=== block 1 ===
==> block_1/io_placement.png <==
Scale: 6 px per µm. Pins as bars across the die edge, other pins in grey.
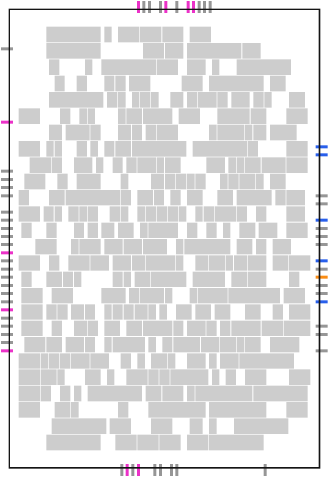

### config.mk
export PLATFORM = sky130hd
export DESIGN_NAME = pc_sequencer
export DESIGN_NICKNAME = d
export VERILOG_FILES = /design/src/rtl/pc_sequencer.sv
export SDC_FILE = /design/constraint.sdc
export NUM_CORES = 1
export LEC_CHECK = 0
export CAP_MARGIN = 20
export CORE_ASPECT_RATIO = 1.5
export CORE_UTILIZATION = 45
export CTS_CLUSTER_DIAMETER = 30
export DETAILED_ROUTE_END_ITERATION = 10
export GPL_TIMING_DRIVEN = 0
export PLACE_DENSITY = 0.81
export SLEW_MARGIN = 20
export SYNTH_ARGS = -nofsm -noshare
export SYNTH_HDL_FRONTEND = slang
export SYNTH_SLANG_ARGS = --single-unit
### constraint.sdc
create_clock -name clk -period 2.9 [get_ports clk]
set_input_delay 0.58 -clock clk [delete_from_list [all_inputs] [get_ports clk]]
set_output_delay 0.58 -clock clk [all_outputs]
set_load 0.01 [all_outputs]
### src/rtl/pc_sequencer.sv
// rtl/pc_sequencer.sv - Program-counter sequencer with return-stack push/pop control
// Traps stack overflow/underflow locally so a bad call/ret never reaches the stack.
module pc_sequencer #(
  parameter int                 WIDTH      = 10,
  parameter int                 DEPTH      = 16,
  parameter logic [WIDTH-1:0]   RESET_PC   = '0,
  parameter logic [WIDTH-1:0]   IRQ_VECTOR = 10'h3F0
) (
  input  logic                       clk,
  input  logic                       reset,
  input  logic                       jump,
  input  logic                       cond_jump,
  input  logic                       zero,
  input  logic                       call,
  input  logic                       ret,
  input  logic                       halt,
  input  logic [WIDTH-1:0]           target,
  input  logic                       irq,
  input  logic [WIDTH-1:0]           stack_top,
  output logic [WIDTH-1:0]           pc,
  output logic                       push,
  output logic                       pop,
  output logic [WIDTH-1:0]           ret_addr,
  output logic                       kill,
  output logic                       irq_ack,
  output logic                       in_isr,
  output logic [$clog2(DEPTH):0]     depth,
  output logic                       fault,
  output logic                       halted
);

  localparam int DW = $clog2(DEPTH) + 1;

  typedef enum logic [1:0] {ST_RUN, ST_HALT, ST_FAULT} state_t;

  state_t           r_state, w_state_nxt;
  logic [WIDTH-1:0] r_pc, w_pc_nxt, w_pc_inc;
  logic [DW-1:0]    r_depth, w_depth_nxt;
  logic             r_isr, w_isr_nxt;
  logic             r_fault, r_halted;
  logic             w_full, w_empty, w_irq_take, w_fault_evt;

  assign w_pc_inc   = r_pc + WIDTH'(1);
  assign w_full     = (r_depth == DW'(DEPTH));
  assign w_empty    = (r_depth == '0);
  assign w_irq_take = irq && !r_isr;

  always_ff @(posedge clk or posedge reset) begin
    if (reset) begin
      r_state  <= ST_RUN;
      r_pc     <= RESET_PC;
      r_depth  <= '0;
      r_isr    <= 1'b0;
      r_fault  <= 1'b0;
      r_halted <= 1'b0;
    end else begin
      r_state  <= w_state_nxt;
      r_pc     <= w_pc_nxt;
      r_depth  <= w_depth_nxt;
      r_isr    <= w_isr_nxt;
      r_fault  <= (w_state_nxt == ST_FAULT);
      r_halted <= (w_state_nxt == ST_HALT);
    end
  end

  always_comb begin
    w_state_nxt = r_state;
    w_pc_nxt    = r_pc;
    w_depth_nxt = r_depth;
    w_isr_nxt   = r_isr;
    w_fault_evt = 1'b0;
    push        = 1'b0;
    pop         = 1'b0;
    ret_addr    = '0;
    kill        = 1'b0;
    irq_ack     = 1'b0;

    if (r_state != ST_RUN && r_state != ST_HALT) begin
      kill        = 1'b1;
      w_state_nxt = ST_FAULT;
    end else if (w_irq_take) begin
      // The interrupted instruction is killed and re-executes on return.
      if (w_full) begin
        w_fault_evt = 1'b1;
      end else begin
        push        = 1'b1;
        ret_addr    = r_pc;
        kill        = 1'b1;
        irq_ack     = 1'b1;
        w_pc_nxt    = IRQ_VECTOR;
        w_isr_nxt   = 1'b1;
        w_depth_nxt = r_depth + DW'(1);
        w_state_nxt = ST_RUN;
      end
    end else if (r_state == ST_RUN) begin
      if (ret) begin
        if (w_empty) begin
          w_fault_evt = 1'b1;
        end else begin
          pop         = 1'b1;
          w_pc_nxt    = stack_top;
          w_depth_nxt = r_depth - DW'(1);
          w_isr_nxt   = 1'b0;
        end
      end else if (call) begin
        if (w_full) begin
          w_fault_evt = 1'b1;
        end else begin
          push        = 1'b1;
          ret_addr    = w_pc_inc;
          w_pc_nxt    = target;
          w_depth_nxt = r_depth + DW'(1);
        end
      end else if (jump) begin
        w_pc_nxt = target;
      end else if (cond_jump) begin
        w_pc_nxt = zero ? target : w_pc_inc;
      end else if (halt) begin
        w_state_nxt = ST_HALT;
      end else begin
        w_pc_nxt = w_pc_inc;
      end
    end

    if (w_fault_evt) begin
      push        = 1'b0;
      pop         = 1'b0;
      ret_addr    = '0;
      irq_ack     = 1'b0;
      kill        = 1'b1;
      w_pc_nxt    = r_pc;
      w_depth_nxt = r_depth;
      w_isr_nxt   = r_isr;
      w_state_nxt = ST_FAULT;
    end

    // Registers are already cleared asynchronously; keep the stack untouched too.
    if (reset) begin
      push     = 1'b0;
      pop      = 1'b0;
      ret_addr = '0;
      kill     = 1'b0;
      irq_ack  = 1'b0;
    end
  end

  assign pc     = r_pc;
  assign depth  = r_depth;
  assign in_isr = r_isr;
  assign fault  = r_fault;
  assign halted = r_halted;

endmodule

=== block 2 ===
<file path="src/rtl/arc4_encrypt.sv">
// -----------------------------------------------------------------------------
// arc4_encrypt
//
// ARC4 stream-cipher encryptor. On a start request it latches a 24-bit key,
// builds the ARC4 permutation in an external 256x8 S RAM (identity fill, then
// key schedule), reads a length-prefixed plaintext from PT RAM and writes the
// length-prefixed ciphertext to CT RAM. All three RAMs are synchronous
// single-port: read data is valid one cycle after the address is presented,
// so every read is address / wait / capture.
//
// Ports
//   clk        system clock, rising edge
//   rst        asynchronous active-high reset
//   en         start request, sampled only while rdy=1
//   rdy        1 = idle and able to accept en
//   key        cipher key, key[23:16] is key byte 0, key[7:0] is key byte 2
//   s_addr     S RAM address
//   s_wrdata   S RAM write data
//   s_rddata   S RAM read data
//   s_wren     S RAM write enable
//   pt_addr    plaintext RAM address (read only)
//   pt_rddata  plaintext RAM read data
//   ct_addr    ciphertext RAM address (write only)
//   ct_wrdata  ciphertext RAM write data
//   ct_wren    ciphertext RAM write enable
//
// State table
//   ST_IDLE    | waiting for en, rdy=1
//   ST_INIT    | S[i]=i, one write per cycle, 256 cycles
//   ST_KSA_RD  | present S[i] address
//   ST_KSA_RW  | wait for S[i]
//   ST_KSA_J   | capture S[i], j += S[i]+key byte, present S[j] address
//   ST_KSA_JW  | wait for S[j]
//   ST_KSA_SWI | capture S[j], write S[i]=old S[j]
//   ST_KSA_SWJ | write S[j]=old S[i], advance i
//   ST_LEN_RD  | present PT[0] address
//   ST_LEN_W   | wait for PT[0]
//   ST_LEN_WR  | capture L, write CT[0]=L
//   ST_PR_RD   | i += 1, present S[i] and PT[k] addresses
//   ST_PR_RW   | wait for S[i], PT[k]
//   ST_PR_J    | capture S[i], PT[k], j += S[i], present S[j] address
//   ST_PR_JW   | wait for S[j]
//   ST_PR_SWI  | capture S[j], write S[i]=old S[j]
//   ST_PR_SWJ  | write S[j]=old S[i]
//   ST_PR_PAD  | present S[S[i]+S[j]] address
//   ST_PR_PW   | wait for pad
//   ST_PR_CT   | write CT[k]=PT[k]^pad, next k or finish
//   ST_FIN     | last CT write commits, rdy rises
// -----------------------------------------------------------------------------
module arc4_encrypt (
  input  logic        clk,
  input  logic        rst,
  input  logic        en,
  output logic        rdy,
  input  logic [23:0] key,
  output logic [7:0]  s_addr,
  output logic [7:0]  s_wrdata,
  input  logic [7:0]  s_rddata,
  output logic        s_wren,
  output logic [7:0]  pt_addr,
  input  logic [7:0]  pt_rddata,
  output logic [7:0]  ct_addr,
  output logic [7:0]  ct_wrdata,
  output logic        ct_wren
);

  typedef enum logic [4:0] {
    ST_IDLE,
    ST_INIT,
    ST_KSA_RD,
    ST_KSA_RW,
    ST_KSA_J,
    ST_KSA_JW,
    ST_KSA_SWI,
    ST_KSA_SWJ,
    ST_LEN_RD,
    ST_LEN_W,
    ST_LEN_WR,
    ST_PR_RD,
    ST_PR_RW,
    ST_PR_J,
    ST_PR_JW,
    ST_PR_SWI,
    ST_PR_SWJ,
    ST_PR_PAD,
    ST_PR_PW,
    ST_PR_CT,
    ST_FIN
  } state_t;

  state_t      state_q;
  logic [23:0] key_q;
  logic [7:0]  i_q;
  logic [7:0]  j_q;
  // 9 bits so that k can reach L=255 and still compare cleanly
  logic [8:0]  k_q;
  logic [7:0]  len_q;
  // i mod 3, tracked alongside i during the key schedule
  logic [1:0]  km_q;
  logic [7:0]  si_q;
  logic [7:0]  sj_q;
  logic [7:0]  ptb_q;

  logic        rdy_q;
  logic [7:0]  s_addr_q;
  logic [7:0]  s_wrdata_q;
  logic        s_wren_q;
  logic [7:0]  pt_addr_q;
  logic [7:0]  ct_addr_q;
  logic [7:0]  ct_wrdata_q;
  logic        ct_wren_q;

  logic [7:0]  key_byte;
  logic [7:0]  j_ksa_d;
  logic [7:0]  j_prga_d;
  logic [7:0]  i_inc_d;
  logic [1:0]  km_d;

  always_comb begin
    key_byte = key_q[23:16];
    case (km_q)
      2'd1:    key_byte = key_q[15:8];
      2'd2:    key_byte = key_q[7:0];
      default: key_byte = key_q[23:16];
    endcase
    j_ksa_d  = j_q + s_rddata + key_byte;
    j_prga_d = j_q + s_rddata;
    i_inc_d  = i_q + 8'd1;
    km_d     = (km_q == 2'd2) ? 2'd0 : km_q + 2'd1;
  end

  always_ff @(posedge clk or posedge rst) begin
    if (rst) begin
      state_q     <= ST_IDLE;
      key_q       <= '0;
      i_q         <= '0;
      j_q         <= '0;
      k_q         <= '0;
      len_q       <= '0;
      km_q        <= '0;
      si_q        <= '0;
      sj_q        <= '0;
      ptb_q       <= '0;
      rdy_q       <= 1'b1;
      s_addr_q    <= '0;
      s_wrdata_q  <= '0;
      s_wren_q    <= 1'b0;
      pt_addr_q   <= '0;
      ct_addr_q   <= '0;
      ct_wrdata_q <= '0;
      ct_wren_q   <= 1'b0;
    end else begin
      case (state_q)
        ST_IDLE: begin
          if (en) begin
            key_q   <= key;
            rdy_q   <= 1'b0;
            i_q     <= '0;
            j_q     <= '0;
            k_q     <= '0;
            state_q <= ST_INIT;
          end
        end

        ST_INIT: begin
          s_addr_q   <= i_q;
          s_wrdata_q <= i_q;
          s_wren_q   <= 1'b1;
          i_q        <= i_inc_d;
          if (i_q == 8'hFF) begin
            j_q     <= '0;
            km_q    <= '0;
            state_q <= ST_KSA_RD;
          end
        end

        // The last INIT write / previous swap write is still on the port
        // during this cycle; the new read address replaces it on this edge.
        ST_KSA_RD: begin
          s_wren_q <= 1'b0;
          s_addr_q <= i_q;
          state_q  <= ST_KSA_RW;
        end

        ST_KSA_RW: state_q <= ST_KSA_J;

        ST_KSA_J: begin
          si_q     <= s_rddata;
          j_q      <= j_ksa_d;
          s_addr_q <= j_ksa_d;
          state_q  <= ST_KSA_JW;
        end

        ST_KSA_JW: state_q <= ST_KSA_SWI;

        // When i == j both writes store the same value, leaving S unchanged.
        ST_KSA_SWI: begin
          sj_q       <= s_rddata;
          s_addr_q   <= i_q;
          s_wrdata_q <= s_rddata;
          s_wren_q   <= 1'b1;
          state_q    <= ST_KSA_SWJ;
        end

        ST_KSA_SWJ: begin
          s_addr_q   <= j_q;
          s_wrdata_q <= si_q;
          s_wren_q   <= 1'b1;
          i_q        <= i_inc_d;
          km_q       <= km_d;
          state_q    <= (i_q == 8'hFF) ? ST_LEN_RD : ST_KSA_RD;
        end

        ST_LEN_RD: begin
          s_wren_q  <= 1'b0;
          pt_addr_q <= '0;
          state_q   <= ST_LEN_W;
        end

        ST_LEN_W: state_q <= ST_LEN_WR;

        ST_LEN_WR: begin
          len_q       <= pt_rddata;
          ct_addr_q   <= '0;
          ct_wrdata_q <= pt_rddata;
          ct_wren_q   <= 1'b1;
          i_q         <= '0;
          j_q         <= '0;
          k_q         <= 9'd1;
          state_q     <= (pt_rddata == 8'd0) ? ST_FIN : ST_PR_RD;
        end

        // S[i] and PT[k] are fetched in parallel from separate RAMs.
        ST_PR_RD: begin
          ct_wren_q <= 1'b0;
          s_wren_q  <= 1'b0;
          i_q       <= i_inc_d;
          s_addr_q  <= i_inc_d;
          pt_addr_q <= k_q[7:0];
          state_q   <= ST_PR_RW;
        end

        ST_PR_RW: state_q <= ST_PR_J;

        ST_PR_J: begin
          si_q     <= s_rddata;
          ptb_q    <= pt_rddata;
          j_q      <= j_prga_d;
          s_addr_q <= j_prga_d;
          state_q  <= ST_PR_JW;
        end

        ST_PR_JW: state_q <= ST_PR_SWI;

        ST_PR_SWI: begin
          sj_q       <= s_rddata;
          s_addr_q   <= i_q;
          s_wrdata_q <= s_rddata;
          s_wren_q   <= 1'b1;
          state_q    <= ST_PR_SWJ;
        end

        ST_PR_SWJ: begin
          s_addr_q   <= j_q;
          s_wrdata_q <= si_q;
          s_wren_q   <= 1'b1;
          state_q    <= ST_PR_PAD;
        end

        // Post-swap S[i]+S[j] equals pre-swap S[j]+S[i], so the captured
        // values serve directly; the swap-j write commits on this edge.
        ST_PR_PAD: begin
          s_wren_q <= 1'b0;
          s_addr_q <= si_q + sj_q;
          state_q  <= ST_PR_PW;
        end

        ST_PR_PW: state_q <= ST_PR_CT;

        ST_PR_CT: begin
          ct_addr_q   <= k_q[7:0];
          ct_wrdata_q <= ptb_q ^ s_rddata;
          ct_wren_q   <= 1'b1;
          if (k_q == {1'b0, len_q}) begin
            state_q <= ST_FIN;
          end else begin
            k_q     <= k_q + 9'd1;
            state_q <= ST_PR_RD;
          end
        end

        // The final CT write commits on the same edge that raises rdy.
        ST_FIN: begin
          ct_wren_q <= 1'b0;
          rdy_q     <= 1'b1;
          state_q   <= ST_IDLE;
        end

        default: state_q <= ST_IDLE;
      endcase
    end
  end

  assign rdy       = rdy_q;
  assign s_addr    = s_addr_q;
  assign s_wrdata  = s_wrdata_q;
  assign s_wren    = s_wren_q;
  assign pt_addr   = pt_addr_q;
  assign ct_addr   = ct_addr_q;
  assign ct_wrdata = ct_wrdata_q;
  assign ct_wren   = ct_wren_q;

endmodule
</file>
<file path="config.mk">
export PLATFORM = sky130hd
export DESIGN_NAME = arc4_encrypt
export DESIGN_NICKNAME = d
export VERILOG_FILES = /design/src/rtl/arc4_encrypt.sv
export SDC_FILE = /design/constraint.sdc
export NUM_CORES = 1
export LEC_CHECK = 0
export CAP_MARGIN = 10
export CORE_ASPECT_RATIO = 1.5
export CORE_MARGIN = 10
export CORE_UTILIZATION = 30
export CTS_BUF_LIST = sky130_fd_sc_hd__clkbuf_4 sky130_fd_sc_hd__clkbuf_8
export DETAILED_ROUTE_END_ITERATION = 8
export SLEW_MARGIN = 20
export SYNTH_ARGS = -nofsm -noshare
export SYNTH_HDL_FRONTEND = slang
export SYNTH_SLANG_ARGS = --single-unit
</file>
<file path="constraint.sdc">
create_clock -name clk -period 4.65 [get_ports clk]
set_clock_uncertainty 0.1 [all_clocks]
set_input_delay 0.6975 -clock clk [delete_from_list [all_inputs] [get_ports clk]]
set_output_delay 0.6975 -clock clk [all_outputs]
set_load 0.02 [all_outputs]
</file>
=== block 3 ===
$ cat src/rtl/button_conditioner.sv
// Multi-channel push-button front end: synchronizer, debounce filter, press/release
// edge pulses and hold detection with optional auto-repeat. All outputs are registered.
module button_conditioner #(
  parameter int CLK_FREQ         = 12_000_000,
  parameter int DEBOUNCE_TIME_MS = 20,
  parameter int NUM_BUTTONS      = 4,
  parameter int SYNC_STAGES      = 2,
  parameter int ACTIVE_LOW       = 0,
  parameter int HOLD_TIME_MS     = 1000,
  parameter int REPEAT_TIME_MS   = 200
) (
  input  logic                   clk_i,
  input  logic                   rst_i,
  input  logic [NUM_BUTTONS-1:0] buttons_i,
  output logic [NUM_BUTTONS-1:0] r_level_o,
  output logic [NUM_BUTTONS-1:0] r_press_o,
  output logic [NUM_BUTTONS-1:0] r_release_o,
  output logic [NUM_BUTTONS-1:0] r_hold_o
);

  localparam int CYC_PER_MS = CLK_FREQ / 1000;
  localparam int DEB_CYC    = CYC_PER_MS * DEBOUNCE_TIME_MS;
  localparam int HOLD_CYC   = CYC_PER_MS * HOLD_TIME_MS;
  localparam int REP_CYC    = CYC_PER_MS * REPEAT_TIME_MS;

  localparam int DEB_W  = (DEB_CYC > 0) ? $clog2(DEB_CYC + 1) : 1;
  localparam int HOLD_W = (HOLD_CYC > 0) ? $clog2(HOLD_CYC + 1) : 1;

  // Toggle fires when the counter already holds DEB_CYC-1 mismatches, so the
  // DEB_CYC-th mismatching cycle is the one that updates the level.
  localparam logic [DEB_W-1:0]  DEB_LAST    = DEB_W'((DEB_CYC > 0) ? DEB_CYC - 1 : 0);
  localparam logic [HOLD_W-1:0] HOLD_TOP    = HOLD_W'(HOLD_CYC);
  localparam logic [HOLD_W-1:0] HOLD_PRE    = HOLD_W'((HOLD_CYC > 0) ? HOLD_CYC - 1 : 0);
  localparam logic [HOLD_W-1:0] HOLD_RELOAD =
      HOLD_W'((REP_CYC > 0 && REP_CYC < HOLD_CYC) ? HOLD_CYC - REP_CYC : 0);
  localparam logic REPEAT_EN = (REP_CYC > 0);
  localparam logic IDLE_RAW  = (ACTIVE_LOW != 0);

  genvar gi;
  generate
    for (gi = 0; gi < NUM_BUTTONS; gi++) begin : g_chan
      logic [SYNC_STAGES-1:0] sync_q;
      logic                   s;
      logic [DEB_W-1:0]       deb_q, deb_d;
      logic                   level_q, level_d;
      logic [HOLD_W-1:0]      hold_cnt_q, hold_cnt_d;
      logic                   hold_evt;
      logic                   press_q, release_q, hold_q;

      assign s = sync_q[SYNC_STAGES-1] ^ IDLE_RAW;

      always_comb begin
        deb_d   = '0;
        level_d = level_q;
        if (s != level_q) begin
          if (deb_q == DEB_LAST) begin
            level_d = s;
          end else begin
            deb_d = deb_q + DEB_W'(1);
          end
        end
      end

      // Hold counter follows the next level so it reads 1 in the press cycle.
      always_comb begin
        hold_cnt_d = '0;
        hold_evt   = 1'b0;
        if (level_d) begin
          if (hold_cnt_q == HOLD_TOP) begin
            hold_cnt_d = hold_cnt_q;
          end else if (hold_cnt_q == HOLD_PRE) begin
            hold_evt   = 1'b1;
            hold_cnt_d = REPEAT_EN ? HOLD_RELOAD : HOLD_TOP;
          end else begin
            hold_cnt_d = hold_cnt_q + HOLD_W'(1);
          end
        end
      end

      always_ff @(posedge clk_i or posedge rst_i) begin
        if (rst_i) begin
          sync_q     <= {SYNC_STAGES{IDLE_RAW}};
          deb_q      <= '0;
          level_q    <= 1'b0;
          hold_cnt_q <= '0;
          press_q    <= 1'b0;
          release_q  <= 1'b0;
          hold_q     <= 1'b0;
        end else begin
          sync_q     <= {sync_q[SYNC_STAGES-2:0], buttons_i[gi]};
          deb_q      <= deb_d;
          level_q    <= level_d;
          hold_cnt_q <= hold_cnt_d;
          press_q    <= level_d & ~level_q;
          release_q  <= ~level_d & level_q;
          hold_q     <= hold_evt;
        end
      end

      assign r_level_o[gi]   = level_q;
      assign r_press_o[gi]   = press_q;
      assign r_release_o[gi] = release_q;
      assign r_hold_o[gi]    = hold_q;
    end
  endgenerate

endmodule
$ cat config.mk
export PLATFORM = sky130hd
export DESIGN_NAME = button_conditioner
export DESIGN_NICKNAME = d
export VERILOG_FILES = /design/src/rtl/button_conditioner.sv
export SDC_FILE = /design/constraint.sdc
export NUM_CORES = 1
export LEC_CHECK = 0
export CAP_MARGIN = 40
export CELL_PAD_IN_SITES_DETAIL_PLACEMENT = 1
export CELL_PAD_IN_SITES_GLOBAL_PLACEMENT = 1
export CORE_UTILIZATION = 46
export CTS_CLUSTER_SIZE = 8
export DETAILED_ROUTE_END_ITERATION = 12
export DONT_BUFFER_PORTS = 1
export PLACE_DENSITY = 0.86
export SETUP_SLACK_MARGIN = 0.3
export SYNTH_ARGS = -nofsm -noshare
export SYNTH_HDL_FRONTEND = slang
export SYNTH_SLANG_ARGS = --single-unit
$ cat constraint.sdc
create_clock -name clk_i -period 7.1 [get_ports clk_i]
set_clock_uncertainty 0.2 [all_clocks]
set_input_delay 2.13 -clock clk_i [delete_from_list [all_inputs] [get_ports clk_i]]
set_output_delay 2.13 -clock clk_i [all_outputs]
set_load 0.005 [all_outputs]
=== block 4 ===
[src/rtl/nios2_oci_dct_pkg.sv]
// Shared types and constants for the OCI compressed-trace (DCT) frame sequencer.
package nios2_oci_dct_pkg;

    localparam int unsigned ATOM_W = 2;
    localparam int unsigned SLOTS  = 15;
    localparam int unsigned CNT_W  = 4;
    localparam int unsigned BUF_W  = ATOM_W * SLOTS;

    typedef struct packed {
        logic             ovf;
        logic [CNT_W-1:0] count;
        logic [BUF_W-1:0] data;
    } frame_t;

    typedef enum logic [1:0] {
        IDLE  = 2'd0,
        FILL  = 2'd1,
        STALL = 2'd2
    } dct_state_e;

    localparam int unsigned CAUSE_W = 3;
    localparam logic [CAUSE_W-1:0] CAUSE_NONE    = 3'd0;
    localparam logic [CAUSE_W-1:0] CAUSE_FULL    = 3'd1;
    localparam logic [CAUSE_W-1:0] CAUSE_FLUSH   = 3'd2;
    localparam logic [CAUSE_W-1:0] CAUSE_TRC_OFF = 3'd3;
    localparam logic [CAUSE_W-1:0] CAUSE_TIMEOUT = 3'd4;
    localparam logic [CAUSE_W-1:0] CAUSE_RETRY   = 3'd5;

endpackage

[src/rtl/nios2_oci_dct_hold.sv]
// Single-entry valid/ready holding register presenting one closed frame to trace RAM.
module nios2_oci_dct_hold
    import nios2_oci_dct_pkg::*;
(
    input  logic   clk,
    input  logic   reset,
    input  logic   load,
    input  frame_t load_frame,
    input  logic   out_ready,
    output logic   out_valid,
    output frame_t out_frame,
    output logic   free_c
);

    // Holding can take a new frame when empty or when its frame leaves this cycle.
    assign free_c = !out_valid || out_ready;

    always_ff @(posedge clk or posedge reset) begin
        if (reset) begin
            out_valid <= 1'b0;
            out_frame <= '0;
        end else if (load) begin
            out_valid <= 1'b1;
            out_frame <= load_frame;
        end else if (out_valid && out_ready) begin
            out_valid <= 1'b0;
        end
    end

endmodule

[src/rtl/nios2_oci_dct_ctrl.sv]
// DCT sequencer: packs trace atoms into frames, closes them on full/flush/trace-off/timeout,
// and hands them to the holding register; drops atoms (sticky overflow) while stalled.
module nios2_oci_dct_ctrl
    import nios2_oci_dct_pkg::*;
#(
    parameter int unsigned FLUSH_TIMEOUT = 64
) (
    input  logic              clk,
    input  logic              reset,
    input  logic              trc_on,
    input  logic              atom_valid,
    input  logic [ATOM_W-1:0] atom_data,
    input  logic              flush_req,
    input  logic              ovf_clear,
    output logic              out_valid,
    input  logic              out_ready,
    output logic [BUF_W-1:0]  out_data,
    output logic [CNT_W-1:0]  out_count,
    output logic              out_ovf,
    output logic [BUF_W-1:0]  dct_buffer,
    output logic [CNT_W-1:0]  dct_count,
    output logic              ovf_status
);

    localparam int unsigned TMR_W = (FLUSH_TIMEOUT > 0) ? $clog2(FLUSH_TIMEOUT + 1) : 1;
    localparam logic [TMR_W-1:0] TMR_LIMIT = TMR_W'(FLUSH_TIMEOUT);

    dct_state_e         state;
    logic               trc_on_q;
    logic               ovf_pend;
    logic               close_pend;
    logic [TMR_W-1:0]   idle_timer;

    logic               accept;
    logic               drop;
    logic               hold_free_c;
    logic               do_close;
    logic               go_stall;
    logic               timeout_hit;
    logic [CNT_W-1:0]   n_post;
    logic [BUF_W-1:0]   buf_post;
    logic [TMR_W-1:0]   timer_inc;
    logic [CAUSE_W-1:0] close_cause;
    frame_t             load_frame;
    frame_t             hold_frame;

    // Post-accept view of the accumulator and the close decision for this cycle.
    always_comb begin
        accept   = atom_valid && trc_on && (state != STALL);
        drop     = atom_valid && trc_on && (state == STALL);
        n_post   = dct_count + CNT_W'(accept);
        buf_post = dct_buffer;
        for (int unsigned k = 0; k < SLOTS; k++) begin
            if (accept && (dct_count == CNT_W'(k))) begin
                buf_post[k*ATOM_W +: ATOM_W] = atom_data;
            end
        end

        // The timeout fires on the idle cycle that brings the idle count to FLUSH_TIMEOUT.
        timer_inc   = (idle_timer == TMR_LIMIT) ? idle_timer : idle_timer + TMR_W'(1);
        timeout_hit = (FLUSH_TIMEOUT != 0) && !accept && (dct_count != '0) &&
                      (timer_inc == TMR_LIMIT);

        close_cause = CAUSE_NONE;
        if (n_post == CNT_W'(SLOTS)) begin
            close_cause = CAUSE_FULL;
        end else if (n_post != '0) begin
            if (flush_req) begin
                close_cause = CAUSE_FLUSH;
            end else if (trc_on_q && !trc_on) begin
                close_cause = CAUSE_TRC_OFF;
            end else if (timeout_hit) begin
                close_cause = CAUSE_TIMEOUT;
            end else if (close_pend) begin
                close_cause = CAUSE_RETRY;
            end
        end

        do_close   = (close_cause != CAUSE_NONE) && hold_free_c;
        go_stall   = (close_cause == CAUSE_FULL) && !hold_free_c;
        load_frame = '{ovf: ovf_pend, count: n_post, data: buf_post};
    end

    always_ff @(posedge clk or posedge reset) begin
        if (reset) begin
            state      <= IDLE;
            trc_on_q   <= 1'b0;
            ovf_pend   <= 1'b0;
            close_pend <= 1'b0;
            idle_timer <= '0;
            dct_buffer <= '0;
            dct_count  <= '0;
            ovf_status <= 1'b0;
        end else begin
            trc_on_q <= trc_on;

            if (do_close) begin
                dct_buffer <= '0;
                dct_count  <= '0;
            end else if (accept) begin
                dct_buffer <= buf_post;
                dct_count  <= n_post;
            end

            if (do_close || accept || (n_post == '0)) begin
                idle_timer <= '0;
            end else begin
                idle_timer <= timer_inc;
            end

            // A close that could not be delivered keeps retrying until holding frees.
            close_pend <= (close_cause != CAUSE_NONE) && !hold_free_c;

            // A drop in the same cycle as a load belongs to the following frame.
            if (drop) begin
                ovf_pend <= 1'b1;
            end else if (do_close) begin
                ovf_pend <= 1'b0;
            end

            if (drop) begin
                ovf_status <= 1'b1;
            end else if (ovf_clear) begin
                ovf_status <= 1'b0;
            end

            if (do_close) begin
                state <= IDLE;
            end else if (go_stall || (state == STALL)) begin
                state <= STALL;
            end else if (n_post != '0) begin
                state <= FILL;
            end else begin
                state <= IDLE;
            end
        end
    end

    nios2_oci_dct_hold u_hold (
        .clk        (clk),
        .reset      (reset),
        .load       (do_close),
        .load_frame (load_frame),
        .out_ready  (out_ready),
        .out_valid  (out_valid),
        .out_frame  (hold_frame),
        .free_c     (hold_free_c)
    );

    assign out_data  = hold_frame.data;
    assign out_count = hold_frame.count;
    assign out_ovf   = hold_frame.ovf;

endmodule

[config.mk]
export PLATFORM = sky130hd
export DESIGN_NAME = nios2_oci_dct_ctrl
export DESIGN_NICKNAME = d
export VERILOG_FILES = /design/src/rtl/nios2_oci_dct_pkg.sv /design/src/rtl/nios2_oci_dct_hold.sv /design/src/rtl/nios2_oci_dct_ctrl.sv
export SDC_FILE = /design/constraint.sdc
export NUM_CORES = 1
export LEC_CHECK = 0
export ABC_AREA = 0
export CAP_MARGIN = 20
export CORE_ASPECT_RATIO = 0.8
export CORE_MARGIN = 5
export CORE_UTILIZATION = 45
export CTS_BUF_LIST = sky130_fd_sc_hd__clkbuf_2 sky130_fd_sc_hd__clkbuf_4 sky130_fd_sc_hd__clkbuf_8
export DETAILED_ROUTE_END_ITERATION = 16
export GPL_TIMING_DRIVEN = 0
export MAX_ROUTING_LAYER = met4
export PLACE_DENSITY = 0.77
export SLEW_MARGIN = 40
export SYNTH_ARGS = -nofsm -noshare
export SYNTH_HDL_FRONTEND = slang
export SYNTH_SLANG_ARGS = --single-unit
[constraint.sdc]
create_clock -name clk -period 3.2 [get_ports clk]
set_clock_uncertainty 0.05 [all_clocks]
set_input_delay 0.64 -clock clk [delete_from_list [all_inputs] [get_ports clk]]
set_output_delay 0.64 -clock clk [all_outputs]
set_load 0.01 [all_outputs]
==> block_4/io_placement.png <==
Scale: 4 px per µm. Pins as bars across the die edge, other pins in grey.
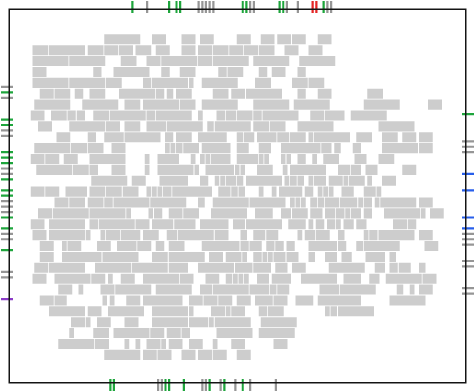
green -> out_data  # pins 30, direction output, edge 12 left, 9 top, 8 bottom, 1 right
purple -> reset  # pins 1, direction input, edge left
blue -> dct_count  # pins 4, direction output, edge right
red -> atom_data  # pins 2, direction input, edge top

==> out/summary.txt, block 4 <==
Worst Max-Slew Pin Slew -> 562 ps
cell row count -> 30
Comb pwr share -> 0.028
DR vias/cell -> 5.19
Comb/total area -> 0.327
Top cell area share -> 0.536
Seq area share -> 0.379
top cells by area -> dfrtp_1, mux2_2, mux2i_1
Inverters excl. clock -> 17
drt first pass iters -> 4
Post-route DRC -> 0
Finished Layout Cells -> 564
comb pwr -> 0.0536 mW
storage element area -> 2080 µm²
WHS Endpoint -> trc_on_q$_DFF_PP0_
CP Capture Type -> flop
most numerous cell in the Yosys netlist -> dfrtp_1
Clk network pwr share -> 0.416
largest area contributor in the netlist -> dfrtp_1
Post-Synth Simple-Gate Area -> 0.152
CTS tree -> built
Synth cell types -> 41
Area Overhead vs Synth -> 41.5%
placed cell areas -> 4930 µm²
cts bufs inserted -> 9
initial antenna violation count -> 0
critical path peak fanout -> 8
number of inserted diodes -> 0
GRT overflow -> 0
Power Density -> 344 nW/µm²
CP endpoint -> u_hold.out_frame[9]$_DFFE_PP0N_
most frequent logic cell in the layout -> dfrtp_1
HP Class -> in2reg
Async S/R FF share, synth -> 1.00
end of the worst register-to-register path -> u_hold.out_frame[9]$_DFFE_PP0N_
RR Startpoint -> state[0]$_DFF_PP0_
fillers -> 661
layout cells sized above 1 -> 0.281
met2 routed WL -> 4700 µm
initial drt markers -> 163
fa+ha+maj area frac -> 0.0129
number of clock sinks -> 83
xor+xnor area frac -> 0.0226
outcome -> completed
GR peak layer -> met2
Arrival @ worst endpoint -> 3330 ps
-- block 4: per-stage QoR --
stage	utilization	TNS (ps)	setup slack [ps]
after floorplan	-	-6650	-177
after global placement	0.580	-137360	-910
after detailed placement	0.584	-69270	-949
after CTS	0.636	0	15.6
after global routing	0.649	-840	-46.4
final	0.649	0	60.0
-- block 4: worst max-delay path, cell delays in order (launching register included) --
cell and delay, ps:
dfrtp_1 380, nand2b_4 170, nand2_8 90, inv_6 40, ha_4 160, ha_4 210
or2_4 240, or3_4 380, a21oi_2 150, a31oi_2 60, a211o_1 320, o311a_1 160
buf_12 180, buf_16 140, mux2_4 290
-- block 4: sequential cells by signal, indices dropped and copies added (netlist names) --
register and cells:
u_hold.out_frame 35, dct_buffer 30, idle_timer 7, dct_count 4, state 2, close_pend 1
ovf_pend 1, ovf_status 1, trc_on_q 1, u_hold.out_valid 1
-- block 4: timing repair --
action                                  CTS  global route
resized                                  34            21
endpoints found under the setup margin   79            78
pin swaps                                 6            11
gates cloned                              3             1
endpoints found under the hold margin     0             0
buffers inserted                         10             3
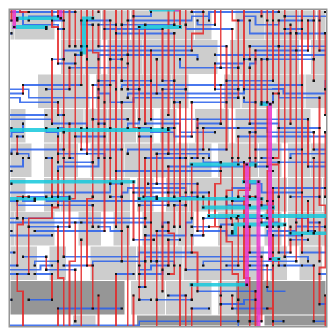
(block_1/detail.png)
Region (13, 10) to (38, 35) µm. Cells in grey, sequential cells in the stronger grey; small squares are vias.
blue -> metal 1
cyan -> metal 3
magenta -> metal 4
red -> metal 2
cells with their middle in the window = 66
netlist names of flops here include = pc (1), r_state (1)
sequential cells in the window = 2
most frequent = nand2_1 (6), nor2_1 (6), buf_4 (5)

Notes on block_1/io_placement.png above:
blue -> depth  # pins 5, direction output, edge right
orange -> call  # pins 1, direction input, edge right
magenta -> pc  # pins 10, direction output, edge 4 left, 4 top, 2 bottom
all pins by edge = 24 left, 17 right, 11 top, 9 bottom
IO buf count: 60
Die Width: 51.4 µm
Die H: 76.2 µm

==> out/summary.txt, block 1 <==
Comb/total area -> 0.467
comb pwr -> 1.26 mW
ys flop type -> dfrtp_1
Seq area share -> 0.199
Max-cap violations -> 0
number of cells in Yosys stat -> 220
number of clock sinks -> 20
Final setup viols -> 4
outcome -> finished, violations left
aoi share -> 0.287
Finished Layout Cells -> 339
Clock buf/inv share -> 0.0163
largest net degree at the start of global routing -> 12
clock skew -> 3.02 ps
cell row count -> 26
Setup Buffers After CTS -> 12
top cells by area -> dfrtp_1, a21oi_1, o21ai_0
Slew Viols, Final -> 0
vias in the first global route -> 1987
CTS tree -> built
Post-route DRC -> 0
final worst slack -> -167 ps
# IOs -> 61
Seq. pwr -> 0.590 mW
HP Class -> reg2reg
number of cells on the critical path -> 7
synthesized area -> 1650 µm²
Power Density -> 801 nW/µm²
Async S/R FF share, synth -> 1.00
failing checks -> negative setup slack
number of inserted diodes -> 0
Critical-path top delay cell -> or4b_4
RSZ-0062 raised after global routing -> yes
Crit path top cell by count -> buf_2
initial antenna violation count -> 0
-- block 1: path summary, 6_finish.rpt --
check / startpoint / endpoint / slack (ps)
min reg2reg: r_state[1]$_DFF_PP0_ / in_isr$_DFFE_PP0P_ / 570
min in group asynchronous: reset / pc[4]$_DFFE_PP0P_ / 810
max in group asynchronous: reset / pc[0]$_DFFE_PP0P_ / 1740
max: ret / ret_addr[5] / -170
max reg2reg: depth[1]$_DFFE_PP0P_ / pc[4]$_DFFE_PP0P_ / 500
min: r_state[1]$_DFF_PP0_ / in_isr$_DFFE_PP0P_ / 570
-- block 1: layer usage --
layer / global-route usage / part of all wire
met1: 0.354 / 0.38
met2: 0.555 / 0.54
met3: 0.0259 / 0.057
met4: 0.132 / 0.025
met5: 0 / 0
-- block 1: kinds of logic (layout without fill, tap and decap cells) --
group,count (synthesis),in the layout
muxes,2,2
and+or+nand+nor,91,91
adders and majority gates,4,4
AOI/OAI and AO/OA,79,79
buffers and inverters,16,93
xor gates and xnor gates,8,8
DFF,20,20
-- block 1: state kept, by name, indices dropped and copies added (netlist names) --
name     count
fault        1
r_state      2
in_isr       1
pc          10
halted       1
depth        5
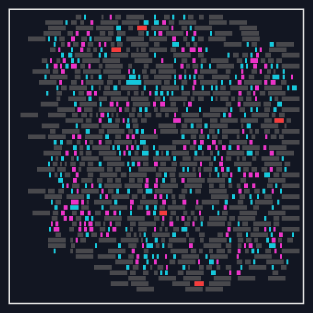
(block_3/logic_types.png)
Scale: 2 px per µm.
red -> multiplexers  # cells 5
magenta -> NAND gates  # cells 190, where all over the die
cyan -> NOR gates  # cells 236, where all over the die

==> out/summary.txt, block 3 <==
CP Capture Type -> output pin
outcome -> completed
FP Util -> 0.472
Seq area share -> 0.463
Gate Area -> 4450 µm²
NetSw -> 0.527 mW
Finished Layout Cells -> 1245
WHS Endpoint -> g_chan[3].sync_q[1]$_DFF_PP0_
crit share post-route -> 0.458
yosys-reported design area after synthesis -> 9590 µm²
flop count -> 192
R2R depth -> 5
most numerous cell in the Yosys netlist -> dfrtp_1
ys flop type -> dfrtp_1
Data buffer area share -> 0.00748
Clock buf/inv share -> 0.0577
Clk network pwr share -> 0.462
Comb pwr share -> 0.019
xor+xnor area frac -> 0.133
top cells by count, synth -> dfrtp_1, nor2_1, xor2_1
reg-to-reg slack, setup -> 4390 ps
block 3: cell usage in the layout (no fill, tap or decap), drive strengths merged, types with 6 or more instances in the layout:
cell type  instances
dfrtp            192
nor2             138
xor2              98
nand3             67
nand2             66
nor3              66
xnor2             48
nand4             45
and3              35
inv               32
a21oi             19
clkbuf            17
and4              16
nor4              13
ha                12
or3               11
and2               9
nor3b              9
or4                8
buf                8
a211oi             6
o21ai              6
block 3: stage by stage:
| stage | hold slack [ps] | setup WS [ps] | cell area, µm² |
|---|---|---|---|
| 3_3_place_gp | 134 | 3820 | 9740 |
| 5_1_grt | 173 | 3800 | 10400 |
| 3_5_place_dp | 139 | 3810 | 9770 |
| 2_1_floorplan | 131 | 2290 | 9590 |
| 6_report | 154 | 3850 | 10400 |
| 4_1_cts | 156 | 3830 | 10400 |
block 3: registers in the layout (all words and copies together), names as in the netlist:
name,flops
g_chan.level_q,4
g_chan.sync_q,8
g_chan.release_q,4
g_chan.hold_q,4
g_chan.press_q,4
g_chan.hold_cnt_q,96
g_chan.deb_q,72
block 3: metal layers:
metal	wire (µm)	GRT usage
met5	0	0
met1	9800	0.275
met2	11700	0.383
met3	520	0.0453
met4	451	0.0922
==> block_2/io_placement.png <==
Scale: 2 px per µm. Pins as bars across the die edge, other pins in grey.
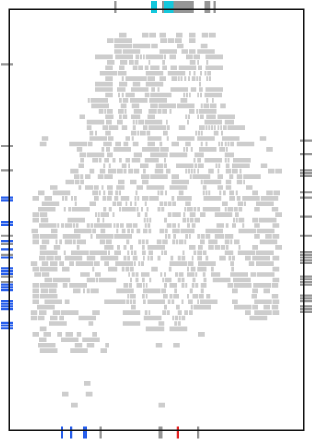
cyan -> s_wrdata  # pins 8, direction output, edge top
red -> ct_wren  # pins 1, direction output, edge bottom
blue -> key  # pins 24, direction input, edge 20 left, 4 bottom
Die H: 210 µm
IO buf count: 85
Die Width: 147 µm

==> block_2/logic_types.png <==
Scale: 1.5 px per µm.
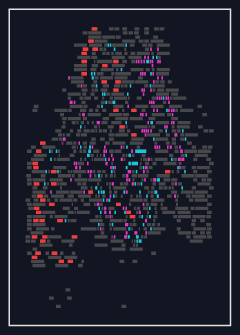
magenta -> NAND gates  # cells 131
cyan -> NOR gates  # cells 89
red -> multiplexers  # cells 45

==> out/summary.txt, block 2 <==
GR Layer Usage met2 -> 0.239
first-pass GRT wire length -> 33700 µm
outcome -> completed
aoi share -> 0.182
number of clock sinks -> 131
Setup Crit Path Kind -> in2reg
clock latency on the worst-skew pair -> 450 ps
design area -> 8750 µm²
Slew headroom -> 0.302
Post-route DRC -> 0
yosys-reported design area after synthesis -> 7200 µm²
Arrival @ worst endpoint -> 3810 ps
mean post-synth cell area -> 9.76 µm²
reg-to-reg slack, setup -> 1430 ps
wl on met1 -> 8470 µm
core area -> 23700 µm²
fmax -> 277 MHz
Seq. pwr -> 1.77 mW
H-tree depth -> 4
CP Capture Type -> flop
fin nets -> 881
CP endpoint -> s_addr[7]$_DFFE_PP0P_
largest net degree at the start of global routing -> 63
RR Startpoint -> km_q[0]$_DFFE_PP0P_
Detailed Route WL -> 21000 µm
Comb pwr share -> 0.490
startpoint types -> primary input
cell row count -> 69
block 2: sequential cells by signal, indices dropped and copies added (netlist names):
name	flops
len_q	8
rdy	1
i_q	8
s_wren	1
k_q	9
state_q	5
ptb_q	8
sj_q	8
pt_addr	8
ct_wren	1
key_q	24
j_q	8
ct_wrdata	8
s_addr	8
si_q	8
s_wrdata	8
km_q	2
ct_addr	8
block 2: per-stage QoR:
stage	hold WS, ps	power [mW]
floorplan	365	3.69
global placement	376	4.42
detailed placement	383	4.47
CTS	405	5.51
global route	423	5.92
finish	398	5.48
block 2: cell type report:
class | count | area, µm²
timing repair buffer | 92 | 903
fill | 2438 | 14900
inverter | 16 | 62.6
multi-input combinational | 551 | 3690
tap | 319 | 399
clock buffer | 17 | 234
clock inverter | 15 | 181
sequential | 131 | 3280
block 2: worst max-delay path: stages:
cell	delay, ps
clkdlybuf4s50_1	550
ha_1	300
fa_1	410
a21o_1	170
a21oi_1	240
o21bai_1	90
a21oi_1	180
xnor2_1	170
ha_1	290
o21ai_0	90
nand2b_1	70
o31ai_1	80
xnor2_1	200
xnor2_1	180
o211ai_1	100

=== block 5 ===
==> src/rtl/seq_mult_pkg.sv <==
// rtl/seq_mult_pkg.sv - shared state encoding and sizing helper for seq_mult_param
package seq_mult_pkg;

  typedef enum logic [1:0] {
    IDLE = 2'd0,
    CALC = 2'd1,
    FIX  = 2'd2
  } state_t;

  // Bits needed to hold a step count from 0 up to and including w.
  function automatic int cnt_width(input int w);
    return $clog2(w + 1);
  endfunction

endpackage

==> src/rtl/seq_mult_datapath.sv <==
// rtl/seq_mult_datapath.sv - shift-add datapath: operand magnitudes, accumulator, sign fix, product register
// Early-termination shifter is built only when SEQ_MULT_EARLY_TERM_EN is defined.
module seq_mult_datapath
  import seq_mult_pkg::*;
#(
  parameter int WIDTH = 24
) (
  input  logic               clk,
  input  logic               reset,
  input  logic               load,
  input  logic               step,
  input  logic               fix,
  input  logic               tc,
  input  logic [WIDTH-1:0]   x,
  input  logic [WIDTH-1:0]   y,
  output logic               cnt_zero,
  output logic               rem_zero,
  output logic [2*WIDTH-1:0] p
);

  localparam int CW = cnt_width(WIDTH);

  logic [WIDTH-1:0]   acc, mq, mcand;
  logic [CW-1:0]      cnt;
  logic               neg;
  logic [WIDTH-1:0]   x_mag, y_mag;
  logic [WIDTH:0]     sum;
  logic [2*WIDTH-1:0] prod;

  // The most negative operand maps onto 2^(WIDTH-1), which still fits unsigned.
  assign x_mag = (tc && x[WIDTH-1]) ? (~x + 1'b1) : x;
  assign y_mag = (tc && y[WIDTH-1]) ? (~y + 1'b1) : y;

  assign sum  = {1'b0, acc} + (mq[0] ? {1'b0, mcand} : '0);
  assign prod = {acc, mq};

  // Asserted on the step that brings cnt down to zero.
  assign cnt_zero = (cnt == CW'(1));

`ifdef SEQ_MULT_EARLY_TERM_EN
  logic [WIDTH-1:0] rem_mask;
  assign rem_mask = ~({WIDTH{1'b1}} << cnt);
  assign rem_zero = ((mq & rem_mask) == '0);
`else
  assign rem_zero = 1'b0;
`endif

  always_ff @(posedge clk) begin
    if (reset) begin
      acc   <= '0;
      mq    <= '0;
      mcand <= '0;
      cnt   <= '0;
      neg   <= 1'b0;
      p     <= '0;
    end else begin
      if (load) begin
        acc   <= '0;
        mq    <= y_mag;
        mcand <= x_mag;
        cnt   <= CW'(WIDTH);
        neg   <= tc & (x[WIDTH-1] ^ y[WIDTH-1]);
      end else if (step) begin
`ifdef SEQ_MULT_EARLY_TERM_EN
        if (rem_zero) begin
          {acc, mq} <= {acc, mq} >> cnt;
          cnt       <= '0;
        end else begin
          {acc, mq} <= {sum, mq[WIDTH-1:1]};
          cnt       <= cnt - 1'b1;
        end
`else
        {acc, mq} <= {sum, mq[WIDTH-1:1]};
        cnt       <= cnt - 1'b1;
`endif
      end
      if (fix) begin
        p <= neg ? -prod : prod;
      end
    end
  end

endmodule

==> src/rtl/seq_mult_param.sv <==
// rtl/seq_mult_param.sv - parametrised sequential shift-add multiplier, unsigned or two's complement
// Optional early termination on zero remaining multiplier bits: SEQ_MULT_EARLY_TERM_EN.
module seq_mult_param
  import seq_mult_pkg::*;
#(
  parameter int WIDTH = 24
) (
  input  logic               clk,
  input  logic               reset,
  input  logic               start,
  input  logic               tc,
  input  logic [WIDTH-1:0]   x,
  input  logic [WIDTH-1:0]   y,
  output logic               busy,
  output logic [2*WIDTH-1:0] p,
  output logic               out_en
);

  state_t state, state_n;
  logic   load, step, fix;
  logic   cnt_zero, rem_zero;

  always_ff @(posedge clk) begin
    if (reset) begin
      state  <= IDLE;
      out_en <= 1'b0;
    end else begin
      state  <= state_n;
      out_en <= (state == FIX);
    end
  end

  always_comb begin
    state_n = state;
    load    = 1'b0;
    step    = 1'b0;
    fix     = 1'b0;
    case (state)
      IDLE: begin
        if (start) begin
          load    = 1'b1;
          state_n = CALC;
        end
      end
      CALC: begin
        step = 1'b1;
        if (cnt_zero || rem_zero) state_n = FIX;
      end
      FIX: begin
        fix     = 1'b1;
        state_n = IDLE;
      end
      default: state_n = IDLE;
    endcase
  end

  assign busy = (state != IDLE);

  seq_mult_datapath #(.WIDTH(WIDTH)) u_datapath (
    .clk      (clk),
    .reset    (reset),
    .load     (load),
    .step     (step),
    .fix      (fix),
    .tc       (tc),
    .x        (x),
    .y        (y),
    .cnt_zero (cnt_zero),
    .rem_zero (rem_zero),
    .p        (p)
  );

endmodule

==> config.mk <==
export PLATFORM = sky130hd
export DESIGN_NAME = seq_mult_param
export DESIGN_NICKNAME = d
export VERILOG_FILES = /design/src/rtl/seq_mult_pkg.sv /design/src/rtl/seq_mult_datapath.sv /design/src/rtl/seq_mult_param.sv
export SDC_FILE = /design/constraint.sdc
export NUM_CORES = 1
export LEC_CHECK = 0
export CAP_MARGIN = 10
export CORE_MARGIN = 2
export CORE_UTILIZATION = 55
export DETAILED_ROUTE_END_ITERATION = 8
export PLACE_DENSITY_LB_ADDON = 0.08
export SETUP_SLACK_MARGIN = 0.3
export SLEW_MARGIN = 5
export SYNTH_ARGS = -nofsm -noshare
export SYNTH_HDL_FRONTEND = slang
export SYNTH_HIERARCHICAL = 1
export SYNTH_SLANG_ARGS = --single-unit
export TNS_END_PERCENT = 30
==> constraint.sdc <==
create_clock -name clk -period 3.4 [get_ports clk]
set_input_delay 1.02 -clock clk [delete_from_list [all_inputs] [get_ports clk]]
set_output_delay 1.02 -clock clk [all_outputs]
set_load 0.02 [all_outputs]
=== block 6 ===
File: src/rtl/mod_exp_engine.sv
// mod_exp_engine: right-to-left square-and-multiply base^exp mod m.
// Define MOD_EXP_CONST_TIME_EN for fixed EXPW-iteration timing.
module mod_exp_engine #(
  parameter int W    = 64,
  parameter int EXPW = 64
) (
  input  logic            clk,
  input  logic            rst_n,
  input  logic            start,
  input  logic [W-1:0]    base,
  input  logic            base_sign,
  input  logic [EXPW-1:0] exponent,
  input  logic [W-1:0]    modulus,
  output logic            busy,
  output logic            done,
  output logic [W-1:0]    result,
  output logic            mul_enable,
  output logic [W-1:0]    mul_a,
  output logic [W-1:0]    mul_b,
  input  logic            mul_done,
  input  logic [2*W-1:0]  mul_result,
  output logic            red_enable,
  output logic [2*W-1:0]  red_input,
  output logic [W-1:0]    red_modulus,
  input  logic            red_done,
  input  logic [W-1:0]    red_result
);

  typedef enum logic [2:0] {
    IDLE, PREP, MUL, RED_M, SQR, RED_S, DONE
  } state_t;

  state_t state, state_d;
  state_t prep_nx, rs_nx;

  logic            first;
  logic            sign_r;
  logic            last_m;
  logic [W-1:0]    mod_r;
  logic [W-1:0]    acc;
  logic [W-1:0]    acc_nx;
  logic [W-1:0]    b;
  logic [W-1:0]    t_abs;
  logic [EXPW-1:0] e;
  logic [EXPW-1:0] e_sh;
  logic [2*W-1:0]  prod;

`ifdef MOD_EXP_CONST_TIME_EN
  localparam int CW = $clog2(EXPW + 1);
  logic [CW-1:0] cnt;
`endif

  always_comb begin
    e_sh   = e >> 1;
    acc_nx = (state == RED_M && red_done && e[0]) ?
             red_result : acc;
`ifdef MOD_EXP_CONST_TIME_EN
    last_m  = (cnt == CW'(EXPW - 1));
    prep_nx = MUL;
    rs_nx   = MUL;
`else
    // the final squaring is skipped once no exponent bits remain
    last_m  = (e_sh == '0);
    prep_nx = (e == '0) ? DONE : (e[0] ? MUL : SQR);
    rs_nx   = e_sh[0] ? MUL :
              (((e_sh >> 1) == '0) ? DONE : SQR);
`endif
  end

  always_comb begin
    state_d = state;
    unique case (state)
      IDLE:    if (start) state_d = PREP;
      PREP:    if (red_done) state_d = prep_nx;
      MUL:     if (mul_done) state_d = RED_M;
      RED_M:   if (red_done) state_d = last_m ? DONE : SQR;
      SQR:     if (mul_done) state_d = RED_S;
      RED_S:   if (red_done) state_d = rs_nx;
      DONE:    state_d = IDLE;
      default: state_d = IDLE;
    endcase
  end

  always_comb begin
    mul_a     = '0;
    mul_b     = '0;
    red_input = '0;
    unique case (1'b1)
      state == MUL: begin
        mul_a = acc;
        mul_b = b;
      end
      state == SQR: begin
        mul_a = b;
        mul_b = b;
      end
      state == PREP: red_input = {{W{1'b0}}, t_abs};
      state == RED_M,
      state == RED_S: red_input = prod;
      default: ;
    endcase
  end

  assign busy        = (state != IDLE) && (state != DONE);
  assign done        = (state == DONE);
  assign mul_enable  = first && (state == MUL || state == SQR);
  assign red_enable  = first &&
                       (state inside {PREP, RED_M, RED_S});
  assign red_modulus = mod_r;

  always_ff @(posedge clk) begin
    if (!rst_n) begin
      state  <= IDLE;
      first  <= 1'b0;
      sign_r <= 1'b0;
      mod_r  <= '0;
      acc    <= '0;
      b      <= '0;
      t_abs  <= '0;
      e      <= '0;
      prod   <= '0;
      result <= '0;
`ifdef MOD_EXP_CONST_TIME_EN
      cnt    <= '0;
`endif
    end else begin
      state <= state_d;
      first <= (state_d != state);
      if (state_d == DONE && state != DONE)
        result <= (mod_r == W'(1)) ? '0 : acc_nx;
      unique case (state)
        IDLE: if (start) begin
          mod_r  <= modulus;
          e      <= exponent;
          acc    <= W'(1);
          sign_r <= base_sign;
          t_abs  <= base_sign ? -base : base;
`ifdef MOD_EXP_CONST_TIME_EN
          cnt    <= '0;
`endif
        end
        PREP: if (red_done)
          b <= (sign_r && red_result != '0) ?
               mod_r - red_result : red_result;
        // product is latched so red_input holds while the
        // shared multiplier moves on
        MUL, SQR: if (mul_done) prod <= mul_result;
        RED_M: if (red_done) acc <= acc_nx;
        RED_S: if (red_done) begin
          b <= red_result;
          e <= e_sh;
`ifdef MOD_EXP_CONST_TIME_EN
          cnt <= cnt + 1'b1;
`endif
        end
        default: ;
      endcase
    end
  end

endmodule
File: config.mk
export PLATFORM = sky130hd
export DESIGN_NAME = mod_exp_engine
export DESIGN_NICKNAME = d
export VERILOG_FILES = /design/src/rtl/mod_exp_engine.sv
export SDC_FILE = /design/constraint.sdc
export NUM_CORES = 1
export LEC_CHECK = 0
export CORE_ASPECT_RATIO = 0.7
export CORE_MARGIN = 2
export CORE_UTILIZATION = 30
export DETAILED_ROUTE_END_ITERATION = 7
export GPL_TIMING_DRIVEN = 0
export PLACE_DENSITY = 0.52
export SYNTH_ARGS = -nofsm -noshare
export SYNTH_HDL_FRONTEND = slang
export SYNTH_SLANG_ARGS = --single-unit
File: constraint.sdc
create_clock -name clk -period 4 [get_ports clk]
set_input_delay 0.6 -clock clk [delete_from_list [all_inputs] [get_ports clk]]
set_output_delay 0.6 -clock clk [all_outputs]
set_load 0.05 [all_outputs]
=== block 7 ===
==> src/rtl/xor_key_lock_stream_if.sv <==
// Bundles the key-load port and the locked data stream of xor_key_lock_stream.
// The master side drives the key and plaintext and consumes the locked words.
// The slave side is the lock block itself.
interface xor_key_lock_stream_if #(
   parameter int unsigned DATA_W = 36
);
   logic              key_sdi;
   logic              key_valid;
   logic              key_ready;
   logic              key_clear;
   logic              key_loaded;
   logic [DATA_W-1:0] in_data;
   logic              in_valid;
   logic              in_ready;
   logic [DATA_W-1:0] out_data;
   logic              out_valid;
   logic              out_ready;

   modport master (
      output key_sdi, key_valid, key_clear, in_data, in_valid, out_ready,
      input  key_ready, key_loaded, in_ready, out_data, out_valid
   );

   modport slave (
      input  key_sdi, key_valid, key_clear, in_data, in_valid, out_ready,
      output key_ready, key_loaded, in_ready, out_data, out_valid
   );
endinterface

==> src/rtl/xor_key_lock_stream.sv <==
// xor_key_lock_stream: loads a KEY_W-bit key serially (LSB first), then
// XOR/XNOR-locks a DATA_W-bit stream into a 2-entry valid/ready buffer.
// Effective key ek = key ^ KEY_POL; data bit i uses ek[i mod KEY_W].
// Optional feature macro: KEYLOCK_ROTATE_EN -- the mask comes from a rotation
// register loaded with ek on entry to ACTIVE and rotated left by one after
// every accepted input word.
module xor_key_lock_stream #(
   parameter int unsigned       DATA_W  = 36,
   parameter int unsigned       KEY_W   = 32,
   parameter logic [KEY_W-1:0]  KEY_POL = '0
) (
   input  logic                 clk,
   input  logic                 rst_n,
   xor_key_lock_stream_if.slave bus
);
   localparam int unsigned CNT_W = $clog2(KEY_W);

   localparam logic [0:0] ST_LOAD   = 1'b0;
   localparam logic [0:0] ST_ACTIVE = 1'b1;

   logic [0:0]        state_q, state_d;
   logic [KEY_W-1:0]  key_q, key_d;
   logic [CNT_W-1:0]  bit_cnt_q, bit_cnt_d;
   logic [1:0]        count_q, count_d;
   logic [DATA_W-1:0] buf0_q, buf0_d;
   logic [DATA_W-1:0] buf1_q, buf1_d;

   logic              active;
   logic              key_xfer;
   logic              last_bit;
   logic              out_valid_w;
   logic              in_ready_w;
   logic              push;
   logic              pop;
   logic [KEY_W-1:0]  mask_src;
   logic [DATA_W-1:0] mask;
   logic [DATA_W-1:0] locked_word;

   assign active      = (state_q == ST_ACTIVE);
   assign key_xfer    = !active && bus.key_valid;
   assign last_bit    = (bit_cnt_q == CNT_W'(KEY_W - 1));
   assign out_valid_w = (count_q != 2'd0);
   assign in_ready_w  = active && !bus.key_clear && (count_q != 2'd2);
   assign push        = bus.in_valid && in_ready_w;
   assign pop         = out_valid_w && bus.out_ready;

   assign bus.key_ready  = !active;
   assign bus.key_loaded = active;
   assign bus.in_ready   = in_ready_w;
   assign bus.out_valid  = out_valid_w;
   assign bus.out_data   = out_valid_w ? buf0_q : '0;

   // Key repeats across the data word: bit i takes key bit i mod KEY_W.
   for (genvar g = 0; g < DATA_W; g++) begin : g_mask
      assign mask[g] = mask_src[g % KEY_W];
   end

   assign locked_word = bus.in_data ^ mask;

   // FSM and serial key shift; key_clear wins over a same-cycle key transfer.
   always_comb begin
      state_d   = state_q;
      key_d     = key_q;
      bit_cnt_d = bit_cnt_q;
      if (bus.key_clear) begin
         state_d   = ST_LOAD;
         key_d     = '0;
         bit_cnt_d = '0;
      end else if (key_xfer) begin
         key_d[bit_cnt_q] = bus.key_sdi;
         if (last_bit) begin
            state_d   = ST_ACTIVE;
            bit_cnt_d = '0;
         end else begin
            bit_cnt_d = bit_cnt_q + CNT_W'(1);
         end
      end
   end

   // Two-entry output buffer; buf0 is always the head, flush overrides push/pop.
   always_comb begin
      count_d = count_q;
      buf0_d  = buf0_q;
      buf1_d  = buf1_q;
      if (bus.key_clear) begin
         count_d = 2'd0;
      end else begin
         if (pop) begin
            buf0_d = buf1_q;
         end
         if (push) begin
            if ((count_q == 2'd0) || ((count_q == 2'd1) && pop)) begin
               buf0_d = locked_word;
            end else begin
               buf1_d = locked_word;
            end
         end
         count_d = count_q + {1'b0, push} - {1'b0, pop};
      end
   end

`ifdef KEYLOCK_ROTATE_EN
   logic [KEY_W-1:0] rk_q, rk_d;

   // Rotation register: seeded from the just-completed key, rotates per accepted word.
   always_comb begin
      rk_d = rk_q;
      if (!active && (state_d == ST_ACTIVE)) begin
         rk_d = key_d ^ KEY_POL;
      end else if (push) begin
         rk_d = {rk_q[KEY_W-2:0], rk_q[KEY_W-1]};
      end
   end

   // Rotation register state.
   always_ff @(posedge clk) begin
      if (!rst_n) begin
         rk_q <= '0;
      end else begin
         rk_q <= rk_d;
      end
   end

   assign mask_src = rk_q;
`else
   assign mask_src = key_q ^ KEY_POL;
`endif

   // Control and buffer state with synchronous active-low reset.
   always_ff @(posedge clk) begin
      if (!rst_n) begin
         state_q   <= ST_LOAD;
         key_q     <= '0;
         bit_cnt_q <= '0;
         count_q   <= 2'd0;
         buf0_q    <= '0;
         buf1_q    <= '0;
      end else begin
         state_q   <= state_d;
         key_q     <= key_d;
         bit_cnt_q <= bit_cnt_d;
         count_q   <= count_d;
         buf0_q    <= buf0_d;
         buf1_q    <= buf1_d;
      end
   end
endmodule

==> src/flat_wrapper.sv <==
// flat-port wrapper written by rule: the top's interface ports become plain ports
module xor_key_lock_stream_flat 
#(
   parameter int unsigned       DATA_W  = 36,
   parameter int unsigned       KEY_W   = 32,
   parameter logic [KEY_W-1:0]  KEY_POL = '0
)
  (clk, rst_n, bus_key_sdi, bus_key_valid, bus_key_clear, bus_in_data, bus_in_valid, bus_out_ready, bus_key_ready, bus_key_loaded, bus_in_ready, bus_out_data, bus_out_valid);
  xor_key_lock_stream_if #(.DATA_W(DATA_W)) bus_i ();
  input  logic clk;
  input  logic rst_n;
  input wire logic [$bits(bus_i.key_sdi)-1:0] bus_key_sdi;
  input wire logic [$bits(bus_i.key_valid)-1:0] bus_key_valid;
  input wire logic [$bits(bus_i.key_clear)-1:0] bus_key_clear;
  input wire logic [$bits(bus_i.in_data)-1:0] bus_in_data;
  input wire logic [$bits(bus_i.in_valid)-1:0] bus_in_valid;
  input wire logic [$bits(bus_i.out_ready)-1:0] bus_out_ready;
  output wire logic [$bits(bus_i.key_ready)-1:0] bus_key_ready;
  output wire logic [$bits(bus_i.key_loaded)-1:0] bus_key_loaded;
  output wire logic [$bits(bus_i.in_ready)-1:0] bus_in_ready;
  output wire logic [$bits(bus_i.out_data)-1:0] bus_out_data;
  output wire logic [$bits(bus_i.out_valid)-1:0] bus_out_valid;
  assign bus_i.key_sdi = bus_key_sdi;
  assign bus_i.key_valid = bus_key_valid;
  assign bus_i.key_clear = bus_key_clear;
  assign bus_i.in_data = bus_in_data;
  assign bus_i.in_valid = bus_in_valid;
  assign bus_i.out_ready = bus_out_ready;
  assign bus_key_ready = bus_i.key_ready;
  assign bus_key_loaded = bus_i.key_loaded;
  assign bus_in_ready = bus_i.in_ready;
  assign bus_out_data = bus_i.out_data;
  assign bus_out_valid = bus_i.out_valid;
  xor_key_lock_stream #(.DATA_W(DATA_W), .KEY_W(KEY_W), .KEY_POL(KEY_POL)) u_core (.clk(clk), .rst_n(rst_n), .bus(bus_i));
endmodule
==> config.mk <==
export PLATFORM = sky130hd
export DESIGN_NAME = xor_key_lock_stream_flat
export DESIGN_NICKNAME = d
export VERILOG_FILES = /design/src/rtl/xor_key_lock_stream_if.sv /design/src/rtl/xor_key_lock_stream.sv /design/src/flat_wrapper.sv
export SDC_FILE = /design/constraint.sdc
export NUM_CORES = 1
export LEC_CHECK = 0
export CORE_MARGIN = 2
export CORE_UTILIZATION = 54
export DETAILED_ROUTE_END_ITERATION = 7
export PLACE_DENSITY = 0.82
export SETUP_SLACK_MARGIN = 0.02
export SYNTH_ARGS = -nofsm -noshare
export SYNTH_HDL_FRONTEND = slang
export SYNTH_SLANG_ARGS = --single-unit
export TNS_END_PERCENT = 30
==> constraint.sdc <==
create_clock -name clk -period 2.12 [get_ports clk]
set_clock_uncertainty 0.1 [all_clocks]
set_input_delay 0.318 -clock clk [delete_from_list [all_inputs] [get_ports clk]]
set_output_delay 0.318 -clock clk [all_outputs]
set_load 0.1 [all_outputs]
=== block 8 ===
--- config.mk ---
export PLATFORM = sky130hd
export DESIGN_NAME = syn_rx_param
export DESIGN_NICKNAME = d
export VERILOG_FILES = /design/src/rtl/syn_rx_param.sv
export SDC_FILE = /design/constraint.sdc
export NUM_CORES = 1
export LEC_CHECK = 0
export CORE_ASPECT_RATIO = 1.2
export CORE_MARGIN = 2
export CORE_UTILIZATION = 24
export CTS_CLUSTER_DIAMETER = 200
export DETAILED_ROUTE_END_ITERATION = 10
export GPL_ROUTABILITY_DRIVEN = 0
export SYNTH_ARGS = -nofsm -noshare
export SYNTH_HDL_FRONTEND = slang
export SYNTH_SLANG_ARGS = --single-unit
--- constraint.sdc ---
create_clock -name clk_10M -period 2.45 [get_ports clk_10M]
set_input_delay 0.6125 -clock clk_10M [delete_from_list [all_inputs] [get_ports clk_10M]]
set_output_delay 0.6125 -clock clk_10M [all_outputs]
set_load 0.05 [all_outputs]
--- src/rtl/syn_rx_param.sv ---
// rtl/syn_rx_param.sv - parametrised 1-wire sync-word receiver
// Start/data/parity/stop deserialiser with glitch rejection, frame checks and error counting.
module syn_rx_param #(
  parameter int DATA_W     = 8,
  parameter int BIT_CLKS   = 5,
  parameter int START_LEN  = 3,
  parameter int PARITY_EN  = 0,
  parameter int PARITY_ODD = 0,
  parameter int MSB_FIRST  = 1
) (
  input  logic              clk_10M,
  input  logic              rst,
  input  logic              data_to_slave,
  output logic              syn_set,
  output logic [DATA_W-1:0] syn_time,
  output logic              load_ready,
  output logic              frame_err,
  output logic              parity_err,
  output logic [7:0]        err_cnt,
  output logic              busy
);

  localparam int H  = BIT_CLKS / 2;
  localparam int CW = $clog2(BIT_CLKS);
  localparam int BW = $clog2(DATA_W + 2);

  typedef enum logic [2:0] {IDLE, START, DATA, PARITY, STOP, REARM} state_t;

  state_t            state, state_n;
  logic              sync1, line;
  logic [CW-1:0]     cnt, cnt_n, cnt_inc;
  logic [BW-1:0]     bit_cnt, bit_n;
  logic [DATA_W-1:0] shadow, shadow_n, shift_val, lo_bit, hi_bit;
  logic [DATA_W-1:0] time_n;
  logic              par, par_n, par_bad, par_bad_n;
  logic              set_n, load_n, ferr_n, perr_n;
  logic [7:0]        err_n;
  logic              mid;

  always_ff @(posedge clk_10M or posedge rst) begin
    if (rst) begin
      sync1 <= 1'b0;
      line  <= 1'b0;
    end else begin
      sync1 <= data_to_slave;
      line  <= sync1;
    end
  end

  assign cnt_inc = (cnt == CW'(BIT_CLKS - 1)) ? '0 : cnt + CW'(1);
  assign mid     = (cnt == CW'(H));

  always_comb begin
    lo_bit    = '0;
    lo_bit[0] = line;
    hi_bit    = '0;
    hi_bit[DATA_W-1] = line;
    shift_val = (MSB_FIRST != 0) ? ((shadow << 1) | lo_bit) : ((shadow >> 1) | hi_bit);
  end

  always_comb begin
    state_n   = state;
    cnt_n     = cnt;
    bit_n     = bit_cnt;
    shadow_n  = shadow;
    par_n     = par;
    par_bad_n = par_bad;
    time_n    = syn_time;
    err_n     = err_cnt;
    set_n     = 1'b0;
    load_n    = 1'b0;
    ferr_n    = 1'b0;
    perr_n    = 1'b0;
    case (state)
      IDLE: begin
        if (line) begin
          // cnt tracks cycles since the first high sample, modulo one bit period
          cnt_n     = CW'(1);
          bit_n     = '0;
          par_n     = 1'b0;
          par_bad_n = 1'b0;
          if (START_LEN == 1) begin
            set_n   = 1'b1;
            state_n = DATA;
          end else begin
            state_n = START;
          end
        end
      end
      START: begin
        if (!line) begin
          state_n = IDLE;
        end else begin
          cnt_n = cnt_inc;
          if (cnt == CW'(START_LEN - 1)) begin
            set_n   = 1'b1;
            state_n = DATA;
          end
        end
      end
      DATA: begin
        cnt_n = cnt_inc;
        if (cnt == CW'(BIT_CLKS - 1))
          bit_n = bit_cnt + BW'(1);
        // bit period 0 is the start bit, so its midpoint is skipped
        if (mid && bit_cnt != '0) begin
          shadow_n = shift_val;
          par_n    = par ^ line;
          if (bit_cnt == BW'(DATA_W))
            state_n = (PARITY_EN != 0) ? PARITY : STOP;
        end
      end
      PARITY: begin
        cnt_n = cnt_inc;
        if (mid) begin
          par_bad_n = ((par ^ line) != 1'(PARITY_ODD));
          state_n   = STOP;
        end
      end
      STOP: begin
        cnt_n = cnt_inc;
        if (mid) begin
          if (line || par_bad) begin
            ferr_n = line;
            perr_n = par_bad;
            err_n  = (err_cnt == 8'hFF) ? err_cnt : err_cnt + 8'd1;
          end else begin
            time_n = shadow;
            load_n = 1'b1;
          end
          state_n = REARM;
        end
      end
      REARM: begin
        if (!line)
          state_n = IDLE;
      end
      default: state_n = IDLE;
    endcase
  end

  always_ff @(posedge clk_10M or posedge rst) begin
    if (rst) begin
      state      <= IDLE;
      cnt        <= '0;
      bit_cnt    <= '0;
      shadow     <= '0;
      par        <= 1'b0;
      par_bad    <= 1'b0;
      syn_time   <= '0;
      err_cnt    <= 8'd0;
      syn_set    <= 1'b0;
      load_ready <= 1'b0;
      frame_err  <= 1'b0;
      parity_err <= 1'b0;
    end else begin
      state      <= state_n;
      cnt        <= cnt_n;
      bit_cnt    <= bit_n;
      shadow     <= shadow_n;
      par        <= par_n;
      par_bad    <= par_bad_n;
      syn_time   <= time_n;
      err_cnt    <= err_n;
      syn_set    <= set_n;
      load_ready <= load_n;
      frame_err  <= ferr_n;
      parity_err <= perr_n;
    end
  end

  assign busy = (state != IDLE);

endmodule
=== block 9 ===
--- src/rtl/upcounter.sv ---
// Synchronous modulo up-counter with clear, load, enable/cascade carry-in,
// saturate-or-wrap behaviour, sticky overflow and one-cycle event pulses.
module upcounter #(
    parameter int unsigned     WIDTH  = 3,
    parameter longint unsigned MODULO = 8
) (
    input  logic             clk,
    input  logic             rst_n,
    input  logic             clr,
    input  logic             load,
    input  logic [WIDTH-1:0] load_val,
    input  logic             en,
    input  logic             sat,
    input  logic             ovf_clr,
    output logic [WIDTH-1:0] count,
    output logic             carry_out,
    output logic             wrap,
    output logic             ovf,
    output logic             load_err
);

    // One extra bit so MODULO = 2^WIDTH is representable and compares exactly.
    localparam logic [WIDTH:0] MOD_W = (WIDTH+1)'(MODULO);

    logic [WIDTH-1:0] count_q, count_d;
    logic             wrap_q, wrap_d;
    logic             ovf_q, ovf_d;
    logic             load_err_q, load_err_d;

    logic [WIDTH:0]   count_inc;
    logic             at_max;
    logic             load_ok;

    assign count_inc = {1'b0, count_q} + (WIDTH+1)'(1);
    assign at_max    = (count_inc == MOD_W);
    assign load_ok   = ({1'b0, load_val} < MOD_W);

    always_comb begin
        count_d    = count_q;
        wrap_d     = 1'b0;
        load_err_d = 1'b0;
        ovf_d      = ovf_q & ~ovf_clr;

        if (clr) begin
            count_d = '0;
            ovf_d   = 1'b0;
        end else if (load) begin
            if (load_ok) begin
                count_d = load_val;
            end else begin
                count_d    = '0;
                load_err_d = 1'b1;
            end
        end else if (en) begin
            if (at_max) begin
                // A fresh overflow outranks a concurrent ovf_clr.
                ovf_d = 1'b1;
                if (!sat) begin
                    count_d = '0;
                    wrap_d  = 1'b1;
                end
            end else begin
                count_d = count_inc[WIDTH-1:0];
            end
        end
    end

    always_ff @(posedge clk or negedge rst_n) begin
        if (!rst_n) begin
            count_q    <= '0;
            wrap_q     <= 1'b0;
            ovf_q      <= 1'b0;
            load_err_q <= 1'b0;
        end else begin
            count_q    <= count_d;
            wrap_q     <= wrap_d;
            ovf_q      <= ovf_d;
            load_err_q <= load_err_d;
        end
    end

    assign count     = count_q;
    assign carry_out = en & at_max & ~clr & ~load;
    assign wrap      = wrap_q;
    assign ovf       = ovf_q;
    assign load_err  = load_err_q;

endmodule

--- config.mk ---
export PLATFORM = sky130hd
export DESIGN_NAME = upcounter
export DESIGN_NICKNAME = d
export VERILOG_FILES = /design/src/rtl/upcounter.sv
export SDC_FILE = /design/constraint.sdc
export NUM_CORES = 1
export LEC_CHECK = 0
export CORE_AREA = 10 10 47 49
export DETAILED_ROUTE_END_ITERATION = 10
export DIE_AREA = 0 0 57 59
export GPL_ROUTABILITY_DRIVEN = 0
export GPL_TIMING_DRIVEN = 0
export SLEW_MARGIN = 15
export SYNTH_ARGS = -nofsm -noshare
export SYNTH_HDL_FRONTEND = slang
export SYNTH_SLANG_ARGS = --single-unit
export TNS_END_PERCENT = 1
--- constraint.sdc ---
create_clock -name clk -period 2.7 [get_ports clk]
set_input_delay 0.27 -clock clk [delete_from_list [all_inputs] [get_ports clk]]
set_output_delay 0.27 -clock clk [all_outputs]
set_load 0.005 [all_outputs]
==> block_6/detail.png <==
Region (169, 64) to (194, 89) µm. Cells in grey, sequential cells in the stronger grey; small squares are vias.
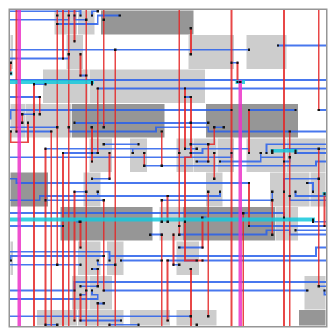
cyan -> metal 3
red -> metal 2
magenta -> metal 4
blue -> metal 1
cells with their middle in the window = 32
netlist names of flops here include = t_abs (3)
sequential cells in the window = 5
most frequent = nand2_1 (8), a21oi_1 (6), dfxtp_1 (5)

==> out/summary.txt, block 6 <==
outcome -> completed
cell row count -> 92
WHS Endpoint -> prod[112]$_SDFFE_PN0P_
PnR Total Power -> 14.8 mW
Finished Layout Cells -> 5646
CTS clock-pin slew for the worst setup and hold paths -> 60 ps
Post-Route Utilization -> 0.431
Worst Max-Slew Pin Slew -> 1370 ps
most frequent logic cell in the layout -> clkdlybuf4s50_1
HP Class -> reg2reg
Comb pwr share -> 0.231
Synth cell types -> 73
crit-path leading delay family -> AND-OR/OR-AND gates
fillers -> 9362
flop count -> 517
pre-CTS WS -> -1160 ps
CTS root buf -> clkbuf_16
Die Width -> 364 µm
CP Capture Type -> flop
placed cell count -> 5521
Max-cap violations -> 0
RSZ-0062 raised after global routing -> yes
Critical Path Max Stage Delay -> 600 ps
Setup Crit Path Kind -> in2reg
Longest Clk Path Bufs -> 3
DR vias/cell -> 5.43
clock buffer count -> 85
Die H -> 256 µm
bufs w/o clock -> 1071
NetSw -> 4.94 mW
R2R depth -> 9
Clock buf/inv share -> 0.0501
worst hold margin -> 450 ps
top cells by count, synth -> dfxtp_1, nand2_1, a21oi_1
Power Density -> 383 nW/µm²
die area -> 93000 µm²
synthesized instance count -> 3522
number of cells in Yosys stat -> 3522
Pint -> 9.91 mW
MI comb cells -> 2632
Post-Synth Simple-Gate Area -> 0.218
Gate Area -> 15600 µm²
[block 6: cells by family (layout without fill, tap and decap cells)]
family,count (synthesis),count (layout)
mux,95,95
simple gates,1317,1317
flops,517,517
xor+xnor,113,113
compound gates,1042,1042
buf+inv,373,1257
fa+ha+maj,65,65
other cells,0,18
[block 6: registers in the layout, indices dropped and copies added (netlist names)]
name,count
prod,128
acc,64
b,64
e,64
red_modulus,64
result,64
t_abs,64
state,3
first,1
sign_r,1
[block 6: per-layer routing]
metal  vias to the layer above  wire, µm
met5                         -       202
met4                        30      4020
met3                       209     16400
met2                      1432     61100
met1                     14770     67500
li1                      14190         -
[block 6: what timing repair did]
| item | 4_1_cts | 5_1_grt |
|---|---|---|
| buffers inserted | 6 | 3 |
| resized | 389 | 44 |
| hold buffers | 0 | 0 |
| pin swaps | 2 | 3 |
| endpoints found under the setup margin | 278 | 165 |
[block 6: power by group through the flow]
stage	combinational, mW	clock (mW)	sequential [mW]
2_1_floorplan	1.71	0	5.90
4_1_cts	3.33	5.71	5.78
3_5_place_dp	3.31	0	5.90
3_3_place_gp	3.30	0	5.89
5_1_grt	3.64	5.92	5.82
6_report	3.42	5.62	5.80
==> block_5/flops_by_reg.png <==
Scale: 2 px per µm. Other sequential cells in the stronger grey, the rest of the logic in the fainter grey.
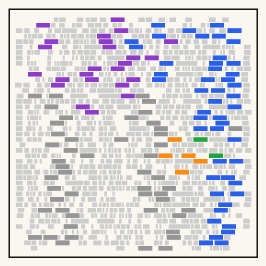
purple -> u_datapath/mq  # sequential cells 24
orange -> u_datapath/cnt  # sequential cells 5
blue -> u_datapath/p  # sequential cells 48
green -> state  # sequential cells 2
not coloured = 50
storage element area: 2580 µm²
Seq area share: 0.265
Seq. pwr: 1.68 mW
Post-Route Utilization: 0.703

==> out/summary.txt, block 5 <==
yosys-reported design area after synthesis -> 7820 µm²
critical path peak fanout -> 4
Setup Buffers After CTS -> 0
cts bufs inserted -> 17
RR Startpoint -> u_datapath/mq[0]$_SDFFE_PP0P_
MI comb cells -> 745
Worst Max-Slew Pin Slew -> 1080 ps
Clock buf/inv share -> 0.0662
DP HPWL -> 14000 µm
layout cells sized above 1 -> 0.0830
Arrival @ worst endpoint -> 3230 ps
Synth cell types -> 58
top cells by area -> dfxtp_1, xor2_1, a211oi_1
H-tree depth -> 4
initial drt markers -> 712
Top cell area share -> 0.330
WHS Endpoint -> u_datapath/mcand[17]$_SDFFE_PP0P_
GR Util All Layers -> 0.260
FP Util -> 0.563
Pleak -> 3.60 nW
Post-synth regs -> 129
CTS clock-pin slew for the worst setup and hold paths -> 60 ps
outcome -> completed
Gate Area -> 4970 µm²
## block 5: power by group
group | total (mW) | switching (mW) | internal, mW
logic | 0.680 | 0.375 | 0.305
clock network | 1.98 | 0.691 | 1.29
registers | 1.68 | 0.0916 | 1.59
## block 5: cell usage after synthesis, drive strengths merged (16+ instances only)
cell type and number:
and2 25, a21oi 45, o22ai 16, o21ai 75
mux2i 33, nand2 72, nor2 91, xor2 62
clkbuf 49, xnor2 41, inv 21, a211oi 61
ha 29, dfxtp 129, o31ai 22, nand3 18
## block 5: tightest hold or removal path, cell delays in order, from the launching register on
cell     delay (ps)
dfxtp_1         320
nand2_1          50
o21ai_0          50
## block 5: through the flow
stage,instance area [µm²],hold WS (ps)
after global placement,9090,433
after detailed placement,9090,438
after floorplan,7820,417
after global routing,9760,479
final,9760,450
after CTS,9740,452
## block 5: sequential cells by signal, indices dropped and copies added (netlist names)
signal,count
u_datapath/acc,24
out_en,1
state,2
u_datapath/mq,24
u_datapath/neg,1
u_datapath/mcand,24
u_datapath/p,48
u_datapath/cnt,5
## block 5: per-layer routing
layer | wire length [µm] | vias up
met5 | 0 | -
met4 | 240 | 0
met3 | 1220 | 23
met2 | 7880 | 232
met1 | 9640 | 3207
li1 | - | 3641
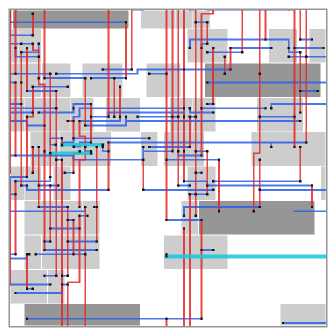
(block_8/detail.png)
Region (32, 20) to (57, 45) µm. Cells in grey, sequential cells in the stronger grey; small squares are vias.
red -> metal 2
blue -> metal 1
cyan -> metal 3
most frequent = dfrtp_1 (4)
cells with their middle in the window = 37
netlist names of flops here include = cnt (2), state (2)
sequential cells in the window = 4

==> block_8/flops_by_reg.png <==
Scale: 2 px per µm. Other sequential cells in the stronger grey, the rest of the logic in the fainter grey.
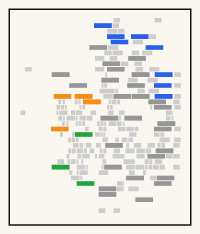
blue -> syn_time  # sequential cells 8, where top right
orange -> bit_cnt  # sequential cells 4
green -> cnt  # sequential cells 3
not coloured = 27

==> out/summary.txt, block 8 <==
outcome -> completed
layout cells sized above 1 -> 0.187
storage element area -> 1050 µm²
Clock buf/inv share -> 0.0368
number of cells on the critical path -> 1
Worst Min Path Start -> sync1$_DFF_PP0_
# Taps -> 117
hold depth -> 0
R2R depth -> 7
Synth cell types -> 47
Max-cap violations -> 0
clock network power -> 0.465 mW
clock skew -> 4.24 ps
flop count -> 42
top cells by count, synth -> dfrtp_1, nand2_1, a21oi_1, mux2_4, inv_1
xor+xnor area frac -> 0.0206
Top non-seq family -> simple AND/OR/NAND/NOR gates
bufs w/o clock -> 26
CP Capture Type -> output pin
mean post-synth cell area -> 11.8 µm²
cell row count -> 37
Worst Max-Slew Pin Slew -> 541 ps
synthesized area -> 2130 µm²
DR vias/cell -> 4.42
WHS Endpoint -> line$_DFF_PP0_
Slew Viols, Final -> 0
end of the worst register-to-register path -> syn_time[0]$_DFFE_PP0P_
Post-synth regs -> 42
antenna viol nets, final -> 0
Arrival @ worst endpoint -> 1600 ps
most numerous cell in the Yosys netlist -> dfrtp_1
number of clock sinks -> 42
Syn. warnings -> 0
Area Overhead vs Synth -> 21.5%
crit-path leading delay family -> buffers and inverters
IO buf count -> 23
FP Util -> 0.247
RR Startpoint -> cnt[0]$_DFFE_PP0P_
Pint -> 1.18 mW
DP HPWL -> 2720 µm
Longest Clk Path Bufs -> 2
NetSw -> 0.680 mW
crit-path cells -> clkdlybuf4s50_1
cts bufs inserted -> 5
RSZ-0062 raised after global routing -> no
Power Density -> 718 nW/µm²
largest net degree at the start of global routing -> 43
initial drt markers -> 77
Biggest consumer -> registers
vias in the first global route -> 1409
[block 8: flip-flops by register name, indices dropped and copies added, names as in the netlist, 3 cells and up]
name	count
state	3
err_cnt	8
shadow	8
cnt	3
syn_time	8
bit_cnt	4
[block 8: layout by cell type, fill, tap and decap left out, drive strengths merged, types with 2 or more instances in the layout]
cell,n
a21oi,10
a22o,2
a31oi,2
and2,2
and3,6
and4,2
buf,4
clkbuf,6
clkdlybuf4s50,22
dfrtp,42
ha,6
inv,10
mux2,17
mux2i,5
nand2,14
nand2b,2
nand3,6
nand4,3
nor2,8
nor3,4
nor4,4
o21ai,11
or2,2
xor2,5
[block 8: per-layer routing]
metal | up-vias | GRT usage | share of wire
li1 | 704 | - | -
met3 | 7 | 0.0246 | 0.045
met1 | 703 | 0.103 | 0.43
met4 | 0 | 0.0374 | 0.018
met5 | - | 0 | 0
met2 | 26 | 0.149 | 0.51
[block 8: stage by stage]
step	worst slack, ps	cell area (µm²)	hold WS [ps]	power, mW	std cells
global placement	562	2490	337	1.38	318
finish	236	2580	356	1.86	326
CTS	212	2580	361	1.89	326
floorplan	662	2130	331	1.28	180
detailed placement	557	2490	342	1.41	318
global route	154	2580	372	1.99	326
==> block_9/io_placement.png <==
Scale: 8 px per µm. Pins as bars across the die edge, other pins in grey.
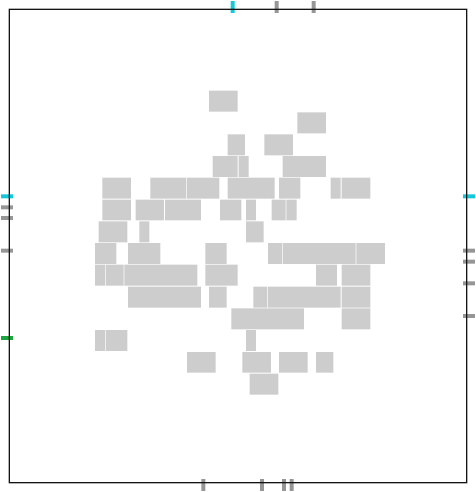
green -> load_err  # pins 1, direction output, edge left
cyan -> load_val  # pins 3, direction input, edge 1 right, 1 left, 1 top
Die Width: 57 µm
IO buf count: 15
Die H: 59 µm

==> out/summary.txt, block 9 <==
Seq pwr share -> 0.392
storage element area -> 125 µm²
met3 WL -> 99 µm
largest net degree at the start of global routing -> 9
sequential-to-total area share from yosys stat -> 0.380
Tmin final -> 2220 ps
vias in the first global route -> 344
Routed wire per std cell -> 12.6 µm
Max-cap violations -> 0
clock skew -> 5.23 ps
fa+ha+maj area frac -> 0.0760
GR peak layer -> met2
pre-CTS WS -> 649 ps
Comb pwr share -> 0.209
CTS tree -> built
Top non-seq family -> simple AND/OR/NAND/NOR gates
Clk network pwr share -> 0.400
final hold viol count -> 0
Net Sw Frac -> 0.246
Slew Viols, Final -> 0
Syn. warnings -> 0
Tool Warnings -> 27
CTS root buf -> clkbuf_4
yosys-reported design area after synthesis -> 329 µm²
Top Layout Cells -> clkdlybuf4s50_1, dfrtp_1, nor2_1, nor2b_1, clkbuf_4
CTS clock-pin slew for the worst setup and hold paths -> 40 ps
outcome -> completed
crit-path leading delay family -> simple AND/OR/NAND/NOR gates
FP Util -> 0.235
Pint -> 0.164 mW
initial drt markers -> 3
fmax -> 451 MHz
GR Util All Layers -> 0.0561
Power Density -> 413 nW/µm²
mean post-synth cell area -> 10.3 µm²
Post-Synth Simple-Gate Area -> 0.205
hold_buf cts -> 0
Post-route DRC -> 0
number of cells on the critical path -> 5
PnR Total Power -> 0.217 mW
Area Overhead vs Synth -> 59.7%
Arrival @ worst endpoint -> 1950 ps
Finished Layout Cells -> 67
layout cells sized above 1 -> 0.137
first-pass GRT wire length -> 1460 µm
startpoint types -> flop
placed cell count -> 63
synthesized area -> 329 µm²
CP Capture Type -> output pin
buffers and inverters on the worst path -> 1
Setup Buffers After CTS -> 0
## block 9: Yosys cell counts
library cell	instances
nor2_1	3
ha_1	2
conb_1	1
a41oi_2	1
nor2b_1	3
a2111oi_2	1
buf_4	1
mux2_1	2
mux2i_1	1
nand4_1	1
nor3_1	2
dfrtp_1	5
inv_1	2
and4_4	1
a21oi_1	1
nand2_1	1
xnor2_1	1
a211oi_1	2
nand2b_1	1
## block 9: power by group through the flow
stage | combinational [mW] | sequential, mW | clock, mW
CTS | 0.0463 | 0.0852 | 0.0890
detailed placement | 0.0461 | 0.0862 | 0
floorplan | 0.0169 | 0.0854 | 0
finish | 0.0453 | 0.0850 | 0.0868
global route | 0.0509 | 0.0860 | 0.100
global placement | 0.0452 | 0.0861 | 0
## block 9: area by class of cell
| class | instances | share of cell area |
|---|---|---|
| Buffer | 1 | 0.0143 |
| Clock buffer | 4 | 0.0500 |
| Timing Repair Buffer | 15 | 0.286 |
| Inverter | 2 | 0.0143 |
| Multi-Input combinational cell | 24 | 0.360 |
| Sequential cell | 5 | 0.238 |
| Tap cell | 16 | 0.0381 |
==> block_7/io_placement.png <==
Scale: 4 px per µm. Pins as bars across the die edge, other pins in grey.
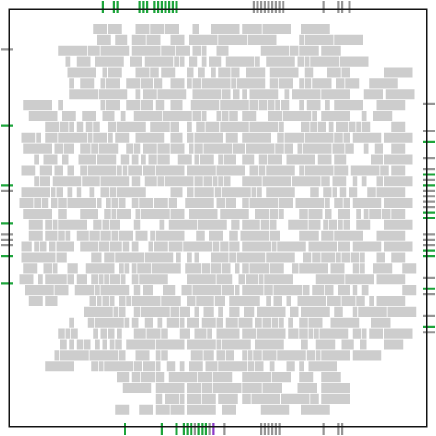
purple -> bus_in_valid  # pins 1, direction input, edge bottom
green -> bus_in_data  # pins 36, direction input, edge 13 top, 9 right, 9 bottom, 5 left
all pins by edge = 26 top, 25 right, 22 bottom, 10 left

==> out/summary.txt, block 7 <==
layout cells sized above 1 -> 0.176
Critical Path Max Stage Delay -> 440 ps
fa+ha+maj area frac -> 0.0162
Post-synth regs -> 112
outcome -> completed
clock latency on the worst-skew pair -> 370 ps
Post-Route Utilization -> 0.733
critical path peak fanout -> 14
core area -> 9730 µm²
# IOs -> 83
CTS tree -> built
Tmin final -> 2010 ps
synthesized area -> 5400 µm²
Arrival @ worst endpoint -> 1590 ps
Area Overhead vs Synth -> 31.9%
number of inserted diodes -> 0
Max-cap violations -> 0
Syn. warnings -> 0
Slew headroom -> 0.625
yosys-reported design area after synthesis -> 5400 µm²
Pleak -> 2.52 nW
buffers and inverters on the worst path -> 2
met1 usage -> 0.314
number of cells in Yosys stat -> 622
Routed wire per std cell -> 15.7 µm
placed cell count -> 816
top cells by count, synth -> dfxtp_1, nand2_1, nor2b_1
Net Sw Frac -> 0.242
Post-route DRC -> 0
number of clock sinks -> 112
Floorplan Nets -> 672
Synth cell types -> 39
design area -> 7130 µm²
reg-to-reg slack, setup -> 210 ps
synthesized instance count -> 622
CP Capture Type -> output pin
most numerous cell in the Yosys netlist -> dfxtp_1
block 7: cell type report:
type | count | area, µm² | area share
multi-input cells | 455 | 3030 | 0.425
clock buffers | 10 | 138 | 0.0193
clock inverters | 6 | 41.3 | 0.00579
flip-flops and latches | 112 | 2250 | 0.315
inverters | 10 | 41.3 | 0.00579
well taps | 133 | 166 | 0.0233
repair buffers | 106 | 1460 | 0.205
block 7: power groups by stage:
stage | Combinational [mW] | Clock (mW) | Sequential [mW]
after CTS | 0.254 | 1.21 | 2.11
after global routing | 0.274 | 1.29 | 2.11
after detailed placement | 0.253 | 0 | 2.16
final | 0.256 | 1.19 | 2.11
after global placement | 0.244 | 0 | 2.16
after floorplan | 0.117 | 0 | 2.15
block 7: cells in the final DEF, fill, tap and decap left out, drive strengths merged, types with 3 or more instances in the layout:
cell / n
buf: 65
nor2b: 73
mux2i: 56
inv: 11
o21ai: 50
clkdlybuf4s50: 41
nand4: 6
a21oi: 18
dfxtp: 112
nand2: 88
ha: 7
nor2: 39
nand3: 13
clkinv: 3
nand3b: 7
clkbuf: 10
nor3: 8
a31oi: 35
xor2: 36

==> layout pictures side by side <==
Routing congestion map.
picture 1
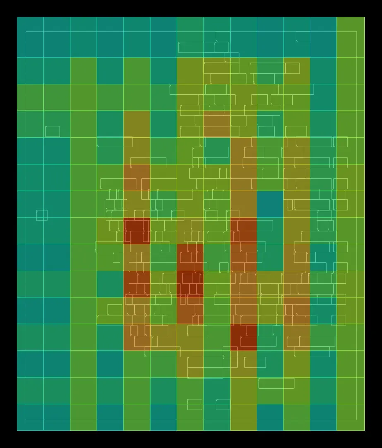
picture 2
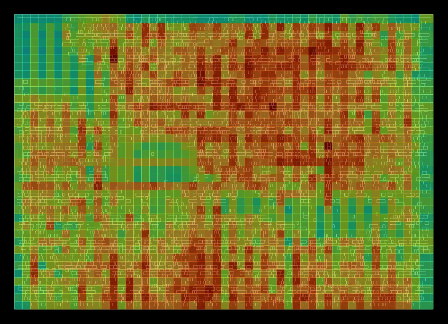
picture 3
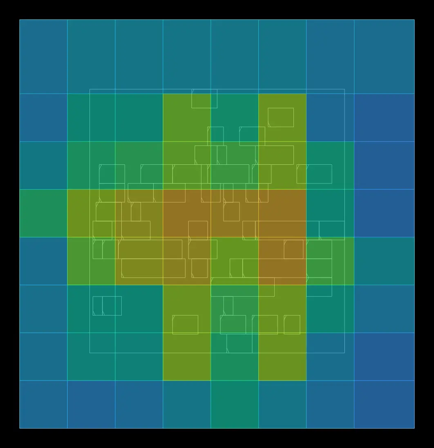
picture 4
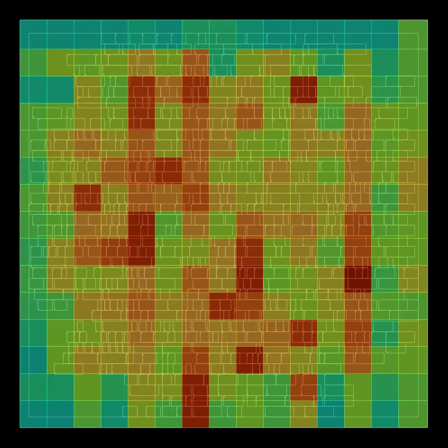
picture 5
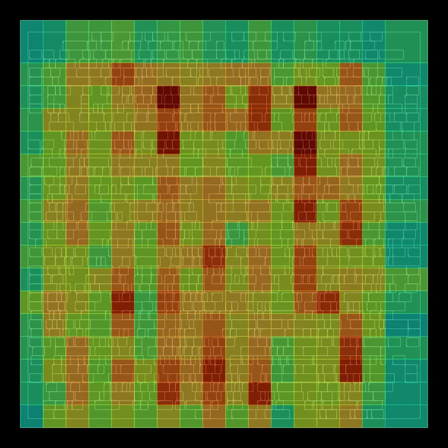
picture 3 -> block 9
picture 1 -> block 8
picture 4 -> block 7
picture 2 -> block 6
picture 5 -> block 5
The one with the highest track usage is picture 2.


=== block 10 ===
===== config.mk =====
export PLATFORM = sky130hd
export DESIGN_NAME = ram4k_arbiter
export DESIGN_NICKNAME = d
export VERILOG_FILES = /design/src/rtl/ram4k_arbiter_pkg.sv /design/src/rtl/rr_arbiter2.sv /design/src/rtl/ram4k_arbiter.sv
export SDC_FILE = /design/constraint.sdc
export NUM_CORES = 1
export LEC_CHECK = 0
export CAP_MARGIN = 25
export CORE_ASPECT_RATIO = 0.9
export CORE_UTILIZATION = 36
export CTS_BUF_LIST = sky130_fd_sc_hd__clkbuf_8
export DETAILED_ROUTE_END_ITERATION = 16
export PLACE_DENSITY = 0.89
export SLEW_MARGIN = 30
export SYNTH_ARGS = -nofsm -noshare
export SYNTH_HDL_FRONTEND = slang
export SYNTH_SLANG_ARGS = --single-unit

===== constraint.sdc =====
create_clock -name clk -period 3.6 [get_ports clk]
set_input_delay 0.36 -clock clk [delete_from_list [all_inputs] [get_ports clk]]
set_output_delay 0.36 -clock clk [all_outputs]
set_load 0.02 [all_outputs]

===== src/rtl/ram4k_arbiter_pkg.sv =====
// Shared definitions for the ram4k access arbiter: default widths, FSM states
// and requester indices.
package ram4k_arbiter_pkg;

  localparam int ADDR_W_DEF = 12;
  localparam int DATA_W_DEF = 16;

  localparam int REQ_CPU = 0;
  localparam int REQ_AUX = 1;

  typedef enum logic {
    ST_SERVE = 1'b0,
    ST_CLEAR = 1'b1
  } arb_state_t;

endpackage


===== src/rtl/rr_arbiter2.sv =====
// Two-input grant logic with a registered preference pointer; round-robin by
// default, or requester 0 always wins when PRIO_FIXED is nonzero.
module rr_arbiter2
  import ram4k_arbiter_pkg::*;
#(
  parameter int PRIO_FIXED = 0
) (
  input  logic clk,
  input  logic reset,
  input  logic en,
  input  logic req0,
  input  logic req1,
  output logic gnt0,
  output logic gnt1
);

  // ptr names the requester that wins the next tie; it only moves on a grant.
  logic ptr;

  always_ff @(posedge clk or posedge reset) begin
    if (reset) begin
      ptr <= 1'(REQ_CPU);
    end else if (gnt0) begin
      ptr <= 1'(REQ_AUX);
    end else if (gnt1) begin
      ptr <= 1'(REQ_CPU);
    end
  end

  always_comb begin
    gnt0 = 1'b0;
    gnt1 = 1'b0;
    if (en) begin
      if (req0 && req1) begin
        if ((PRIO_FIXED != 0) || (ptr == 1'(REQ_CPU))) begin
          gnt0 = 1'b1;
        end else begin
          gnt1 = 1'b1;
        end
      end else begin
        gnt0 = req0;
        gnt1 = req1;
      end
    end
  end

endmodule


===== src/rtl/ram4k_arbiter.sv =====
// Two-requester access controller for a single ram4k. Defining RAM4K_ARB_CLEAR_EN
// adds a post-reset sweep that zeroes every RAM word before serving requests.
module ram4k_arbiter
  import ram4k_arbiter_pkg::*;
#(
  parameter int ADDR_W     = ADDR_W_DEF,
  parameter int DATA_W     = DATA_W_DEF,
  parameter int PRIO_FIXED = 0
) (
  input  logic              clk,
  input  logic              reset,
  input  logic              req0,
  input  logic              we0,
  input  logic [ADDR_W-1:0] addr0,
  input  logic [DATA_W-1:0] wdata0,
  output logic              gnt0,
  output logic              rvalid0,
  output logic [DATA_W-1:0] rdata0,
  input  logic              req1,
  input  logic              we1,
  input  logic [ADDR_W-1:0] addr1,
  input  logic [DATA_W-1:0] wdata1,
  output logic              gnt1,
  output logic              rvalid1,
  output logic [DATA_W-1:0] rdata1,
  input  logic [DATA_W-1:0] mem_out,
  output logic [DATA_W-1:0] mem_in,
  output logic [ADDR_W-1:0] mem_address,
  output logic              mem_load,
  output logic              busy
);

  arb_state_t state, state_nxt;
  logic       serving;

`ifdef RAM4K_ARB_CLEAR_EN
  logic [ADDR_W-1:0] clr_cnt;

  // Reset parks the FSM in CLEAR with the sweep counter at word 0.
  always_ff @(posedge clk or posedge reset) begin
    if (reset) begin
      state   <= ST_CLEAR;
      clr_cnt <= '0;
    end else begin
      state <= state_nxt;
      if (state == ST_CLEAR) begin
        clr_cnt <= clr_cnt + ADDR_W'(1);
      end
    end
  end

  always_comb begin
    state_nxt = state;
    case (state)
      ST_CLEAR: if (clr_cnt == '1) state_nxt = ST_SERVE;
      ST_SERVE: state_nxt = ST_SERVE;
      default:  state_nxt = ST_SERVE;
    endcase
  end

  assign busy = (state == ST_CLEAR);
`else
  always_ff @(posedge clk or posedge reset) begin
    if (reset) begin
      state <= ST_SERVE;
    end else begin
      state <= state_nxt;
    end
  end

  always_comb begin
    state_nxt = ST_SERVE;
  end

  assign busy = 1'b0;
`endif

  // No grant may appear while reset is held or the RAM is being swept.
  assign serving = (state == ST_SERVE) && !reset;

  rr_arbiter2 #(
    .PRIO_FIXED(PRIO_FIXED)
  ) u_arb (
    .clk  (clk),
    .reset(reset),
    .en   (serving),
    .req0 (req0),
    .req1 (req1),
    .gnt0 (gnt0),
    .gnt1 (gnt1)
  );

  // Requester 0 owns the RAM bus when idle; reset overrides everything so a
  // half-finished write can never land.
  always_comb begin
    mem_address = addr0;
    mem_in      = wdata0;
    mem_load    = (gnt0 & we0) | (gnt1 & we1);
    if (gnt1) begin
      mem_address = addr1;
      mem_in      = wdata1;
    end
`ifdef RAM4K_ARB_CLEAR_EN
    if (state == ST_CLEAR) begin
      mem_address = clr_cnt;
      mem_in      = '0;
      mem_load    = 1'b1;
    end
`endif
    if (reset) begin
      mem_address = '0;
      mem_in      = '0;
      mem_load    = 1'b0;
    end
  end

  // Read data is captured on the granting edge and flagged for one cycle.
  always_ff @(posedge clk or posedge reset) begin
    if (reset) begin
      rvalid0 <= 1'b0;
      rvalid1 <= 1'b0;
      rdata0  <= '0;
      rdata1  <= '0;
    end else begin
      rvalid0 <= gnt0 & ~we0;
      rvalid1 <= gnt1 & ~we1;
      if (gnt0 && !we0) begin
        rdata0 <= mem_out;
      end
      if (gnt1 && !we1) begin
        rdata1 <= mem_out;
      end
    end
  end

endmodule


=== block 11 ===
`src/rtl/drc_pwr_seq_if.sv`:
```
// Request/status bundle between the CSR block and the camera power sequencer.
// The master side issues cam_en; the sequencer drives the camera controls and the status.
interface drc_pwr_seq_if;
  logic       cam_en;
  logic       cam_pwdn_o;
  logic       cam_rx_en_o;
  logic       dvp_rst_n_o;
  logic       cam_ready_o;
  logic       seq_busy_o;
  logic [2:0] seq_state_o;

  modport master (
    output cam_en,
    input  cam_pwdn_o,
    input  cam_rx_en_o,
    input  dvp_rst_n_o,
    input  cam_ready_o,
    input  seq_busy_o,
    input  seq_state_o
  );

  modport slave (
    input  cam_en,
    output cam_pwdn_o,
    output cam_rx_en_o,
    output dvp_rst_n_o,
    output cam_ready_o,
    output seq_busy_o,
    output seq_state_o
  );
endinterface

```
`src/rtl/drc_pwr_seq.sv`:
```
// Camera power sequencer: turns the cam_en level into timed PWDN / XCLK-enable / RESET
// control with a ready/busy status for firmware.
module drc_pwr_seq #(
  parameter int unsigned T_PWDN_CYC = 125000,
  parameter int unsigned T_XCLK_CYC = 1250,
  parameter int unsigned T_INIT_CYC = 2500000,
  parameter int unsigned T_RST_CYC  = 1250,
  parameter int unsigned T_OFF_CYC  = 1250
) (
  input logic         clk,
  input logic         rst_n,
  drc_pwr_seq_if.slave bus
);

  localparam int unsigned TMaxA = (T_PWDN_CYC > T_XCLK_CYC) ? T_PWDN_CYC : T_XCLK_CYC;
  localparam int unsigned TMaxB = (TMaxA > T_INIT_CYC) ? TMaxA : T_INIT_CYC;
  localparam int unsigned TMaxC = (TMaxB > T_RST_CYC) ? TMaxB : T_RST_CYC;
  localparam int unsigned TMax  = (TMaxC > T_OFF_CYC) ? TMaxC : T_OFF_CYC;
  localparam int unsigned CNT_W = $clog2(TMax) + 1;

  typedef enum logic [2:0] {
    StOff     = 3'd0,
    StPwrOn   = 3'd1,
    StXclkOn  = 3'd2,
    StRstRel  = 3'd3,
    StReady   = 3'd4,
    StRstHold = 3'd5,
    StXclkOff = 3'd6
  } state_e;

  state_e             state_q, state_d;
  logic [CNT_W-1:0]   cnt_q, cnt_d;
  logic               cam_en_q;
  logic               pwdn_q, pwdn_d;
  logic               rx_en_q, rx_en_d;
  logic               rst_n_q, rst_n_d;
  logic               ready_q, ready_d;
  logic               busy_q, busy_d;
  logic               done;

  assign done = (cnt_q == '0);

  always_comb begin
    state_d = state_q;
    cnt_d   = (cnt_q != '0) ? cnt_q - CNT_W'(1) : cnt_q;
    pwdn_d  = 1'b1;
    rx_en_d = 1'b0;
    rst_n_d = 1'b0;
    ready_d = 1'b0;
    busy_d  = 1'b0;

    // Abort on a dropped request takes priority over timer expiry.
    case (state_q)
      StOff:     if (cam_en_q) state_d = StPwrOn;
      StPwrOn:   if (!cam_en_q) state_d = StOff;
                 else if (done) state_d = StXclkOn;
      StXclkOn:  if (!cam_en_q) state_d = StXclkOff;
                 else if (done) state_d = StRstRel;
      StRstRel:  if (!cam_en_q) state_d = StRstHold;
                 else if (done) state_d = StReady;
      StReady:   if (!cam_en_q) state_d = StRstHold;
      StRstHold: if (done) state_d = StXclkOff;
      StXclkOff: if (done) state_d = StOff;
      default:   state_d = StOff;
    endcase

    if (state_d != state_q) begin
      case (state_d)
        StPwrOn:   cnt_d = CNT_W'(T_PWDN_CYC - 1);
        StXclkOn:  cnt_d = CNT_W'(T_XCLK_CYC - 1);
        StRstRel:  cnt_d = CNT_W'(T_INIT_CYC - 1);
        StRstHold: cnt_d = CNT_W'(T_RST_CYC - 1);
        StXclkOff: cnt_d = CNT_W'(T_OFF_CYC - 1);
        default:   cnt_d = '0;
      endcase
    end

    // Outputs decoded from the next state so they register alongside it.
    case (state_d)
      StPwrOn:   begin pwdn_d = 1'b0; busy_d = 1'b1; end
      StXclkOn:  begin pwdn_d = 1'b0; rx_en_d = 1'b1; busy_d = 1'b1; end
      StRstRel:  begin pwdn_d = 1'b0; rx_en_d = 1'b1; rst_n_d = 1'b1; busy_d = 1'b1; end
      StReady:   begin pwdn_d = 1'b0; rx_en_d = 1'b1; rst_n_d = 1'b1; ready_d = 1'b1; end
      StRstHold: begin pwdn_d = 1'b0; rx_en_d = 1'b1; busy_d = 1'b1; end
      StXclkOff: begin pwdn_d = 1'b0; busy_d = 1'b1; end
      default:   ;
    endcase
  end

  always_ff @(posedge clk or negedge rst_n) begin
    if (!rst_n) begin
      state_q  <= StOff;
      cnt_q    <= '0;
      cam_en_q <= 1'b0;
      pwdn_q   <= 1'b1;
      rx_en_q  <= 1'b0;
      rst_n_q  <= 1'b0;
      ready_q  <= 1'b0;
      busy_q   <= 1'b0;
    end else begin
      state_q  <= state_d;
      cnt_q    <= cnt_d;
      cam_en_q <= bus.cam_en;
      pwdn_q   <= pwdn_d;
      rx_en_q  <= rx_en_d;
      rst_n_q  <= rst_n_d;
      ready_q  <= ready_d;
      busy_q   <= busy_d;
    end
  end

  assign bus.cam_pwdn_o  = pwdn_q;
  assign bus.cam_rx_en_o = rx_en_q;
  assign bus.dvp_rst_n_o = rst_n_q;
  assign bus.cam_ready_o = ready_q;
  assign bus.seq_busy_o  = busy_q;
  assign bus.seq_state_o = state_q;

endmodule

```
`src/flat_wrapper.sv`:
```
// flat-port wrapper written by rule: the top's interface ports become plain ports
module drc_pwr_seq_flat 
#(
  parameter int unsigned T_PWDN_CYC = 125000,
  parameter int unsigned T_XCLK_CYC = 1250,
  parameter int unsigned T_INIT_CYC = 2500000,
  parameter int unsigned T_RST_CYC  = 1250,
  parameter int unsigned T_OFF_CYC  = 1250
)
  (clk, rst_n, bus_cam_en, bus_cam_pwdn_o, bus_cam_rx_en_o, bus_dvp_rst_n_o, bus_cam_ready_o, bus_seq_busy_o, bus_seq_state_o);
  drc_pwr_seq_if bus_i ();
  input logic clk;
  input logic rst_n;
  input wire logic [$bits(bus_i.cam_en)-1:0] bus_cam_en;
  output wire logic [$bits(bus_i.cam_pwdn_o)-1:0] bus_cam_pwdn_o;
  output wire logic [$bits(bus_i.cam_rx_en_o)-1:0] bus_cam_rx_en_o;
  output wire logic [$bits(bus_i.dvp_rst_n_o)-1:0] bus_dvp_rst_n_o;
  output wire logic [$bits(bus_i.cam_ready_o)-1:0] bus_cam_ready_o;
  output wire logic [$bits(bus_i.seq_busy_o)-1:0] bus_seq_busy_o;
  output wire logic [$bits(bus_i.seq_state_o)-1:0] bus_seq_state_o;
  assign bus_i.cam_en = bus_cam_en;
  assign bus_cam_pwdn_o = bus_i.cam_pwdn_o;
  assign bus_cam_rx_en_o = bus_i.cam_rx_en_o;
  assign bus_dvp_rst_n_o = bus_i.dvp_rst_n_o;
  assign bus_cam_ready_o = bus_i.cam_ready_o;
  assign bus_seq_busy_o = bus_i.seq_busy_o;
  assign bus_seq_state_o = bus_i.seq_state_o;
  drc_pwr_seq #(.T_PWDN_CYC(T_PWDN_CYC), .T_XCLK_CYC(T_XCLK_CYC), .T_INIT_CYC(T_INIT_CYC), .T_RST_CYC(T_RST_CYC), .T_OFF_CYC(T_OFF_CYC)) u_core (.clk(clk), .rst_n(rst_n), .bus(bus_i));
endmodule
```
`config.mk`:
```
export PLATFORM = sky130hd
export DESIGN_NAME = drc_pwr_seq_flat
export DESIGN_NICKNAME = d
export VERILOG_FILES = /design/src/rtl/drc_pwr_seq_if.sv /design/src/rtl/drc_pwr_seq.sv /design/src/flat_wrapper.sv
export SDC_FILE = /design/constraint.sdc
export NUM_CORES = 1
export LEC_CHECK = 0
export CAP_MARGIN = 20
export CORE_ASPECT_RATIO = 1.4
export CORE_MARGIN = 3
export CORE_UTILIZATION = 40
export CTS_CLUSTER_DIAMETER = 50
export DETAILED_ROUTE_END_ITERATION = 7
export HOLD_SLACK_MARGIN = 0.03
export SYNTH_ARGS = -nofsm -noshare
export SYNTH_HDL_FRONTEND = slang
export SYNTH_SLANG_ARGS = --single-unit
```
`constraint.sdc`:
```
create_clock -name clk -period 4.05 [get_ports clk]
set_input_delay 0.405 -clock clk [delete_from_list [all_inputs] [get_ports clk]]
set_output_delay 0.405 -clock clk [all_outputs]
set_load 0.02 [all_outputs]
```
=== block 12 ===
**config.mk**
```make
export PLATFORM = sky130hd
export DESIGN_NAME = rr_arbiter8
export DESIGN_NICKNAME = d
export VERILOG_FILES = /design/src/rtl/rr_arbiter8.sv
export SDC_FILE = /design/constraint.sdc
export NUM_CORES = 1
export LEC_CHECK = 0
export CELL_PAD_IN_SITES_DETAIL_PLACEMENT = 1
export CELL_PAD_IN_SITES_GLOBAL_PLACEMENT = 1
export CORE_MARGIN = 2
export CORE_UTILIZATION = 39
export DETAILED_ROUTE_END_ITERATION = 10
export PLACE_DENSITY_LB_ADDON = 0.1
export RECOVER_POWER = 25
export SYNTH_ARGS = -nofsm -noshare
export SYNTH_HDL_FRONTEND = slang
export SYNTH_SLANG_ARGS = --single-unit
```
**constraint.sdc**
```tcl
create_clock -name i_clk -period 3.1 [get_ports i_clk]
set_input_delay 0.465 -clock i_clk [delete_from_list [all_inputs] [get_ports i_clk]]
set_output_delay 0.465 -clock i_clk [all_outputs]
set_load 0.005 [all_outputs]
```
**src/rtl/rr_arbiter8.sv**
```systemverilog
// -----------------------------------------------------------------------------
// rr_arbiter8
//
// Purpose:
//   Eight-requester round-robin arbiter that shares one downstream resource.
//   The grant is presented both as a binary index (for a 3-to-8 decoder
//   select) and as the equivalent one-hot vector.
//
//   Ownership is bounded:
//   - Once an owner has held the resource for MAX_HOLD cycles, it is forced
//     off as soon as any other requester is waiting.
//   - Every change of owner passes through one dead (GAP) cycle, so the
//     decoded select never overlaps two requesters.
//
// Parameters:
//   MAX_HOLD     maximum consecutive grant cycles while others wait (2..255)
//
// Ports:
//   i_clk        single clock, rising edge
//   i_rst        synchronous active-high reset
//   i_en         1 = new grants may be issued; an existing grant is unaffected
//   i_req[7:0]   level requests, held high while a requester wants/uses the
//                resource
//   o_gnt[7:0]   registered one-hot grant, 8'h00 when idle
//   o_gnt_idx    registered binary owner index; keeps its last value while
//                o_gnt_valid is low
//   o_gnt_valid  1 while o_gnt is non-zero
//   o_preempt    one-cycle pulse during the GAP cycle after a forced release
// -----------------------------------------------------------------------------
module rr_arbiter8 #(
    parameter int MAX_HOLD = 16
) (
    input  logic       i_clk,
    input  logic       i_rst,
    input  logic       i_en,
    input  logic [7:0] i_req,
    output logic [7:0] o_gnt,
    output logic [2:0] o_gnt_idx,
    output logic       o_gnt_valid,
    output logic       o_preempt
);

    // -------------------------------------------------------------------------
    // Controller states
    // -------------------------------------------------------------------------
    localparam logic [1:0] ST_IDLE  = 2'd0;
    localparam logic [1:0] ST_GRANT = 2'd1;
    localparam logic [1:0] ST_GAP   = 2'd2;

    // The hold counter saturates at this value. An owner that reaches it is
    // released on the first cycle in which someone else is asking.
    localparam logic [7:0] HOLD_LAST = 8'(MAX_HOLD - 1);

    // -------------------------------------------------------------------------
    // Registered state
    // -------------------------------------------------------------------------
    logic [1:0] r_state;
    logic [7:0] r_gnt;
    logic [2:0] r_gnt_idx;
    logic       r_gnt_valid;
    logic       r_preempt;
    logic [2:0] r_last;
    logic [7:0] r_hold;

    // Next-state values
    logic [1:0] w_state_n;
    logic [7:0] w_gnt_n;
    logic [2:0] w_gnt_idx_n;
    logic       w_gnt_valid_n;
    logic       w_preempt_n;
    logic [2:0] w_last_n;
    logic [7:0] w_hold_n;

    // Arbitration helpers
    logic [2:0] w_win;
    logic       w_can_grant;
    logic       w_owner_req;
    logic       w_others_req;
    logic       w_hold_max;

    // -------------------------------------------------------------------------
    // Round-robin search
    //
    // Scans last+1, last+2, ... last+8 (mod 8) and returns the first index
    // whose request is set. The final probe (k=8) lands on 'last' itself, so
    // the previous owner wins again only when nobody else is requesting.
    // Callers only use the result when at least one request is set; for an
    // empty vector it returns last+1.
    // -------------------------------------------------------------------------
    function automatic logic [2:0] f_rr_pick(input logic [7:0] req,
                                             input logic [2:0] last);
        logic [2:0] idx;
        logic [2:0] pick;
        logic       found;

        pick  = last + 3'd1;
        found = 1'b0;

        for (int k = 1; k <= 8; k++) begin
            idx = last + k[2:0];
            if (!found && req[idx]) begin
                pick  = idx;
                found = 1'b1;
            end
        end

        return pick;
    endfunction

    assign w_win       = f_rr_pick(i_req, r_last);
    assign w_can_grant = i_en & (|i_req);

    // In GRANT, r_gnt is exactly 1 << r_gnt_idx, so masking with ~r_gnt
    // leaves only the competing requesters.
    assign w_owner_req  = i_req[r_gnt_idx];
    assign w_others_req = |(i_req & ~r_gnt);
    assign w_hold_max   = (r_hold == HOLD_LAST);

    // -------------------------------------------------------------------------
    // Next-state logic
    // -------------------------------------------------------------------------
    always_comb begin
        w_state_n     = r_state;
        w_gnt_n       = r_gnt;
        w_gnt_idx_n   = r_gnt_idx;
        w_gnt_valid_n = r_gnt_valid;
        w_preempt_n   = r_preempt;
        w_last_n      = r_last;
        w_hold_n      = r_hold;

        case (r_state)
            ST_IDLE: begin
                w_preempt_n = 1'b0;
                if (w_can_grant) begin
                    w_state_n     = ST_GRANT;
                    w_gnt_n       = 8'b1 << w_win;
                    w_gnt_idx_n   = w_win;
                    w_gnt_valid_n = 1'b1;
                    w_hold_n      = 8'd0;
                end
            end

            ST_GRANT: begin
                if (!w_owner_req) begin
                    // Voluntary release: the owner dropped its request.
                    w_state_n     = ST_GAP;
                    w_gnt_n       = 8'd0;
                    w_gnt_valid_n = 1'b0;
                    w_last_n      = r_gnt_idx;
                    w_preempt_n   = 1'b0;
                end else if (w_hold_max && w_others_req) begin
                    // Forced release: hold budget spent and someone is waiting.
                    w_state_n     = ST_GAP;
                    w_gnt_n       = 8'd0;
                    w_gnt_valid_n = 1'b0;
                    w_last_n      = r_gnt_idx;
                    w_preempt_n   = 1'b1;
                end else if (!w_hold_max) begin
                    w_hold_n = r_hold + 8'd1;
                end
            end

            ST_GAP: begin
                // r_last already names the outgoing owner, so the search
                // starts just past it.
                w_preempt_n = 1'b0;
                if (w_can_grant) begin
                    w_state_n     = ST_GRANT;
                    w_gnt_n       = 8'b1 << w_win;
                    w_gnt_idx_n   = w_win;
                    w_gnt_valid_n = 1'b1;
                    w_hold_n      = 8'd0;
                end else begin
                    w_state_n = ST_IDLE;
                end
            end

            default: begin
                w_state_n     = ST_IDLE;
                w_gnt_n       = 8'd0;
                w_gnt_valid_n = 1'b0;
                w_preempt_n   = 1'b0;
                w_hold_n      = 8'd0;
            end
        endcase
    end

    // -------------------------------------------------------------------------
    // State registers
    //
    // Reset sets last to 7, so the first search after reset begins at
    // requester 0.
    // -------------------------------------------------------------------------
    always_ff @(posedge i_clk) begin
        if (i_rst) begin
            r_state     <= ST_IDLE;
            r_gnt       <= 8'd0;
            r_gnt_idx   <= 3'd0;
            r_gnt_valid <= 1'b0;
            r_preempt   <= 1'b0;
            r_last      <= 3'd7;
            r_hold      <= 8'd0;
        end else begin
            r_state     <= w_state_n;
            r_gnt       <= w_gnt_n;
            r_gnt_idx   <= w_gnt_idx_n;
            r_gnt_valid <= w_gnt_valid_n;
            r_preempt   <= w_preempt_n;
            r_last      <= w_last_n;
            r_hold      <= w_hold_n;
        end
    end

    // -------------------------------------------------------------------------
    // Outputs
    // -------------------------------------------------------------------------
    assign o_gnt       = r_gnt;
    assign o_gnt_idx   = r_gnt_idx;
    assign o_gnt_valid = r_gnt_valid;
    assign o_preempt   = r_preempt;

endmodule

```
==> block_11/flops_by_reg.png <==
Scale: 3 px per µm. Other sequential cells in the stronger grey, the rest of the logic in the fainter grey.
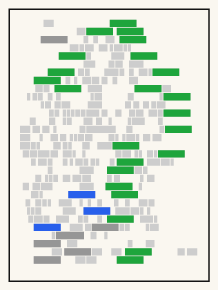
green -> u_core.cnt_q  # sequential cells 23
blue -> u_core.bus.seq_state_o  # sequential cells 3
not coloured = 6

==> block_11/logic_types.png <==
Scale: 3 px per µm.
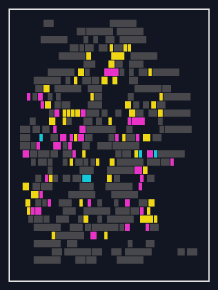
yellow -> NOR gates  # cells 49
cyan -> inverters  # cells 4
magenta -> NAND gates  # cells 36
most frequent logic cell in the layout: dfrtp_1
Finished Layout Cells: 303

==> out/summary.txt, block 11 <==
Top non-seq family -> simple AND/OR/NAND/NOR gates
crit-path cells -> inv_1 > ha_1 > nor3b_1 > nand4_2 > or2_1 > nand2_1 > a31oi_1 > o22ai_1 > ha_1 > nor2_1 > a22o_1 > a21oi_1 > nor2_1 > a221oi_1
core area -> 4880 µm²
most numerous cell in the Yosys netlist -> dfrtp_1
largest vdd supply drop -> 0.302 mV
Largest area class, layout -> logic gates
Final setup viols -> 0
flop count -> 32
Gate Area -> 1160 µm²
Seq. pwr -> 0.542 mW
placed cell areas -> 2180 µm²
clock network power -> 0.265 mW
Comb pwr share -> 0.367
clock buffer count -> 7
Critical-path top delay cell -> or2_1
cts bufs inserted -> 5
Power Density -> 558 nW/µm²
IO buf count -> 10
DR vias/cell -> 5.61
CTS tree -> built
FP Util -> 0.414
pre-CTS WS -> 533 ps
largest area contributor in the netlist -> dfrtp_1
Routed wire per std cell -> 15.4 µm
outcome -> completed
ys flop type -> dfrtp_1
CP Capture Type -> flop
Clk network pwr share -> 0.207
RR Startpoint -> u_core.cnt_q[0]$_DFFE_PN0P_
cell row count -> 30
initial drt markers -> 56
MI comb cells -> 182
die area -> 5960 µm²
Slew headroom -> 0.528
NetSw -> 0.476 mW
Tmin final -> 3640 ps
initial antenna violation count -> 0
uppermost routed layer -> met4
cts repair resizes -> 0
synthesized area -> 2020 µm²
largest net degree at the start of global routing -> 33
Pleak -> 0.868 nW
synthesized instance count -> 231
number of cells in Yosys stat -> 231
placed cell count -> 296
GR Util All Layers -> 0.174
flip-flops with a built-in enable -> 0
Worst EP required -> 4230 ps
critical path peak fanout -> 12
DP HPWL -> 3390 µm
mux frac, synth -> 0
Post-Synth Simple-Gate Area -> 0.268
hold_buf cts -> 0
-- block 11: worst max-delay path: cells and delay by family (launching register included) --
kind,cells,cell delay [ps]
simple gates,6,1330
compound gates,5,1190
fa+ha+maj,2,530
flops,1,380
buf+inv,1,100
-- block 11: worst paths after layout --
kind | endpoint | slack, ps | cells past startpoint
max | u_core.cnt_q[0]$_DFFE_PN0P_ | 410 | 14
max reg2reg | u_core.cnt_q[0]$_DFFE_PN0P_ | 410 | 14
min reg2reg | u_core.cnt_q[1]$_DFFE_PN0P_ | 530 | 2
min | u_core.cnt_q[6]$_DFFE_PN0P_ | 520 | 2
min in group clk | u_core.cnt_q[1]$_DFFE_PN0P_ | 530 | 2
max in group asynchronous | u_core.bus.cam_pwdn_o$_DFF_PN1_ | 3210 | 2
-- block 11: kinds of logic after synthesis --
group,after synthesis
buf+inv,17
simple gates,101
fa+ha+maj,5
xor+xnor,18
flops,32
compound gates,58
-- block 11: routing by layer --
layer  vias up  GRT usage
li1        843          -
met5         -          0
met4         0     0.0746
met2        22      0.279
met1       825      0.229
met3         9     0.0263
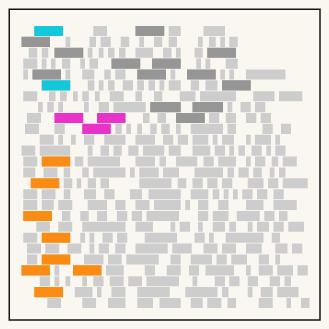
(block_12/flops_by_reg.png)
Scale: 4 px per µm. Other sequential cells in the stronger grey, the rest of the logic in the fainter grey.
magenta -> o_gnt_idx  # sequential cells 3
orange -> o_gnt  # sequential cells 8, where bottom left
cyan -> r_state  # sequential cells 2
not coloured = 13

==> block_12/io_placement.png <==
Scale: 6 px per µm. Pins as bars across the die edge, other pins in grey.
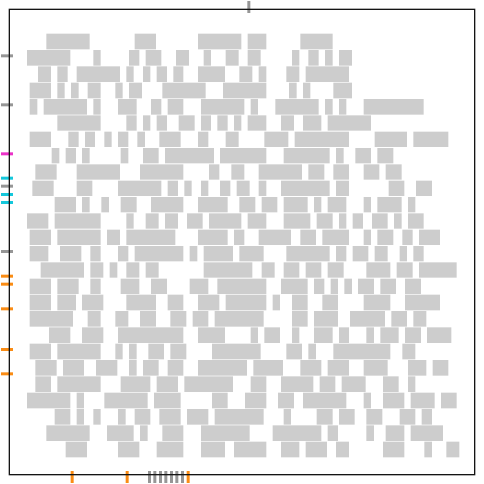
magenta -> i_en  # pins 1, direction input, edge left
orange -> o_gnt  # pins 8, direction output, edge 5 left, 3 bottom
cyan -> o_gnt_idx  # pins 3, direction output, edge left

==> out/summary.txt, block 12 <==
outcome -> finished, violations left
failing checks -> negative setup slack
largest vdd supply drop -> 0.289 mV
WHS Endpoint -> o_gnt[2]$_SDFFE_PP0P_
final worst slack -> -164 ps
Comb pwr share -> 0.599
antenna viol nets, final -> 0
Post-synth regs -> 26
yosys-reported design area after synthesis -> 2100 µm²
RSZ-0062 raised after global routing -> yes
xor+xnor area frac -> 0.0406
critical path peak fanout -> 8
cts repair resizes -> 15
comb pwr -> 1.02 mW
top cells by count, synth -> nand2_1, dfxtp_1, nor2_1
# IOs -> 24
Power Density -> 551 nW/µm²
FP Util -> 0.408
most numerous cell in the Yosys netlist -> nand2_1
Max-cap violations -> 0
CTS clock-pin slew for the worst setup and hold paths -> 100 ps
Synth cell types -> 61
vias in the first global route -> 2372
layout cells sized above 1 -> 0.342
fmax -> 306 MHz
cts bufs inserted -> 3
final hold viol count -> 0
largest area contributor in the netlist -> dfxtp_1
Final setup viols -> 9
CP Capture Type -> flop
H-tree depth -> 1
-- block 12: area by class of cell --
cell class / instances / area, µm² / share of cell area
sequential: 26 / 523 / 0.170
multi-input combinational: 196 / 1710 / 0.555
clock buffer: 3 / 41.3 / 0.0134
tap: 70 / 87.6 / 0.0284
clock inverter: 1 / 30.0 / 0.00975
timing repair buffer: 74 / 638 / 0.207
inverter: 13 / 48.8 / 0.0158
-- block 12: worst max-delay path, cell delays in order (launching register included) --
cell and delay [ps]:
dfxtp_2 370, inv_2 60, ha_4 300, buf_8 160, mux2i_4 190, mux2_4 290
a221o_2 400, and4_4 190, a222oi_1 470, a211oi_2 190, a21o_4 270, a32o_1 250
-- block 12: metal layers --
| metal | part of all wire | global-route usage | up-vias |
|---|---|---|---|
| met4 | 0.031 | 0.0821 | 0 |
| met5 | 0 | 0 | - |
| met2 | 0.50 | 0.444 | 93 |
| li1 | - | - | 1065 |
| met1 | 0.42 | 0.333 | 1155 |
| met3 | 0.054 | 0.0294 | 26 |
-- block 12: registers in the layout (all words and copies together), names as in the netlist --
name and count:
o_gnt 8, o_gnt_idx 3, o_gnt_valid 1, o_preempt 1, r_hold 8, r_last 3
r_state 2
==> block_10/logic_types.png <==
Scale: 3 px per µm.
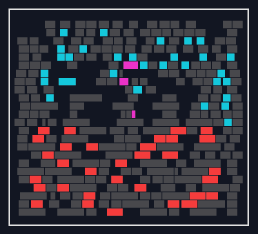
magenta -> NAND gates  # cells 3
red -> multiplexers  # cells 32
cyan -> NOR gates  # cells 30

==> out/summary.txt, block 10 <==
Inverters excl. clock -> 2
reg-to-reg slack, setup -> 1920 ps
Seq area share -> 0.250
Synth cell types -> 22
wl on met1 -> 2350 µm
PnR Total Power -> 1.61 mW
top cells by area -> dfrtp_1, mux2_2, a31o_2
layout cells sized above 1 -> 0.275
largest vdd supply drop -> 0.382 mV
number of cells in Yosys stat -> 151
CP endpoint -> mem_load
clock network power -> 0.369 mW
Comb/total area -> 0.271
drt first pass iters -> 4
Syn. warnings -> 0
largest net degree at the start of global routing -> 36
startpoint types -> primary input
Die H -> 71.5 µm
GRT overflow -> 0
Slew headroom -> 0.637
cts repair resizes -> 0
Crit path top cell by count -> clkdlybuf4s50_1
sequential-to-total area share from yosys stat -> 0.454
R2R depth -> 5
Post-route DRC -> 0
top cells by count, synth -> dfrtp_1, a31o_2, nor3b_1
largest area contributor in the netlist -> dfrtp_1
hold depth -> 1
Critical Path Max Stage Delay -> 600 ps
initial drt markers -> 67
IO buf count -> 142
Floorplan Nets -> 229
outcome -> completed
Net Sw Frac -> 0.313
Setup TNS -> 0 ps
Die Width -> 79.2 µm
Final setup viols -> 0
crit-path cells -> clkdlybuf4s50_1 > nand2b_2 > or2_2 > inv_1 > a22o_1 > clkdlybuf4s50_1
final worst slack -> 791 ps
Longest Clk Path Bufs -> 2
## block 10: critical path: cells and delay by family
kind	cells	cell delay [ps]
AND/OR/NAND/NOR	2	600
buffers and inverters	3	1330
AND-OR/OR-AND	1	140
## block 10: layout by cell type (no fill, tap or decap), drive strengths merged
master,synthesis,final
clkdlybuf4s50,0,142
dfrtp,35,35
mux2,32,32
nor3b,28,28
a31o,28,28
clkbuf,6,6
buf,9,5
nand2b,2,2
inv,2,2
a21oi,1,1
nand2,1,1
o21ai,1,1
nor2b,1,1
nor3,1,1
a211oi,1,1
or2,1,1
a22o,1,1
conb,1,1
clkinv,0,1
bufinv,0,1
## block 10: logic make-up after synthesis
| logic type | after synthesis | synth area share |
|---|---|---|
| AND-OR/OR-AND | 32 | 0.147 |
| buffers and inverters | 17 | 0.0544 |
| flip-flops | 35 | 0.454 |
| multiplexers | 32 | 0.204 |
| other | 1 | 0.00194 |
| AND/OR/NAND/NOR | 34 | 0.139 |
## block 10: routing by layer
| metal | vias up | GRT usage |
|---|---|---|
| li1 | 844 | - |
| met1 | 854 | 0.259 |
| met2 | 80 | 0.369 |
| met3 | 12 | 0.0611 |
| met4 | 0 | 0.0687 |
| met5 | - | 0 |

## Gallery

Routing congestion map.
shot_01.png
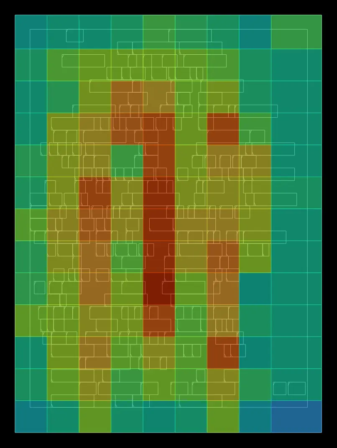
shot_02.png
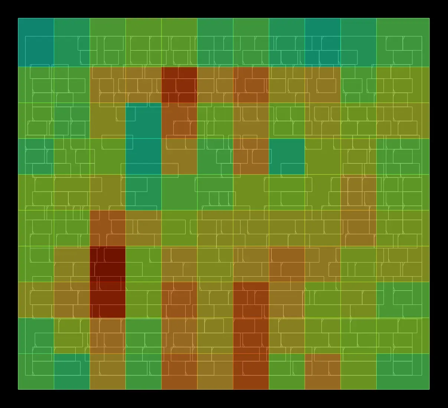
shot_03.png
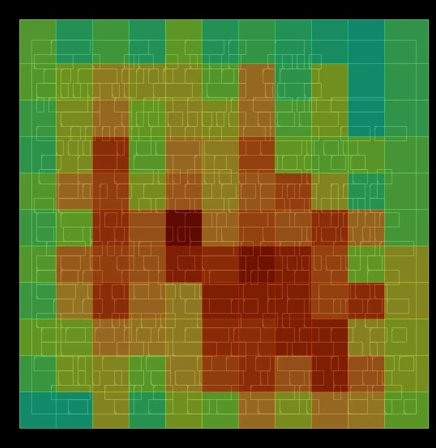
block 12: shot_03.png
block 11: shot_01.png
block 10: shot_02.png
Of these, highest utilization: shot_02.png
Of these, lowest utilization: shot_01.png


=== block 13 ===
==> block_13/flops_by_reg.png <==
Scale: 1 px per µm. Other sequential cells in the stronger grey, the rest of the logic in the fainter grey.
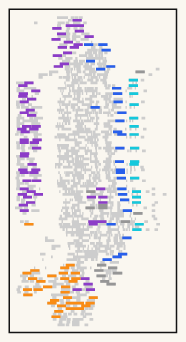

<file path="src/rtl/finalizer_mixer.sv">
// Finalizer sound-path mixer: sums NCH gain-scaled signed sources into one
// saturated 16-bit sample every DIV clocks, time-sharing a single multiplier.
module finalizer_mixer #(
  parameter int NCH = 4,
  parameter int DIV = 128
) (
  input  logic                 clk,
  input  logic                 reset,
  input  logic [16*NCH-1:0]    ch_in,
  input  logic [8*NCH-1:0]     gain,
  input  logic                 mute,
  output logic signed [15:0]   out,
  output logic                 out_stb,
  output logic                 clip
);

  localparam int DW = $clog2(DIV);
  localparam int IW = (NCH > 1) ? $clog2(NCH) : 1;

  // The MAC sequence must finish before the next tick, otherwise samples would
  // be silently dropped, so refuse to build an unworkable configuration.
  if (DIV < NCH + 3) begin : g_div_check
    $fatal(1, "finalizer_mixer: DIV (%0d) must be at least NCH+3 (%0d)", DIV, NCH + 3);
  end
  if (NCH < 1 || NCH > 8) begin : g_nch_check
    $fatal(1, "finalizer_mixer: NCH (%0d) must be in 1..8", NCH);
  end

  typedef enum logic [1:0] {
    IDLE,
    MAC,
    SAT
  } state_t;

  state_t              state_q;
  state_t              state_d;
  logic [DW-1:0]       divider;
  logic                tick;
  logic [IW-1:0]       idx;
  logic                last_mac;
  logic signed [15:0]  ch_snap   [NCH];
  logic [7:0]          gain_snap [NCH];
  logic                mute_snap;
  logic signed [27:0]  acc;
  logic signed [24:0]  ch_ext;
  logic signed [24:0]  gain_ext;
  logic signed [24:0]  prod;
  logic signed [20:0]  s;

  // Free-running sample-rate divider; tick marks the last clock of each period.
  always_ff @(posedge clk or posedge reset) begin
    if (reset) begin
      divider <= '0;
    end else if (divider == DW'(DIV - 1)) begin
      divider <= '0;
    end else begin
      divider <= divider + 1'b1;
    end
  end

  assign tick     = (divider == DW'(DIV - 1));
  assign last_mac = (idx == IW'(NCH - 1));

  // Shared multiplier: gains are unsigned Q1.7, so they are zero-extended
  // before the signed multiply. The full product always fits in 25 bits.
  assign ch_ext   = {{9{ch_snap[idx][15]}}, ch_snap[idx]};
  assign gain_ext = {17'd0, gain_snap[idx]};
  assign prod     = ch_ext * gain_ext;

  // Dropping the low 7 accumulator bits is an arithmetic shift right by 7,
  // which rounds toward minus infinity.
  assign s = acc[27:7];

  // State register.
  always_ff @(posedge clk or posedge reset) begin
    if (reset) begin
      state_q <= IDLE;
    end else begin
      state_q <= state_d;
    end
  end

  // Next-state logic: one MAC cycle per channel, then one saturation cycle.
  always_comb begin
    state_d = state_q;
    unique case (state_q)
      IDLE:    if (tick) state_d = MAC;
      MAC:     if (last_mac) state_d = SAT;
      SAT:     state_d = IDLE;
      default: state_d = IDLE;
    endcase
  end

  // Datapath: snapshot inputs on tick, accumulate products, then saturate
  // and publish the sample with a single-cycle strobe.
  always_ff @(posedge clk or posedge reset) begin
    if (reset) begin
      for (int i = 0; i < NCH; i++) begin
        ch_snap[i]   <= '0;
        gain_snap[i] <= '0;
      end
      mute_snap <= 1'b0;
      acc       <= '0;
      idx       <= '0;
      out       <= '0;
      out_stb   <= 1'b0;
      clip      <= 1'b0;
    end else begin
      out_stb <= 1'b0;
      unique case (state_q)
        IDLE: begin
          if (tick) begin
            for (int i = 0; i < NCH; i++) begin
              ch_snap[i]   <= ch_in[16*i +: 16];
              gain_snap[i] <= gain[8*i +: 8];
            end
            mute_snap <= mute;
            acc       <= '0;
            idx       <= '0;
          end
        end
        MAC: begin
          acc <= acc + {{3{prod[24]}}, prod};
          idx <= idx + 1'b1;
        end
        SAT: begin
          out_stb <= 1'b1;
          if (mute_snap) begin
            out  <= '0;
            clip <= 1'b0;
          end else if (s > 21'sd32767) begin
            out  <= 16'sh7FFF;
            clip <= 1'b1;
          end else if (s < -21'sd32768) begin
            out  <= 16'sh8000;
            clip <= 1'b1;
          end else begin
            out  <= s[15:0];
            clip <= 1'b0;
          end
        end
        default: ;
      endcase
    end
  end

endmodule

</file>
<file path="config.mk">
export PLATFORM = sky130hd
export DESIGN_NAME = finalizer_mixer
export DESIGN_NICKNAME = d
export VERILOG_FILES = /design/src/rtl/finalizer_mixer.sv
export SDC_FILE = /design/constraint.sdc
export NUM_CORES = 1
export LEC_CHECK = 0
export CAP_MARGIN = 15
export CORE_ASPECT_RATIO = 2
export CORE_MARGIN = 5
export CORE_UTILIZATION = 25
export CTS_CLUSTER_SIZE = 30
export DETAILED_ROUTE_END_ITERATION = 8
export GPL_TIMING_DRIVEN = 0
export MAX_ROUTING_LAYER = met4
export SETUP_SLACK_MARGIN = 0.4
export SKIP_CTS_REPAIR_TIMING = 1
export SYNTH_ARGS = -nofsm -noshare
export SYNTH_HDL_FRONTEND = slang
export SYNTH_SLANG_ARGS = --single-unit
</file>
<file path="constraint.sdc">
create_clock -name clk -period 8.9 [get_ports clk]
set_input_delay 1.78 -clock clk [delete_from_list [all_inputs] [get_ports clk]]
set_output_delay 1.78 -clock clk [all_outputs]
set_load 0.03 [all_outputs]
</file>
=== block 14 ===
[src/rtl/motor_speed_ctrl.sv]
// motor_speed_ctrl: closed-loop PI speed regulator driving an H-bridge PWM.
// Each new speed sample runs a four-state update (IDLE -> ERR -> INTEG -> OUT).
// The resulting duty is loaded into the PWM generator only when its counter
// wraps, so a PWM period never sees two different duty values.
// Optional build macro: MOTOR_SLEW_LIMIT_EN. When it is defined, each update
// moves duty_next by at most SLEW_STEP toward the clamped controller output.
//
// state | meaning
// IDLE  | waiting for a sample_valid strobe while enabled
// ERR   | compute error = target - measurement
// INTEG | accumulate the error into the clamped integrator
// OUT   | form the P+I output, clamp it, and update duty_next
module motor_speed_ctrl #(
    parameter int KP_SHIFT  = 1,
    parameter int KI_SHIFT  = 3,
    parameter int INT_MAX   = 1023,
    parameter int PWM_DIV   = 4,
    parameter int SLEW_STEP = 8
) (
    input  logic       clk_sys,
    input  logic       rst_n,
    input  logic       enable,
    input  logic [7:0] target_speed,
    input  logic [7:0] pulse_data,
    input  logic       sample_valid,
    output logic       pwm_out,
    output logic [7:0] duty,
    output logic       saturated,
    output logic       busy
);

    localparam int PW = (PWM_DIV > 1) ? $clog2(PWM_DIV) : 1;

    typedef enum logic [1:0] {IDLE, ERR, INTEG, OUT} state_t;

    state_t              r_state;
    logic [7:0]          r_meas;
    logic [7:0]          r_tgt;
    logic signed [8:0]   r_err;
    logic signed [11:0]  r_integ;
    logic [7:0]          r_duty_next;
    logic [7:0]          r_duty;
    logic [7:0]          r_pwm_cnt;
    logic [PW-1:0]       r_presc;
    logic                r_pwm_out;
    logic                r_sat;

    logic signed [12:0]  w_sum;
    logic signed [12:0]  w_lim;
    logic signed [13:0]  w_p;
    logic signed [13:0]  w_i;
    logic signed [13:0]  w_u;
    logic [7:0]          w_uc;
    logic                w_u_sat;
    logic [7:0]          w_dn_new;
    logic                w_tick;

    // Integrator sum is one bit wider than the integrator so the clamp sees true overflow.
    assign w_sum = {r_integ[11], r_integ} + {{4{r_err[8]}}, r_err};
    assign w_lim = 13'(INT_MAX);

    assign w_p = $signed({{5{r_err[8]}}, r_err}) <<< KP_SHIFT;
    assign w_i = $signed({{2{r_integ[11]}}, r_integ}) >>> KI_SHIFT;
    assign w_u = w_p + w_i;

    // Clamp controller output into the 8-bit duty range.
    always_comb begin
        w_uc    = w_u[7:0];
        w_u_sat = 1'b0;
        if (w_u < 14'sd0) begin
            w_uc    = 8'd0;
            w_u_sat = 1'b1;
        end else if (w_u > 14'sd255) begin
            w_uc    = 8'd255;
            w_u_sat = 1'b1;
        end
    end

`ifdef MOTOR_SLEW_LIMIT_EN
    // Step duty_next toward the clamped output by at most SLEW_STEP, never overshooting.
    always_comb begin
        w_dn_new = w_uc;
        if ({1'b0, w_uc} > {1'b0, r_duty_next} + 9'(SLEW_STEP))
            w_dn_new = r_duty_next + 8'(SLEW_STEP);
        else if ({1'b0, w_uc} + 9'(SLEW_STEP) < {1'b0, r_duty_next})
            w_dn_new = r_duty_next - 8'(SLEW_STEP);
    end
`else
    assign w_dn_new = w_uc;
`endif

    // Update FSM: one state per cycle; disable overrides everything and clears the loop.
    always_ff @(posedge clk_sys or negedge rst_n) begin
        if (!rst_n) begin
            r_state     <= IDLE;
            r_meas      <= 8'd0;
            r_tgt       <= 8'd0;
            r_err       <= 9'sd0;
            r_integ     <= 12'sd0;
            r_duty_next <= 8'd0;
            r_sat       <= 1'b0;
        end else if (!enable) begin
            r_state     <= IDLE;
            r_integ     <= 12'sd0;
            r_duty_next <= 8'd0;
            r_sat       <= 1'b0;
        end else begin
            case (r_state)
                IDLE: begin
                    if (sample_valid) begin
                        r_meas  <= pulse_data;
                        r_tgt   <= target_speed;
                        r_state <= ERR;
                    end
                end
                ERR: begin
                    r_err   <= $signed({1'b0, r_tgt}) - $signed({1'b0, r_meas});
                    r_state <= INTEG;
                end
                INTEG: begin
                    if (w_sum > w_lim)
                        r_integ <= 12'(INT_MAX);
                    else if (w_sum < -w_lim)
                        r_integ <= 12'(-INT_MAX);
                    else
                        r_integ <= w_sum[11:0];
                    r_state <= OUT;
                end
                OUT: begin
                    r_duty_next <= w_dn_new;
                    r_sat       <= w_u_sat;
                    r_state     <= IDLE;
                end
                default: r_state <= IDLE;
            endcase
        end
    end

    assign w_tick = (r_presc == PW'(PWM_DIV - 1));

    // Prescaler and PWM counter free-run regardless of enable.
    always_ff @(posedge clk_sys or negedge rst_n) begin
        if (!rst_n) begin
            r_presc   <= '0;
            r_pwm_cnt <= 8'd0;
        end else begin
            if (w_tick) begin
                r_presc   <= '0;
                r_pwm_cnt <= r_pwm_cnt + 8'd1;
            end else begin
                r_presc <= r_presc + PW'(1);
            end
        end
    end

    // Duty loads only on the wrapping tick; output compare is registered to stay glitch-free.
    always_ff @(posedge clk_sys or negedge rst_n) begin
        if (!rst_n) begin
            r_duty    <= 8'd0;
            r_pwm_out <= 1'b0;
        end else if (!enable) begin
            r_duty    <= 8'd0;
            r_pwm_out <= 1'b0;
        end else begin
            if (w_tick && (r_pwm_cnt == 8'd255))
                r_duty <= r_duty_next;
            r_pwm_out <= (r_pwm_cnt < r_duty);
        end
    end

    assign pwm_out   = r_pwm_out;
    assign duty      = r_duty;
    assign saturated = r_sat;
    assign busy      = (r_state != IDLE);

endmodule

[config.mk]
export PLATFORM = sky130hd
export DESIGN_NAME = motor_speed_ctrl
export DESIGN_NICKNAME = d
export VERILOG_FILES = /design/src/rtl/motor_speed_ctrl.sv
export SDC_FILE = /design/constraint.sdc
export NUM_CORES = 1
export LEC_CHECK = 0
export CORE_ASPECT_RATIO = 1.2
export CORE_UTILIZATION = 50
export CTS_BUF_LIST = sky130_fd_sc_hd__clkbuf_4 sky130_fd_sc_hd__clkbuf_8 sky130_fd_sc_hd__clkbuf_16
export CTS_CLUSTER_SIZE = 16
export DETAILED_ROUTE_END_ITERATION = 8
export GPL_TIMING_DRIVEN = 0
export HOLD_SLACK_MARGIN = 0.06
export PLACE_DENSITY = 0.7
export SYNTH_ARGS = -nofsm -noshare
export SYNTH_HDL_FRONTEND = slang
export SYNTH_SLANG_ARGS = --single-unit
[constraint.sdc]
create_clock -name clk_sys -period 5.7 [get_ports clk_sys]
set_input_delay 1.14 -clock clk_sys [delete_from_list [all_inputs] [get_ports clk_sys]]
set_output_delay 1.14 -clock clk_sys [all_outputs]
set_load 0.005 [all_outputs]
==> block_13/detail.png <==
Region (70, 84) to (95, 109) µm. Cells in grey, sequential cells in the stronger grey; small squares are vias.
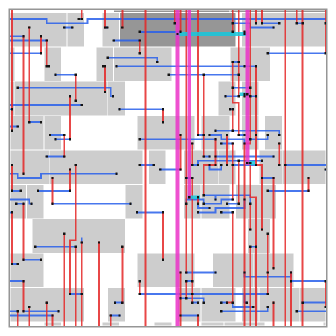
blue -> metal 1
magenta -> metal 4
cyan -> metal 3
red -> metal 2
cells with their middle in the window = 41
most frequent = inv_1 (13), fa_1 (5)
netlist names of flops here include = ch_snap (1)
sequential cells in the window = 1

About block_13/flops_by_reg.png:
purple -> ch_snap  # sequential cells 64
cyan -> out  # sequential cells 16
orange -> gain_snap  # sequential cells 32
blue -> acc  # sequential cells 28

==> out/summary.txt, block 13 <==
final worst slack -> 779 ps
met3 WL -> 965 µm
placed cell areas -> 14200 µm²
worst hold margin -> 468 ps
Critical-path top delay cell -> o31ai_1
number of inserted diodes -> 0
critical path peak fanout -> 8
initial drt markers -> 279
first-pass GRT wire length -> 51500 µm
die area -> 53400 µm²
outcome -> completed
pre-CTS WS -> -725 ps
most frequent logic cell in the layout -> inv_1
largest area contributor in the netlist -> dfrtp_1
NetSw -> 1.59 mW
Comb pwr share -> 0.588
fmax -> 123 MHz
flip-flops with a built-in enable -> 0
clock latency on the worst-skew pair -> 450 ps
block 13: power by group through the flow:
stage | combinational (mW) | clock (mW) | sequential, mW
CTS | 2.15 | 0.797 | 0.733
detailed placement | 2.14 | 0 | 0.746
global route | 2.46 | 0.819 | 0.735
floorplan | 1.70 | 0 | 0.742
finish | 2.15 | 0.770 | 0.733
global placement | 2.08 | 0 | 0.745
block 13: layout make-up:
type	instances	area (µm²)	share of cell area
multi-input cells	800	7530	0.509
flip-flops and latches	154	3850	0.260
repair buffers	119	1210	0.0818
well taps	638	798	0.0539
inverters	168	636	0.0430
clock buffers	17	425	0.0287
clock inverters	15	179	0.0121
plain buffers	37	160	0.0108
block 13: state kept, by name (all words and copies together) (netlist names):
signal and count:
acc 28, ch_snap 64, clip 1, divider 7
gain_snap 32, idx 2, mute_snap 1, out 16
out_stb 1, state_q 2
block 13: metal layers:
layer | up-vias | GRT usage
li1 | 4086 | -
met1 | 4306 | 0.127
met2 | 171 | 0.244
met3 | 56 | 0.0192
met4 | 0 | 0.0567
met5 | - | -
==> block_14/logic_types.png <==
Scale: 3 px per µm.
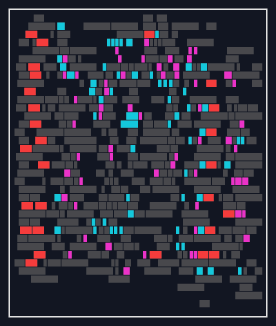
cyan -> NOR gates  # cells 59
red -> multiplexers  # cells 27, where all over the die
magenta -> NAND gates  # cells 58

==> out/summary.txt, block 14 <==
number of cells on the critical path -> 10
top cells by count, synth -> dfrtp_1, ha_1, nor2_1
cell row count -> 36
Worst EP required -> 5910 ps
Detailed Route WL -> 7870 µm
Setup Crit Path Kind -> reg2reg
Die Width -> 85.3 µm
Tmin final -> 2960 ps
CTS root buf -> clkbuf_8
RSZ-0062 raised after global routing -> no
IO buf count -> 30
xor+xnor area frac -> 0.0565
Post-Synth Simple-Gate Area -> 0.150
met3 Usage GRT -> 0.0396
Tool Warnings -> 29
Area Overhead vs Synth -> 14.9%
outcome -> completed
crit-path leading delay family -> AND-OR/OR-AND gates
first-pass GRT wire length -> 13500 µm
Final Wtd Congestion -> 0.897
storage element area -> 1680 µm²
crit-path cells -> ha_1 > inv_1 > fa_1 > nand2b_1 > a21oi_1 > o21ai_2 > nand3_1 > o311ai_2 > o311ai_0 > o21ai_1
GR peak layer -> met2
ys flop type -> dfrtp_1
Top cell area share -> 0.403
CTS tree -> built
GR Layer Usage met2 -> 0.396
Power Density -> 507 nW/µm²
cts repair resizes -> 0
Top non-seq family -> simple AND/OR/NAND/NOR gates
die area -> 8700 µm²
block 14: layout make-up:
type	instances	share of cell area
repair buffers	30	0.0623
flip-flops and latches	67	0.351
well taps	95	0.0248
plain buffers	11	0.0112
inverters	27	0.0212
clock inverters	6	0.0136
multi-input cells	308	0.488
clock buffers	10	0.0288
block 14: kinds of logic after synthesis:
| group | count (synthesis) |
|---|---|
| simple gates | 125 |
| compound gates | 86 |
| flops | 67 |
| fa+ha+maj | 44 |
| buf+inv | 38 |
| mux | 27 |
| xor+xnor | 26 |
block 14: state kept, by name, indices dropped and copies added (netlist names):
register / flops
duty: 8
pwm_out: 1
r_duty_next: 8
r_err: 9
r_integ: 12
r_meas: 8
r_presc: 2
r_pwm_cnt: 8
r_state: 2
r_tgt: 8
saturated: 1
block 14: power breakdown:
| group | switching (mW) | internal, mW | total [mW] |
|---|---|---|---|
| registers | 0.120 | 0.615 | 0.735 |
| logic | 0.696 | 0.592 | 1.29 |
| clock network | 0.187 | 0.214 | 0.401 |
block 14: stage by stage:
step                cells  utilization  power, mW
CTS                   554        0.590       2.44
detailed placement    538        0.565       2.03
floorplan             413            -       1.75
global placement      538        0.565       1.98
finish                554        0.590       2.42
global route          554        0.590       2.63

==> layout pictures side by side <==
Routing congestion map.
panel A
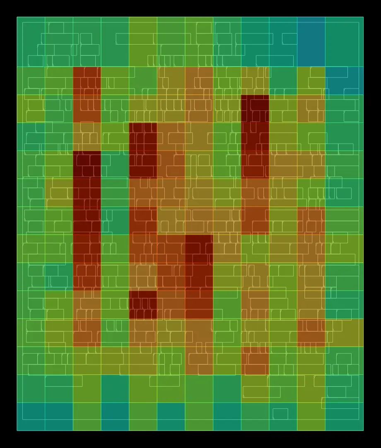
panel B
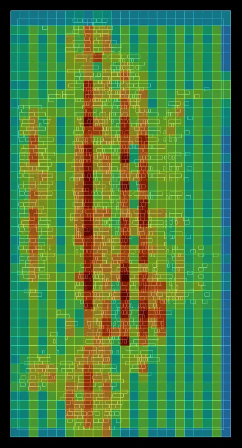
Of these, most wire per cell: panel B
Of these, highest track usage: panel A
block 13 -> panel B
block 14 -> panel A


=== block 15 ===
### config.mk
export PLATFORM = sky130hd
export DESIGN_NAME = arb_requester_flat
export DESIGN_NICKNAME = d
export VERILOG_FILES = /design/src/rtl/arb_req_pkg.sv /design/src/rtl/arb_requester_if.sv /design/src/rtl/arb_req_wdog.sv /design/src/rtl/arb_requester.sv /design/src/flat_wrapper.sv
export SDC_FILE = /design/constraint.sdc
export NUM_CORES = 1
export LEC_CHECK = 0
export CAP_MARGIN = 10
export CORE_MARGIN = 10
export CORE_UTILIZATION = 28
export DETAILED_ROUTE_END_ITERATION = 6
export GPL_TIMING_DRIVEN = 0
export SETUP_SLACK_MARGIN = 0.3
export SYNTH_ARGS = -nofsm -noshare
export SYNTH_HDL_FRONTEND = slang
export SYNTH_SLANG_ARGS = --single-unit
### constraint.sdc
create_clock -name clk -period 2.3 [get_ports clk]
set_input_delay 0.46 -clock clk [delete_from_list [all_inputs] [get_ports clk]]
set_output_delay 0.46 -clock clk [all_outputs]
set_load 0.01 [all_outputs]
### src/rtl/arb_req_pkg.sv
// arb_req_pkg: shared types for the arbiter requester.
// Holds the burst FSM state enumeration and its width.
package arb_req_pkg;

  localparam int STATE_W = 2;

  typedef enum logic [STATE_W-1:0] {
    ST_IDLE = 2'd0,
    ST_REQ  = 2'd1,
    ST_XFER = 2'd2,
    ST_REL  = 2'd3
  } state_e;

  localparam int BEAT_DW = 8;
  localparam int BEAT_LW = 4;

endpackage

### src/rtl/arb_requester_if.sv
// arb_requester_if: client command/beat side plus arbiter and bus side.
// master = requester block, slave = client/arbiter/bus environment.
interface arb_requester_if #(
  parameter int DATA_W = 8,
  parameter int LEN_W  = 4
);

  logic              cmd_valid;
  logic              cmd_ready;
  logic [LEN_W-1:0]  cmd_len;
  logic              wdata_valid;
  logic [DATA_W-1:0] wdata;
  logic              wdata_ready;
  logic              req;
  logic              gnt;
  logic              bus_valid;
  logic [DATA_W-1:0] bus_data;
  logic              bus_last;
  logic              err_timeout;

  modport master (
    input  cmd_valid,
    input  cmd_len,
    input  wdata_valid,
    input  wdata,
    input  gnt,
    output cmd_ready,
    output wdata_ready,
    output req,
    output bus_valid,
    output bus_data,
    output bus_last,
    output err_timeout
  );

  modport slave (
    output cmd_valid,
    output cmd_len,
    output wdata_valid,
    output wdata,
    output gnt,
    input  cmd_ready,
    input  wdata_ready,
    input  req,
    input  bus_valid,
    input  bus_data,
    input  bus_last,
    input  err_timeout
  );

endinterface

### src/rtl/arb_req_wdog.sv
// arb_req_wdog: grant-wait watchdog for the requester.
// Counts enabled cycles; expire is high on the TIMEOUT-th one.
module arb_req_wdog #(
  parameter int TIMEOUT = 64
) (
  input  logic clk,
  input  logic nreset,
  input  logic en,
  input  logic clr,
  output logic expire
);

  localparam int CW =
    (TIMEOUT > 1) ? $clog2(TIMEOUT) : 1;

  localparam logic [CW-1:0] LAST =
    CW'(TIMEOUT - 1);

  logic [CW-1:0] cnt_q;
  logic [CW-1:0] cnt_d;

  assign expire = en & (cnt_q == LAST);

  // next wait count: restart outside the wait or on expiry
  always_comb begin
    cnt_d = cnt_q;
    unique case (1'b1)
      clr | expire: cnt_d = '0;
      en:           cnt_d = cnt_q + CW'(1);
      default:      cnt_d = cnt_q;
    endcase
  end

  // wait count register
  always_ff @(posedge clk or negedge nreset) begin
    if (!nreset) begin
      cnt_q <= '0;
    end else begin
      cnt_q <= cnt_d;
    end
  end

endmodule

### src/rtl/arb_requester.sv
// arb_requester: bursts client beats onto a shared bus under arbitration.
// Optional grant timeout with ARB_REQ_TIMEOUT_EN (wdog sub-module).
module arb_requester
  import arb_req_pkg::*;
#(
  parameter int DATA_W  = 8,
  parameter int LEN_W   = 4,
  parameter int TIMEOUT = 64
) (
  input  logic clk,
  input  logic nreset,
  arb_requester_if.master bus
);

  state_e state_q;
  state_e state_d;

  logic [LEN_W-1:0]  cnt_q;
  logic [LEN_W-1:0]  cnt_d;
  logic [DATA_W-1:0] data_o;

  logic beat;
  logic cnt_zero;
  logic to_fire;

  assign cnt_zero = (cnt_q == '0);

`ifdef ARB_REQ_TIMEOUT_EN
  logic wd_en;
  logic wd_clr;

  assign wd_en  = (state_q == ST_REQ) & ~bus.gnt;
  assign wd_clr = (state_q != ST_REQ);

  arb_req_wdog #(
    .TIMEOUT (TIMEOUT)
  ) u_wdog (
    .clk    (clk),
    .nreset (nreset),
    .en     (wd_en),
    .clr    (wd_clr),
    .expire (to_fire)
  );
`else
  logic unused_timeout;

  assign unused_timeout = (TIMEOUT > 0);
  assign to_fire = 1'b0;
`endif

  assign bus.err_timeout = to_fire;
  assign bus.bus_data    = data_o;

  // next state, beat counter and handshake outputs
  always_comb begin
    state_d         = state_q;
    cnt_d           = cnt_q;
    beat            = 1'b0;
    data_o          = '0;
    bus.cmd_ready   = 1'b0;
    bus.req         = 1'b0;
    bus.bus_valid   = 1'b0;
    bus.wdata_ready = 1'b0;
    bus.bus_last    = 1'b0;
    unique case (state_q)
      ST_IDLE: begin
        bus.cmd_ready = 1'b1;
        if (bus.cmd_valid) begin
          cnt_d   = bus.cmd_len;
          state_d = ST_REQ;
        end
      end
      ST_REQ: begin
        bus.req = 1'b1;
        if (bus.gnt) begin
          state_d = ST_XFER;
        end else if (to_fire) begin
          cnt_d   = '0;
          state_d = ST_REL;
        end
      end
      ST_XFER: begin
        bus.req         = 1'b1;
        beat            = bus.gnt & bus.wdata_valid;
        bus.bus_valid   = beat;
        bus.wdata_ready = beat;
        bus.bus_last    = beat & cnt_zero;
        data_o          = bus.wdata;
        if (beat) begin
          if (cnt_zero) begin
            state_d = ST_REL;
          end else begin
            cnt_d = cnt_q - LEN_W'(1);
          end
        end
      end
      ST_REL: begin
        state_d = ST_IDLE;
      end
      default: begin
        state_d = ST_IDLE;
      end
    endcase
  end

  // state and beat counter registers
  always_ff @(posedge clk or negedge nreset) begin
    if (!nreset) begin
      state_q <= ST_IDLE;
      cnt_q   <= '0;
    end else begin
      state_q <= state_d;
      cnt_q   <= cnt_d;
    end
  end

endmodule
### src/flat_wrapper.sv
// flat-port wrapper written by rule: the top's interface ports become plain ports
module arb_requester_flat import arb_req_pkg::*;
#(
  parameter int DATA_W  = 8,
  parameter int LEN_W   = 4,
  parameter int TIMEOUT = 64
)
  (clk, nreset, bus_cmd_valid, bus_cmd_len, bus_wdata_valid, bus_wdata, bus_gnt, bus_cmd_ready, bus_wdata_ready, bus_req, bus_bus_valid, bus_bus_data, bus_bus_last, bus_err_timeout);
  arb_requester_if #(.DATA_W(DATA_W), .LEN_W(LEN_W)) bus_i ();
  input  logic clk;
  input  logic nreset;
  input wire logic [$bits(bus_i.cmd_valid)-1:0] bus_cmd_valid;
  input wire logic [$bits(bus_i.cmd_len)-1:0] bus_cmd_len;
  input wire logic [$bits(bus_i.wdata_valid)-1:0] bus_wdata_valid;
  input wire logic [$bits(bus_i.wdata)-1:0] bus_wdata;
  input wire logic [$bits(bus_i.gnt)-1:0] bus_gnt;
  output wire logic [$bits(bus_i.cmd_ready)-1:0] bus_cmd_ready;
  output wire logic [$bits(bus_i.wdata_ready)-1:0] bus_wdata_ready;
  output wire logic [$bits(bus_i.req)-1:0] bus_req;
  output wire logic [$bits(bus_i.bus_valid)-1:0] bus_bus_valid;
  output wire logic [$bits(bus_i.bus_data)-1:0] bus_bus_data;
  output wire logic [$bits(bus_i.bus_last)-1:0] bus_bus_last;
  output wire logic [$bits(bus_i.err_timeout)-1:0] bus_err_timeout;
  assign bus_i.cmd_valid = bus_cmd_valid;
  assign bus_i.cmd_len = bus_cmd_len;
  assign bus_i.wdata_valid = bus_wdata_valid;
  assign bus_i.wdata = bus_wdata;
  assign bus_i.gnt = bus_gnt;
  assign bus_cmd_ready = bus_i.cmd_ready;
  assign bus_wdata_ready = bus_i.wdata_ready;
  assign bus_req = bus_i.req;
  assign bus_bus_valid = bus_i.bus_valid;
  assign bus_bus_data = bus_i.bus_data;
  assign bus_bus_last = bus_i.bus_last;
  assign bus_err_timeout = bus_i.err_timeout;
  arb_requester #(.DATA_W(DATA_W), .LEN_W(LEN_W), .TIMEOUT(TIMEOUT)) u_core (.clk(clk), .nreset(nreset), .bus(bus_i));
endmodule
=== block 16 ===
`src/rtl/rhythm_pkg.sv`:
```
// Shared types, key codes and BCD helpers for the rhythm-game score path.
package rhythm_pkg;

  typedef enum logic [1:0] {
    ST_IDLE = 2'd0,
    ST_PLAY = 2'd1,
    ST_DONE = 2'd2
  } game_state_t;

  localparam logic [7:0]  KEY_START = 8'h2c;
  localparam logic [7:0]  KEY_RESET = 8'h01;
  localparam logic [15:0] BCD_SAT   = 16'h9999;

  function automatic logic [15:0] bcd_to_bin(input logic [15:0] bcd);
    return ({12'd0, bcd[15:12]} * 16'd1000) + ({12'd0, bcd[11:8]} * 16'd100)
         + ({12'd0, bcd[7:4]} * 16'd10) + {12'd0, bcd[3:0]};
  endfunction

  // Shift-and-add-3 conversion of a value known to be at most 9999.
  function automatic logic [15:0] bin_to_bcd(input logic [13:0] bin);
    logic [29:0] sr;
    sr = {16'd0, bin};
    for (int unsigned i = 0; i < 14; i++) begin
      for (int unsigned d = 0; d < 4; d++) begin
        if (sr[14+4*d +: 4] >= 4'd5)
          sr[14+4*d +: 4] = sr[14+4*d +: 4] + 4'd3;
      end
      sr = sr << 1;
    end
    return sr[29:14];
  endfunction

endpackage

```
`src/rtl/bcd_add4.sv`:
```
// Combinational four-digit BCD accumulate of a small binary addend, clamped at 9999.
module bcd_add4
  import rhythm_pkg::*;
#(
  parameter int unsigned AW = 6
) (
  input  logic [15:0]   augend,
  input  logic [AW-1:0] addend,
  output logic [15:0]   sum
);

  logic [15:0] bin_sum;

  always_comb begin
    bin_sum = bcd_to_bin(augend) + 16'(addend);
    sum     = (bin_sum > 16'd9999) ? BCD_SAT : bin_to_bcd(bin_sum[13:0]);
  end

endmodule

```
`src/rtl/score_tally.sv`:
```
// Per-frame score, combo and game-phase tracker fed by the lane droppers.
module score_tally
  import rhythm_pkg::*;
#(
  parameter int unsigned LANES       = 24,
  parameter int unsigned SONG_FRAMES = 3000,
  parameter int unsigned COMBO_BONUS = 10
) (
  input  logic             frame_clk,
  input  logic             Reset,
  input  logic [7:0]       keycode,
  input  logic [LANES-1:0] score_flags,
  input  logic [LANES-1:0] miss_flags,
  output logic [15:0]      score_bcd,
  output logic [7:0]       combo,
  output logic [7:0]       max_combo,
  output logic [1:0]       game_state,
  output logic             hit_pulse
);

  localparam int unsigned KW = $clog2(LANES + 1);
  localparam int unsigned AW = KW + 1;
  localparam int unsigned FW = $clog2(SONG_FRAMES + 1);

  game_state_t      state;
  logic [FW-1:0]    frame_cnt;
  logic [LANES-1:0] prev_score, prev_miss;
  logic [LANES-1:0] new_hit, new_miss;
  logic [KW-1:0]    hit_cnt;
  logic [AW-1:0]    points;
  logic [15:0]      score_next;
  logic [15:0]      combo_sum;
  logic [7:0]       combo_next, max_next;
  logic             clear_all;

  assign game_state = state;
  assign new_hit    = score_flags & ~prev_score;
  assign new_miss   = miss_flags & ~prev_miss;

  always_comb begin
    hit_cnt = '0;
    for (int unsigned i = 0; i < LANES; i++)
      hit_cnt = hit_cnt + KW'(new_hit[i]);
  end

  always_comb begin
    points     = (32'(combo) < COMBO_BONUS) ? {1'b0, hit_cnt} : {hit_cnt, 1'b0};
    combo_sum  = 16'(combo) + 16'(hit_cnt);
    combo_next = (combo_sum > 16'd255) ? 8'hff : combo_sum[7:0];
    max_next   = (combo_next > max_combo) ? combo_next : max_combo;
  end

  bcd_add4 #(.AW(AW)) u_bcd_add (
    .augend (score_bcd),
    .addend (points),
    .sum    (score_next)
  );

  // Idle and the abort key both zero the datapath, so one clear term covers them with Reset.
  assign clear_all = Reset || (state == ST_IDLE) || (keycode == KEY_RESET);

  always_ff @(posedge frame_clk) begin
    if (clear_all) begin
      score_bcd  <= '0;
      combo      <= '0;
      max_combo  <= '0;
      frame_cnt  <= '0;
      hit_pulse  <= 1'b0;
      prev_score <= '0;
      prev_miss  <= '0;
    end else if (state == ST_PLAY) begin
      score_bcd  <= score_next;
      max_combo  <= max_next;
      combo      <= (|new_miss) ? 8'd0 : combo_next;
      hit_pulse  <= (hit_cnt != '0);
      prev_score <= score_flags;
      prev_miss  <= miss_flags;
      frame_cnt  <= frame_cnt + FW'(1);
    end else begin
      hit_pulse  <= 1'b0;
    end

    if (Reset) begin
      state <= ST_IDLE;
    end else begin
      case (state)
        ST_IDLE: if (keycode == KEY_START) state <= ST_PLAY;
        ST_PLAY: begin
          if (keycode == KEY_RESET)
            state <= ST_IDLE;
          else if (frame_cnt == FW'(SONG_FRAMES - 1))
            state <= ST_DONE;
        end
        ST_DONE: if (keycode == KEY_RESET) state <= ST_IDLE;
        default: state <= ST_IDLE;
      endcase
    end
  end

endmodule

```
`config.mk`:
```
export PLATFORM = sky130hd
export DESIGN_NAME = score_tally
export DESIGN_NICKNAME = d
export VERILOG_FILES = /design/src/rtl/rhythm_pkg.sv /design/src/rtl/bcd_add4.sv /design/src/rtl/score_tally.sv
export SDC_FILE = /design/constraint.sdc
export NUM_CORES = 1
export LEC_CHECK = 0
export ABC_AREA = 1
export CAP_MARGIN = 20
export CORE_UTILIZATION = 58
export CTS_CLUSTER_DIAMETER = 200
export CTS_CLUSTER_SIZE = 12
export DETAILED_ROUTE_END_ITERATION = 16
export MAX_ROUTING_LAYER = met4
export PLACE_DENSITY = 0.93
export SYNTH_ARGS = -nofsm -noshare
export SYNTH_HDL_FRONTEND = slang
export SYNTH_SLANG_ARGS = --single-unit
```
`constraint.sdc`:
```
create_clock -name frame_clk -period 19.2 [get_ports frame_clk]
set_input_delay 3.84 -clock frame_clk [delete_from_list [all_inputs] [get_ports frame_clk]]
set_output_delay 3.84 -clock frame_clk [all_outputs]
set_load 0.005 [all_outputs]
```
=== block 17 ===
--- config.mk ---
export PLATFORM = sky130hd
export DESIGN_NAME = delay_arbiter
export DESIGN_NICKNAME = d
export VERILOG_FILES = /design/src/rtl/delay_arb_pkg.sv /design/src/rtl/delay_counter.sv /design/src/rtl/delay_arbiter.sv
export SDC_FILE = /design/constraint.sdc
export NUM_CORES = 1
export LEC_CHECK = 0
export ABC_AREA = 1
export ABC_CLOCK_PERIOD_IN_PS = 2830
export CORE_ASPECT_RATIO = 2
export CORE_UTILIZATION = 45
export CTS_CLUSTER_SIZE = 14
export DETAILED_ROUTE_END_ITERATION = 12
export PLACE_DENSITY = 0.75
export SLEW_MARGIN = 20
export SYNTH_ARGS = -nofsm -noshare
export SYNTH_HDL_FRONTEND = slang
export SYNTH_SLANG_ARGS = --single-unit
export TNS_END_PERCENT = 100
--- constraint.sdc ---
create_clock -name clk -period 2.83 [get_ports clk]
set_input_delay 0.4245 -clock clk [delete_from_list [all_inputs] [get_ports clk]]
set_output_delay 0.4245 -clock clk [all_outputs]
set_load 0.005 [all_outputs]
--- src/rtl/delay_arb_pkg.sv ---
// Shared types for the delay arbiter: FSM state encoding and index-width helper.
package delay_arb_pkg;

  typedef enum logic [1:0] {
    ST_IDLE  = 2'b00,
    ST_COUNT = 2'b01,
    ST_DONE  = 2'b10
  } state_e;

  // Width of a requester index; never narrower than one bit.
  function automatic int idx_width(input int n);
    return (n <= 2) ? 1 : $clog2(n);
  endfunction

endpackage

--- src/rtl/delay_counter.sv ---
// Loadable saturating down-counter timing one granted delay.
module delay_counter #(
  parameter int W = 16
) (
  input  logic         clk,
  input  logic         rst,
  input  logic         load,
  input  logic [W-1:0] value,
  output logic         terminal
);

  logic [W-1:0] count_q;

  // NOTE: sequential state uses non-blocking assignments so every flop samples
  // pre-edge values regardless of block evaluation order.
  always_ff @(posedge clk or negedge rst) begin
    if (!rst) begin
      count_q <= '0;
    end else if (load) begin
      count_q <= value;
    end else if (count_q != '0) begin
      count_q <= count_q - 1'b1;
    end
  end

  // At most one decrement left: the next cycle is the last one of the delay.
  assign terminal = (count_q[W-1:1] == '0);

endmodule

--- src/rtl/delay_arbiter.sv ---
// Round-robin arbiter that grants one requester at a time and times its
// requested delay, pulsing done for that requester on the last busy cycle.
module delay_arbiter
  import delay_arb_pkg::*;
#(
  parameter int N_REQ = 4,
  parameter int W     = 16
) (
  input  logic                        clk,
  input  logic                        rst,
  input  logic [N_REQ-1:0]            req,
  input  logic [N_REQ-1:0][W-1:0]     cycles,
  output logic                        busy,
  output logic [idx_width(N_REQ)-1:0] grant_id,
  output logic [N_REQ-1:0]            done
);

  localparam int IW = idx_width(N_REQ);

  state_e            state_q, state_d;
  logic [IW-1:0]     ptr_q, ptr_d;
  logic [IW-1:0]     gid_q, gid_d;
  logic              busy_q, busy_d;
  logic [N_REQ-1:0]  done_q, done_d;

  logic [IW-1:0]     sel_lo, sel_hi, sel_idx;
  logic              hit_hi;
  logic [W-1:0]      sel_cycles, load_value;
  logic              load, terminal;

  // Round-robin pick: lowest requester at or above ptr, else lowest overall.
  always_comb begin
    sel_lo = '0;
    sel_hi = '0;
    hit_hi = 1'b0;
    for (int i = N_REQ - 1; i >= 0; i--) begin
      if (req[i]) begin
        sel_lo = IW'(i);
        if (IW'(i) >= ptr_q) begin
          sel_hi = IW'(i);
          hit_hi = 1'b1;
        end
      end
    end
    sel_idx = hit_hi ? sel_hi : sel_lo;
  end

  // The counter holds D-1 so that a zero request still times a single cycle.
  assign sel_cycles = cycles[sel_idx];
  assign load_value = (sel_cycles == '0) ? '0 : sel_cycles - 1'b1;

  // NOTE: every variable gets a default at the top of the block, so no path
  // through the case statement can leave one unassigned and infer a latch.
  always_comb begin
    state_d = state_q;
    ptr_d   = ptr_q;
    gid_d   = gid_q;
    busy_d  = busy_q;
    done_d  = '0;
    load    = 1'b0;
    case (state_q)
      // DONE arbitrates like IDLE so back-to-back grants are D+1 cycles apart.
      ST_IDLE, ST_DONE: begin
        state_d = ST_IDLE;
        busy_d  = 1'b0;
        if (req != '0) begin
          state_d         = ST_COUNT;
          busy_d          = 1'b1;
          gid_d           = sel_idx;
          ptr_d           = (int'(sel_idx) == N_REQ - 1) ? '0 : sel_idx + 1'b1;
          load            = 1'b1;
          done_d[sel_idx] = (sel_cycles[W-1:1] == '0);
        end
      end
      ST_COUNT: begin
        if (done_q != '0 || !req[gid_q]) begin
          state_d = ST_DONE;
          busy_d  = 1'b0;
        end else if (terminal) begin
          done_d[gid_q] = 1'b1;
        end
      end
      default: begin
        state_d = ST_IDLE;
        busy_d  = 1'b0;
      end
    endcase
  end

  always_ff @(posedge clk or negedge rst) begin
    if (!rst) begin
      state_q <= ST_IDLE;
      ptr_q   <= '0;
      gid_q   <= '0;
      busy_q  <= 1'b0;
      done_q  <= '0;
    end else begin
      state_q <= state_d;
      ptr_q   <= ptr_d;
      gid_q   <= gid_d;
      busy_q  <= busy_d;
      done_q  <= done_d;
    end
  end

  delay_counter #(.W(W)) u_counter (
    .clk      (clk),
    .rst      (rst),
    .load     (load),
    .value    (load_value),
    .terminal (terminal)
  );

  assign busy     = busy_q;
  assign grant_id = gid_q;
  assign done     = done_q;

endmodule


==> layout pictures side by side <==
Selected gate families.
(a)
Scale: 3 px per µm.
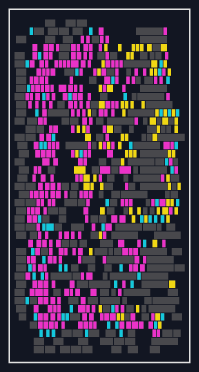
(b)
Scale: 4 px per µm.
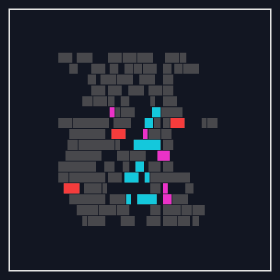
(c)
Scale: 2 px per µm.
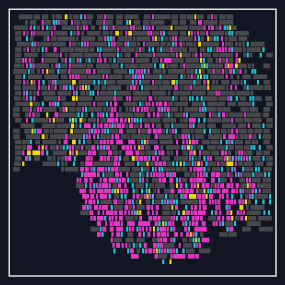
block 17: (a)
block 15: (b)
block 16: (c)
- smallest die: (b)
- fewest cells: (b)

Key to (a):
magenta -> NAND gates  # cells 283
yellow -> NOR gates  # cells 80
cyan -> inverters  # cells 63, where all over the die

==> block_15/congestion.png <==
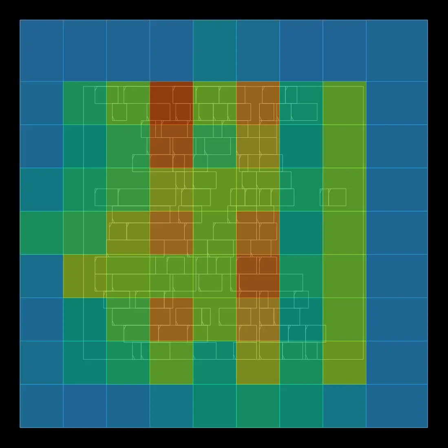
GR peak layer: met2
met1 usage: 0.0833
met3 Usage GRT: 0.0172
Post-Route Utilization: 0.514

==> out/summary.txt, block 15 <==
die area -> 4220 µm²
sequential-to-total area share from yosys stat -> 0.265
critical path peak fanout -> 3
final worst slack -> 353 ps
design area -> 998 µm²
outcome -> completed
GR Util All Layers -> 0.0715
layout cells sized above 1 -> 0.357
first-pass GRT wire length -> 2450 µm
Area Overhead vs Synth -> 76.2%
RR Startpoint -> u_core.state_q[1]$_DFFE_PN0P_
Final setup viols -> 0
Final Wtd Congestion -> 0.687
met2 routed WL -> 900 µm
end of the worst register-to-register path -> u_core.cnt_q[3]$_DFFE_PN0P_
RSZ-0062 raised after global routing -> no
cts repair resizes -> 37
Top Layout Cells -> clkdlybuf4s50_1, and2_1, buf_4, clkdlybuf4s15_2, dfrtp_1
clock latency on the worst-skew pair -> 230 ps
Tool Warnings -> 30
most frequent logic cell in the layout -> clkdlybuf4s50_1
wl on met1 -> 635 µm
clock skew -> 3.26 ps
top cells by area -> dfrtp_1, ha_1, and2_1
==> block 15: state kept, by name, summed over array words and instances (netlist names) <==
signal          cells
u_core.cnt_q        4
u_core.state_q      2
==> block 15: metal layers <==
layer | up-vias | track usage
li1 | 282 | -
met1 | 261 | 0.0833
met2 | 3 | 0.121
met3 | 2 | 0.0172
met4 | 0 | 0.0321
met5 | - | 0
==> block 15: worst max-delay path, stage by stage <==
cell             delay (ps)
clkdlybuf4s50_1         490
and3_4                  190
buf_4                    90
dlygate4sd2_1           260
==> block 15: kinds of logic after synthesis <==
group	count (synthesis)
flops	6
simple gates	25
other cells	1
compound gates	12
mux	3
fa+ha+maj	5
buf+inv	9
==> block 15: synthesized netlist by cell type (all sizes together), types with 2 or more instances <==
master,n
inv,5
o21ai,3
buf,3
nor2,2
dfrtp,6
and2,9
ha,5
mux2i,2
nand2,4
nor2b,4
==> block_17/flops_by_reg.png <==
Scale: 3 px per µm. Other sequential cells in the stronger grey, the rest of the logic in the fainter grey.
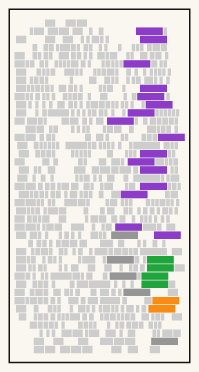
green -> done  # sequential cells 4, where bottom right
orange -> state_q  # sequential cells 2
purple -> u_counter.count_q  # sequential cells 16
not coloured = 5

==> block_17/congestion.png <==
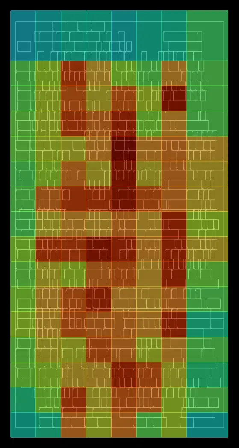
GR Layer Usage met2: 0.549
GR Util All Layers: 0.282
met1 usage: 0.272
Routed wire per std cell: 12.5 µm

==> out/summary.txt, block 17 <==
pre-CTS WS -> -151 ps
CTS root buf -> clkbuf_16
number of flip-flops in the largest register -> 16
startpoint types -> primary input
Area Overhead vs Synth -> 44.0%
Syn. warnings -> 0
Die Width -> 59.6 µm
Post-Route Utilization -> 0.677
GRT overflow -> 0
Arrival @ worst endpoint -> 2820 ps
flip-flops with a built-in enable -> 0
yosys-reported design area after synthesis -> 2990 µm²
initial drt markers -> 178
outcome -> completed
fmax -> 374 MHz
uppermost routed layer -> met4
initial antenna violation count -> 0
## block 17: final cells by class
| class | count | area, µm² | share of cell area |
|---|---|---|---|
| Multi-Input combinational cell | 415 | 1960 | 0.456 |
| Inverter | 62 | 233 | 0.0541 |
| Clock inverter | 1 | 5.00 | 0.00116 |
| Timing Repair Buffer | 132 | 1240 | 0.288 |
| Timing Repair inverter | 1 | 7.51 | 0.00174 |
| Tap cell | 86 | 108 | 0.0250 |
| Clock buffer | 3 | 75.1 | 0.0174 |
| Sequential cell | 27 | 676 | 0.157 |
## block 17: cell families after synthesis
kind of cell	count (synthesis)	share of synthesized area
compound gates	36	0.0678
xor+xnor	9	0.0264
fa+ha+maj	6	0.0251
buf+inv	84	0.125
flops	27	0.226
simple gates	364	0.530
## block 17: timing repair
action / in CTS / in global routing
endpoints found under the setup margin: 0 / 19
buffers inserted: 0 / 1
resized: 0 / 11
hold buffers: 0 / 0
==> block_16/detail.png <==
Region (54, 27) to (79, 52) µm. Cells in grey, sequential cells in the stronger grey; small squares are vias.
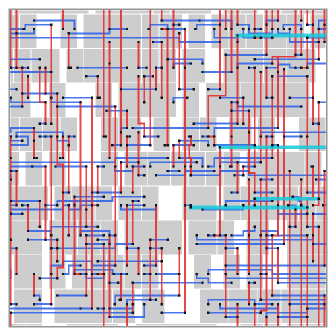
blue -> metal 1
cyan -> metal 3
red -> metal 2
cells with their middle in the window = 92
sequential cells in the window = 0
most frequent = nand2_1 (25), inv_1 (16)

==> out/summary.txt, block 16 <==
ys flop type -> dfxtp_1
synthesized area -> 9900 µm²
buffers and inverters on the worst path -> 23
Gate Area -> 7010 µm²
met3 Usage GRT -> 0.0490
Finished Layout Cells -> 1800
GR peak layer -> met2
layout cells sized above 1 -> 0.128
cts repair resizes -> 0
placed cell areas -> 11000 µm²
vias in the first global route -> 9265
largest area contributor in the netlist -> dfxtp_1
Post-synth regs -> 95
Seq area share -> 0.164
clock buffer count -> 9
Crit path top cell by count -> nand2_1
fa+ha+maj area frac -> 0.205
most numerous cell in the Yosys netlist -> nand2_1
initial antenna violation count -> 0
reg-to-reg slack, setup -> 4460 ps
storage element area -> 1900 µm²
final hold viol count -> 0
MI comb cells -> 1078
drt first pass iters -> 6
Die H -> 133 µm
largest net degree at the start of global routing -> 68
most frequent logic cell in the layout -> nand2_1
Clock buf/inv share -> 0.0248
Data buffer area share -> 0.0874
HP Class -> reg2reg
outcome -> completed
Largest area class, layout -> logic gates
Worst Max-Slew Pin Slew -> 718 ps
==> block 16: metrics by stage <==
step | hold slack, ps | setup slack [ps]
2_1_floorplan | 441 | 1960
3_3_place_gp | 447 | 751
3_5_place_dp | 455 | 43.5
4_1_cts | 464 | 235
5_1_grt | 479 | -139
6_report | 463 | 853
==> block 16: worst paths after layout <==
kind                                from                        end  depth (start not counted)
max                      score_flags[11]  score_bcd[5]$_SDFFE_PP0P_                        106
min            prev_miss[3]$_SDFFE_PP0P_  prev_miss[3]$_SDFFE_PP0P_                          2
max reg2reg  prev_score[13]$_SDFFE_PP0P_  score_bcd[5]$_SDFFE_PP0P_                        104
min reg2reg    prev_miss[3]$_SDFFE_PP0P_  prev_miss[3]$_SDFFE_PP0P_                          2
==> block 16: logic make-up after synthesis <==
group,count (synthesis)
AND-OR/OR-AND,211
XOR/XNOR,39
adder cells (fa/ha/maj),141
buffers and inverters,311
flip-flops,95
AND/OR/NAND/NOR,687
==> block 16: state kept, by name, indices dropped and copies added (netlist names) <==
name / flops
prev_miss: 24
prev_score: 24
score_bcd: 16
frame_cnt: 12
combo: 8
max_combo: 8
game_state: 2
hit_pulse: 1

=== block 18 ===
==> block_18/logic_types.png <==
Scale: 2 px per µm.
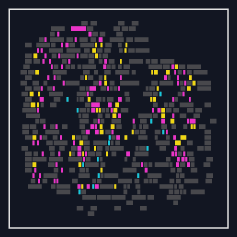

==> src/rtl/ts_delay_pkg.sv <==
// ts_delay_pkg: shared types and defaults for the timed-delay server.
//   state_t        : server FSM states (IDLE, RUN, FIN)
//   UNIT_RATIO_DEF : precision ticks per time unit (1 s / 1 us)
//   DELAY_W_DEF    : default width of a requested delay, in units
//   prec_width()   : width of the precision counter for a given ratio (min 1)
package ts_delay_pkg;

    localparam int UNIT_RATIO_DEF = 1000000;
    localparam int DELAY_W_DEF    = 16;

    typedef enum logic [1:0] {
        IDLE = 2'd0,
        RUN  = 2'd1,
        FIN  = 2'd2
    } state_t;

    // $clog2 gives 0 for a ratio of 1; a zero-width counter is not legal,
    // so one bit is kept and simply never leaves 0.
    function automatic int prec_width(input int ratio);
        return (ratio <= 2) ? 1 : $clog2(ratio);
    endfunction

endpackage

==> src/rtl/ts_delay_server_if.sv <==
// ts_delay_server_if: request/status bundle between a delay initiator
// (master) and ts_delay_server (slave).
//   tick_en       : precision tick strobe (master -> slave)
//   req_valid     : request present (master -> slave)
//   req_delay     : requested delay in units (master -> slave)
//   abort         : cancel the active request (master -> slave)
//   req_ready     : server idle and able to accept (slave -> master)
//   busy          : request in progress (slave -> master)
//   done          : one-cycle completion pulse (slave -> master)
//   aborted       : one-cycle cancellation pulse (slave -> master)
//   units_elapsed : whole units elapsed (slave -> master)
//   prec_count    : precision ticks within the current unit (slave -> master)
//   dbg_state     : server FSM state, for observation only
//
// Handshake: a request transfers on a rising clock edge where req_valid
// and req_ready are both 1; req_delay is sampled on that edge. req_ready is
// a function of registered state only, so it never depends on req_valid.
interface ts_delay_server_if
    import ts_delay_pkg::*;
#(
    parameter int UNIT_RATIO = UNIT_RATIO_DEF,
    parameter int DELAY_W    = DELAY_W_DEF
);
    localparam int PREC_W = prec_width(UNIT_RATIO);

    logic               tick_en;
    logic               req_valid;
    logic [DELAY_W-1:0] req_delay;
    logic               abort;
    logic               req_ready;
    logic               busy;
    logic               done;
    logic               aborted;
    logic [DELAY_W-1:0] units_elapsed;
    logic [PREC_W-1:0]  prec_count;
    state_t             dbg_state;

    modport master (
        output tick_en, req_valid, req_delay, abort,
        input  req_ready, busy, done, aborted, units_elapsed, prec_count, dbg_state
    );

    modport slave (
        input  tick_en, req_valid, req_delay, abort,
        output req_ready, busy, done, aborted, units_elapsed, prec_count, dbg_state
    );

endinterface

==> src/rtl/ts_prec_counter.sv <==
// ts_prec_counter: modulo-RATIO precision counter.
//   clock, reset_n : clock and synchronous active-low reset
//   clr_i          : force the count to 0 (has priority over en_i)
//   en_i           : advance one precision step
//   count_o        : current count, 0 .. RATIO-1
//   at_max_o       : count is RATIO-1 (next enabled step wraps)
//   wrap_o         : enabled step that wraps to 0, i.e. one whole unit done
module ts_prec_counter
    import ts_delay_pkg::*;
#(
    parameter int RATIO = 4,
    localparam int W    = prec_width(RATIO)
) (
    input  logic         clock,
    input  logic         reset_n,
    input  logic         clr_i,
    input  logic         en_i,
    output logic [W-1:0] count_o,
    output logic         at_max_o,
    output logic         wrap_o
);

    localparam logic [W-1:0] LAST = W'(RATIO - 1);

    logic [W-1:0] count_q;
    logic [W-1:0] count_d;

    assign at_max_o = (count_q == LAST);
    assign wrap_o   = en_i && at_max_o;
    assign count_o  = count_q;

    always_comb begin
        count_d = count_q;
        if (clr_i) begin
            count_d = '0;
        end else if (en_i) begin
            count_d = at_max_o ? '0 : count_q + W'(1);
        end
    end

    always_ff @(posedge clock) begin
        if (!reset_n) begin
            count_q <= '0;
        end else begin
            count_q <= count_d;
        end
    end

endmodule

==> src/rtl/ts_delay_server.sv <==
// ts_delay_server: accepts one delay request (in time units) and counts
// precision ticks until it expires, then pulses done for one cycle.
//   clock, reset_n : clock and synchronous active-low reset
//   bus            : ts_delay_server_if slave port (request, abort, tick
//                    strobe in; ready/busy/done/aborted and counters out)
// All status outputs come straight from registers: no input-to-output
// combinational path.
module ts_delay_server
    import ts_delay_pkg::*;
#(
    parameter int UNIT_RATIO = UNIT_RATIO_DEF,
    parameter int DELAY_W    = DELAY_W_DEF
) (
    input  logic             clock,
    input  logic             reset_n,
    ts_delay_server_if.slave bus
);

    localparam int PREC_W = prec_width(UNIT_RATIO);

    state_t             state_q, state_d;
    logic [DELAY_W-1:0] target_q, target_d;
    logic [DELAY_W-1:0] units_q, units_d;
    logic               aborted_q, aborted_d;

    logic [PREC_W-1:0]  prec_cnt;
    logic               at_max;
    logic               wrap;
    logic               cnt_en;
    logic               cnt_clr;
    logic               last_unit;
    logic               expiring;

    // The next unit wrap completes the request. Compared one bit wider so
    // the +1 can never alias.
    assign last_unit = (({1'b0, units_q} + {{DELAY_W{1'b0}}, 1'b1}) == {1'b0, target_q});
    assign expiring  = bus.tick_en && at_max && last_unit;

    // An abort freezes the counters, except when it coincides with the
    // expiring tick: completion takes priority in that case.
    assign cnt_en  = (state_q == RUN) && bus.tick_en && (!bus.abort || expiring);
    assign cnt_clr = (state_q == IDLE) && bus.req_valid;

    ts_prec_counter #(
        .RATIO (UNIT_RATIO)
    ) u_prec (
        .clock    (clock),
        .reset_n  (reset_n),
        .clr_i    (cnt_clr),
        .en_i     (cnt_en),
        .count_o  (prec_cnt),
        .at_max_o (at_max),
        .wrap_o   (wrap)
    );

    always_comb begin
        state_d   = state_q;
        target_d  = target_q;
        units_d   = units_q;
        aborted_d = 1'b0;
        case (state_q)
            IDLE: begin
                if (bus.req_valid) begin
                    target_d = bus.req_delay;
                    units_d  = '0;
                    state_d  = (bus.req_delay == '0) ? FIN : RUN;
                end
            end
            RUN: begin
                if (wrap) begin
                    units_d = units_q + DELAY_W'(1);
                    if (last_unit) begin
                        state_d = FIN;
                    end
                end
                if (bus.abort && !expiring) begin
                    state_d   = IDLE;
                    aborted_d = 1'b1;
                end
            end
            FIN: begin
                state_d = IDLE;
            end
            default: begin
                state_d = IDLE;
            end
        endcase
    end

    always_ff @(posedge clock) begin
        if (!reset_n) begin
            state_q   <= IDLE;
            target_q  <= '0;
            units_q   <= '0;
            aborted_q <= 1'b0;
        end else begin
            state_q   <= state_d;
            target_q  <= target_d;
            units_q   <= units_d;
            aborted_q <= aborted_d;
        end
    end

    assign bus.req_ready     = (state_q == IDLE);
    assign bus.busy          = (state_q == RUN);
    assign bus.done          = (state_q == FIN);
    assign bus.aborted       = aborted_q;
    assign bus.units_elapsed = units_q;
    assign bus.prec_count    = prec_cnt;
    assign bus.dbg_state     = state_q;

endmodule

==> src/flat_wrapper.sv <==
// flat-port wrapper written by rule: the top's interface ports become plain ports
module ts_delay_server_flat import ts_delay_pkg::*;
#(
    parameter int UNIT_RATIO = UNIT_RATIO_DEF,
    parameter int DELAY_W    = DELAY_W_DEF
)
  (clock, reset_n, bus_tick_en, bus_req_valid, bus_req_delay, bus_abort, bus_req_ready, bus_busy, bus_done, bus_aborted, bus_units_elapsed, bus_prec_count, bus_dbg_state);
  ts_delay_server_if #(.UNIT_RATIO(UNIT_RATIO), .DELAY_W(DELAY_W)) bus_i ();
  input  logic clock;
  input  logic reset_n;
  input wire logic [$bits(bus_i.tick_en)-1:0] bus_tick_en;
  input wire logic [$bits(bus_i.req_valid)-1:0] bus_req_valid;
  input wire logic [$bits(bus_i.req_delay)-1:0] bus_req_delay;
  input wire logic [$bits(bus_i.abort)-1:0] bus_abort;
  output wire logic [$bits(bus_i.req_ready)-1:0] bus_req_ready;
  output wire logic [$bits(bus_i.busy)-1:0] bus_busy;
  output wire logic [$bits(bus_i.done)-1:0] bus_done;
  output wire logic [$bits(bus_i.aborted)-1:0] bus_aborted;
  output wire logic [$bits(bus_i.units_elapsed)-1:0] bus_units_elapsed;
  output wire logic [$bits(bus_i.prec_count)-1:0] bus_prec_count;
  output wire logic [$bits(bus_i.dbg_state)-1:0] bus_dbg_state;
  assign bus_i.tick_en = bus_tick_en;
  assign bus_i.req_valid = bus_req_valid;
  assign bus_i.req_delay = bus_req_delay;
  assign bus_i.abort = bus_abort;
  assign bus_req_ready = bus_i.req_ready;
  assign bus_busy = bus_i.busy;
  assign bus_done = bus_i.done;
  assign bus_aborted = bus_i.aborted;
  assign bus_units_elapsed = bus_i.units_elapsed;
  assign bus_prec_count = bus_i.prec_count;
  assign bus_dbg_state = bus_i.dbg_state;
  ts_delay_server #(.UNIT_RATIO(UNIT_RATIO), .DELAY_W(DELAY_W)) u_core (.clock(clock), .reset_n(reset_n), .bus(bus_i));
endmodule
==> config.mk <==
export PLATFORM = sky130hd
export DESIGN_NAME = ts_delay_server_flat
export DESIGN_NICKNAME = d
export VERILOG_FILES = /design/src/rtl/ts_delay_pkg.sv /design/src/rtl/ts_delay_server_if.sv /design/src/rtl/ts_prec_counter.sv /design/src/rtl/ts_delay_server.sv /design/src/flat_wrapper.sv
export SDC_FILE = /design/constraint.sdc
export NUM_CORES = 1
export LEC_CHECK = 0
export CAP_MARGIN = 30
export CORE_MARGIN = 5
export CORE_UTILIZATION = 35
export DETAILED_ROUTE_END_ITERATION = 12
export GPL_ROUTABILITY_DRIVEN = 1
export HOLD_SLACK_MARGIN = 0.1
export SLEW_MARGIN = 20
export SYNTH_ARGS = -nofsm -noshare
export SYNTH_HDL_FRONTEND = slang
export SYNTH_SLANG_ARGS = --single-unit
==> constraint.sdc <==
create_clock -name clock -period 3.96 [get_ports clock]
set_input_delay 0.792 -clock clock [delete_from_list [all_inputs] [get_ports clock]]
set_output_delay 0.792 -clock clock [all_outputs]
set_load 0.01 [all_outputs]
=== block 19 ===
## config.mk

```make
export PLATFORM = sky130hd
export DESIGN_NAME = stall_ctrl
export DESIGN_NICKNAME = d
export VERILOG_FILES = /design/src/rtl/stall_ctrl_pkg.sv /design/src/rtl/stall_ctrl_md_busy_timer.sv /design/src/rtl/stall_ctrl.sv
export SDC_FILE = /design/constraint.sdc
export NUM_CORES = 1
export LEC_CHECK = 0
export ABC_AREA = 1
export CAP_MARGIN = 20
export CORE_MARGIN = 2
export CORE_UTILIZATION = 54
export DETAILED_ROUTE_END_ITERATION = 10
export PLACE_DENSITY_LB_ADDON = 0.08
export SETUP_SLACK_MARGIN = 0.05
export SYNTH_ARGS = -nofsm -noshare
export SYNTH_HDL_FRONTEND = slang
export SYNTH_SLANG_ARGS = --single-unit
```

## constraint.sdc

```tcl
create_clock -name clk -period 3.8 [get_ports clk]
set_clock_uncertainty 0.1 [all_clocks]
set_input_delay 0.76 -clock clk [delete_from_list [all_inputs] [get_ports clk]]
set_output_delay 0.76 -clock clk [all_outputs]
set_load 0.01 [all_outputs]
```

## src/rtl/stall_ctrl_pkg.sv

```systemverilog
// Shared encodings and defaults for the hazard/stall controller.
//   TUSE_NONE      : Tuse code meaning "operand not read"
//   MULT_CYCLES_DEF: default busy window for mult/multu
//   DIV_CYCLES_DEF : default busy window for div/divu
//   reg_hazard()   : one operand against one producer stage
package stall_ctrl_pkg;

  localparam logic [1:0] TUSE_NONE      = 2'd3;
  localparam int         MULT_CYCLES_DEF = 5;
  localparam int         DIV_CYCLES_DEF  = 10;

  // Stall when the producer's result arrives later than the consumer needs it.
  // Tuse = 3 can never be below a legal Tnew (max 2), so unused operands drop out.
  function automatic logic reg_hazard(input logic [4:0] a, input logic [1:0] tuse,
                                      input logic [4:0] a3, input logic [1:0] tnew);
    return (a != 5'd0) && (a == a3) && (tuse < tnew);
  endfunction

endpackage

```

## src/rtl/stall_ctrl_md_busy_timer.sv

```systemverilog
// Mult/div busy window: loads a cycle count on issue, counts down to zero.
//   clk, reset      : clock, synchronous active-high reset
//   start, is_div   : md op in E this cycle; selects div vs mult length
//   busy            : unit occupied (includes the issue cycle itself)
//   count           : remaining busy cycles after the issue cycle
module md_busy_timer
  import stall_ctrl_pkg::*;
#(
  parameter int MULT_CYCLES = MULT_CYCLES_DEF,
  parameter int DIV_CYCLES  = DIV_CYCLES_DEF
) (
  input  logic       clk,
  input  logic       reset,
  input  logic       start,
  input  logic       is_div,
  output logic       busy,
  output logic [3:0] count
);

  always_ff @(posedge clk) begin
    if (reset)               count <= 4'd0;
    else if (start)          count <= is_div ? 4'(DIV_CYCLES) : 4'(MULT_CYCLES);  // reload wins
    else if (count != 4'd0)  count <= count - 4'd1;
  end

  // Combinational so the issue cycle already blocks the next md instruction.
  assign busy = ~reset & (start | (count != 4'd0));

endmodule

```

## src/rtl/stall_ctrl.sv

```systemverilog
// Hazard and stall controller for the five-stage pipeline.
//   D_A1/D_A2, D_Tuse_rs/D_Tuse_rt : D-stage sources and their need times
//   E_A3/E_Tnew, M_A3/M_Tnew       : producer destinations and ready times
//   D_md_use                       : D instruction uses the mult/div unit
//   E_md_start, E_md_is_div        : mult/div issue pulse in E
//   D_Stall / E_Clear              : hold F/D + PC / bubble into D/E
//   md_busy, md_count              : mult/div occupancy
//   stall_cycles                   : saturating count of stalled cycles
// STALL_CNT_W sets the width of the stall counter (zero-extended to 32 bits).
module stall_ctrl
  import stall_ctrl_pkg::*;
#(
  parameter int MULT_CYCLES = MULT_CYCLES_DEF,
  parameter int DIV_CYCLES  = DIV_CYCLES_DEF,
  parameter int STALL_CNT_W = 32
) (
  input  logic        clk,
  input  logic        reset,
  input  logic [4:0]  D_A1,
  input  logic [4:0]  D_A2,
  input  logic [1:0]  D_Tuse_rs,
  input  logic [1:0]  D_Tuse_rt,
  input  logic        D_md_use,
  input  logic [4:0]  E_A3,
  input  logic [1:0]  E_Tnew,
  input  logic [4:0]  M_A3,
  input  logic [1:0]  M_Tnew,
  input  logic        E_md_start,
  input  logic        E_md_is_div,
  output logic        D_Stall,
  output logic        E_Clear,
  output logic        md_busy,
  output logic [3:0]  md_count,
  output logic [31:0] stall_cycles
);

  logic rs_stall, rt_stall, md_stall;
  logic [STALL_CNT_W-1:0] stall_cnt;

  md_busy_timer #(
    .MULT_CYCLES(MULT_CYCLES),
    .DIV_CYCLES (DIV_CYCLES)
  ) u_md_timer (
    .clk   (clk),
    .reset (reset),
    .start (E_md_start),
    .is_div(E_md_is_div),
    .busy  (md_busy),
    .count (md_count)
  );

  assign rs_stall = reg_hazard(D_A1, D_Tuse_rs, E_A3, E_Tnew) |
                    reg_hazard(D_A1, D_Tuse_rs, M_A3, M_Tnew);
  assign rt_stall = reg_hazard(D_A2, D_Tuse_rt, E_A3, E_Tnew) |
                    reg_hazard(D_A2, D_Tuse_rt, M_A3, M_Tnew);
  assign md_stall = D_md_use & md_busy;

  // One stall cycle == one bubble, regardless of how many terms fire.
  assign D_Stall = ~reset & (rs_stall | rt_stall | md_stall);
  assign E_Clear = D_Stall;

  always_ff @(posedge clk) begin
    if (reset)                               stall_cnt <= '0;
    else if (D_Stall && (stall_cnt != '1))   stall_cnt <= stall_cnt + STALL_CNT_W'(1);
  end

  assign stall_cycles = 32'(stall_cnt);

endmodule
```

=== block 20 ===
--- config.mk ---
export PLATFORM = sky130hd
export DESIGN_NAME = retire_unit_flat
export DESIGN_NICKNAME = d
export VERILOG_FILES = /design/src/rtl/retire_unit_if.sv /design/src/rtl/retire_unit.sv /design/src/flat_wrapper.sv
export SDC_FILE = /design/constraint.sdc
export NUM_CORES = 1
export LEC_CHECK = 0
export CORE_MARGIN = 2
export CORE_UTILIZATION = 41
export DETAILED_ROUTE_END_ITERATION = 12
export PLACE_DENSITY = 0.82
export SLEW_MARGIN = 25
export SYNTH_ARGS = -nofsm -noshare
export SYNTH_HDL_FRONTEND = slang
export SYNTH_SLANG_ARGS = --single-unit
--- constraint.sdc ---
create_clock -name clk -period 7.6 [get_ports clk]
set_input_delay 1.52 -clock clk [delete_from_list [all_inputs] [get_ports clk]]
set_output_delay 1.52 -clock clk [all_outputs]
set_load 0.01 [all_outputs]
--- src/rtl/retire_unit_if.sv ---
// ROB-head / retire-unit bundle: head entries in, retire pops, frees, flush and RRAT out.
// The ROB/Front_RAT side uses the master modport and the retire unit uses the slave modport.
interface retire_unit_if #(
  parameter int unsigned ADDR_WIDTH = 32,
  parameter int unsigned ARCH_REGS  = 32,
  parameter int unsigned PHY_WIDTH  = 6
);
  logic [1:0]                      head_valid;
  logic [1:0]                      head_done;
  logic                            head_has_rd_0;
  logic                            head_has_rd_1;
  logic [4:0]                      head_rd_arch_0;
  logic [4:0]                      head_rd_arch_1;
  logic [PHY_WIDTH-1:0]            head_rd_phy_0;
  logic [PHY_WIDTH-1:0]            head_rd_phy_1;
  logic [PHY_WIDTH-1:0]            head_rd_phy_old_0;
  logic [PHY_WIDTH-1:0]            head_rd_phy_old_1;
  logic                            head_mispredict_0;
  logic                            head_mispredict_1;
  logic [ADDR_WIDTH-1:0]           head_target_0;
  logic [ADDR_WIDTH-1:0]           head_target_1;

  logic [1:0]                      retire_valid;
  logic [1:0]                      free_valid;
  logic [PHY_WIDTH-1:0]            free_phy_0;
  logic [PHY_WIDTH-1:0]            free_phy_1;
  logic                            flush;
  logic                            redirect_valid;
  logic [ADDR_WIDTH-1:0]           redirect_addr;
  logic [ARCH_REGS*PHY_WIDTH-1:0]  rrat_snapshot;
  logic [31:0]                     retired_count;
  logic [31:0]                     flush_count;

  modport master (
    output head_valid, head_done, head_has_rd_0, head_has_rd_1,
           head_rd_arch_0, head_rd_arch_1, head_rd_phy_0, head_rd_phy_1,
           head_rd_phy_old_0, head_rd_phy_old_1, head_mispredict_0, head_mispredict_1,
           head_target_0, head_target_1,
    input  retire_valid, free_valid, free_phy_0, free_phy_1, flush, redirect_valid,
           redirect_addr, rrat_snapshot, retired_count, flush_count
  );

  modport slave (
    input  head_valid, head_done, head_has_rd_0, head_has_rd_1,
           head_rd_arch_0, head_rd_arch_1, head_rd_phy_0, head_rd_phy_1,
           head_rd_phy_old_0, head_rd_phy_old_1, head_mispredict_0, head_mispredict_1,
           head_target_0, head_target_1,
    output retire_valid, free_valid, free_phy_0, free_phy_1, flush, redirect_valid,
           redirect_addr, rrat_snapshot, retired_count, flush_count
  );
endinterface

--- src/rtl/retire_unit.sv ---
// Dual-slot in-order commit: pops ROB head, updates retirement RAT, frees old regs, flushes on mispredict.
// Optional RETIRE_PERF_EN builds retired/flush performance counters; otherwise they read as 0.
module retire_unit #(
  parameter int unsigned ADDR_WIDTH = 32,
  parameter int unsigned ARCH_REGS  = 32,
  parameter int unsigned PHY_WIDTH  = 6
) (
  input  logic          clk,
  input  logic          rst,
  retire_unit_if.slave  rob
);

  typedef enum logic {RUN = 1'b0, FLUSH = 1'b1} state_e;

  state_e                 state_q, state_d;
  logic [ADDR_WIDTH-1:0]  redirect_q, redirect_d;
  logic [1:0]             retire_c;
  logic [1:0]             wr_c;
  logic [1:0]             free_valid_q;
  logic [PHY_WIDTH-1:0]   free_phy_0_q, free_phy_1_q;
  logic [PHY_WIDTH-1:0]   rrat_q [ARCH_REGS];

  always_ff @(posedge clk or posedge rst) begin
    if (rst) begin
      state_q    <= RUN;
      redirect_q <= '0;
    end else begin
      state_q    <= state_d;
      redirect_q <= redirect_d;
    end
  end

  // Retire selection and mispredict detection; FLUSH always returns to RUN.
  always_comb begin
    state_d    = state_q;
    redirect_d = redirect_q;
    retire_c   = 2'b00;
    unique case (state_q)
      RUN: begin
        retire_c[0] = rob.head_valid[0] & rob.head_done[0];
        retire_c[1] = retire_c[0] & ~rob.head_mispredict_0 &
                      rob.head_valid[1] & rob.head_done[1];
        if (retire_c[0] && rob.head_mispredict_0) begin
          state_d    = FLUSH;
          redirect_d = rob.head_target_0;
        end else if (retire_c[1] && rob.head_mispredict_1) begin
          state_d    = FLUSH;
          redirect_d = rob.head_target_1;
        end
      end
      FLUSH: state_d = RUN;
      default: state_d = RUN;
    endcase
  end

  // Architectural register 0 is never remapped nor freed.
  assign wr_c[0] = retire_c[0] & rob.head_has_rd_0 & (rob.head_rd_arch_0 != 5'd0);
  assign wr_c[1] = retire_c[1] & rob.head_has_rd_1 & (rob.head_rd_arch_1 != 5'd0);

  // Slot 1 is written last so it wins a same-register collision.
  always_ff @(posedge clk or posedge rst) begin
    if (rst) begin
      for (int i = 0; i < ARCH_REGS; i++) rrat_q[i] <= PHY_WIDTH'(i);
      free_valid_q <= 2'b00;
      free_phy_0_q <= '0;
      free_phy_1_q <= '0;
    end else begin
      if (wr_c[0]) rrat_q[rob.head_rd_arch_0] <= rob.head_rd_phy_0;
      if (wr_c[1]) rrat_q[rob.head_rd_arch_1] <= rob.head_rd_phy_1;
      free_valid_q <= wr_c;
      free_phy_0_q <= wr_c[0] ? rob.head_rd_phy_old_0 : '0;
      free_phy_1_q <= wr_c[1] ? rob.head_rd_phy_old_1 : '0;
    end
  end

  for (genvar g = 0; g < ARCH_REGS; g++) begin : g_snap
    assign rob.rrat_snapshot[g*PHY_WIDTH +: PHY_WIDTH] = rrat_q[g];
  end

  assign rob.retire_valid   = retire_c;
  assign rob.free_valid     = free_valid_q;
  assign rob.free_phy_0     = free_phy_0_q;
  assign rob.free_phy_1     = free_phy_1_q;
  assign rob.flush          = (state_q == FLUSH);
  assign rob.redirect_valid = (state_q == FLUSH);
  assign rob.redirect_addr  = redirect_q;

`ifdef RETIRE_PERF_EN
  logic        enter_flush_c;
  logic [31:0] retired_q, flushes_q;

  assign enter_flush_c = (state_q == RUN) && (state_d == FLUSH);

  always_ff @(posedge clk or posedge rst) begin
    if (rst) begin
      retired_q <= '0;
      flushes_q <= '0;
    end else begin
      retired_q <= retired_q + 32'(retire_c[0]) + 32'(retire_c[1]);
      flushes_q <= flushes_q + 32'(enter_flush_c);
    end
  end

  assign rob.retired_count = retired_q;
  assign rob.flush_count   = flushes_q;
`else
  assign rob.retired_count = 32'd0;
  assign rob.flush_count   = 32'd0;
`endif

endmodule

--- src/flat_wrapper.sv ---
// flat-port wrapper written by rule: the top's interface ports become plain ports
module retire_unit_flat 
#(
  parameter int unsigned ADDR_WIDTH = 32,
  parameter int unsigned ARCH_REGS  = 32,
  parameter int unsigned PHY_WIDTH  = 6
)
  (clk, rst, rob_head_valid, rob_head_done, rob_head_has_rd_0, rob_head_has_rd_1, rob_head_rd_arch_0, rob_head_rd_arch_1, rob_head_rd_phy_0, rob_head_rd_phy_1, rob_head_rd_phy_old_0, rob_head_rd_phy_old_1, rob_head_mispredict_0, rob_head_mispredict_1, rob_head_target_0, rob_head_target_1, rob_retire_valid, rob_free_valid, rob_free_phy_0, rob_free_phy_1, rob_flush, rob_redirect_valid, rob_redirect_addr, rob_rrat_snapshot, rob_retired_count, rob_flush_count);
  retire_unit_if #(.ADDR_WIDTH(ADDR_WIDTH), .ARCH_REGS(ARCH_REGS), .PHY_WIDTH(PHY_WIDTH)) rob_i ();
  input  logic clk;
  input  logic rst;
  input wire logic [$bits(rob_i.head_valid)-1:0] rob_head_valid;
  input wire logic [$bits(rob_i.head_done)-1:0] rob_head_done;
  input wire logic [$bits(rob_i.head_has_rd_0)-1:0] rob_head_has_rd_0;
  input wire logic [$bits(rob_i.head_has_rd_1)-1:0] rob_head_has_rd_1;
  input wire logic [$bits(rob_i.head_rd_arch_0)-1:0] rob_head_rd_arch_0;
  input wire logic [$bits(rob_i.head_rd_arch_1)-1:0] rob_head_rd_arch_1;
  input wire logic [$bits(rob_i.head_rd_phy_0)-1:0] rob_head_rd_phy_0;
  input wire logic [$bits(rob_i.head_rd_phy_1)-1:0] rob_head_rd_phy_1;
  input wire logic [$bits(rob_i.head_rd_phy_old_0)-1:0] rob_head_rd_phy_old_0;
  input wire logic [$bits(rob_i.head_rd_phy_old_1)-1:0] rob_head_rd_phy_old_1;
  input wire logic [$bits(rob_i.head_mispredict_0)-1:0] rob_head_mispredict_0;
  input wire logic [$bits(rob_i.head_mispredict_1)-1:0] rob_head_mispredict_1;
  input wire logic [$bits(rob_i.head_target_0)-1:0] rob_head_target_0;
  input wire logic [$bits(rob_i.head_target_1)-1:0] rob_head_target_1;
  output wire logic [$bits(rob_i.retire_valid)-1:0] rob_retire_valid;
  output wire logic [$bits(rob_i.free_valid)-1:0] rob_free_valid;
  output wire logic [$bits(rob_i.free_phy_0)-1:0] rob_free_phy_0;
  output wire logic [$bits(rob_i.free_phy_1)-1:0] rob_free_phy_1;
  output wire logic [$bits(rob_i.flush)-1:0] rob_flush;
  output wire logic [$bits(rob_i.redirect_valid)-1:0] rob_redirect_valid;
  output wire logic [$bits(rob_i.redirect_addr)-1:0] rob_redirect_addr;
  output wire logic [$bits(rob_i.rrat_snapshot)-1:0] rob_rrat_snapshot;
  output wire logic [$bits(rob_i.retired_count)-1:0] rob_retired_count;
  output wire logic [$bits(rob_i.flush_count)-1:0] rob_flush_count;
  assign rob_i.head_valid = rob_head_valid;
  assign rob_i.head_done = rob_head_done;
  assign rob_i.head_has_rd_0 = rob_head_has_rd_0;
  assign rob_i.head_has_rd_1 = rob_head_has_rd_1;
  assign rob_i.head_rd_arch_0 = rob_head_rd_arch_0;
  assign rob_i.head_rd_arch_1 = rob_head_rd_arch_1;
  assign rob_i.head_rd_phy_0 = rob_head_rd_phy_0;
  assign rob_i.head_rd_phy_1 = rob_head_rd_phy_1;
  assign rob_i.head_rd_phy_old_0 = rob_head_rd_phy_old_0;
  assign rob_i.head_rd_phy_old_1 = rob_head_rd_phy_old_1;
  assign rob_i.head_mispredict_0 = rob_head_mispredict_0;
  assign rob_i.head_mispredict_1 = rob_head_mispredict_1;
  assign rob_i.head_target_0 = rob_head_target_0;
  assign rob_i.head_target_1 = rob_head_target_1;
  assign rob_retire_valid = rob_i.retire_valid;
  assign rob_free_valid = rob_i.free_valid;
  assign rob_free_phy_0 = rob_i.free_phy_0;
  assign rob_free_phy_1 = rob_i.free_phy_1;
  assign rob_flush = rob_i.flush;
  assign rob_redirect_valid = rob_i.redirect_valid;
  assign rob_redirect_addr = rob_i.redirect_addr;
  assign rob_rrat_snapshot = rob_i.rrat_snapshot;
  assign rob_retired_count = rob_i.retired_count;
  assign rob_flush_count = rob_i.flush_count;
  retire_unit #(.ADDR_WIDTH(ADDR_WIDTH), .ARCH_REGS(ARCH_REGS), .PHY_WIDTH(PHY_WIDTH)) u_core (.clk(clk), .rst(rst), .rob(rob_i));
endmodule

## Gallery

Close-up of the layout.
Plate I
Region (26, 11) to (51, 36) µm. Cells in grey, sequential cells in the stronger grey; small squares are vias.
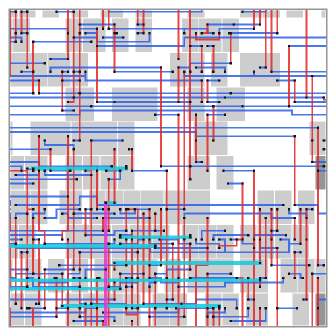
Plate II
Region (42, 20) to (67, 45) µm. Cells in grey, sequential cells in the stronger grey; small squares are vias.
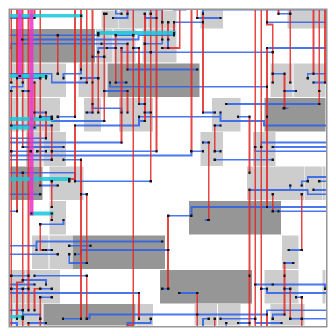
Plate III
Region (74, 39) to (99, 64) µm. Cells in grey, sequential cells in the stronger grey; small squares are vias.
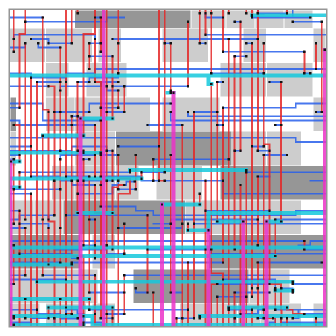
Plate II is block 18.
Plate I is block 19.
Plate III is block 20.

==> block_18/io_placement.png <==
Scale: 4 px per µm. Pins as bars across the die edge, other pins in grey.
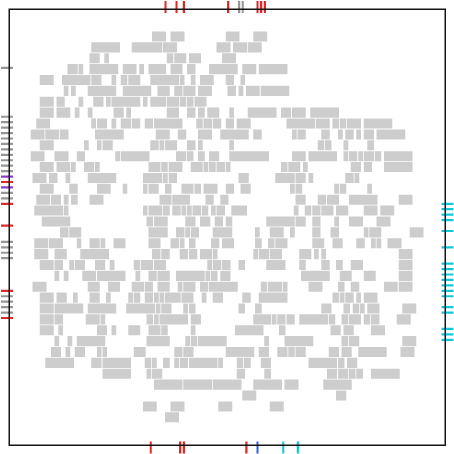
purple -> bus_dbg_state  # pins 2, direction output, edge left
blue -> bus_aborted  # pins 1, direction output, edge bottom
red -> bus_units_elapsed  # pins 16, direction output, edge 7 top, 5 left, 4 bottom
cyan -> bus_prec_count  # pins 20, direction output, edge 18 right, 2 bottom
IO buf count: 62
Die Width: 109 µm
Die H: 109 µm

Notes on block_18/logic_types.png above:
magenta -> NAND gates  # cells 101
cyan -> inverters  # cells 14
yellow -> NOR gates  # cells 56

==> out/summary.txt, block 18 <==
H-tree depth -> 2
outcome -> completed
number of clock sinks -> 55
vias in the first global route -> 3277
largest net degree at the start of global routing -> 23
CTS tree -> built
Final Wtd Congestion -> 0.908
Critical-path top delay cell -> o41a_1
Arrival @ worst endpoint -> 3750 ps
Slew Viols, Final -> 0
Slew headroom -> 0.508
initial drt markers -> 259
hold_buf cts -> 0
buffers and inverters on the worst path -> 0
Critical Path Max Stage Delay -> 700 ps
top cells by area -> dfxtp_1, nand2_1, xnor2_1
Floorplan Nets -> 457
Setup Buffers After CTS -> 0
DR vias/cell -> 5.75
GR Util All Layers -> 0.187
comb pwr -> 0.134 mW
GRT overflow -> 0
worst hold margin -> 484 ps
DP HPWL -> 8310 µm
final hold viol count -> 0
-- block 18: final timing paths --
path	from	to	slack (ps)	cells past startpoint
hold reg to reg	u_core.target_q[1]$_SDFFE_PN0P_	u_core.target_q[1]$_SDFFE_PN0P_	480	2
hold / removal	u_core.target_q[1]$_SDFFE_PN0P_	u_core.target_q[1]$_SDFFE_PN0P_	480	2
setup / recovery	u_core.bus.units_elapsed[0]$_SDFFE_PN0P_	u_core.u_prec.count_o[8]$_SDFFE_PP0P_	450	8
setup reg to reg	u_core.bus.units_elapsed[0]$_SDFFE_PN0P_	u_core.u_prec.count_o[8]$_SDFFE_PP0P_	450	8
-- block 18: per-stage QoR --
stage | worst slack (ps) | cells | utilization | area, µm² | power [mW]
floorplan | 1060 | 434 | - | 3400 | 0.658
global placement | 647 | 610 | 0.430 | 4150 | 0.718
detailed placement | 472 | 610 | 0.430 | 4150 | 0.719
CTS | 445 | 616 | 0.438 | 4220 | 1.01
global route | 161 | 616 | 0.438 | 4220 | 1.05
finish | 451 | 616 | 0.438 | 4220 | 1.00
-- block 18: metal layers --
metal | wire length [µm] | track usage
met1 | 4730 | 0.237
met2 | 5250 | 0.315
met5 | 0 | 0
met4 | 289 | 0.0631
met3 | 727 | 0.0426
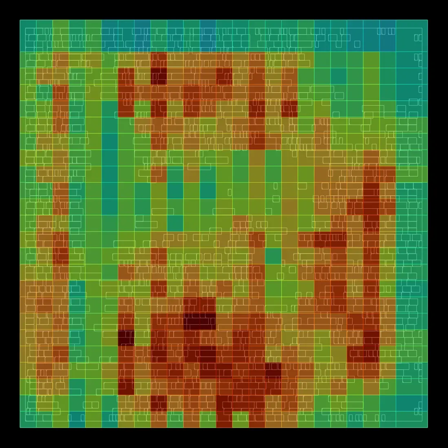
(block_20/congestion.png)
Post-Route Utilization: 0.575
met1 usage: 0.325

==> block_20/logic_types.png <==
Scale: 1.5 px per µm.
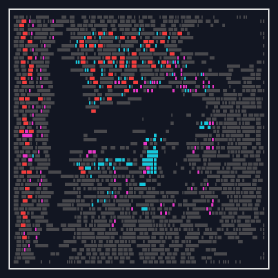
magenta -> NAND gates  # cells 103
cyan -> NOR gates  # cells 98
red -> multiplexers  # cells 79
most frequent logic cell in the layout: clkdlybuf4s50_1
Comb/total area: 0.303
Finished Layout Cells: 1818

==> out/summary.txt, block 20 <==
initial drt markers -> 1248
CTS clock-pin slew for the worst setup and hold paths -> 60 ps
Post-synth regs -> 239
core area -> 27800 µm²
mean post-synth cell area -> 10.3 µm²
startpoint types -> primary input
largest area contributor in the netlist -> dfrtp_1
layout cells sized above 1 -> 0.116
RR Startpoint -> u_core.rob.flush$_DFF_PP0_
R2R depth -> 6
largest net degree at the start of global routing -> 121
number of cells in Yosys stat -> 1122
Power Density -> 217 nW/µm²
DR vias/cell -> 5.79
sequential-to-total area share from yosys stat -> 0.525
Worst Min Path Start -> u_core.rob.rrat_snapshot[2]$_DFF_PP0_
Final setup viols -> 0
end of the worst register-to-register path -> u_core.rob.rrat_snapshot[61]$_DFF_PP1_
vias in the first global route -> 10023
top cells by count, synth -> a21oi_1, dfrtp_1, a221oi_1
CP Capture Type -> output pin
clock skew -> 9.46 ps
Setup TNS -> 0 ps
placed cell areas -> 15100 µm²
first-pass GRT wire length -> 59200 µm
initial antenna violation count -> 3
Crit path top cell by count -> clkdlybuf4s50_1
Gate Area -> 4840 µm²
Critical Path Max Stage Delay -> 590 ps
Setup Crit Path Kind -> in2out
Largest area class, layout -> sequential cells
DR vias -> 10528
storage element area -> 6080 µm²
Die Width -> 172 µm
Setup Buffers After CTS -> 0
Tool Warnings -> 28
cts repair resizes -> 0
WHS Endpoint -> u_core.rob.rrat_snapshot[2]$_DFF_PP0_
Tmin final -> 4870 ps
number of flip-flops in the largest register -> 192
GRT overflow -> 0
cell row count -> 61
Syn. warnings -> 0
NetSw -> 0.931 mW
met3 WL -> 3490 µm
Critical-path top delay cell -> clkdlybuf4s50_1
worst hold margin -> 375 ps
outcome -> completed
MI comb cells -> 769
number of clock sinks -> 239
FP Util -> 0.417
uppermost routed layer -> met4
Inverters excl. clock -> 9
Clk network pwr share -> 0.354
Worst EP required -> 6080 ps
flip-flops with a built-in enable -> 0
[block 20: power groups by stage]
stage                     Sequential, mW  Combinational, mW  Clock [mW]
final                               1.53              0.713        1.23
after global routing                1.54              0.767        1.30
after CTS                           1.53              0.713        1.24
after detailed placement            1.55              0.709           0
after global placement              1.55              0.691           0
after floorplan                     1.59              0.251           0
[block 20: layer usage]
layer / vias to the layer above / global-route usage
li1: 4618 / -
met1: 5111 / 0.325
met2: 699 / 0.454
met3: 100 / 0.0460
met4: 0 / 0.111
met5: - / 0
[block 20: layout by cell type, fill, tap and decap left out, types with 5 or more instances in the layout]
master,count
a21oi_1,169
a221oi_1,112
a22oi_1,15
a31oi_1,18
and2_1,48
buf_4,23
clkbuf_1,8
clkbuf_16,25
clkbuf_8,9
clkdlybuf4s50_1,349
conb_1,64
dfrtp_1,159
dfstp_2,80
inv_1,5
mux2i_1,79
nand2_1,62
nand3_1,32
nand3b_1,6
nor2_1,70
nor4_1,13
o21ai_0,32
or4_1,7
[block 20: worst max-delay path: cells and delay by family]
family | cells | cell delay, ps
buf+inv | 2 | 1060
simple gates | 2 | 760
==> block_19/flops_by_reg.png <==
Scale: 4 px per µm. Other cells in grey.
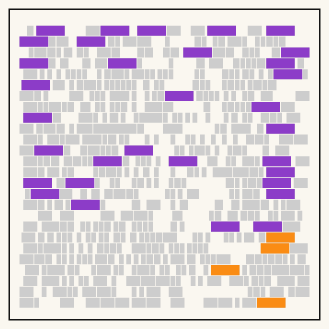
purple -> stall_cycles  # sequential cells 32
orange -> u_md_timer.count  # sequential cells 4, where bottom right
Seq area share: 0.192
storage element area: 721 µm²
Seq. pwr: 0.393 mW
Post-Route Utilization: 0.729

==> out/summary.txt, block 19 <==
startpoint types -> primary input
Worst Max-Slew Pin Slew -> 540 ps
comb pwr -> 0.186 mW
die area -> 5970 µm²
Slew Viols, Final -> 0
DP HPWL -> 6500 µm
Clk network pwr share -> 0.370
Setup TNS -> 0 ps
Post-synth regs -> 36
Inverters excl. clock -> 63
number of inserted diodes -> 0
most frequent logic cell in the layout -> nand2_1
Die H -> 77.3 µm
Critical Path Max Stage Delay -> 460 ps
met3 WL -> 586 µm
first-pass GRT wire length -> 14300 µm
fmax -> 306 MHz
initial drt markers -> 249
Area Overhead vs Synth -> 29.2%
synthesized instance count -> 484
cell row count -> 26
H-tree depth -> 2
Top Layout Cells -> nand2_1, clkdlybuf4s50_1, inv_1, nor2_1, dfxtp_1
clock network power -> 0.340 mW
Floorplan Nets -> 524
Pint -> 0.662 mW
Comb/total area -> 0.489
Top cell area share -> 0.249
hold_buf cts -> 0
outcome -> completed
Slew headroom -> 0.637
Largest area class, layout -> logic gates
sequential-to-total area share from yosys stat -> 0.249
Top non-seq family -> simple AND/OR/NAND/NOR gates
CTS clock-pin slew for the worst setup and hold paths -> 80 ps
block 19: through the flow:
stage	total power, mW	instances	area, µm²	setup slack (ps)
floorplan	0.502	484	2900	1120
global route	0.956	622	3740	370
CTS	0.916	622	3740	156
finish	0.919	622	3740	535
global placement	0.581	614	3630	197
detailed placement	0.585	614	3630	157
block 19: synth_stat cells:
library cell,instances
and2_1,1
nand4_2,1
nand2_1,162
nand3_2,3
nor3_1,20
nand4_1,32
dfxtp_1,36
buf_1,3
nand2_2,2
ha_1,7
xor2_1,18
inv_1,62
inv_2,1
nor3_2,1
o21ai_0,9
o21a_1,1
nor2_2,1
nor2_4,2
a31oi_1,2
xnor2_1,4
nor2_1,43
nor3_4,1
nand3b_1,3
clkbuf_1,4
buf_4,2
a21oi_1,35
buf_2,3
buf_6,5
nand3_1,20
block 19: flip-flops by register name, summed over array words and instances (netlist names):
register	cells
u_md_timer.count	4
stall_cycles	32
block 19: worst max-delay path: cells and delay by family:
family	cells	cell delay, ps
buf+inv	4	770
simple gates	7	530
fa+ha+maj	1	190
compound gates	1	150
block 19: repair_timing:
item / CTS / global route
hold endpoints to repair: 0 / 0
resized: 0 / 3
endpoints found under the setup margin: 0 / 2

=== block 21 ===
$ cat src/rtl/sign_extend_unit.sv
// Immediate widener: sign, zero, short-sign and word-scaled extension of IN_W to OUT_W bits.
// Optional registered status flags (is_neg, is_zero) are enabled by defining SIGN_EXTEND_STATUS_EN.
module sign_extend_unit #(
  parameter int IN_W  = 9,
  parameter int OUT_W = 16
) (
  input  logic             clk,
  input  logic             rst,
  input  logic [IN_W-1:0]  in,
  input  logic [1:0]       mode,
  input  logic             in_valid,
  output logic [OUT_W-1:0] out,
  output logic [OUT_W-1:0] out_q,
`ifdef SIGN_EXTEND_STATUS_EN
  output logic             is_neg,
  output logic             is_zero,
`endif
  output logic             out_valid
);

  logic [OUT_W-1:0] sx;

  assign sx = {{(OUT_W-IN_W){in[IN_W-1]}}, in};

  // mode 00 falls to default so an unknown mode still yields the sign-extended value
  always_comb begin
    out = sx;
    case (mode)
      2'b01:   out = {{(OUT_W-IN_W){1'b0}}, in};
      2'b10:   out = {{(OUT_W-6){in[5]}}, in[5:0]};
      2'b11:   out = {sx[OUT_W-2:0], 1'b0};
      default: out = sx;
    endcase
  end

  always_ff @(posedge clk) begin
    if (rst) begin
      out_q     <= '0;
      out_valid <= 1'b0;
    end else begin
      out_valid <= in_valid;
      if (in_valid) out_q <= out;
    end
  end

`ifdef SIGN_EXTEND_STATUS_EN
  always_ff @(posedge clk) begin
    if (rst) begin
      is_neg  <= 1'b0;
      is_zero <= 1'b0;
    end else if (in_valid) begin
      is_neg  <= out[OUT_W-1];
      is_zero <= (out == '0);
    end
  end
`endif

endmodule

$ cat config.mk
export PLATFORM = sky130hd
export DESIGN_NAME = sign_extend_unit
export DESIGN_NICKNAME = d
export VERILOG_FILES = /design/src/rtl/sign_extend_unit.sv
export SDC_FILE = /design/constraint.sdc
export NUM_CORES = 1
export LEC_CHECK = 0
export CAP_MARGIN = 25
export CORE_ASPECT_RATIO = 0.7
export CORE_MARGIN = 2
export CORE_UTILIZATION = 33
export CTS_CLUSTER_SIZE = 30
export DETAILED_ROUTE_END_ITERATION = 8
export PLACE_DENSITY = 0.89
export RECOVER_POWER = 100
export SETUP_SLACK_MARGIN = 0.15
export SLEW_MARGIN = 20
export SYNTH_ARGS = -nofsm -noshare
export SYNTH_HDL_FRONTEND = slang
export SYNTH_SLANG_ARGS = --single-unit
$ cat constraint.sdc
create_clock -name clk -period 1.9 [get_ports clk]
set_input_delay 0.475 -clock clk [delete_from_list [all_inputs] [get_ports clk]]
set_output_delay 0.475 -clock clk [all_outputs]
set_load 0.02 [all_outputs]
=== block 22 ===
### src/rtl/sgdmac_read_mb.sv
// SG-DMA read engine: splits a source buffer into 4 KB-safe AXI3 INCR bursts,
// gates each request on FIFO space and streams read data into the data FIFO.
module sgdmac_read_mb #(
  parameter int unsigned DATA_W     = 64,
  parameter int unsigned MAX_BURST  = 16,
  parameter int unsigned FIFO_DEPTH = 64,
  parameter int unsigned AXI_ID     = 0
) (
  input  logic                            clk,
  input  logic                            rst_n,
  output logic [3:0]                      arid_o,
  output logic [31:0]                     araddr_o,
  output logic [3:0]                      arlen_o,
  output logic [2:0]                      arsize_o,
  output logic [1:0]                      arburst_o,
  output logic                            arvalid_o,
  input  logic                            arready_i,
  input  logic [3:0]                      rid_i,
  input  logic [DATA_W-1:0]               rdata_i,
  input  logic [1:0]                      rresp_i,
  input  logic                            rlast_i,
  input  logic                            rvalid_i,
  output logic                            rready_o,
  input  logic                            start_i,
  input  logic [47:0]                     cmd_i,
  output logic                            done_o,
  output logic                            err_o,
  input  logic                            fifo_afull_i,
  input  logic [$clog2(FIFO_DEPTH):0]     fifo_free_i,
  output logic                            fifo_wren_o,
  output logic [DATA_W-1:0]               fifo_wdata_o
);

  localparam int unsigned BYTES = DATA_W / 8;
  localparam int unsigned SZ    = $clog2(BYTES);
  localparam int unsigned CNT_W = 5;

  typedef enum logic [1:0] {S_IDLE, S_WAIT, S_ADDR, S_DATA} state_t;

  state_t             state, state_d;
  logic [31:0]        addr_q, addr_d;
  logic [15:0]        remain_q, remain_d;
  logic [CNT_W-1:0]   cnt_q, cnt_d;
  logic               err_q, err_d;
  logic [31:0]        araddr_d;
  logic [3:0]         arlen_d;

  logic [15:0]        cmd_beats;
  logic [16:0]        to_bound;
  logic [16:0]        beats_w;
  logic [CNT_W-1:0]   beats;
  logic [CNT_W-1:0]   ar_beats;
  logic               hs;
  logic               beat_err;

  assign cmd_beats = cmd_i[15:0] >> SZ;
  assign to_bound  = 17'((13'd4096 - {1'b0, addr_q[11:0]}) >> SZ);
  assign ar_beats  = CNT_W'(arlen_o) + CNT_W'(1);
  assign hs        = (state == S_DATA) && rvalid_i && !fifo_afull_i;
  assign beat_err  = (rresp_i != 2'b00) || (rid_i != 4'(AXI_ID)) ||
                     (rlast_i && cnt_q != CNT_W'(1)) || (!rlast_i && cnt_q == CNT_W'(1));

  // Burst length: min of remaining beats, max burst and beats left in the 4 KB page
  always_comb begin
    beats_w = {1'b0, remain_q};
    if (17'(MAX_BURST) < beats_w) beats_w = 17'(MAX_BURST);
    if (to_bound < beats_w)       beats_w = to_bound;
    beats = CNT_W'(beats_w);
  end

  always_comb begin
    state_d  = state;
    addr_d   = addr_q;
    remain_d = remain_q;
    cnt_d    = cnt_q;
    err_d    = err_q;
    araddr_d = araddr_o;
    arlen_d  = arlen_o;
    case (state)
      S_IDLE: begin
        if (start_i) begin
          err_d    = 1'b0;
          addr_d   = cmd_i[47:16] & ~32'(BYTES - 1);
          remain_d = cmd_beats;
          if (cmd_beats != 16'd0) state_d = S_WAIT;
        end
      end
      S_WAIT: begin
        araddr_d = addr_q;
        arlen_d  = 4'(beats - CNT_W'(1));
        if (17'(fifo_free_i) >= beats_w) state_d = S_ADDR;
      end
      S_ADDR: begin
        if (arready_i) begin
          addr_d   = addr_q + (32'(ar_beats) << SZ);
          remain_d = remain_q - 16'(ar_beats);
          cnt_d    = ar_beats;
          state_d  = S_DATA;
        end
      end
      S_DATA: begin
        if (hs) begin
          cnt_d = cnt_q - CNT_W'(1);
          if (beat_err) err_d = 1'b1;
          // A failed burst is drained to RLAST, then the rest of the buffer is abandoned
          if (rlast_i)
            state_d = (err_q || beat_err || remain_q == 16'd0) ? S_IDLE : S_WAIT;
        end
      end
      default: state_d = S_IDLE;
    endcase
  end

  always_ff @(posedge clk) begin
    if (!rst_n) begin
      state    <= S_IDLE;
      addr_q   <= '0;
      remain_q <= '0;
      cnt_q    <= '0;
      err_q    <= 1'b0;
      araddr_o <= '0;
      arlen_o  <= '0;
    end else begin
      state    <= state_d;
      addr_q   <= addr_d;
      remain_q <= remain_d;
      cnt_q    <= cnt_d;
      err_q    <= err_d;
      araddr_o <= araddr_d;
      arlen_o  <= arlen_d;
    end
  end

  assign arid_o       = 4'(AXI_ID);
  assign arsize_o     = 3'(SZ);
  assign arburst_o    = 2'b01;
  assign arvalid_o    = (state == S_ADDR);
  assign rready_o     = (state == S_DATA) && !fifo_afull_i;
  assign done_o       = (state == S_IDLE);
  assign err_o        = err_q;
  assign fifo_wren_o  = hs;
  assign fifo_wdata_o = rdata_i;

endmodule

### config.mk
export PLATFORM = sky130hd
export DESIGN_NAME = sgdmac_read_mb
export DESIGN_NICKNAME = d
export VERILOG_FILES = /design/src/rtl/sgdmac_read_mb.sv
export SDC_FILE = /design/constraint.sdc
export NUM_CORES = 1
export LEC_CHECK = 0
export ABC_CLOCK_PERIOD_IN_PS = 4300
export CAP_MARGIN = 30
export CORE_UTILIZATION = 45
export DETAILED_ROUTE_END_ITERATION = 8
export PLACE_DENSITY = 0.83
export SLEW_MARGIN = 20
export SYNTH_ARGS = -nofsm -noshare
export SYNTH_HDL_FRONTEND = slang
export SYNTH_SLANG_ARGS = --single-unit
export TNS_END_PERCENT = 20
### constraint.sdc
create_clock -name clk -period 4.3 [get_ports clk]
set_input_delay 0.645 -clock clk [delete_from_list [all_inputs] [get_ports clk]]
set_output_delay 0.645 -clock clk [all_outputs]
set_load 0.02 [all_outputs]
=== block 23 ===
==> config.mk <==
export PLATFORM = sky130hd
export DESIGN_NAME = emif_tx_regs_flat
export DESIGN_NICKNAME = d
export VERILOG_FILES = /design/src/rtl/emif_pkg.sv /design/src/rtl/emif_tx_regs_if.sv /design/src/rtl/emif_strobe_sync.sv /design/src/rtl/emif_tx_regs.sv /design/src/flat_wrapper.sv
export SDC_FILE = /design/constraint.sdc
export NUM_CORES = 1
export LEC_CHECK = 0
export ABC_AREA = 1
export CORE_UTILIZATION = 33
export CTS_CLUSTER_SIZE = 25
export DETAILED_ROUTE_END_ITERATION = 12
export MAX_ROUTING_LAYER = met4
export PLACE_DENSITY = 0.79
export SLEW_MARGIN = 20
export SYNTH_ARGS = -nofsm -noshare
export SYNTH_HDL_FRONTEND = slang
export SYNTH_HIERARCHICAL = 1
export SYNTH_SLANG_ARGS = --single-unit
export TNS_END_PERCENT = 50
==> constraint.sdc <==
create_clock -name clk_i -period 1.4 [get_ports clk_i]
set_input_delay 0.21 -clock clk_i [delete_from_list [all_inputs] [get_ports clk_i]]
set_output_delay 0.21 -clock clk_i [all_outputs]
set_load 0.02 [all_outputs]
==> src/rtl/emif_pkg.sv <==
// Shared types and constants for the EMIF transmit (read-back) register path.
package emif_pkg;

  localparam int EMIF_DATA_WIDTH = 16;
  localparam int EMIF_WORD_WIDTH = 32;
  localparam logic [EMIF_DATA_WIDTH-1:0] EMIF_OOR_VALUE = 16'h0000;

  typedef enum logic [1:0] {
    IDLE    = 2'd0,
    LATCH   = 2'd1,
    DRIVE   = 2'd2,
    RELEASE = 2'd3
  } emif_state_e;

endpackage

==> src/rtl/emif_tx_regs_if.sv <==
// EMIF pin bundle seen by the read-back responder: the DSP side drives the
// strobes and address, the FPGA side drives the data bus and its tri-state enable.
interface emif_tx_regs_if #(
  parameter int ADDR_WIDTH = 4
);
  import emif_pkg::*;

  logic                       emif_cs_n_i;
  logic                       emif_oe_n_i;
  logic [ADDR_WIDTH-1:0]      emif_addr_i;
  logic [EMIF_DATA_WIDTH-1:0] emif_data_o;
  logic                       emif_data_oe_o;

  modport master (
    output emif_cs_n_i,
    output emif_oe_n_i,
    output emif_addr_i,
    input  emif_data_o,
    input  emif_data_oe_o
  );

  modport slave (
    input  emif_cs_n_i,
    input  emif_oe_n_i,
    input  emif_addr_i,
    output emif_data_o,
    output emif_data_oe_o
  );

endinterface

==> src/rtl/emif_strobe_sync.sv <==
// Multi-flop synchroniser for an active-low EMIF strobe; resets to 1 so the
// strobe reads as inactive while the chain is held in reset.
module emif_strobe_sync #(
  parameter int SYNC_STAGES = 2
) (
  input  logic clk_i,
  input  logic rst_i,
  input  logic async_i,
  output logic sync_o
);

  logic [SYNC_STAGES-1:0] sync_q;

  always_ff @(posedge clk_i or posedge rst_i) begin
    if (rst_i) begin
      sync_q <= '1;
    end else begin
      sync_q <= {sync_q[SYNC_STAGES-2:0], async_i};
    end
  end

  assign sync_o = sync_q[SYNC_STAGES-1];

endmodule

==> src/rtl/emif_tx_regs.sv <==
// EMIF read-back responder: serves 32-bit status words as two 16-bit halves
// with a high-half shadow. Optional snapshot bank under EMIF_TX_SNAPSHOT_EN.
module emif_tx_regs
  import emif_pkg::*;
#(
  parameter int N_WORDS     = 8,
  parameter int ADDR_WIDTH  = 4,
  parameter int SYNC_STAGES = 2
) (
  input  logic                                 clk_i,
  input  logic                                 rst_i,
  emif_tx_regs_if.slave                        bus,
  input  logic [N_WORDS*EMIF_WORD_WIDTH-1:0]   words_i,
  input  logic                                 snapshot_i,
  output logic [15:0]                          rd_count_o
);

  localparam int IDX_WIDTH = ADDR_WIDTH - 1;

  logic cs_n_sync;
  logic oe_n_sync;
  logic read_act;

  emif_strobe_sync #(.SYNC_STAGES(SYNC_STAGES)) u_cs_sync (
    .clk_i   (clk_i),
    .rst_i   (rst_i),
    .async_i (bus.emif_cs_n_i),
    .sync_o  (cs_n_sync)
  );

  emif_strobe_sync #(.SYNC_STAGES(SYNC_STAGES)) u_oe_sync (
    .clk_i   (clk_i),
    .rst_i   (rst_i),
    .async_i (bus.emif_oe_n_i),
    .sync_o  (oe_n_sync)
  );

  assign read_act = !cs_n_sync && !oe_n_sync;

  emif_state_e state_q;
  emif_state_e state_d;

  always_ff @(posedge clk_i or posedge rst_i) begin
    if (rst_i) begin
      state_q <= IDLE;
    end else begin
      state_q <= state_d;
    end
  end

  // A strobe released before DRIVE simply returns to IDLE without side effects.
  always_comb begin
    state_d = state_q;
    case (state_q)
      IDLE:    if (read_act)  state_d = LATCH;
      LATCH:   state_d = read_act ? DRIVE : IDLE;
      DRIVE:   if (!read_act) state_d = RELEASE;
      RELEASE: state_d = IDLE;
      default: state_d = IDLE;
    endcase
  end

  logic oe_d;
  logic load_en;
  logic count_en;

  always_comb begin
    oe_d     = (state_d == DRIVE);
    load_en  = (state_q == LATCH);
    count_en = (state_q == RELEASE);
  end

  logic [N_WORDS*EMIF_WORD_WIDTH-1:0] word_src;

`ifdef EMIF_TX_SNAPSHOT_EN
  logic [N_WORDS*EMIF_WORD_WIDTH-1:0] bank_q;

  always_ff @(posedge clk_i or posedge rst_i) begin
    if (rst_i) begin
      bank_q <= '0;
    end else if (snapshot_i) begin
      bank_q <= words_i;
    end
  end

  assign word_src = bank_q;
`else
  logic unused_snapshot;

  assign unused_snapshot = snapshot_i;
  assign word_src        = words_i;
`endif

  logic                       addr_hi;
  logic [IDX_WIDTH-1:0]       addr_idx;
  logic [EMIF_WORD_WIDTH-1:0] sel_word;
  logic                       idx_valid;

  assign addr_hi  = bus.emif_addr_i[0];
  assign addr_idx = bus.emif_addr_i[ADDR_WIDTH-1:1];

  // Indices past the last word leave idx_valid low; the mux never indexes out of range.
  always_comb begin
    sel_word  = '0;
    idx_valid = 1'b0;
    for (int k = 0; k < N_WORDS; k++) begin
      if (int'(addr_idx) == k) begin
        sel_word  = word_src[EMIF_WORD_WIDTH*k +: EMIF_WORD_WIDTH];
        idx_valid = 1'b1;
      end
    end
  end

  logic [EMIF_DATA_WIDTH-1:0] data_q;
  logic [EMIF_DATA_WIDTH-1:0] data_d;
  logic [EMIF_DATA_WIDTH-1:0] shadow_q;
  logic [EMIF_DATA_WIDTH-1:0] shadow_d;

  // High-half reads return the half captured by the last low-half read.
  always_comb begin
    data_d   = data_q;
    shadow_d = shadow_q;
    if (load_en) begin
      if (addr_hi) begin
        data_d = shadow_q;
      end else if (idx_valid) begin
        data_d   = sel_word[EMIF_DATA_WIDTH-1:0];
        shadow_d = sel_word[EMIF_WORD_WIDTH-1:EMIF_DATA_WIDTH];
      end else begin
        data_d = EMIF_OOR_VALUE;
      end
    end
  end

  logic        oe_q;
  logic [15:0] rd_count_q;

  always_ff @(posedge clk_i or posedge rst_i) begin
    if (rst_i) begin
      data_q     <= '0;
      shadow_q   <= '0;
      oe_q       <= 1'b0;
      rd_count_q <= '0;
    end else begin
      data_q   <= data_d;
      shadow_q <= shadow_d;
      oe_q     <= oe_d;
      if (count_en) begin
        rd_count_q <= rd_count_q + 16'd1;
      end
    end
  end

  assign bus.emif_data_o    = data_q;
  assign bus.emif_data_oe_o = oe_q;
  assign rd_count_o         = rd_count_q;

endmodule

==> src/flat_wrapper.sv <==
// flat-port wrapper written by rule: the top's interface ports become plain ports
module emif_tx_regs_flat import emif_pkg::*;
#(
  parameter int N_WORDS     = 8,
  parameter int ADDR_WIDTH  = 4,
  parameter int SYNC_STAGES = 2
)
  (clk_i, rst_i, words_i, snapshot_i, rd_count_o, bus_emif_cs_n_i, bus_emif_oe_n_i, bus_emif_addr_i, bus_emif_data_o, bus_emif_data_oe_o);
  emif_tx_regs_if #(.ADDR_WIDTH(ADDR_WIDTH)) bus_i ();
  input  logic clk_i;
  input  logic rst_i;
  input  logic [N_WORDS*EMIF_WORD_WIDTH-1:0] words_i;
  input  logic snapshot_i;
  output logic [15:0] rd_count_o;
  input wire logic [$bits(bus_i.emif_cs_n_i)-1:0] bus_emif_cs_n_i;
  input wire logic [$bits(bus_i.emif_oe_n_i)-1:0] bus_emif_oe_n_i;
  input wire logic [$bits(bus_i.emif_addr_i)-1:0] bus_emif_addr_i;
  output wire logic [$bits(bus_i.emif_data_o)-1:0] bus_emif_data_o;
  output wire logic [$bits(bus_i.emif_data_oe_o)-1:0] bus_emif_data_oe_o;
  assign bus_i.emif_cs_n_i = bus_emif_cs_n_i;
  assign bus_i.emif_oe_n_i = bus_emif_oe_n_i;
  assign bus_i.emif_addr_i = bus_emif_addr_i;
  assign bus_emif_data_o = bus_i.emif_data_o;
  assign bus_emif_data_oe_o = bus_i.emif_data_oe_o;
  emif_tx_regs #(.N_WORDS(N_WORDS), .ADDR_WIDTH(ADDR_WIDTH), .SYNC_STAGES(SYNC_STAGES)) u_core (.clk_i(clk_i), .rst_i(rst_i), .bus(bus_i), .words_i(words_i), .snapshot_i(snapshot_i), .rd_count_o(rd_count_o));
endmodule
=== block 24 ===
$ cat config.mk
export PLATFORM = sky130hd
export DESIGN_NAME = gsx_master_ctl
export DESIGN_NICKNAME = d
export VERILOG_FILES = /design/src/rtl/gsx_master_ctl.sv
export SDC_FILE = /design/constraint.sdc
export NUM_CORES = 1
export LEC_CHECK = 0
export ABC_AREA = 1
export CORE_ASPECT_RATIO = 1.1
export CORE_UTILIZATION = 59
export CTS_CLUSTER_DIAMETER = 60
export DETAILED_ROUTE_END_ITERATION = 12
export PLACE_DENSITY = 0.86
export SLEW_MARGIN = 30
export SYNTH_ARGS = -nofsm -noshare
export SYNTH_HDL_FRONTEND = slang
export SYNTH_SLANG_ARGS = --single-unit
$ cat constraint.sdc
create_clock -name iClk -period 3 [get_ports iClk]
set_clock_uncertainty 0.05 [all_clocks]
set_input_delay 0.3 -clock iClk [delete_from_list [all_inputs] [get_ports iClk]]
set_output_delay 0.3 -clock iClk [all_outputs]
set_load 0.02 [all_outputs]
$ cat src/rtl/gsx_master_ctl.sv
// gsx_master_ctl: SGPIO (SFF-8485 style) serial expander master; SClock is a clock-enable derived waveform on iClk.
// Optional GSX_INPUT_DEBOUNCE_EN: a received bit reaches ovDataIn only after matching on two consecutive frames.
module gsx_master_ctl #(
  parameter int NUM_BITS = 24,
  parameter int CLK_DIV  = 10,
  parameter int CNT_W    = 16
) (
  input  logic                iClk,
  input  logic                iReset,
  input  logic                iEnable,
  input  logic                iStart,
  input  logic                iContinuous,
  input  logic [NUM_BITS-1:0] ivDataOut,
  output logic                oSClock,
  output logic                oSLoad,
  output logic                oSDataOut,
  input  logic                iSDataIn,
  output logic [NUM_BITS-1:0] ovDataIn,
  output logic                oFrameDone,
  output logic                oBusy,
  output logic [CNT_W-1:0]    ovFrameCount
);

  localparam int BI_W = $clog2(NUM_BITS);
  localparam int HC_W = $clog2(CLK_DIV);
  localparam logic [BI_W-1:0] LAST_BIT = BI_W'(NUM_BITS - 1);
  localparam logic [HC_W-1:0] HC_LOAD  = HC_W'(CLK_DIV - 1);

  typedef enum logic [1:0] {IDLE, LOW, HIGH} stateT;

  stateT               stateReg, stateNext;
  logic [HC_W-1:0]     hcReg, hcNext;
  logic [BI_W-1:0]     biReg, biNext, biInc;
  logic [NUM_BITS-1:0] txBufReg, txBufNext;
  logic [NUM_BITS-1:0] rxBufReg, rxBufNext, rxMerged;
  logic [NUM_BITS-1:0] dataInReg, dataInNext, frameDataIn;
  logic                sClockReg, sClockNext;
  logic                sLoadReg, sLoadNext;
  logic                sDataReg, sDataNext;
  logic                frameDoneReg, frameDoneNext;
  logic                busyReg, busyNext;
  logic [CNT_W-1:0]    frameCountReg, frameCountNext;
  logic                syncMeta, syncIn;
  logic                frameEnd;

  // iSDataIn is asynchronous to iClk; idle level of the line is high.
  always_ff @(posedge iClk or negedge iReset) begin
    if (!iReset) begin
      syncMeta <= 1'b1;
      syncIn   <= 1'b1;
    end else begin
      syncMeta <= iSDataIn;
      syncIn   <= syncMeta;
    end
  end

  assign biInc    = biReg + BI_W'(1);
  assign frameEnd = (stateReg == HIGH) && (hcReg == '0) && (biReg == LAST_BIT);

  // Receive buffer including the bit being sampled this cycle.
  always_comb begin
    rxMerged        = rxBufReg;
    rxMerged[biReg] = syncIn;
  end

`ifdef GSX_INPUT_DEBOUNCE_EN
  logic [NUM_BITS-1:0] prevBufReg;

  for (genvar gi = 0; gi < NUM_BITS; gi++) begin : gDebounce
    assign frameDataIn[gi] = (rxMerged[gi] == prevBufReg[gi]) ? rxMerged[gi] : dataInReg[gi];
  end

  always_ff @(posedge iClk or negedge iReset) begin
    if (!iReset) begin
      prevBufReg <= '0;
    end else if (frameEnd) begin
      prevBufReg <= rxMerged;
    end
  end
`else
  assign frameDataIn = rxMerged;
`endif

  always_comb begin
    stateNext      = stateReg;
    hcNext         = hcReg;
    biNext         = biReg;
    txBufNext      = txBufReg;
    rxBufNext      = rxBufReg;
    dataInNext     = dataInReg;
    sClockNext     = sClockReg;
    sLoadNext      = sLoadReg;
    sDataNext      = sDataReg;
    frameDoneNext  = 1'b0;
    busyNext       = busyReg;
    frameCountNext = frameCountReg;

    case (stateReg)
      IDLE: begin
        if (iEnable && (iStart || iContinuous)) begin
          txBufNext  = ivDataOut;
          biNext     = '0;
          hcNext     = HC_LOAD;
          stateNext  = LOW;
          sClockNext = 1'b0;
          sDataNext  = ivDataOut[0];
          sLoadNext  = 1'b0;
          busyNext   = 1'b1;
        end
      end

      LOW: begin
        if (hcReg == '0) begin
          stateNext  = HIGH;
          hcNext     = HC_LOAD;
          sClockNext = 1'b1;
        end else begin
          hcNext = hcReg - HC_W'(1);
        end
      end

      HIGH: begin
        if (hcReg != '0) begin
          hcNext = hcReg - HC_W'(1);
        end else begin
          rxBufNext = rxMerged;
          if (biReg != LAST_BIT) begin
            biNext     = biInc;
            stateNext  = LOW;
            hcNext     = HC_LOAD;
            sClockNext = 1'b0;
            sDataNext  = txBufReg[biInc];
            sLoadNext  = (biInc == LAST_BIT);
          end else begin
            dataInNext     = frameDataIn;
            frameDoneNext  = 1'b1;
            frameCountNext = frameCountReg + CNT_W'(1);
            // Continuous mode chains straight into bit 0 of the next frame.
            if (iEnable && iContinuous) begin
              txBufNext  = ivDataOut;
              biNext     = '0;
              stateNext  = LOW;
              hcNext     = HC_LOAD;
              sClockNext = 1'b0;
              sDataNext  = ivDataOut[0];
              sLoadNext  = 1'b0;
            end else begin
              stateNext = IDLE;
              busyNext  = 1'b0;
              sLoadNext = 1'b1;
              sDataNext = 1'b1;
            end
          end
        end
      end

      default: begin
        stateNext = IDLE;
      end
    endcase
  end

  always_ff @(posedge iClk or negedge iReset) begin
    if (!iReset) begin
      stateReg      <= IDLE;
      hcReg         <= '0;
      biReg         <= '0;
      txBufReg      <= '0;
      rxBufReg      <= '0;
      dataInReg     <= '0;
      sClockReg     <= 1'b1;
      sLoadReg      <= 1'b1;
      sDataReg      <= 1'b1;
      frameDoneReg  <= 1'b0;
      busyReg       <= 1'b0;
      frameCountReg <= '0;
    end else begin
      stateReg      <= stateNext;
      hcReg         <= hcNext;
      biReg         <= biNext;
      txBufReg      <= txBufNext;
      rxBufReg      <= rxBufNext;
      dataInReg     <= dataInNext;
      sClockReg     <= sClockNext;
      sLoadReg      <= sLoadNext;
      sDataReg      <= sDataNext;
      frameDoneReg  <= frameDoneNext;
      busyReg       <= busyNext;
      frameCountReg <= frameCountNext;
    end
  end

  assign oSClock      = sClockReg;
  assign oSLoad       = sLoadReg;
  assign oSDataOut    = sDataReg;
  assign ovDataIn     = dataInReg;
  assign oFrameDone   = frameDoneReg;
  assign oBusy        = busyReg;
  assign ovFrameCount = frameCountReg;

endmodule
==> block_23/io_placement.png <==
Scale: 4 px per µm. Pins as bars across the die edge, other pins in grey.
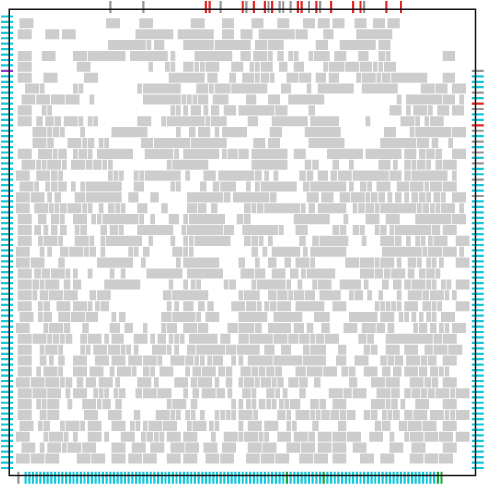
cyan -> words_i  # pins 256, direction input, edge 110 bottom, 83 left, 63 right
purple -> bus_emif_oe_n_i  # pins 1, direction input, edge left
green -> bus_emif_addr_i  # pins 4, direction input, edge bottom
red -> rd_count_o  # pins 16, direction output, edge 14 top, 2 right
all pins by edge = 115 bottom, 84 left, 74 right, 25 top

==> out/summary.txt, block 23 <==
cell row count -> 41
initial antenna violation count -> 0
Finished Layout Cells -> 1205
Gate Area -> 2660 µm²
Arrival @ worst endpoint -> 1600 ps
Worst EP required -> 1620 ps
met3 Usage GRT -> 0.0607
DP HPWL -> 16500 µm
PnR Total Power -> 6.81 mW
CTS tree -> built
GRT overflow -> 0
aoi share -> 0.120
Post-Route Utilization -> 0.671
top cells by area -> dfrtp_1, nand2_1, a21oi_1
antenna viol nets, final -> 0
number of inserted diodes -> 0
Async S/R FF share, synth -> 1.00
number of clock sinks -> 55
Pint -> 4.33 mW
largest net degree at the start of global routing -> 33
Tmin final -> 1390 ps
fmax -> 722 MHz
CP Capture Type -> flop
hold_buf cts -> 0
end of the worst register-to-register path -> u_core/rd_count_o[14]$_DFFE_PP0N_
CP Launch Point -> u_core/rd_count_o[0]$_DFFE_PP0N_
cts repair resizes -> 60
outcome -> completed
Synth cell types -> 28
R2R depth -> 8
xor+xnor area frac -> 0.0305
mux frac, synth -> 0
pre-CTS WS -> -840 ps
vias in the first global route -> 5908
most frequent logic cell in the layout -> clkdlybuf4s50_1
synthesized area -> 4300 µm²
cts bufs inserted -> 5
design area -> 8500 µm²
## block 23: power groups by stage
stage | sequential [mW] | clock (mW) | combinational, mW
3_5_place_dp | 2.47 | 0 | 3.15
3_3_place_gp | 2.46 | 0 | 3.12
2_1_floorplan | 2.69 | 0 | 0.996
5_1_grt | 2.49 | 1.33 | 3.41
6_report | 2.45 | 1.23 | 3.14
4_1_cts | 2.43 | 1.26 | 3.04
## block 23: worst max-delay path: stages (launching register included)
cell and delay (ps):
dfrtp_2 390, ha_4 160, nand3_4 80, nor2_4 110, nand2_2 80, nor2_4 120, nand3_2 90, nor2_2 130
xor2_1 140
## block 23: area by class of cell
| class | instances | area share |
|---|---|---|
| clock buffers | 6 | 0.0152 |
| clock inverters | 2 | 0.00147 |
| inverters | 71 | 0.0328 |
| multi-input cells | 525 | 0.313 |
| flip-flops and latches | 55 | 0.163 |
| well taps | 172 | 0.0253 |
| repair buffers | 374 | 0.450 |
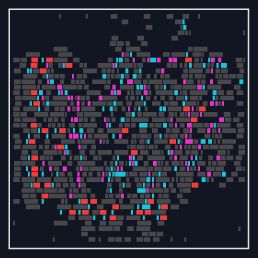
(block_22/logic_types.png)
Scale: 2 px per µm.
magenta -> NAND gates  # cells 92
red -> multiplexers  # cells 38, where all over the die
cyan -> NOR gates  # cells 122

==> out/summary.txt, block 22 <==
outcome -> completed
clock network power -> 0.742 mW
top cells by area -> dfxtp_1, buf_4, ha_1
pre-CTS WS -> 176 ps
core area -> 13300 µm²
Net Sw Frac -> 0.460
largest net degree at the start of global routing -> 54
clock latency on the worst-skew pair -> 350 ps
Worst EP required -> 4560 ps
end of the worst register-to-register path -> state[1]$_SDFFE_PN0P_
RR Startpoint -> addr_q[6]$_SDFFE_PN0P_
Biggest consumer -> combinational cells
synthesized area -> 6140 µm²
Final setup viols -> 0
mux frac, synth -> 0.0619
Finished Layout Cells -> 976
vias in the first global route -> 5173
Synth cell types -> 70
Largest area class, layout -> logic gates
H-tree depth -> 3
bufs w/o clock -> 116
Routed wire per std cell -> 16.4 µm
Pint -> 2.62 mW
largest vdd supply drop -> 0.306 mV
Clk network pwr share -> 0.153
CP endpoint -> state[1]$_SDFFE_PN0P_
R2R depth -> 16
Seq pwr share -> 0.262
Die Width -> 119 µm
placed cell areas -> 6790 µm²
CTS root buf -> clkbuf_16
Seq area share -> 0.243
Arrival @ worst endpoint -> 4270 ps
Top cell area share -> 0.280
Post-route DRC -> 0
Critical Path Max Stage Delay -> 390 ps
xor+xnor area frac -> 0.0285
fin nets -> 965
Pleak -> 2.68 nW
PnR Total Power -> 4.85 mW
antenna viol nets, final -> 0
design area -> 7100 µm²
most frequent logic cell in the layout -> clkdlybuf4s50_1
cts bufs inserted -> 9
Die H -> 119 µm
Critical-path top delay cell -> dfxtp_1
Comb/total area -> 0.515
==> block 22: cell usage after synthesis (3+ instances only) <==
library cell / instances
a211oi_1: 11
a21o_1: 7
a21oi_1: 43
a221oi_1: 7
a22oi_1: 6
a311oi_1: 4
a31oi_1: 13
and3_1: 15
buf_1: 5
buf_4: 76
clkbuf_1: 36
dfxtp_1: 86
ha_1: 36
inv_1: 26
mux2i_1: 38
nand2_1: 49
nand2b_1: 5
nand3_1: 22
nand3b_1: 4
nand4_1: 9
nor2_1: 80
nor2b_1: 7
nor3_1: 20
nor4_1: 9
o211a_1: 3
o211ai_1: 17
o21a_1: 9
o21ai_0: 31
o22ai_1: 3
o31ai_1: 3
or2_2: 5
or3_1: 9
or4_1: 10
xnor2_1: 13
xor2_1: 7
==> block 22: metal layers <==
metal	GRT usage	up-vias	share of wire	routed length (µm)
met4	0.0752	0	0.017	278
li1	-	2742	-	-
met3	0.0479	33	0.080	1280
met5	0	-	0	0
met2	0.368	245	0.48	7630
met1	0.283	2661	0.43	6850
==> block 22: logic make-up after synthesis <==
family                     Yosys count
AOI/OAI and AO/OA                  180
DFF                                 86
buffers and inverters              146
muxes                               38
xor gates and xnor gates            20
other                                2
adders and majority gates           38
and+or+nand+nor                    261
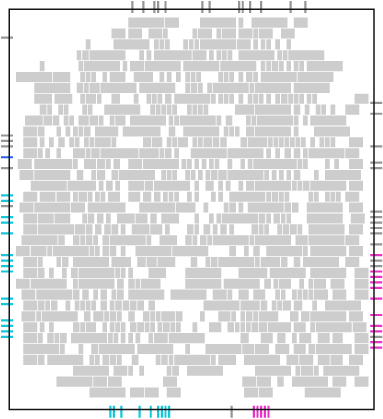
(block_24/io_placement.png)
Scale: 4 px per µm. Pins as bars across the die edge, other pins in grey.
magenta -> ovFrameCount  # pins 16, direction output, edge 11 right, 5 bottom
blue -> oSClock  # pins 1, direction output, edge left
cyan -> ivDataOut  # pins 24, direction input, edge 15 left, 9 bottom
all pins by edge = 25 right, 22 left, 15 bottom, 13 top
Die H: 99.7 µm
Die Width: 90.8 µm
IO buf count: 74

==> block_24/logic_types.png <==
Scale: 3 px per µm.
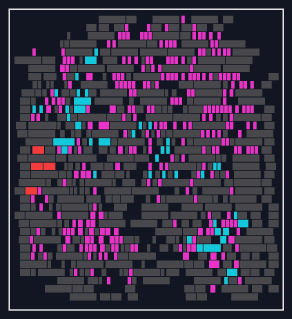
magenta -> NAND gates  # cells 265, where all over the die
red -> multiplexers  # cells 4, where left middle
cyan -> NOR gates  # cells 42
most frequent logic cell in the layout: nand2_1
Comb/total area: 0.352
Finished Layout Cells: 801

==> out/summary.txt, block 24 <==
cts repair resizes -> 0
Post-Synth Simple-Gate Area -> 0.258
MI comb cells -> 435
outcome -> completed
die area -> 9060 µm²
Clock buf/inv share -> 0.0320
reg-to-reg slack, setup -> 620 ps
hold depth -> 0
Final setup viols -> 0
storage element area -> 2630 µm²
fa+ha+maj area frac -> 0.0269
synthesized area -> 5120 µm²
Crit path top cell by count -> inv_2
Largest area class, layout -> sequential cells
number of cells in Yosys stat -> 615
WHS Endpoint -> syncIn$_DFF_PN1_
GR Layer Usage met2 -> 0.446
top cells by area -> dfrtp_1, nand2_1, o21ai_0
largest net degree at the start of global routing -> 63
met3 Usage GRT -> 0.0459
design area -> 6130 µm²
startpoint types -> flop
Max-cap violations -> 0
cell row count -> 35
Top non-seq family -> simple AND/OR/NAND/NOR gates
Arrival @ worst endpoint -> 2610 ps
R2R depth -> 10
drt first pass iters -> 6
initial antenna violation count -> 0
end of the worst register-to-register path -> hcReg[1]$_DFFE_PN0P_
NetSw -> 1.51 mW
fin nets -> 726
critical path peak fanout -> 30
sequential-to-total area share from yosys stat -> 0.514
Post-synth regs -> 105
buffers and inverters on the worst path -> 4
H-tree depth -> 3
Clk network pwr share -> 0.213
Slew Viols, Final -> 0
cts bufs inserted -> 9
aoi share -> 0.0965
first-pass GRT wire length -> 18800 µm
block 24: repair_timing:
item / in CTS / in global routing
hold endpoints to repair: 43 / 0
hold buffers: 1 / 0
buffers inserted: 0 / 0
block 24: power by group through the flow:
stage	combinational (mW)	clock, mW	sequential [mW]
6_report	1.43	0.872	1.79
5_1_grt	1.64	0.945	1.81
4_1_cts	1.43	0.885	1.79
3_5_place_dp	1.42	0	1.81
3_3_place_gp	1.36	0	1.80
2_1_floorplan	1.13	0	1.80
block 24: state kept, by name (all words and copies together) (netlist names):
name and cells:
stateReg 2, syncIn 1, oBusy 1, txBufReg 24
syncMeta 1, rxBufReg 23, ovFrameCount 16, oFrameDone 1
ovDataIn 24, oSDataOut 1, hcReg 4, oSLoad 1
biReg 5, oSClock 1
block 24: through the flow:
step	setup WS [ps]	power [mW]	instances	hold slack, ps	utilization
after floorplan	1040	2.92	615	-45.6	-
after global placement	820	3.16	784	269	0.705
after detailed placement	686	3.23	784	275	0.705
after CTS	663	4.10	801	314	0.729
after global routing	392	4.39	801	305	0.729
final	625	4.09	801	312	0.729
==> block_21/io_placement.png <==
Scale: 8 px per µm. Pins as bars across the die edge, other pins in grey.
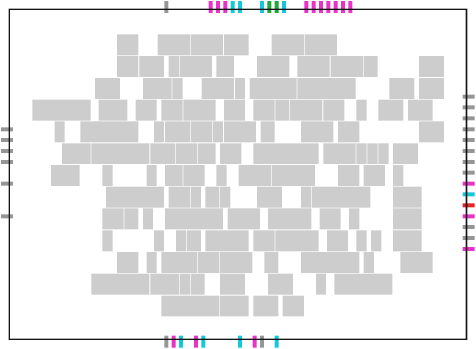
red -> in_valid  # pins 1, direction input, edge right
cyan -> in  # pins 9, direction input, edge 4 bottom, 4 top, 1 right
green -> mode  # pins 2, direction input, edge top
magenta -> out  # pins 16, direction output, edge 10 top, 3 bottom, 3 right
Die H: 41.1 µm
Die Width: 57.0 µm

==> out/summary.txt, block 21 <==
GR Util All Layers -> 0.164
vias in the first global route -> 564
Top cell area share -> 0.340
Worst Max-Slew Pin Slew -> 314 ps
end of the worst register-to-register path -> out_q[14]$_SDFFE_PP0P_
Post-Synth Simple-Gate Area -> 0.224
CP Capture Type -> output pin
mux frac, synth -> 0.149
Inverters excl. clock -> 2
RSZ-0062 raised after global routing -> yes
clock latency on the worst-skew pair -> 270 ps
GR peak layer -> met2
Seq. pwr -> 0.255 mW
critical path peak fanout -> 7
R2R depth -> 3
met3 Usage GRT -> 0.0852
cts repair resizes -> 124
Data buffer area share -> 0.433
Top non-seq family -> simple AND/OR/NAND/NOR gates
Final Wtd Congestion -> 0.653
Clock buf/inv share -> 0.0234
MI comb cells -> 49
number of clock sinks -> 11
final hold viol count -> 0
wl on met1 -> 761 µm
Routed wire per std cell -> 12.8 µm
clock buffer count -> 4
Setup TNS -> 0 ps
FP Util -> 0.350
Setup Buffers After CTS -> 0
met1 usage -> 0.169
mean post-synth cell area -> 8.42 µm²
comb pwr -> 0.288 mW
largest area contributor in the netlist -> dfxtp_1
RR Startpoint -> out_q[14]$_SDFFE_PP0P_
number of inserted diodes -> 0
outcome -> completed
Post-route DRC -> 0
aoi share -> 0.112
CTS root buf -> clkbuf_4
clock skew -> 0 ps
reg-to-reg slack, setup -> 1170 ps
Slew Viols, Final -> 0
placed cell count -> 140
storage element area -> 220 µm²
Area Overhead vs Synth -> 73.0%
flop count -> 11
DP HPWL -> 1420 µm
Pint -> 0.466 mW
Biggest consumer -> combinational cells
# IOs -> 47
xor+xnor area frac -> 0
GR Layer Usage met2 -> 0.305
-- block 21: critical path, delay by kind of cell --
kind | cells | cell delay (ps)
simple gates | 1 | 150
buf+inv | 2 | 310
mux | 1 | 380
-- block 21: metrics by stage --
stage / setup WS [ps] / total power [mW] / util / hold WS [ps] / cell area (µm²)
floorplan: 181 / 0.429 / - / 545 / 659
global placement: -701 / 0.558 / 0.602 / 456 / 1120
detailed placement: -747 / 0.564 / 0.602 / 476 / 1120
CTS: 58.7 / 0.724 / 0.615 / 488 / 1140
global route: 79.0 / 0.749 / 0.605 / 507 / 1120
finish: 112 / 0.707 / 0.605 / 480 / 1120
-- block 21: layout by cell type (no fill, tap or decap), types with 2 or more instances in the layout --
master / count
buf_4: 12
dfxtp_1: 11
o21a_1: 6
buf_2: 3
clkbuf_4: 3
buf_6: 12
nand2b_1: 2
nor2_1: 16
clkbuf_1: 5
nand2_1: 5
o32ai_1: 2
nand3_1: 2
mux2_4: 4
dlygate4sd3_1: 9
nor2_4: 2
dlygate4sd2_1: 14
-- block 21: registers in the layout, indices dropped and copies added, names as in the netlist --
name / cells
out_valid: 1
out_q: 10

==> layout pictures side by side <==
Register map, names as in the netlist.
image #1
Scale: 3 px per µm. Other sequential cells in the stronger grey, the rest of the logic in the fainter grey.
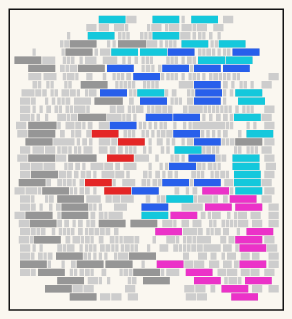
image #2
Scale: 2 px per µm. Other sequential cells in the stronger grey, the rest of the logic in the fainter grey.
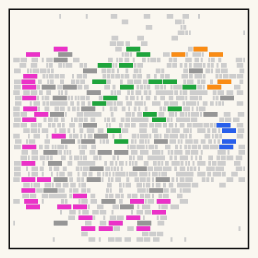
image #3
Scale: 2 px per µm. Other sequential cells in the stronger grey, the rest of the logic in the fainter grey.
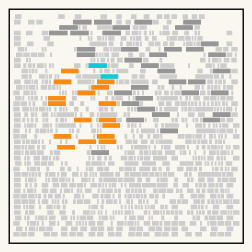
| from | picture |
|---|---|
| block 23 | image #3 |
| block 22 | image #2 |
| block 24 | image #1 |
- fewest sequential cells: image #3
- fewest cells: image #1

Key to image #2:
blue -> arlen_o  # sequential cells 4, where right middle
magenta -> araddr_o  # sequential cells 29
orange -> cnt_q  # sequential cells 5, where top right
green -> remain_q  # sequential cells 16
not coloured = 32



==> notes/layouts.md <==
Pictures saved along the way, in no particular order.

Selected gate families.
picture 1
Scale: 2 px per µm.
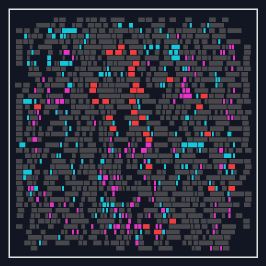
picture 2
Scale: 4 px per µm.
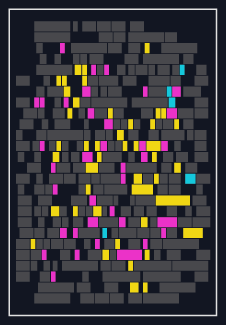
picture 3
Scale: 3 px per µm.
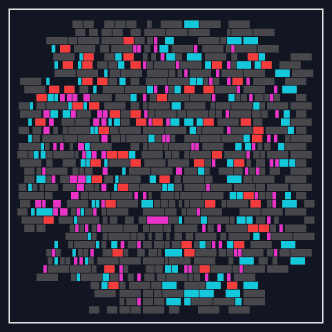
picture 4
Scale: 4 px per µm.
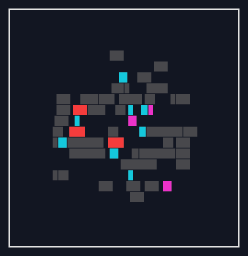
picture 5
Scale: 4 px per µm.
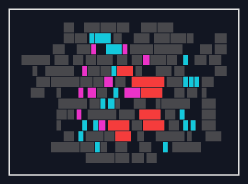
picture 6
Scale: 4 px per µm.
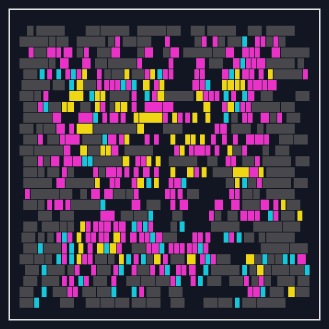
- picture 6 = block 19
- picture 4 = block 9
- picture 2 = block 1
- picture 1 = block 5
- picture 3 = block 7
- picture 5 = block 21
- largest die: picture 1


==> screenshots <==
Close-up of the layout.
image #1
Region (21, 15) to (46, 40) µm. Cells in grey, sequential cells in the stronger grey; small squares are vias.
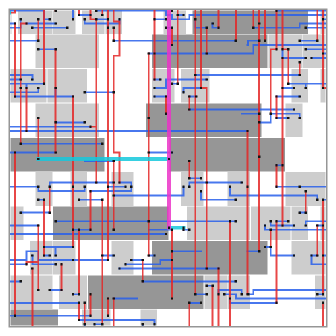
image #2
Region (26, 11) to (51, 36) µm. Cells in grey, sequential cells in the stronger grey; small squares are vias.
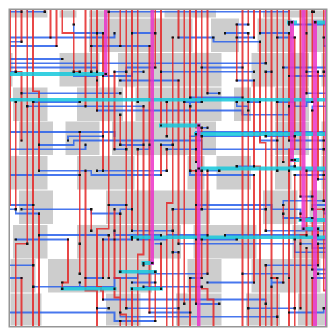
image #3
Region (16, 0) to (41, 25) µm. Cells in grey, sequential cells in the stronger grey; small squares are vias.
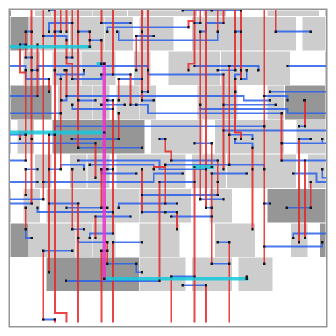
image #4
Region (47, 23) to (72, 48) µm. Cells in grey, sequential cells in the stronger grey; small squares are vias.
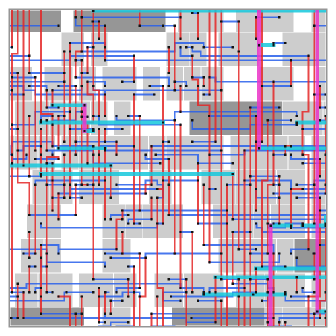
image #5
Region (30, 18) to (55, 43) µm. Cells in grey, sequential cells in the stronger grey; small squares are vias.
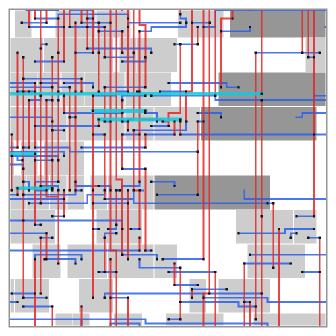
image #6
Region (40, 19) to (65, 44) µm. Cells in grey, sequential cells in the stronger grey; small squares are vias.
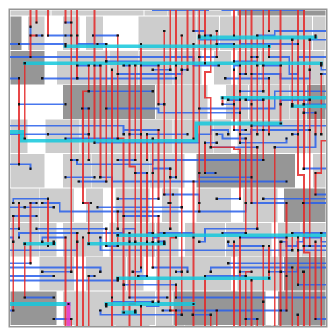
| picture | from |
|---|---|
| image #5 | block 14 |
| image #2 | block 12 |
| image #1 | block 11 |
| image #3 | block 21 |
| image #6 | block 7 |
| image #4 | block 22 |

Power and IR drop assume default switching activity.
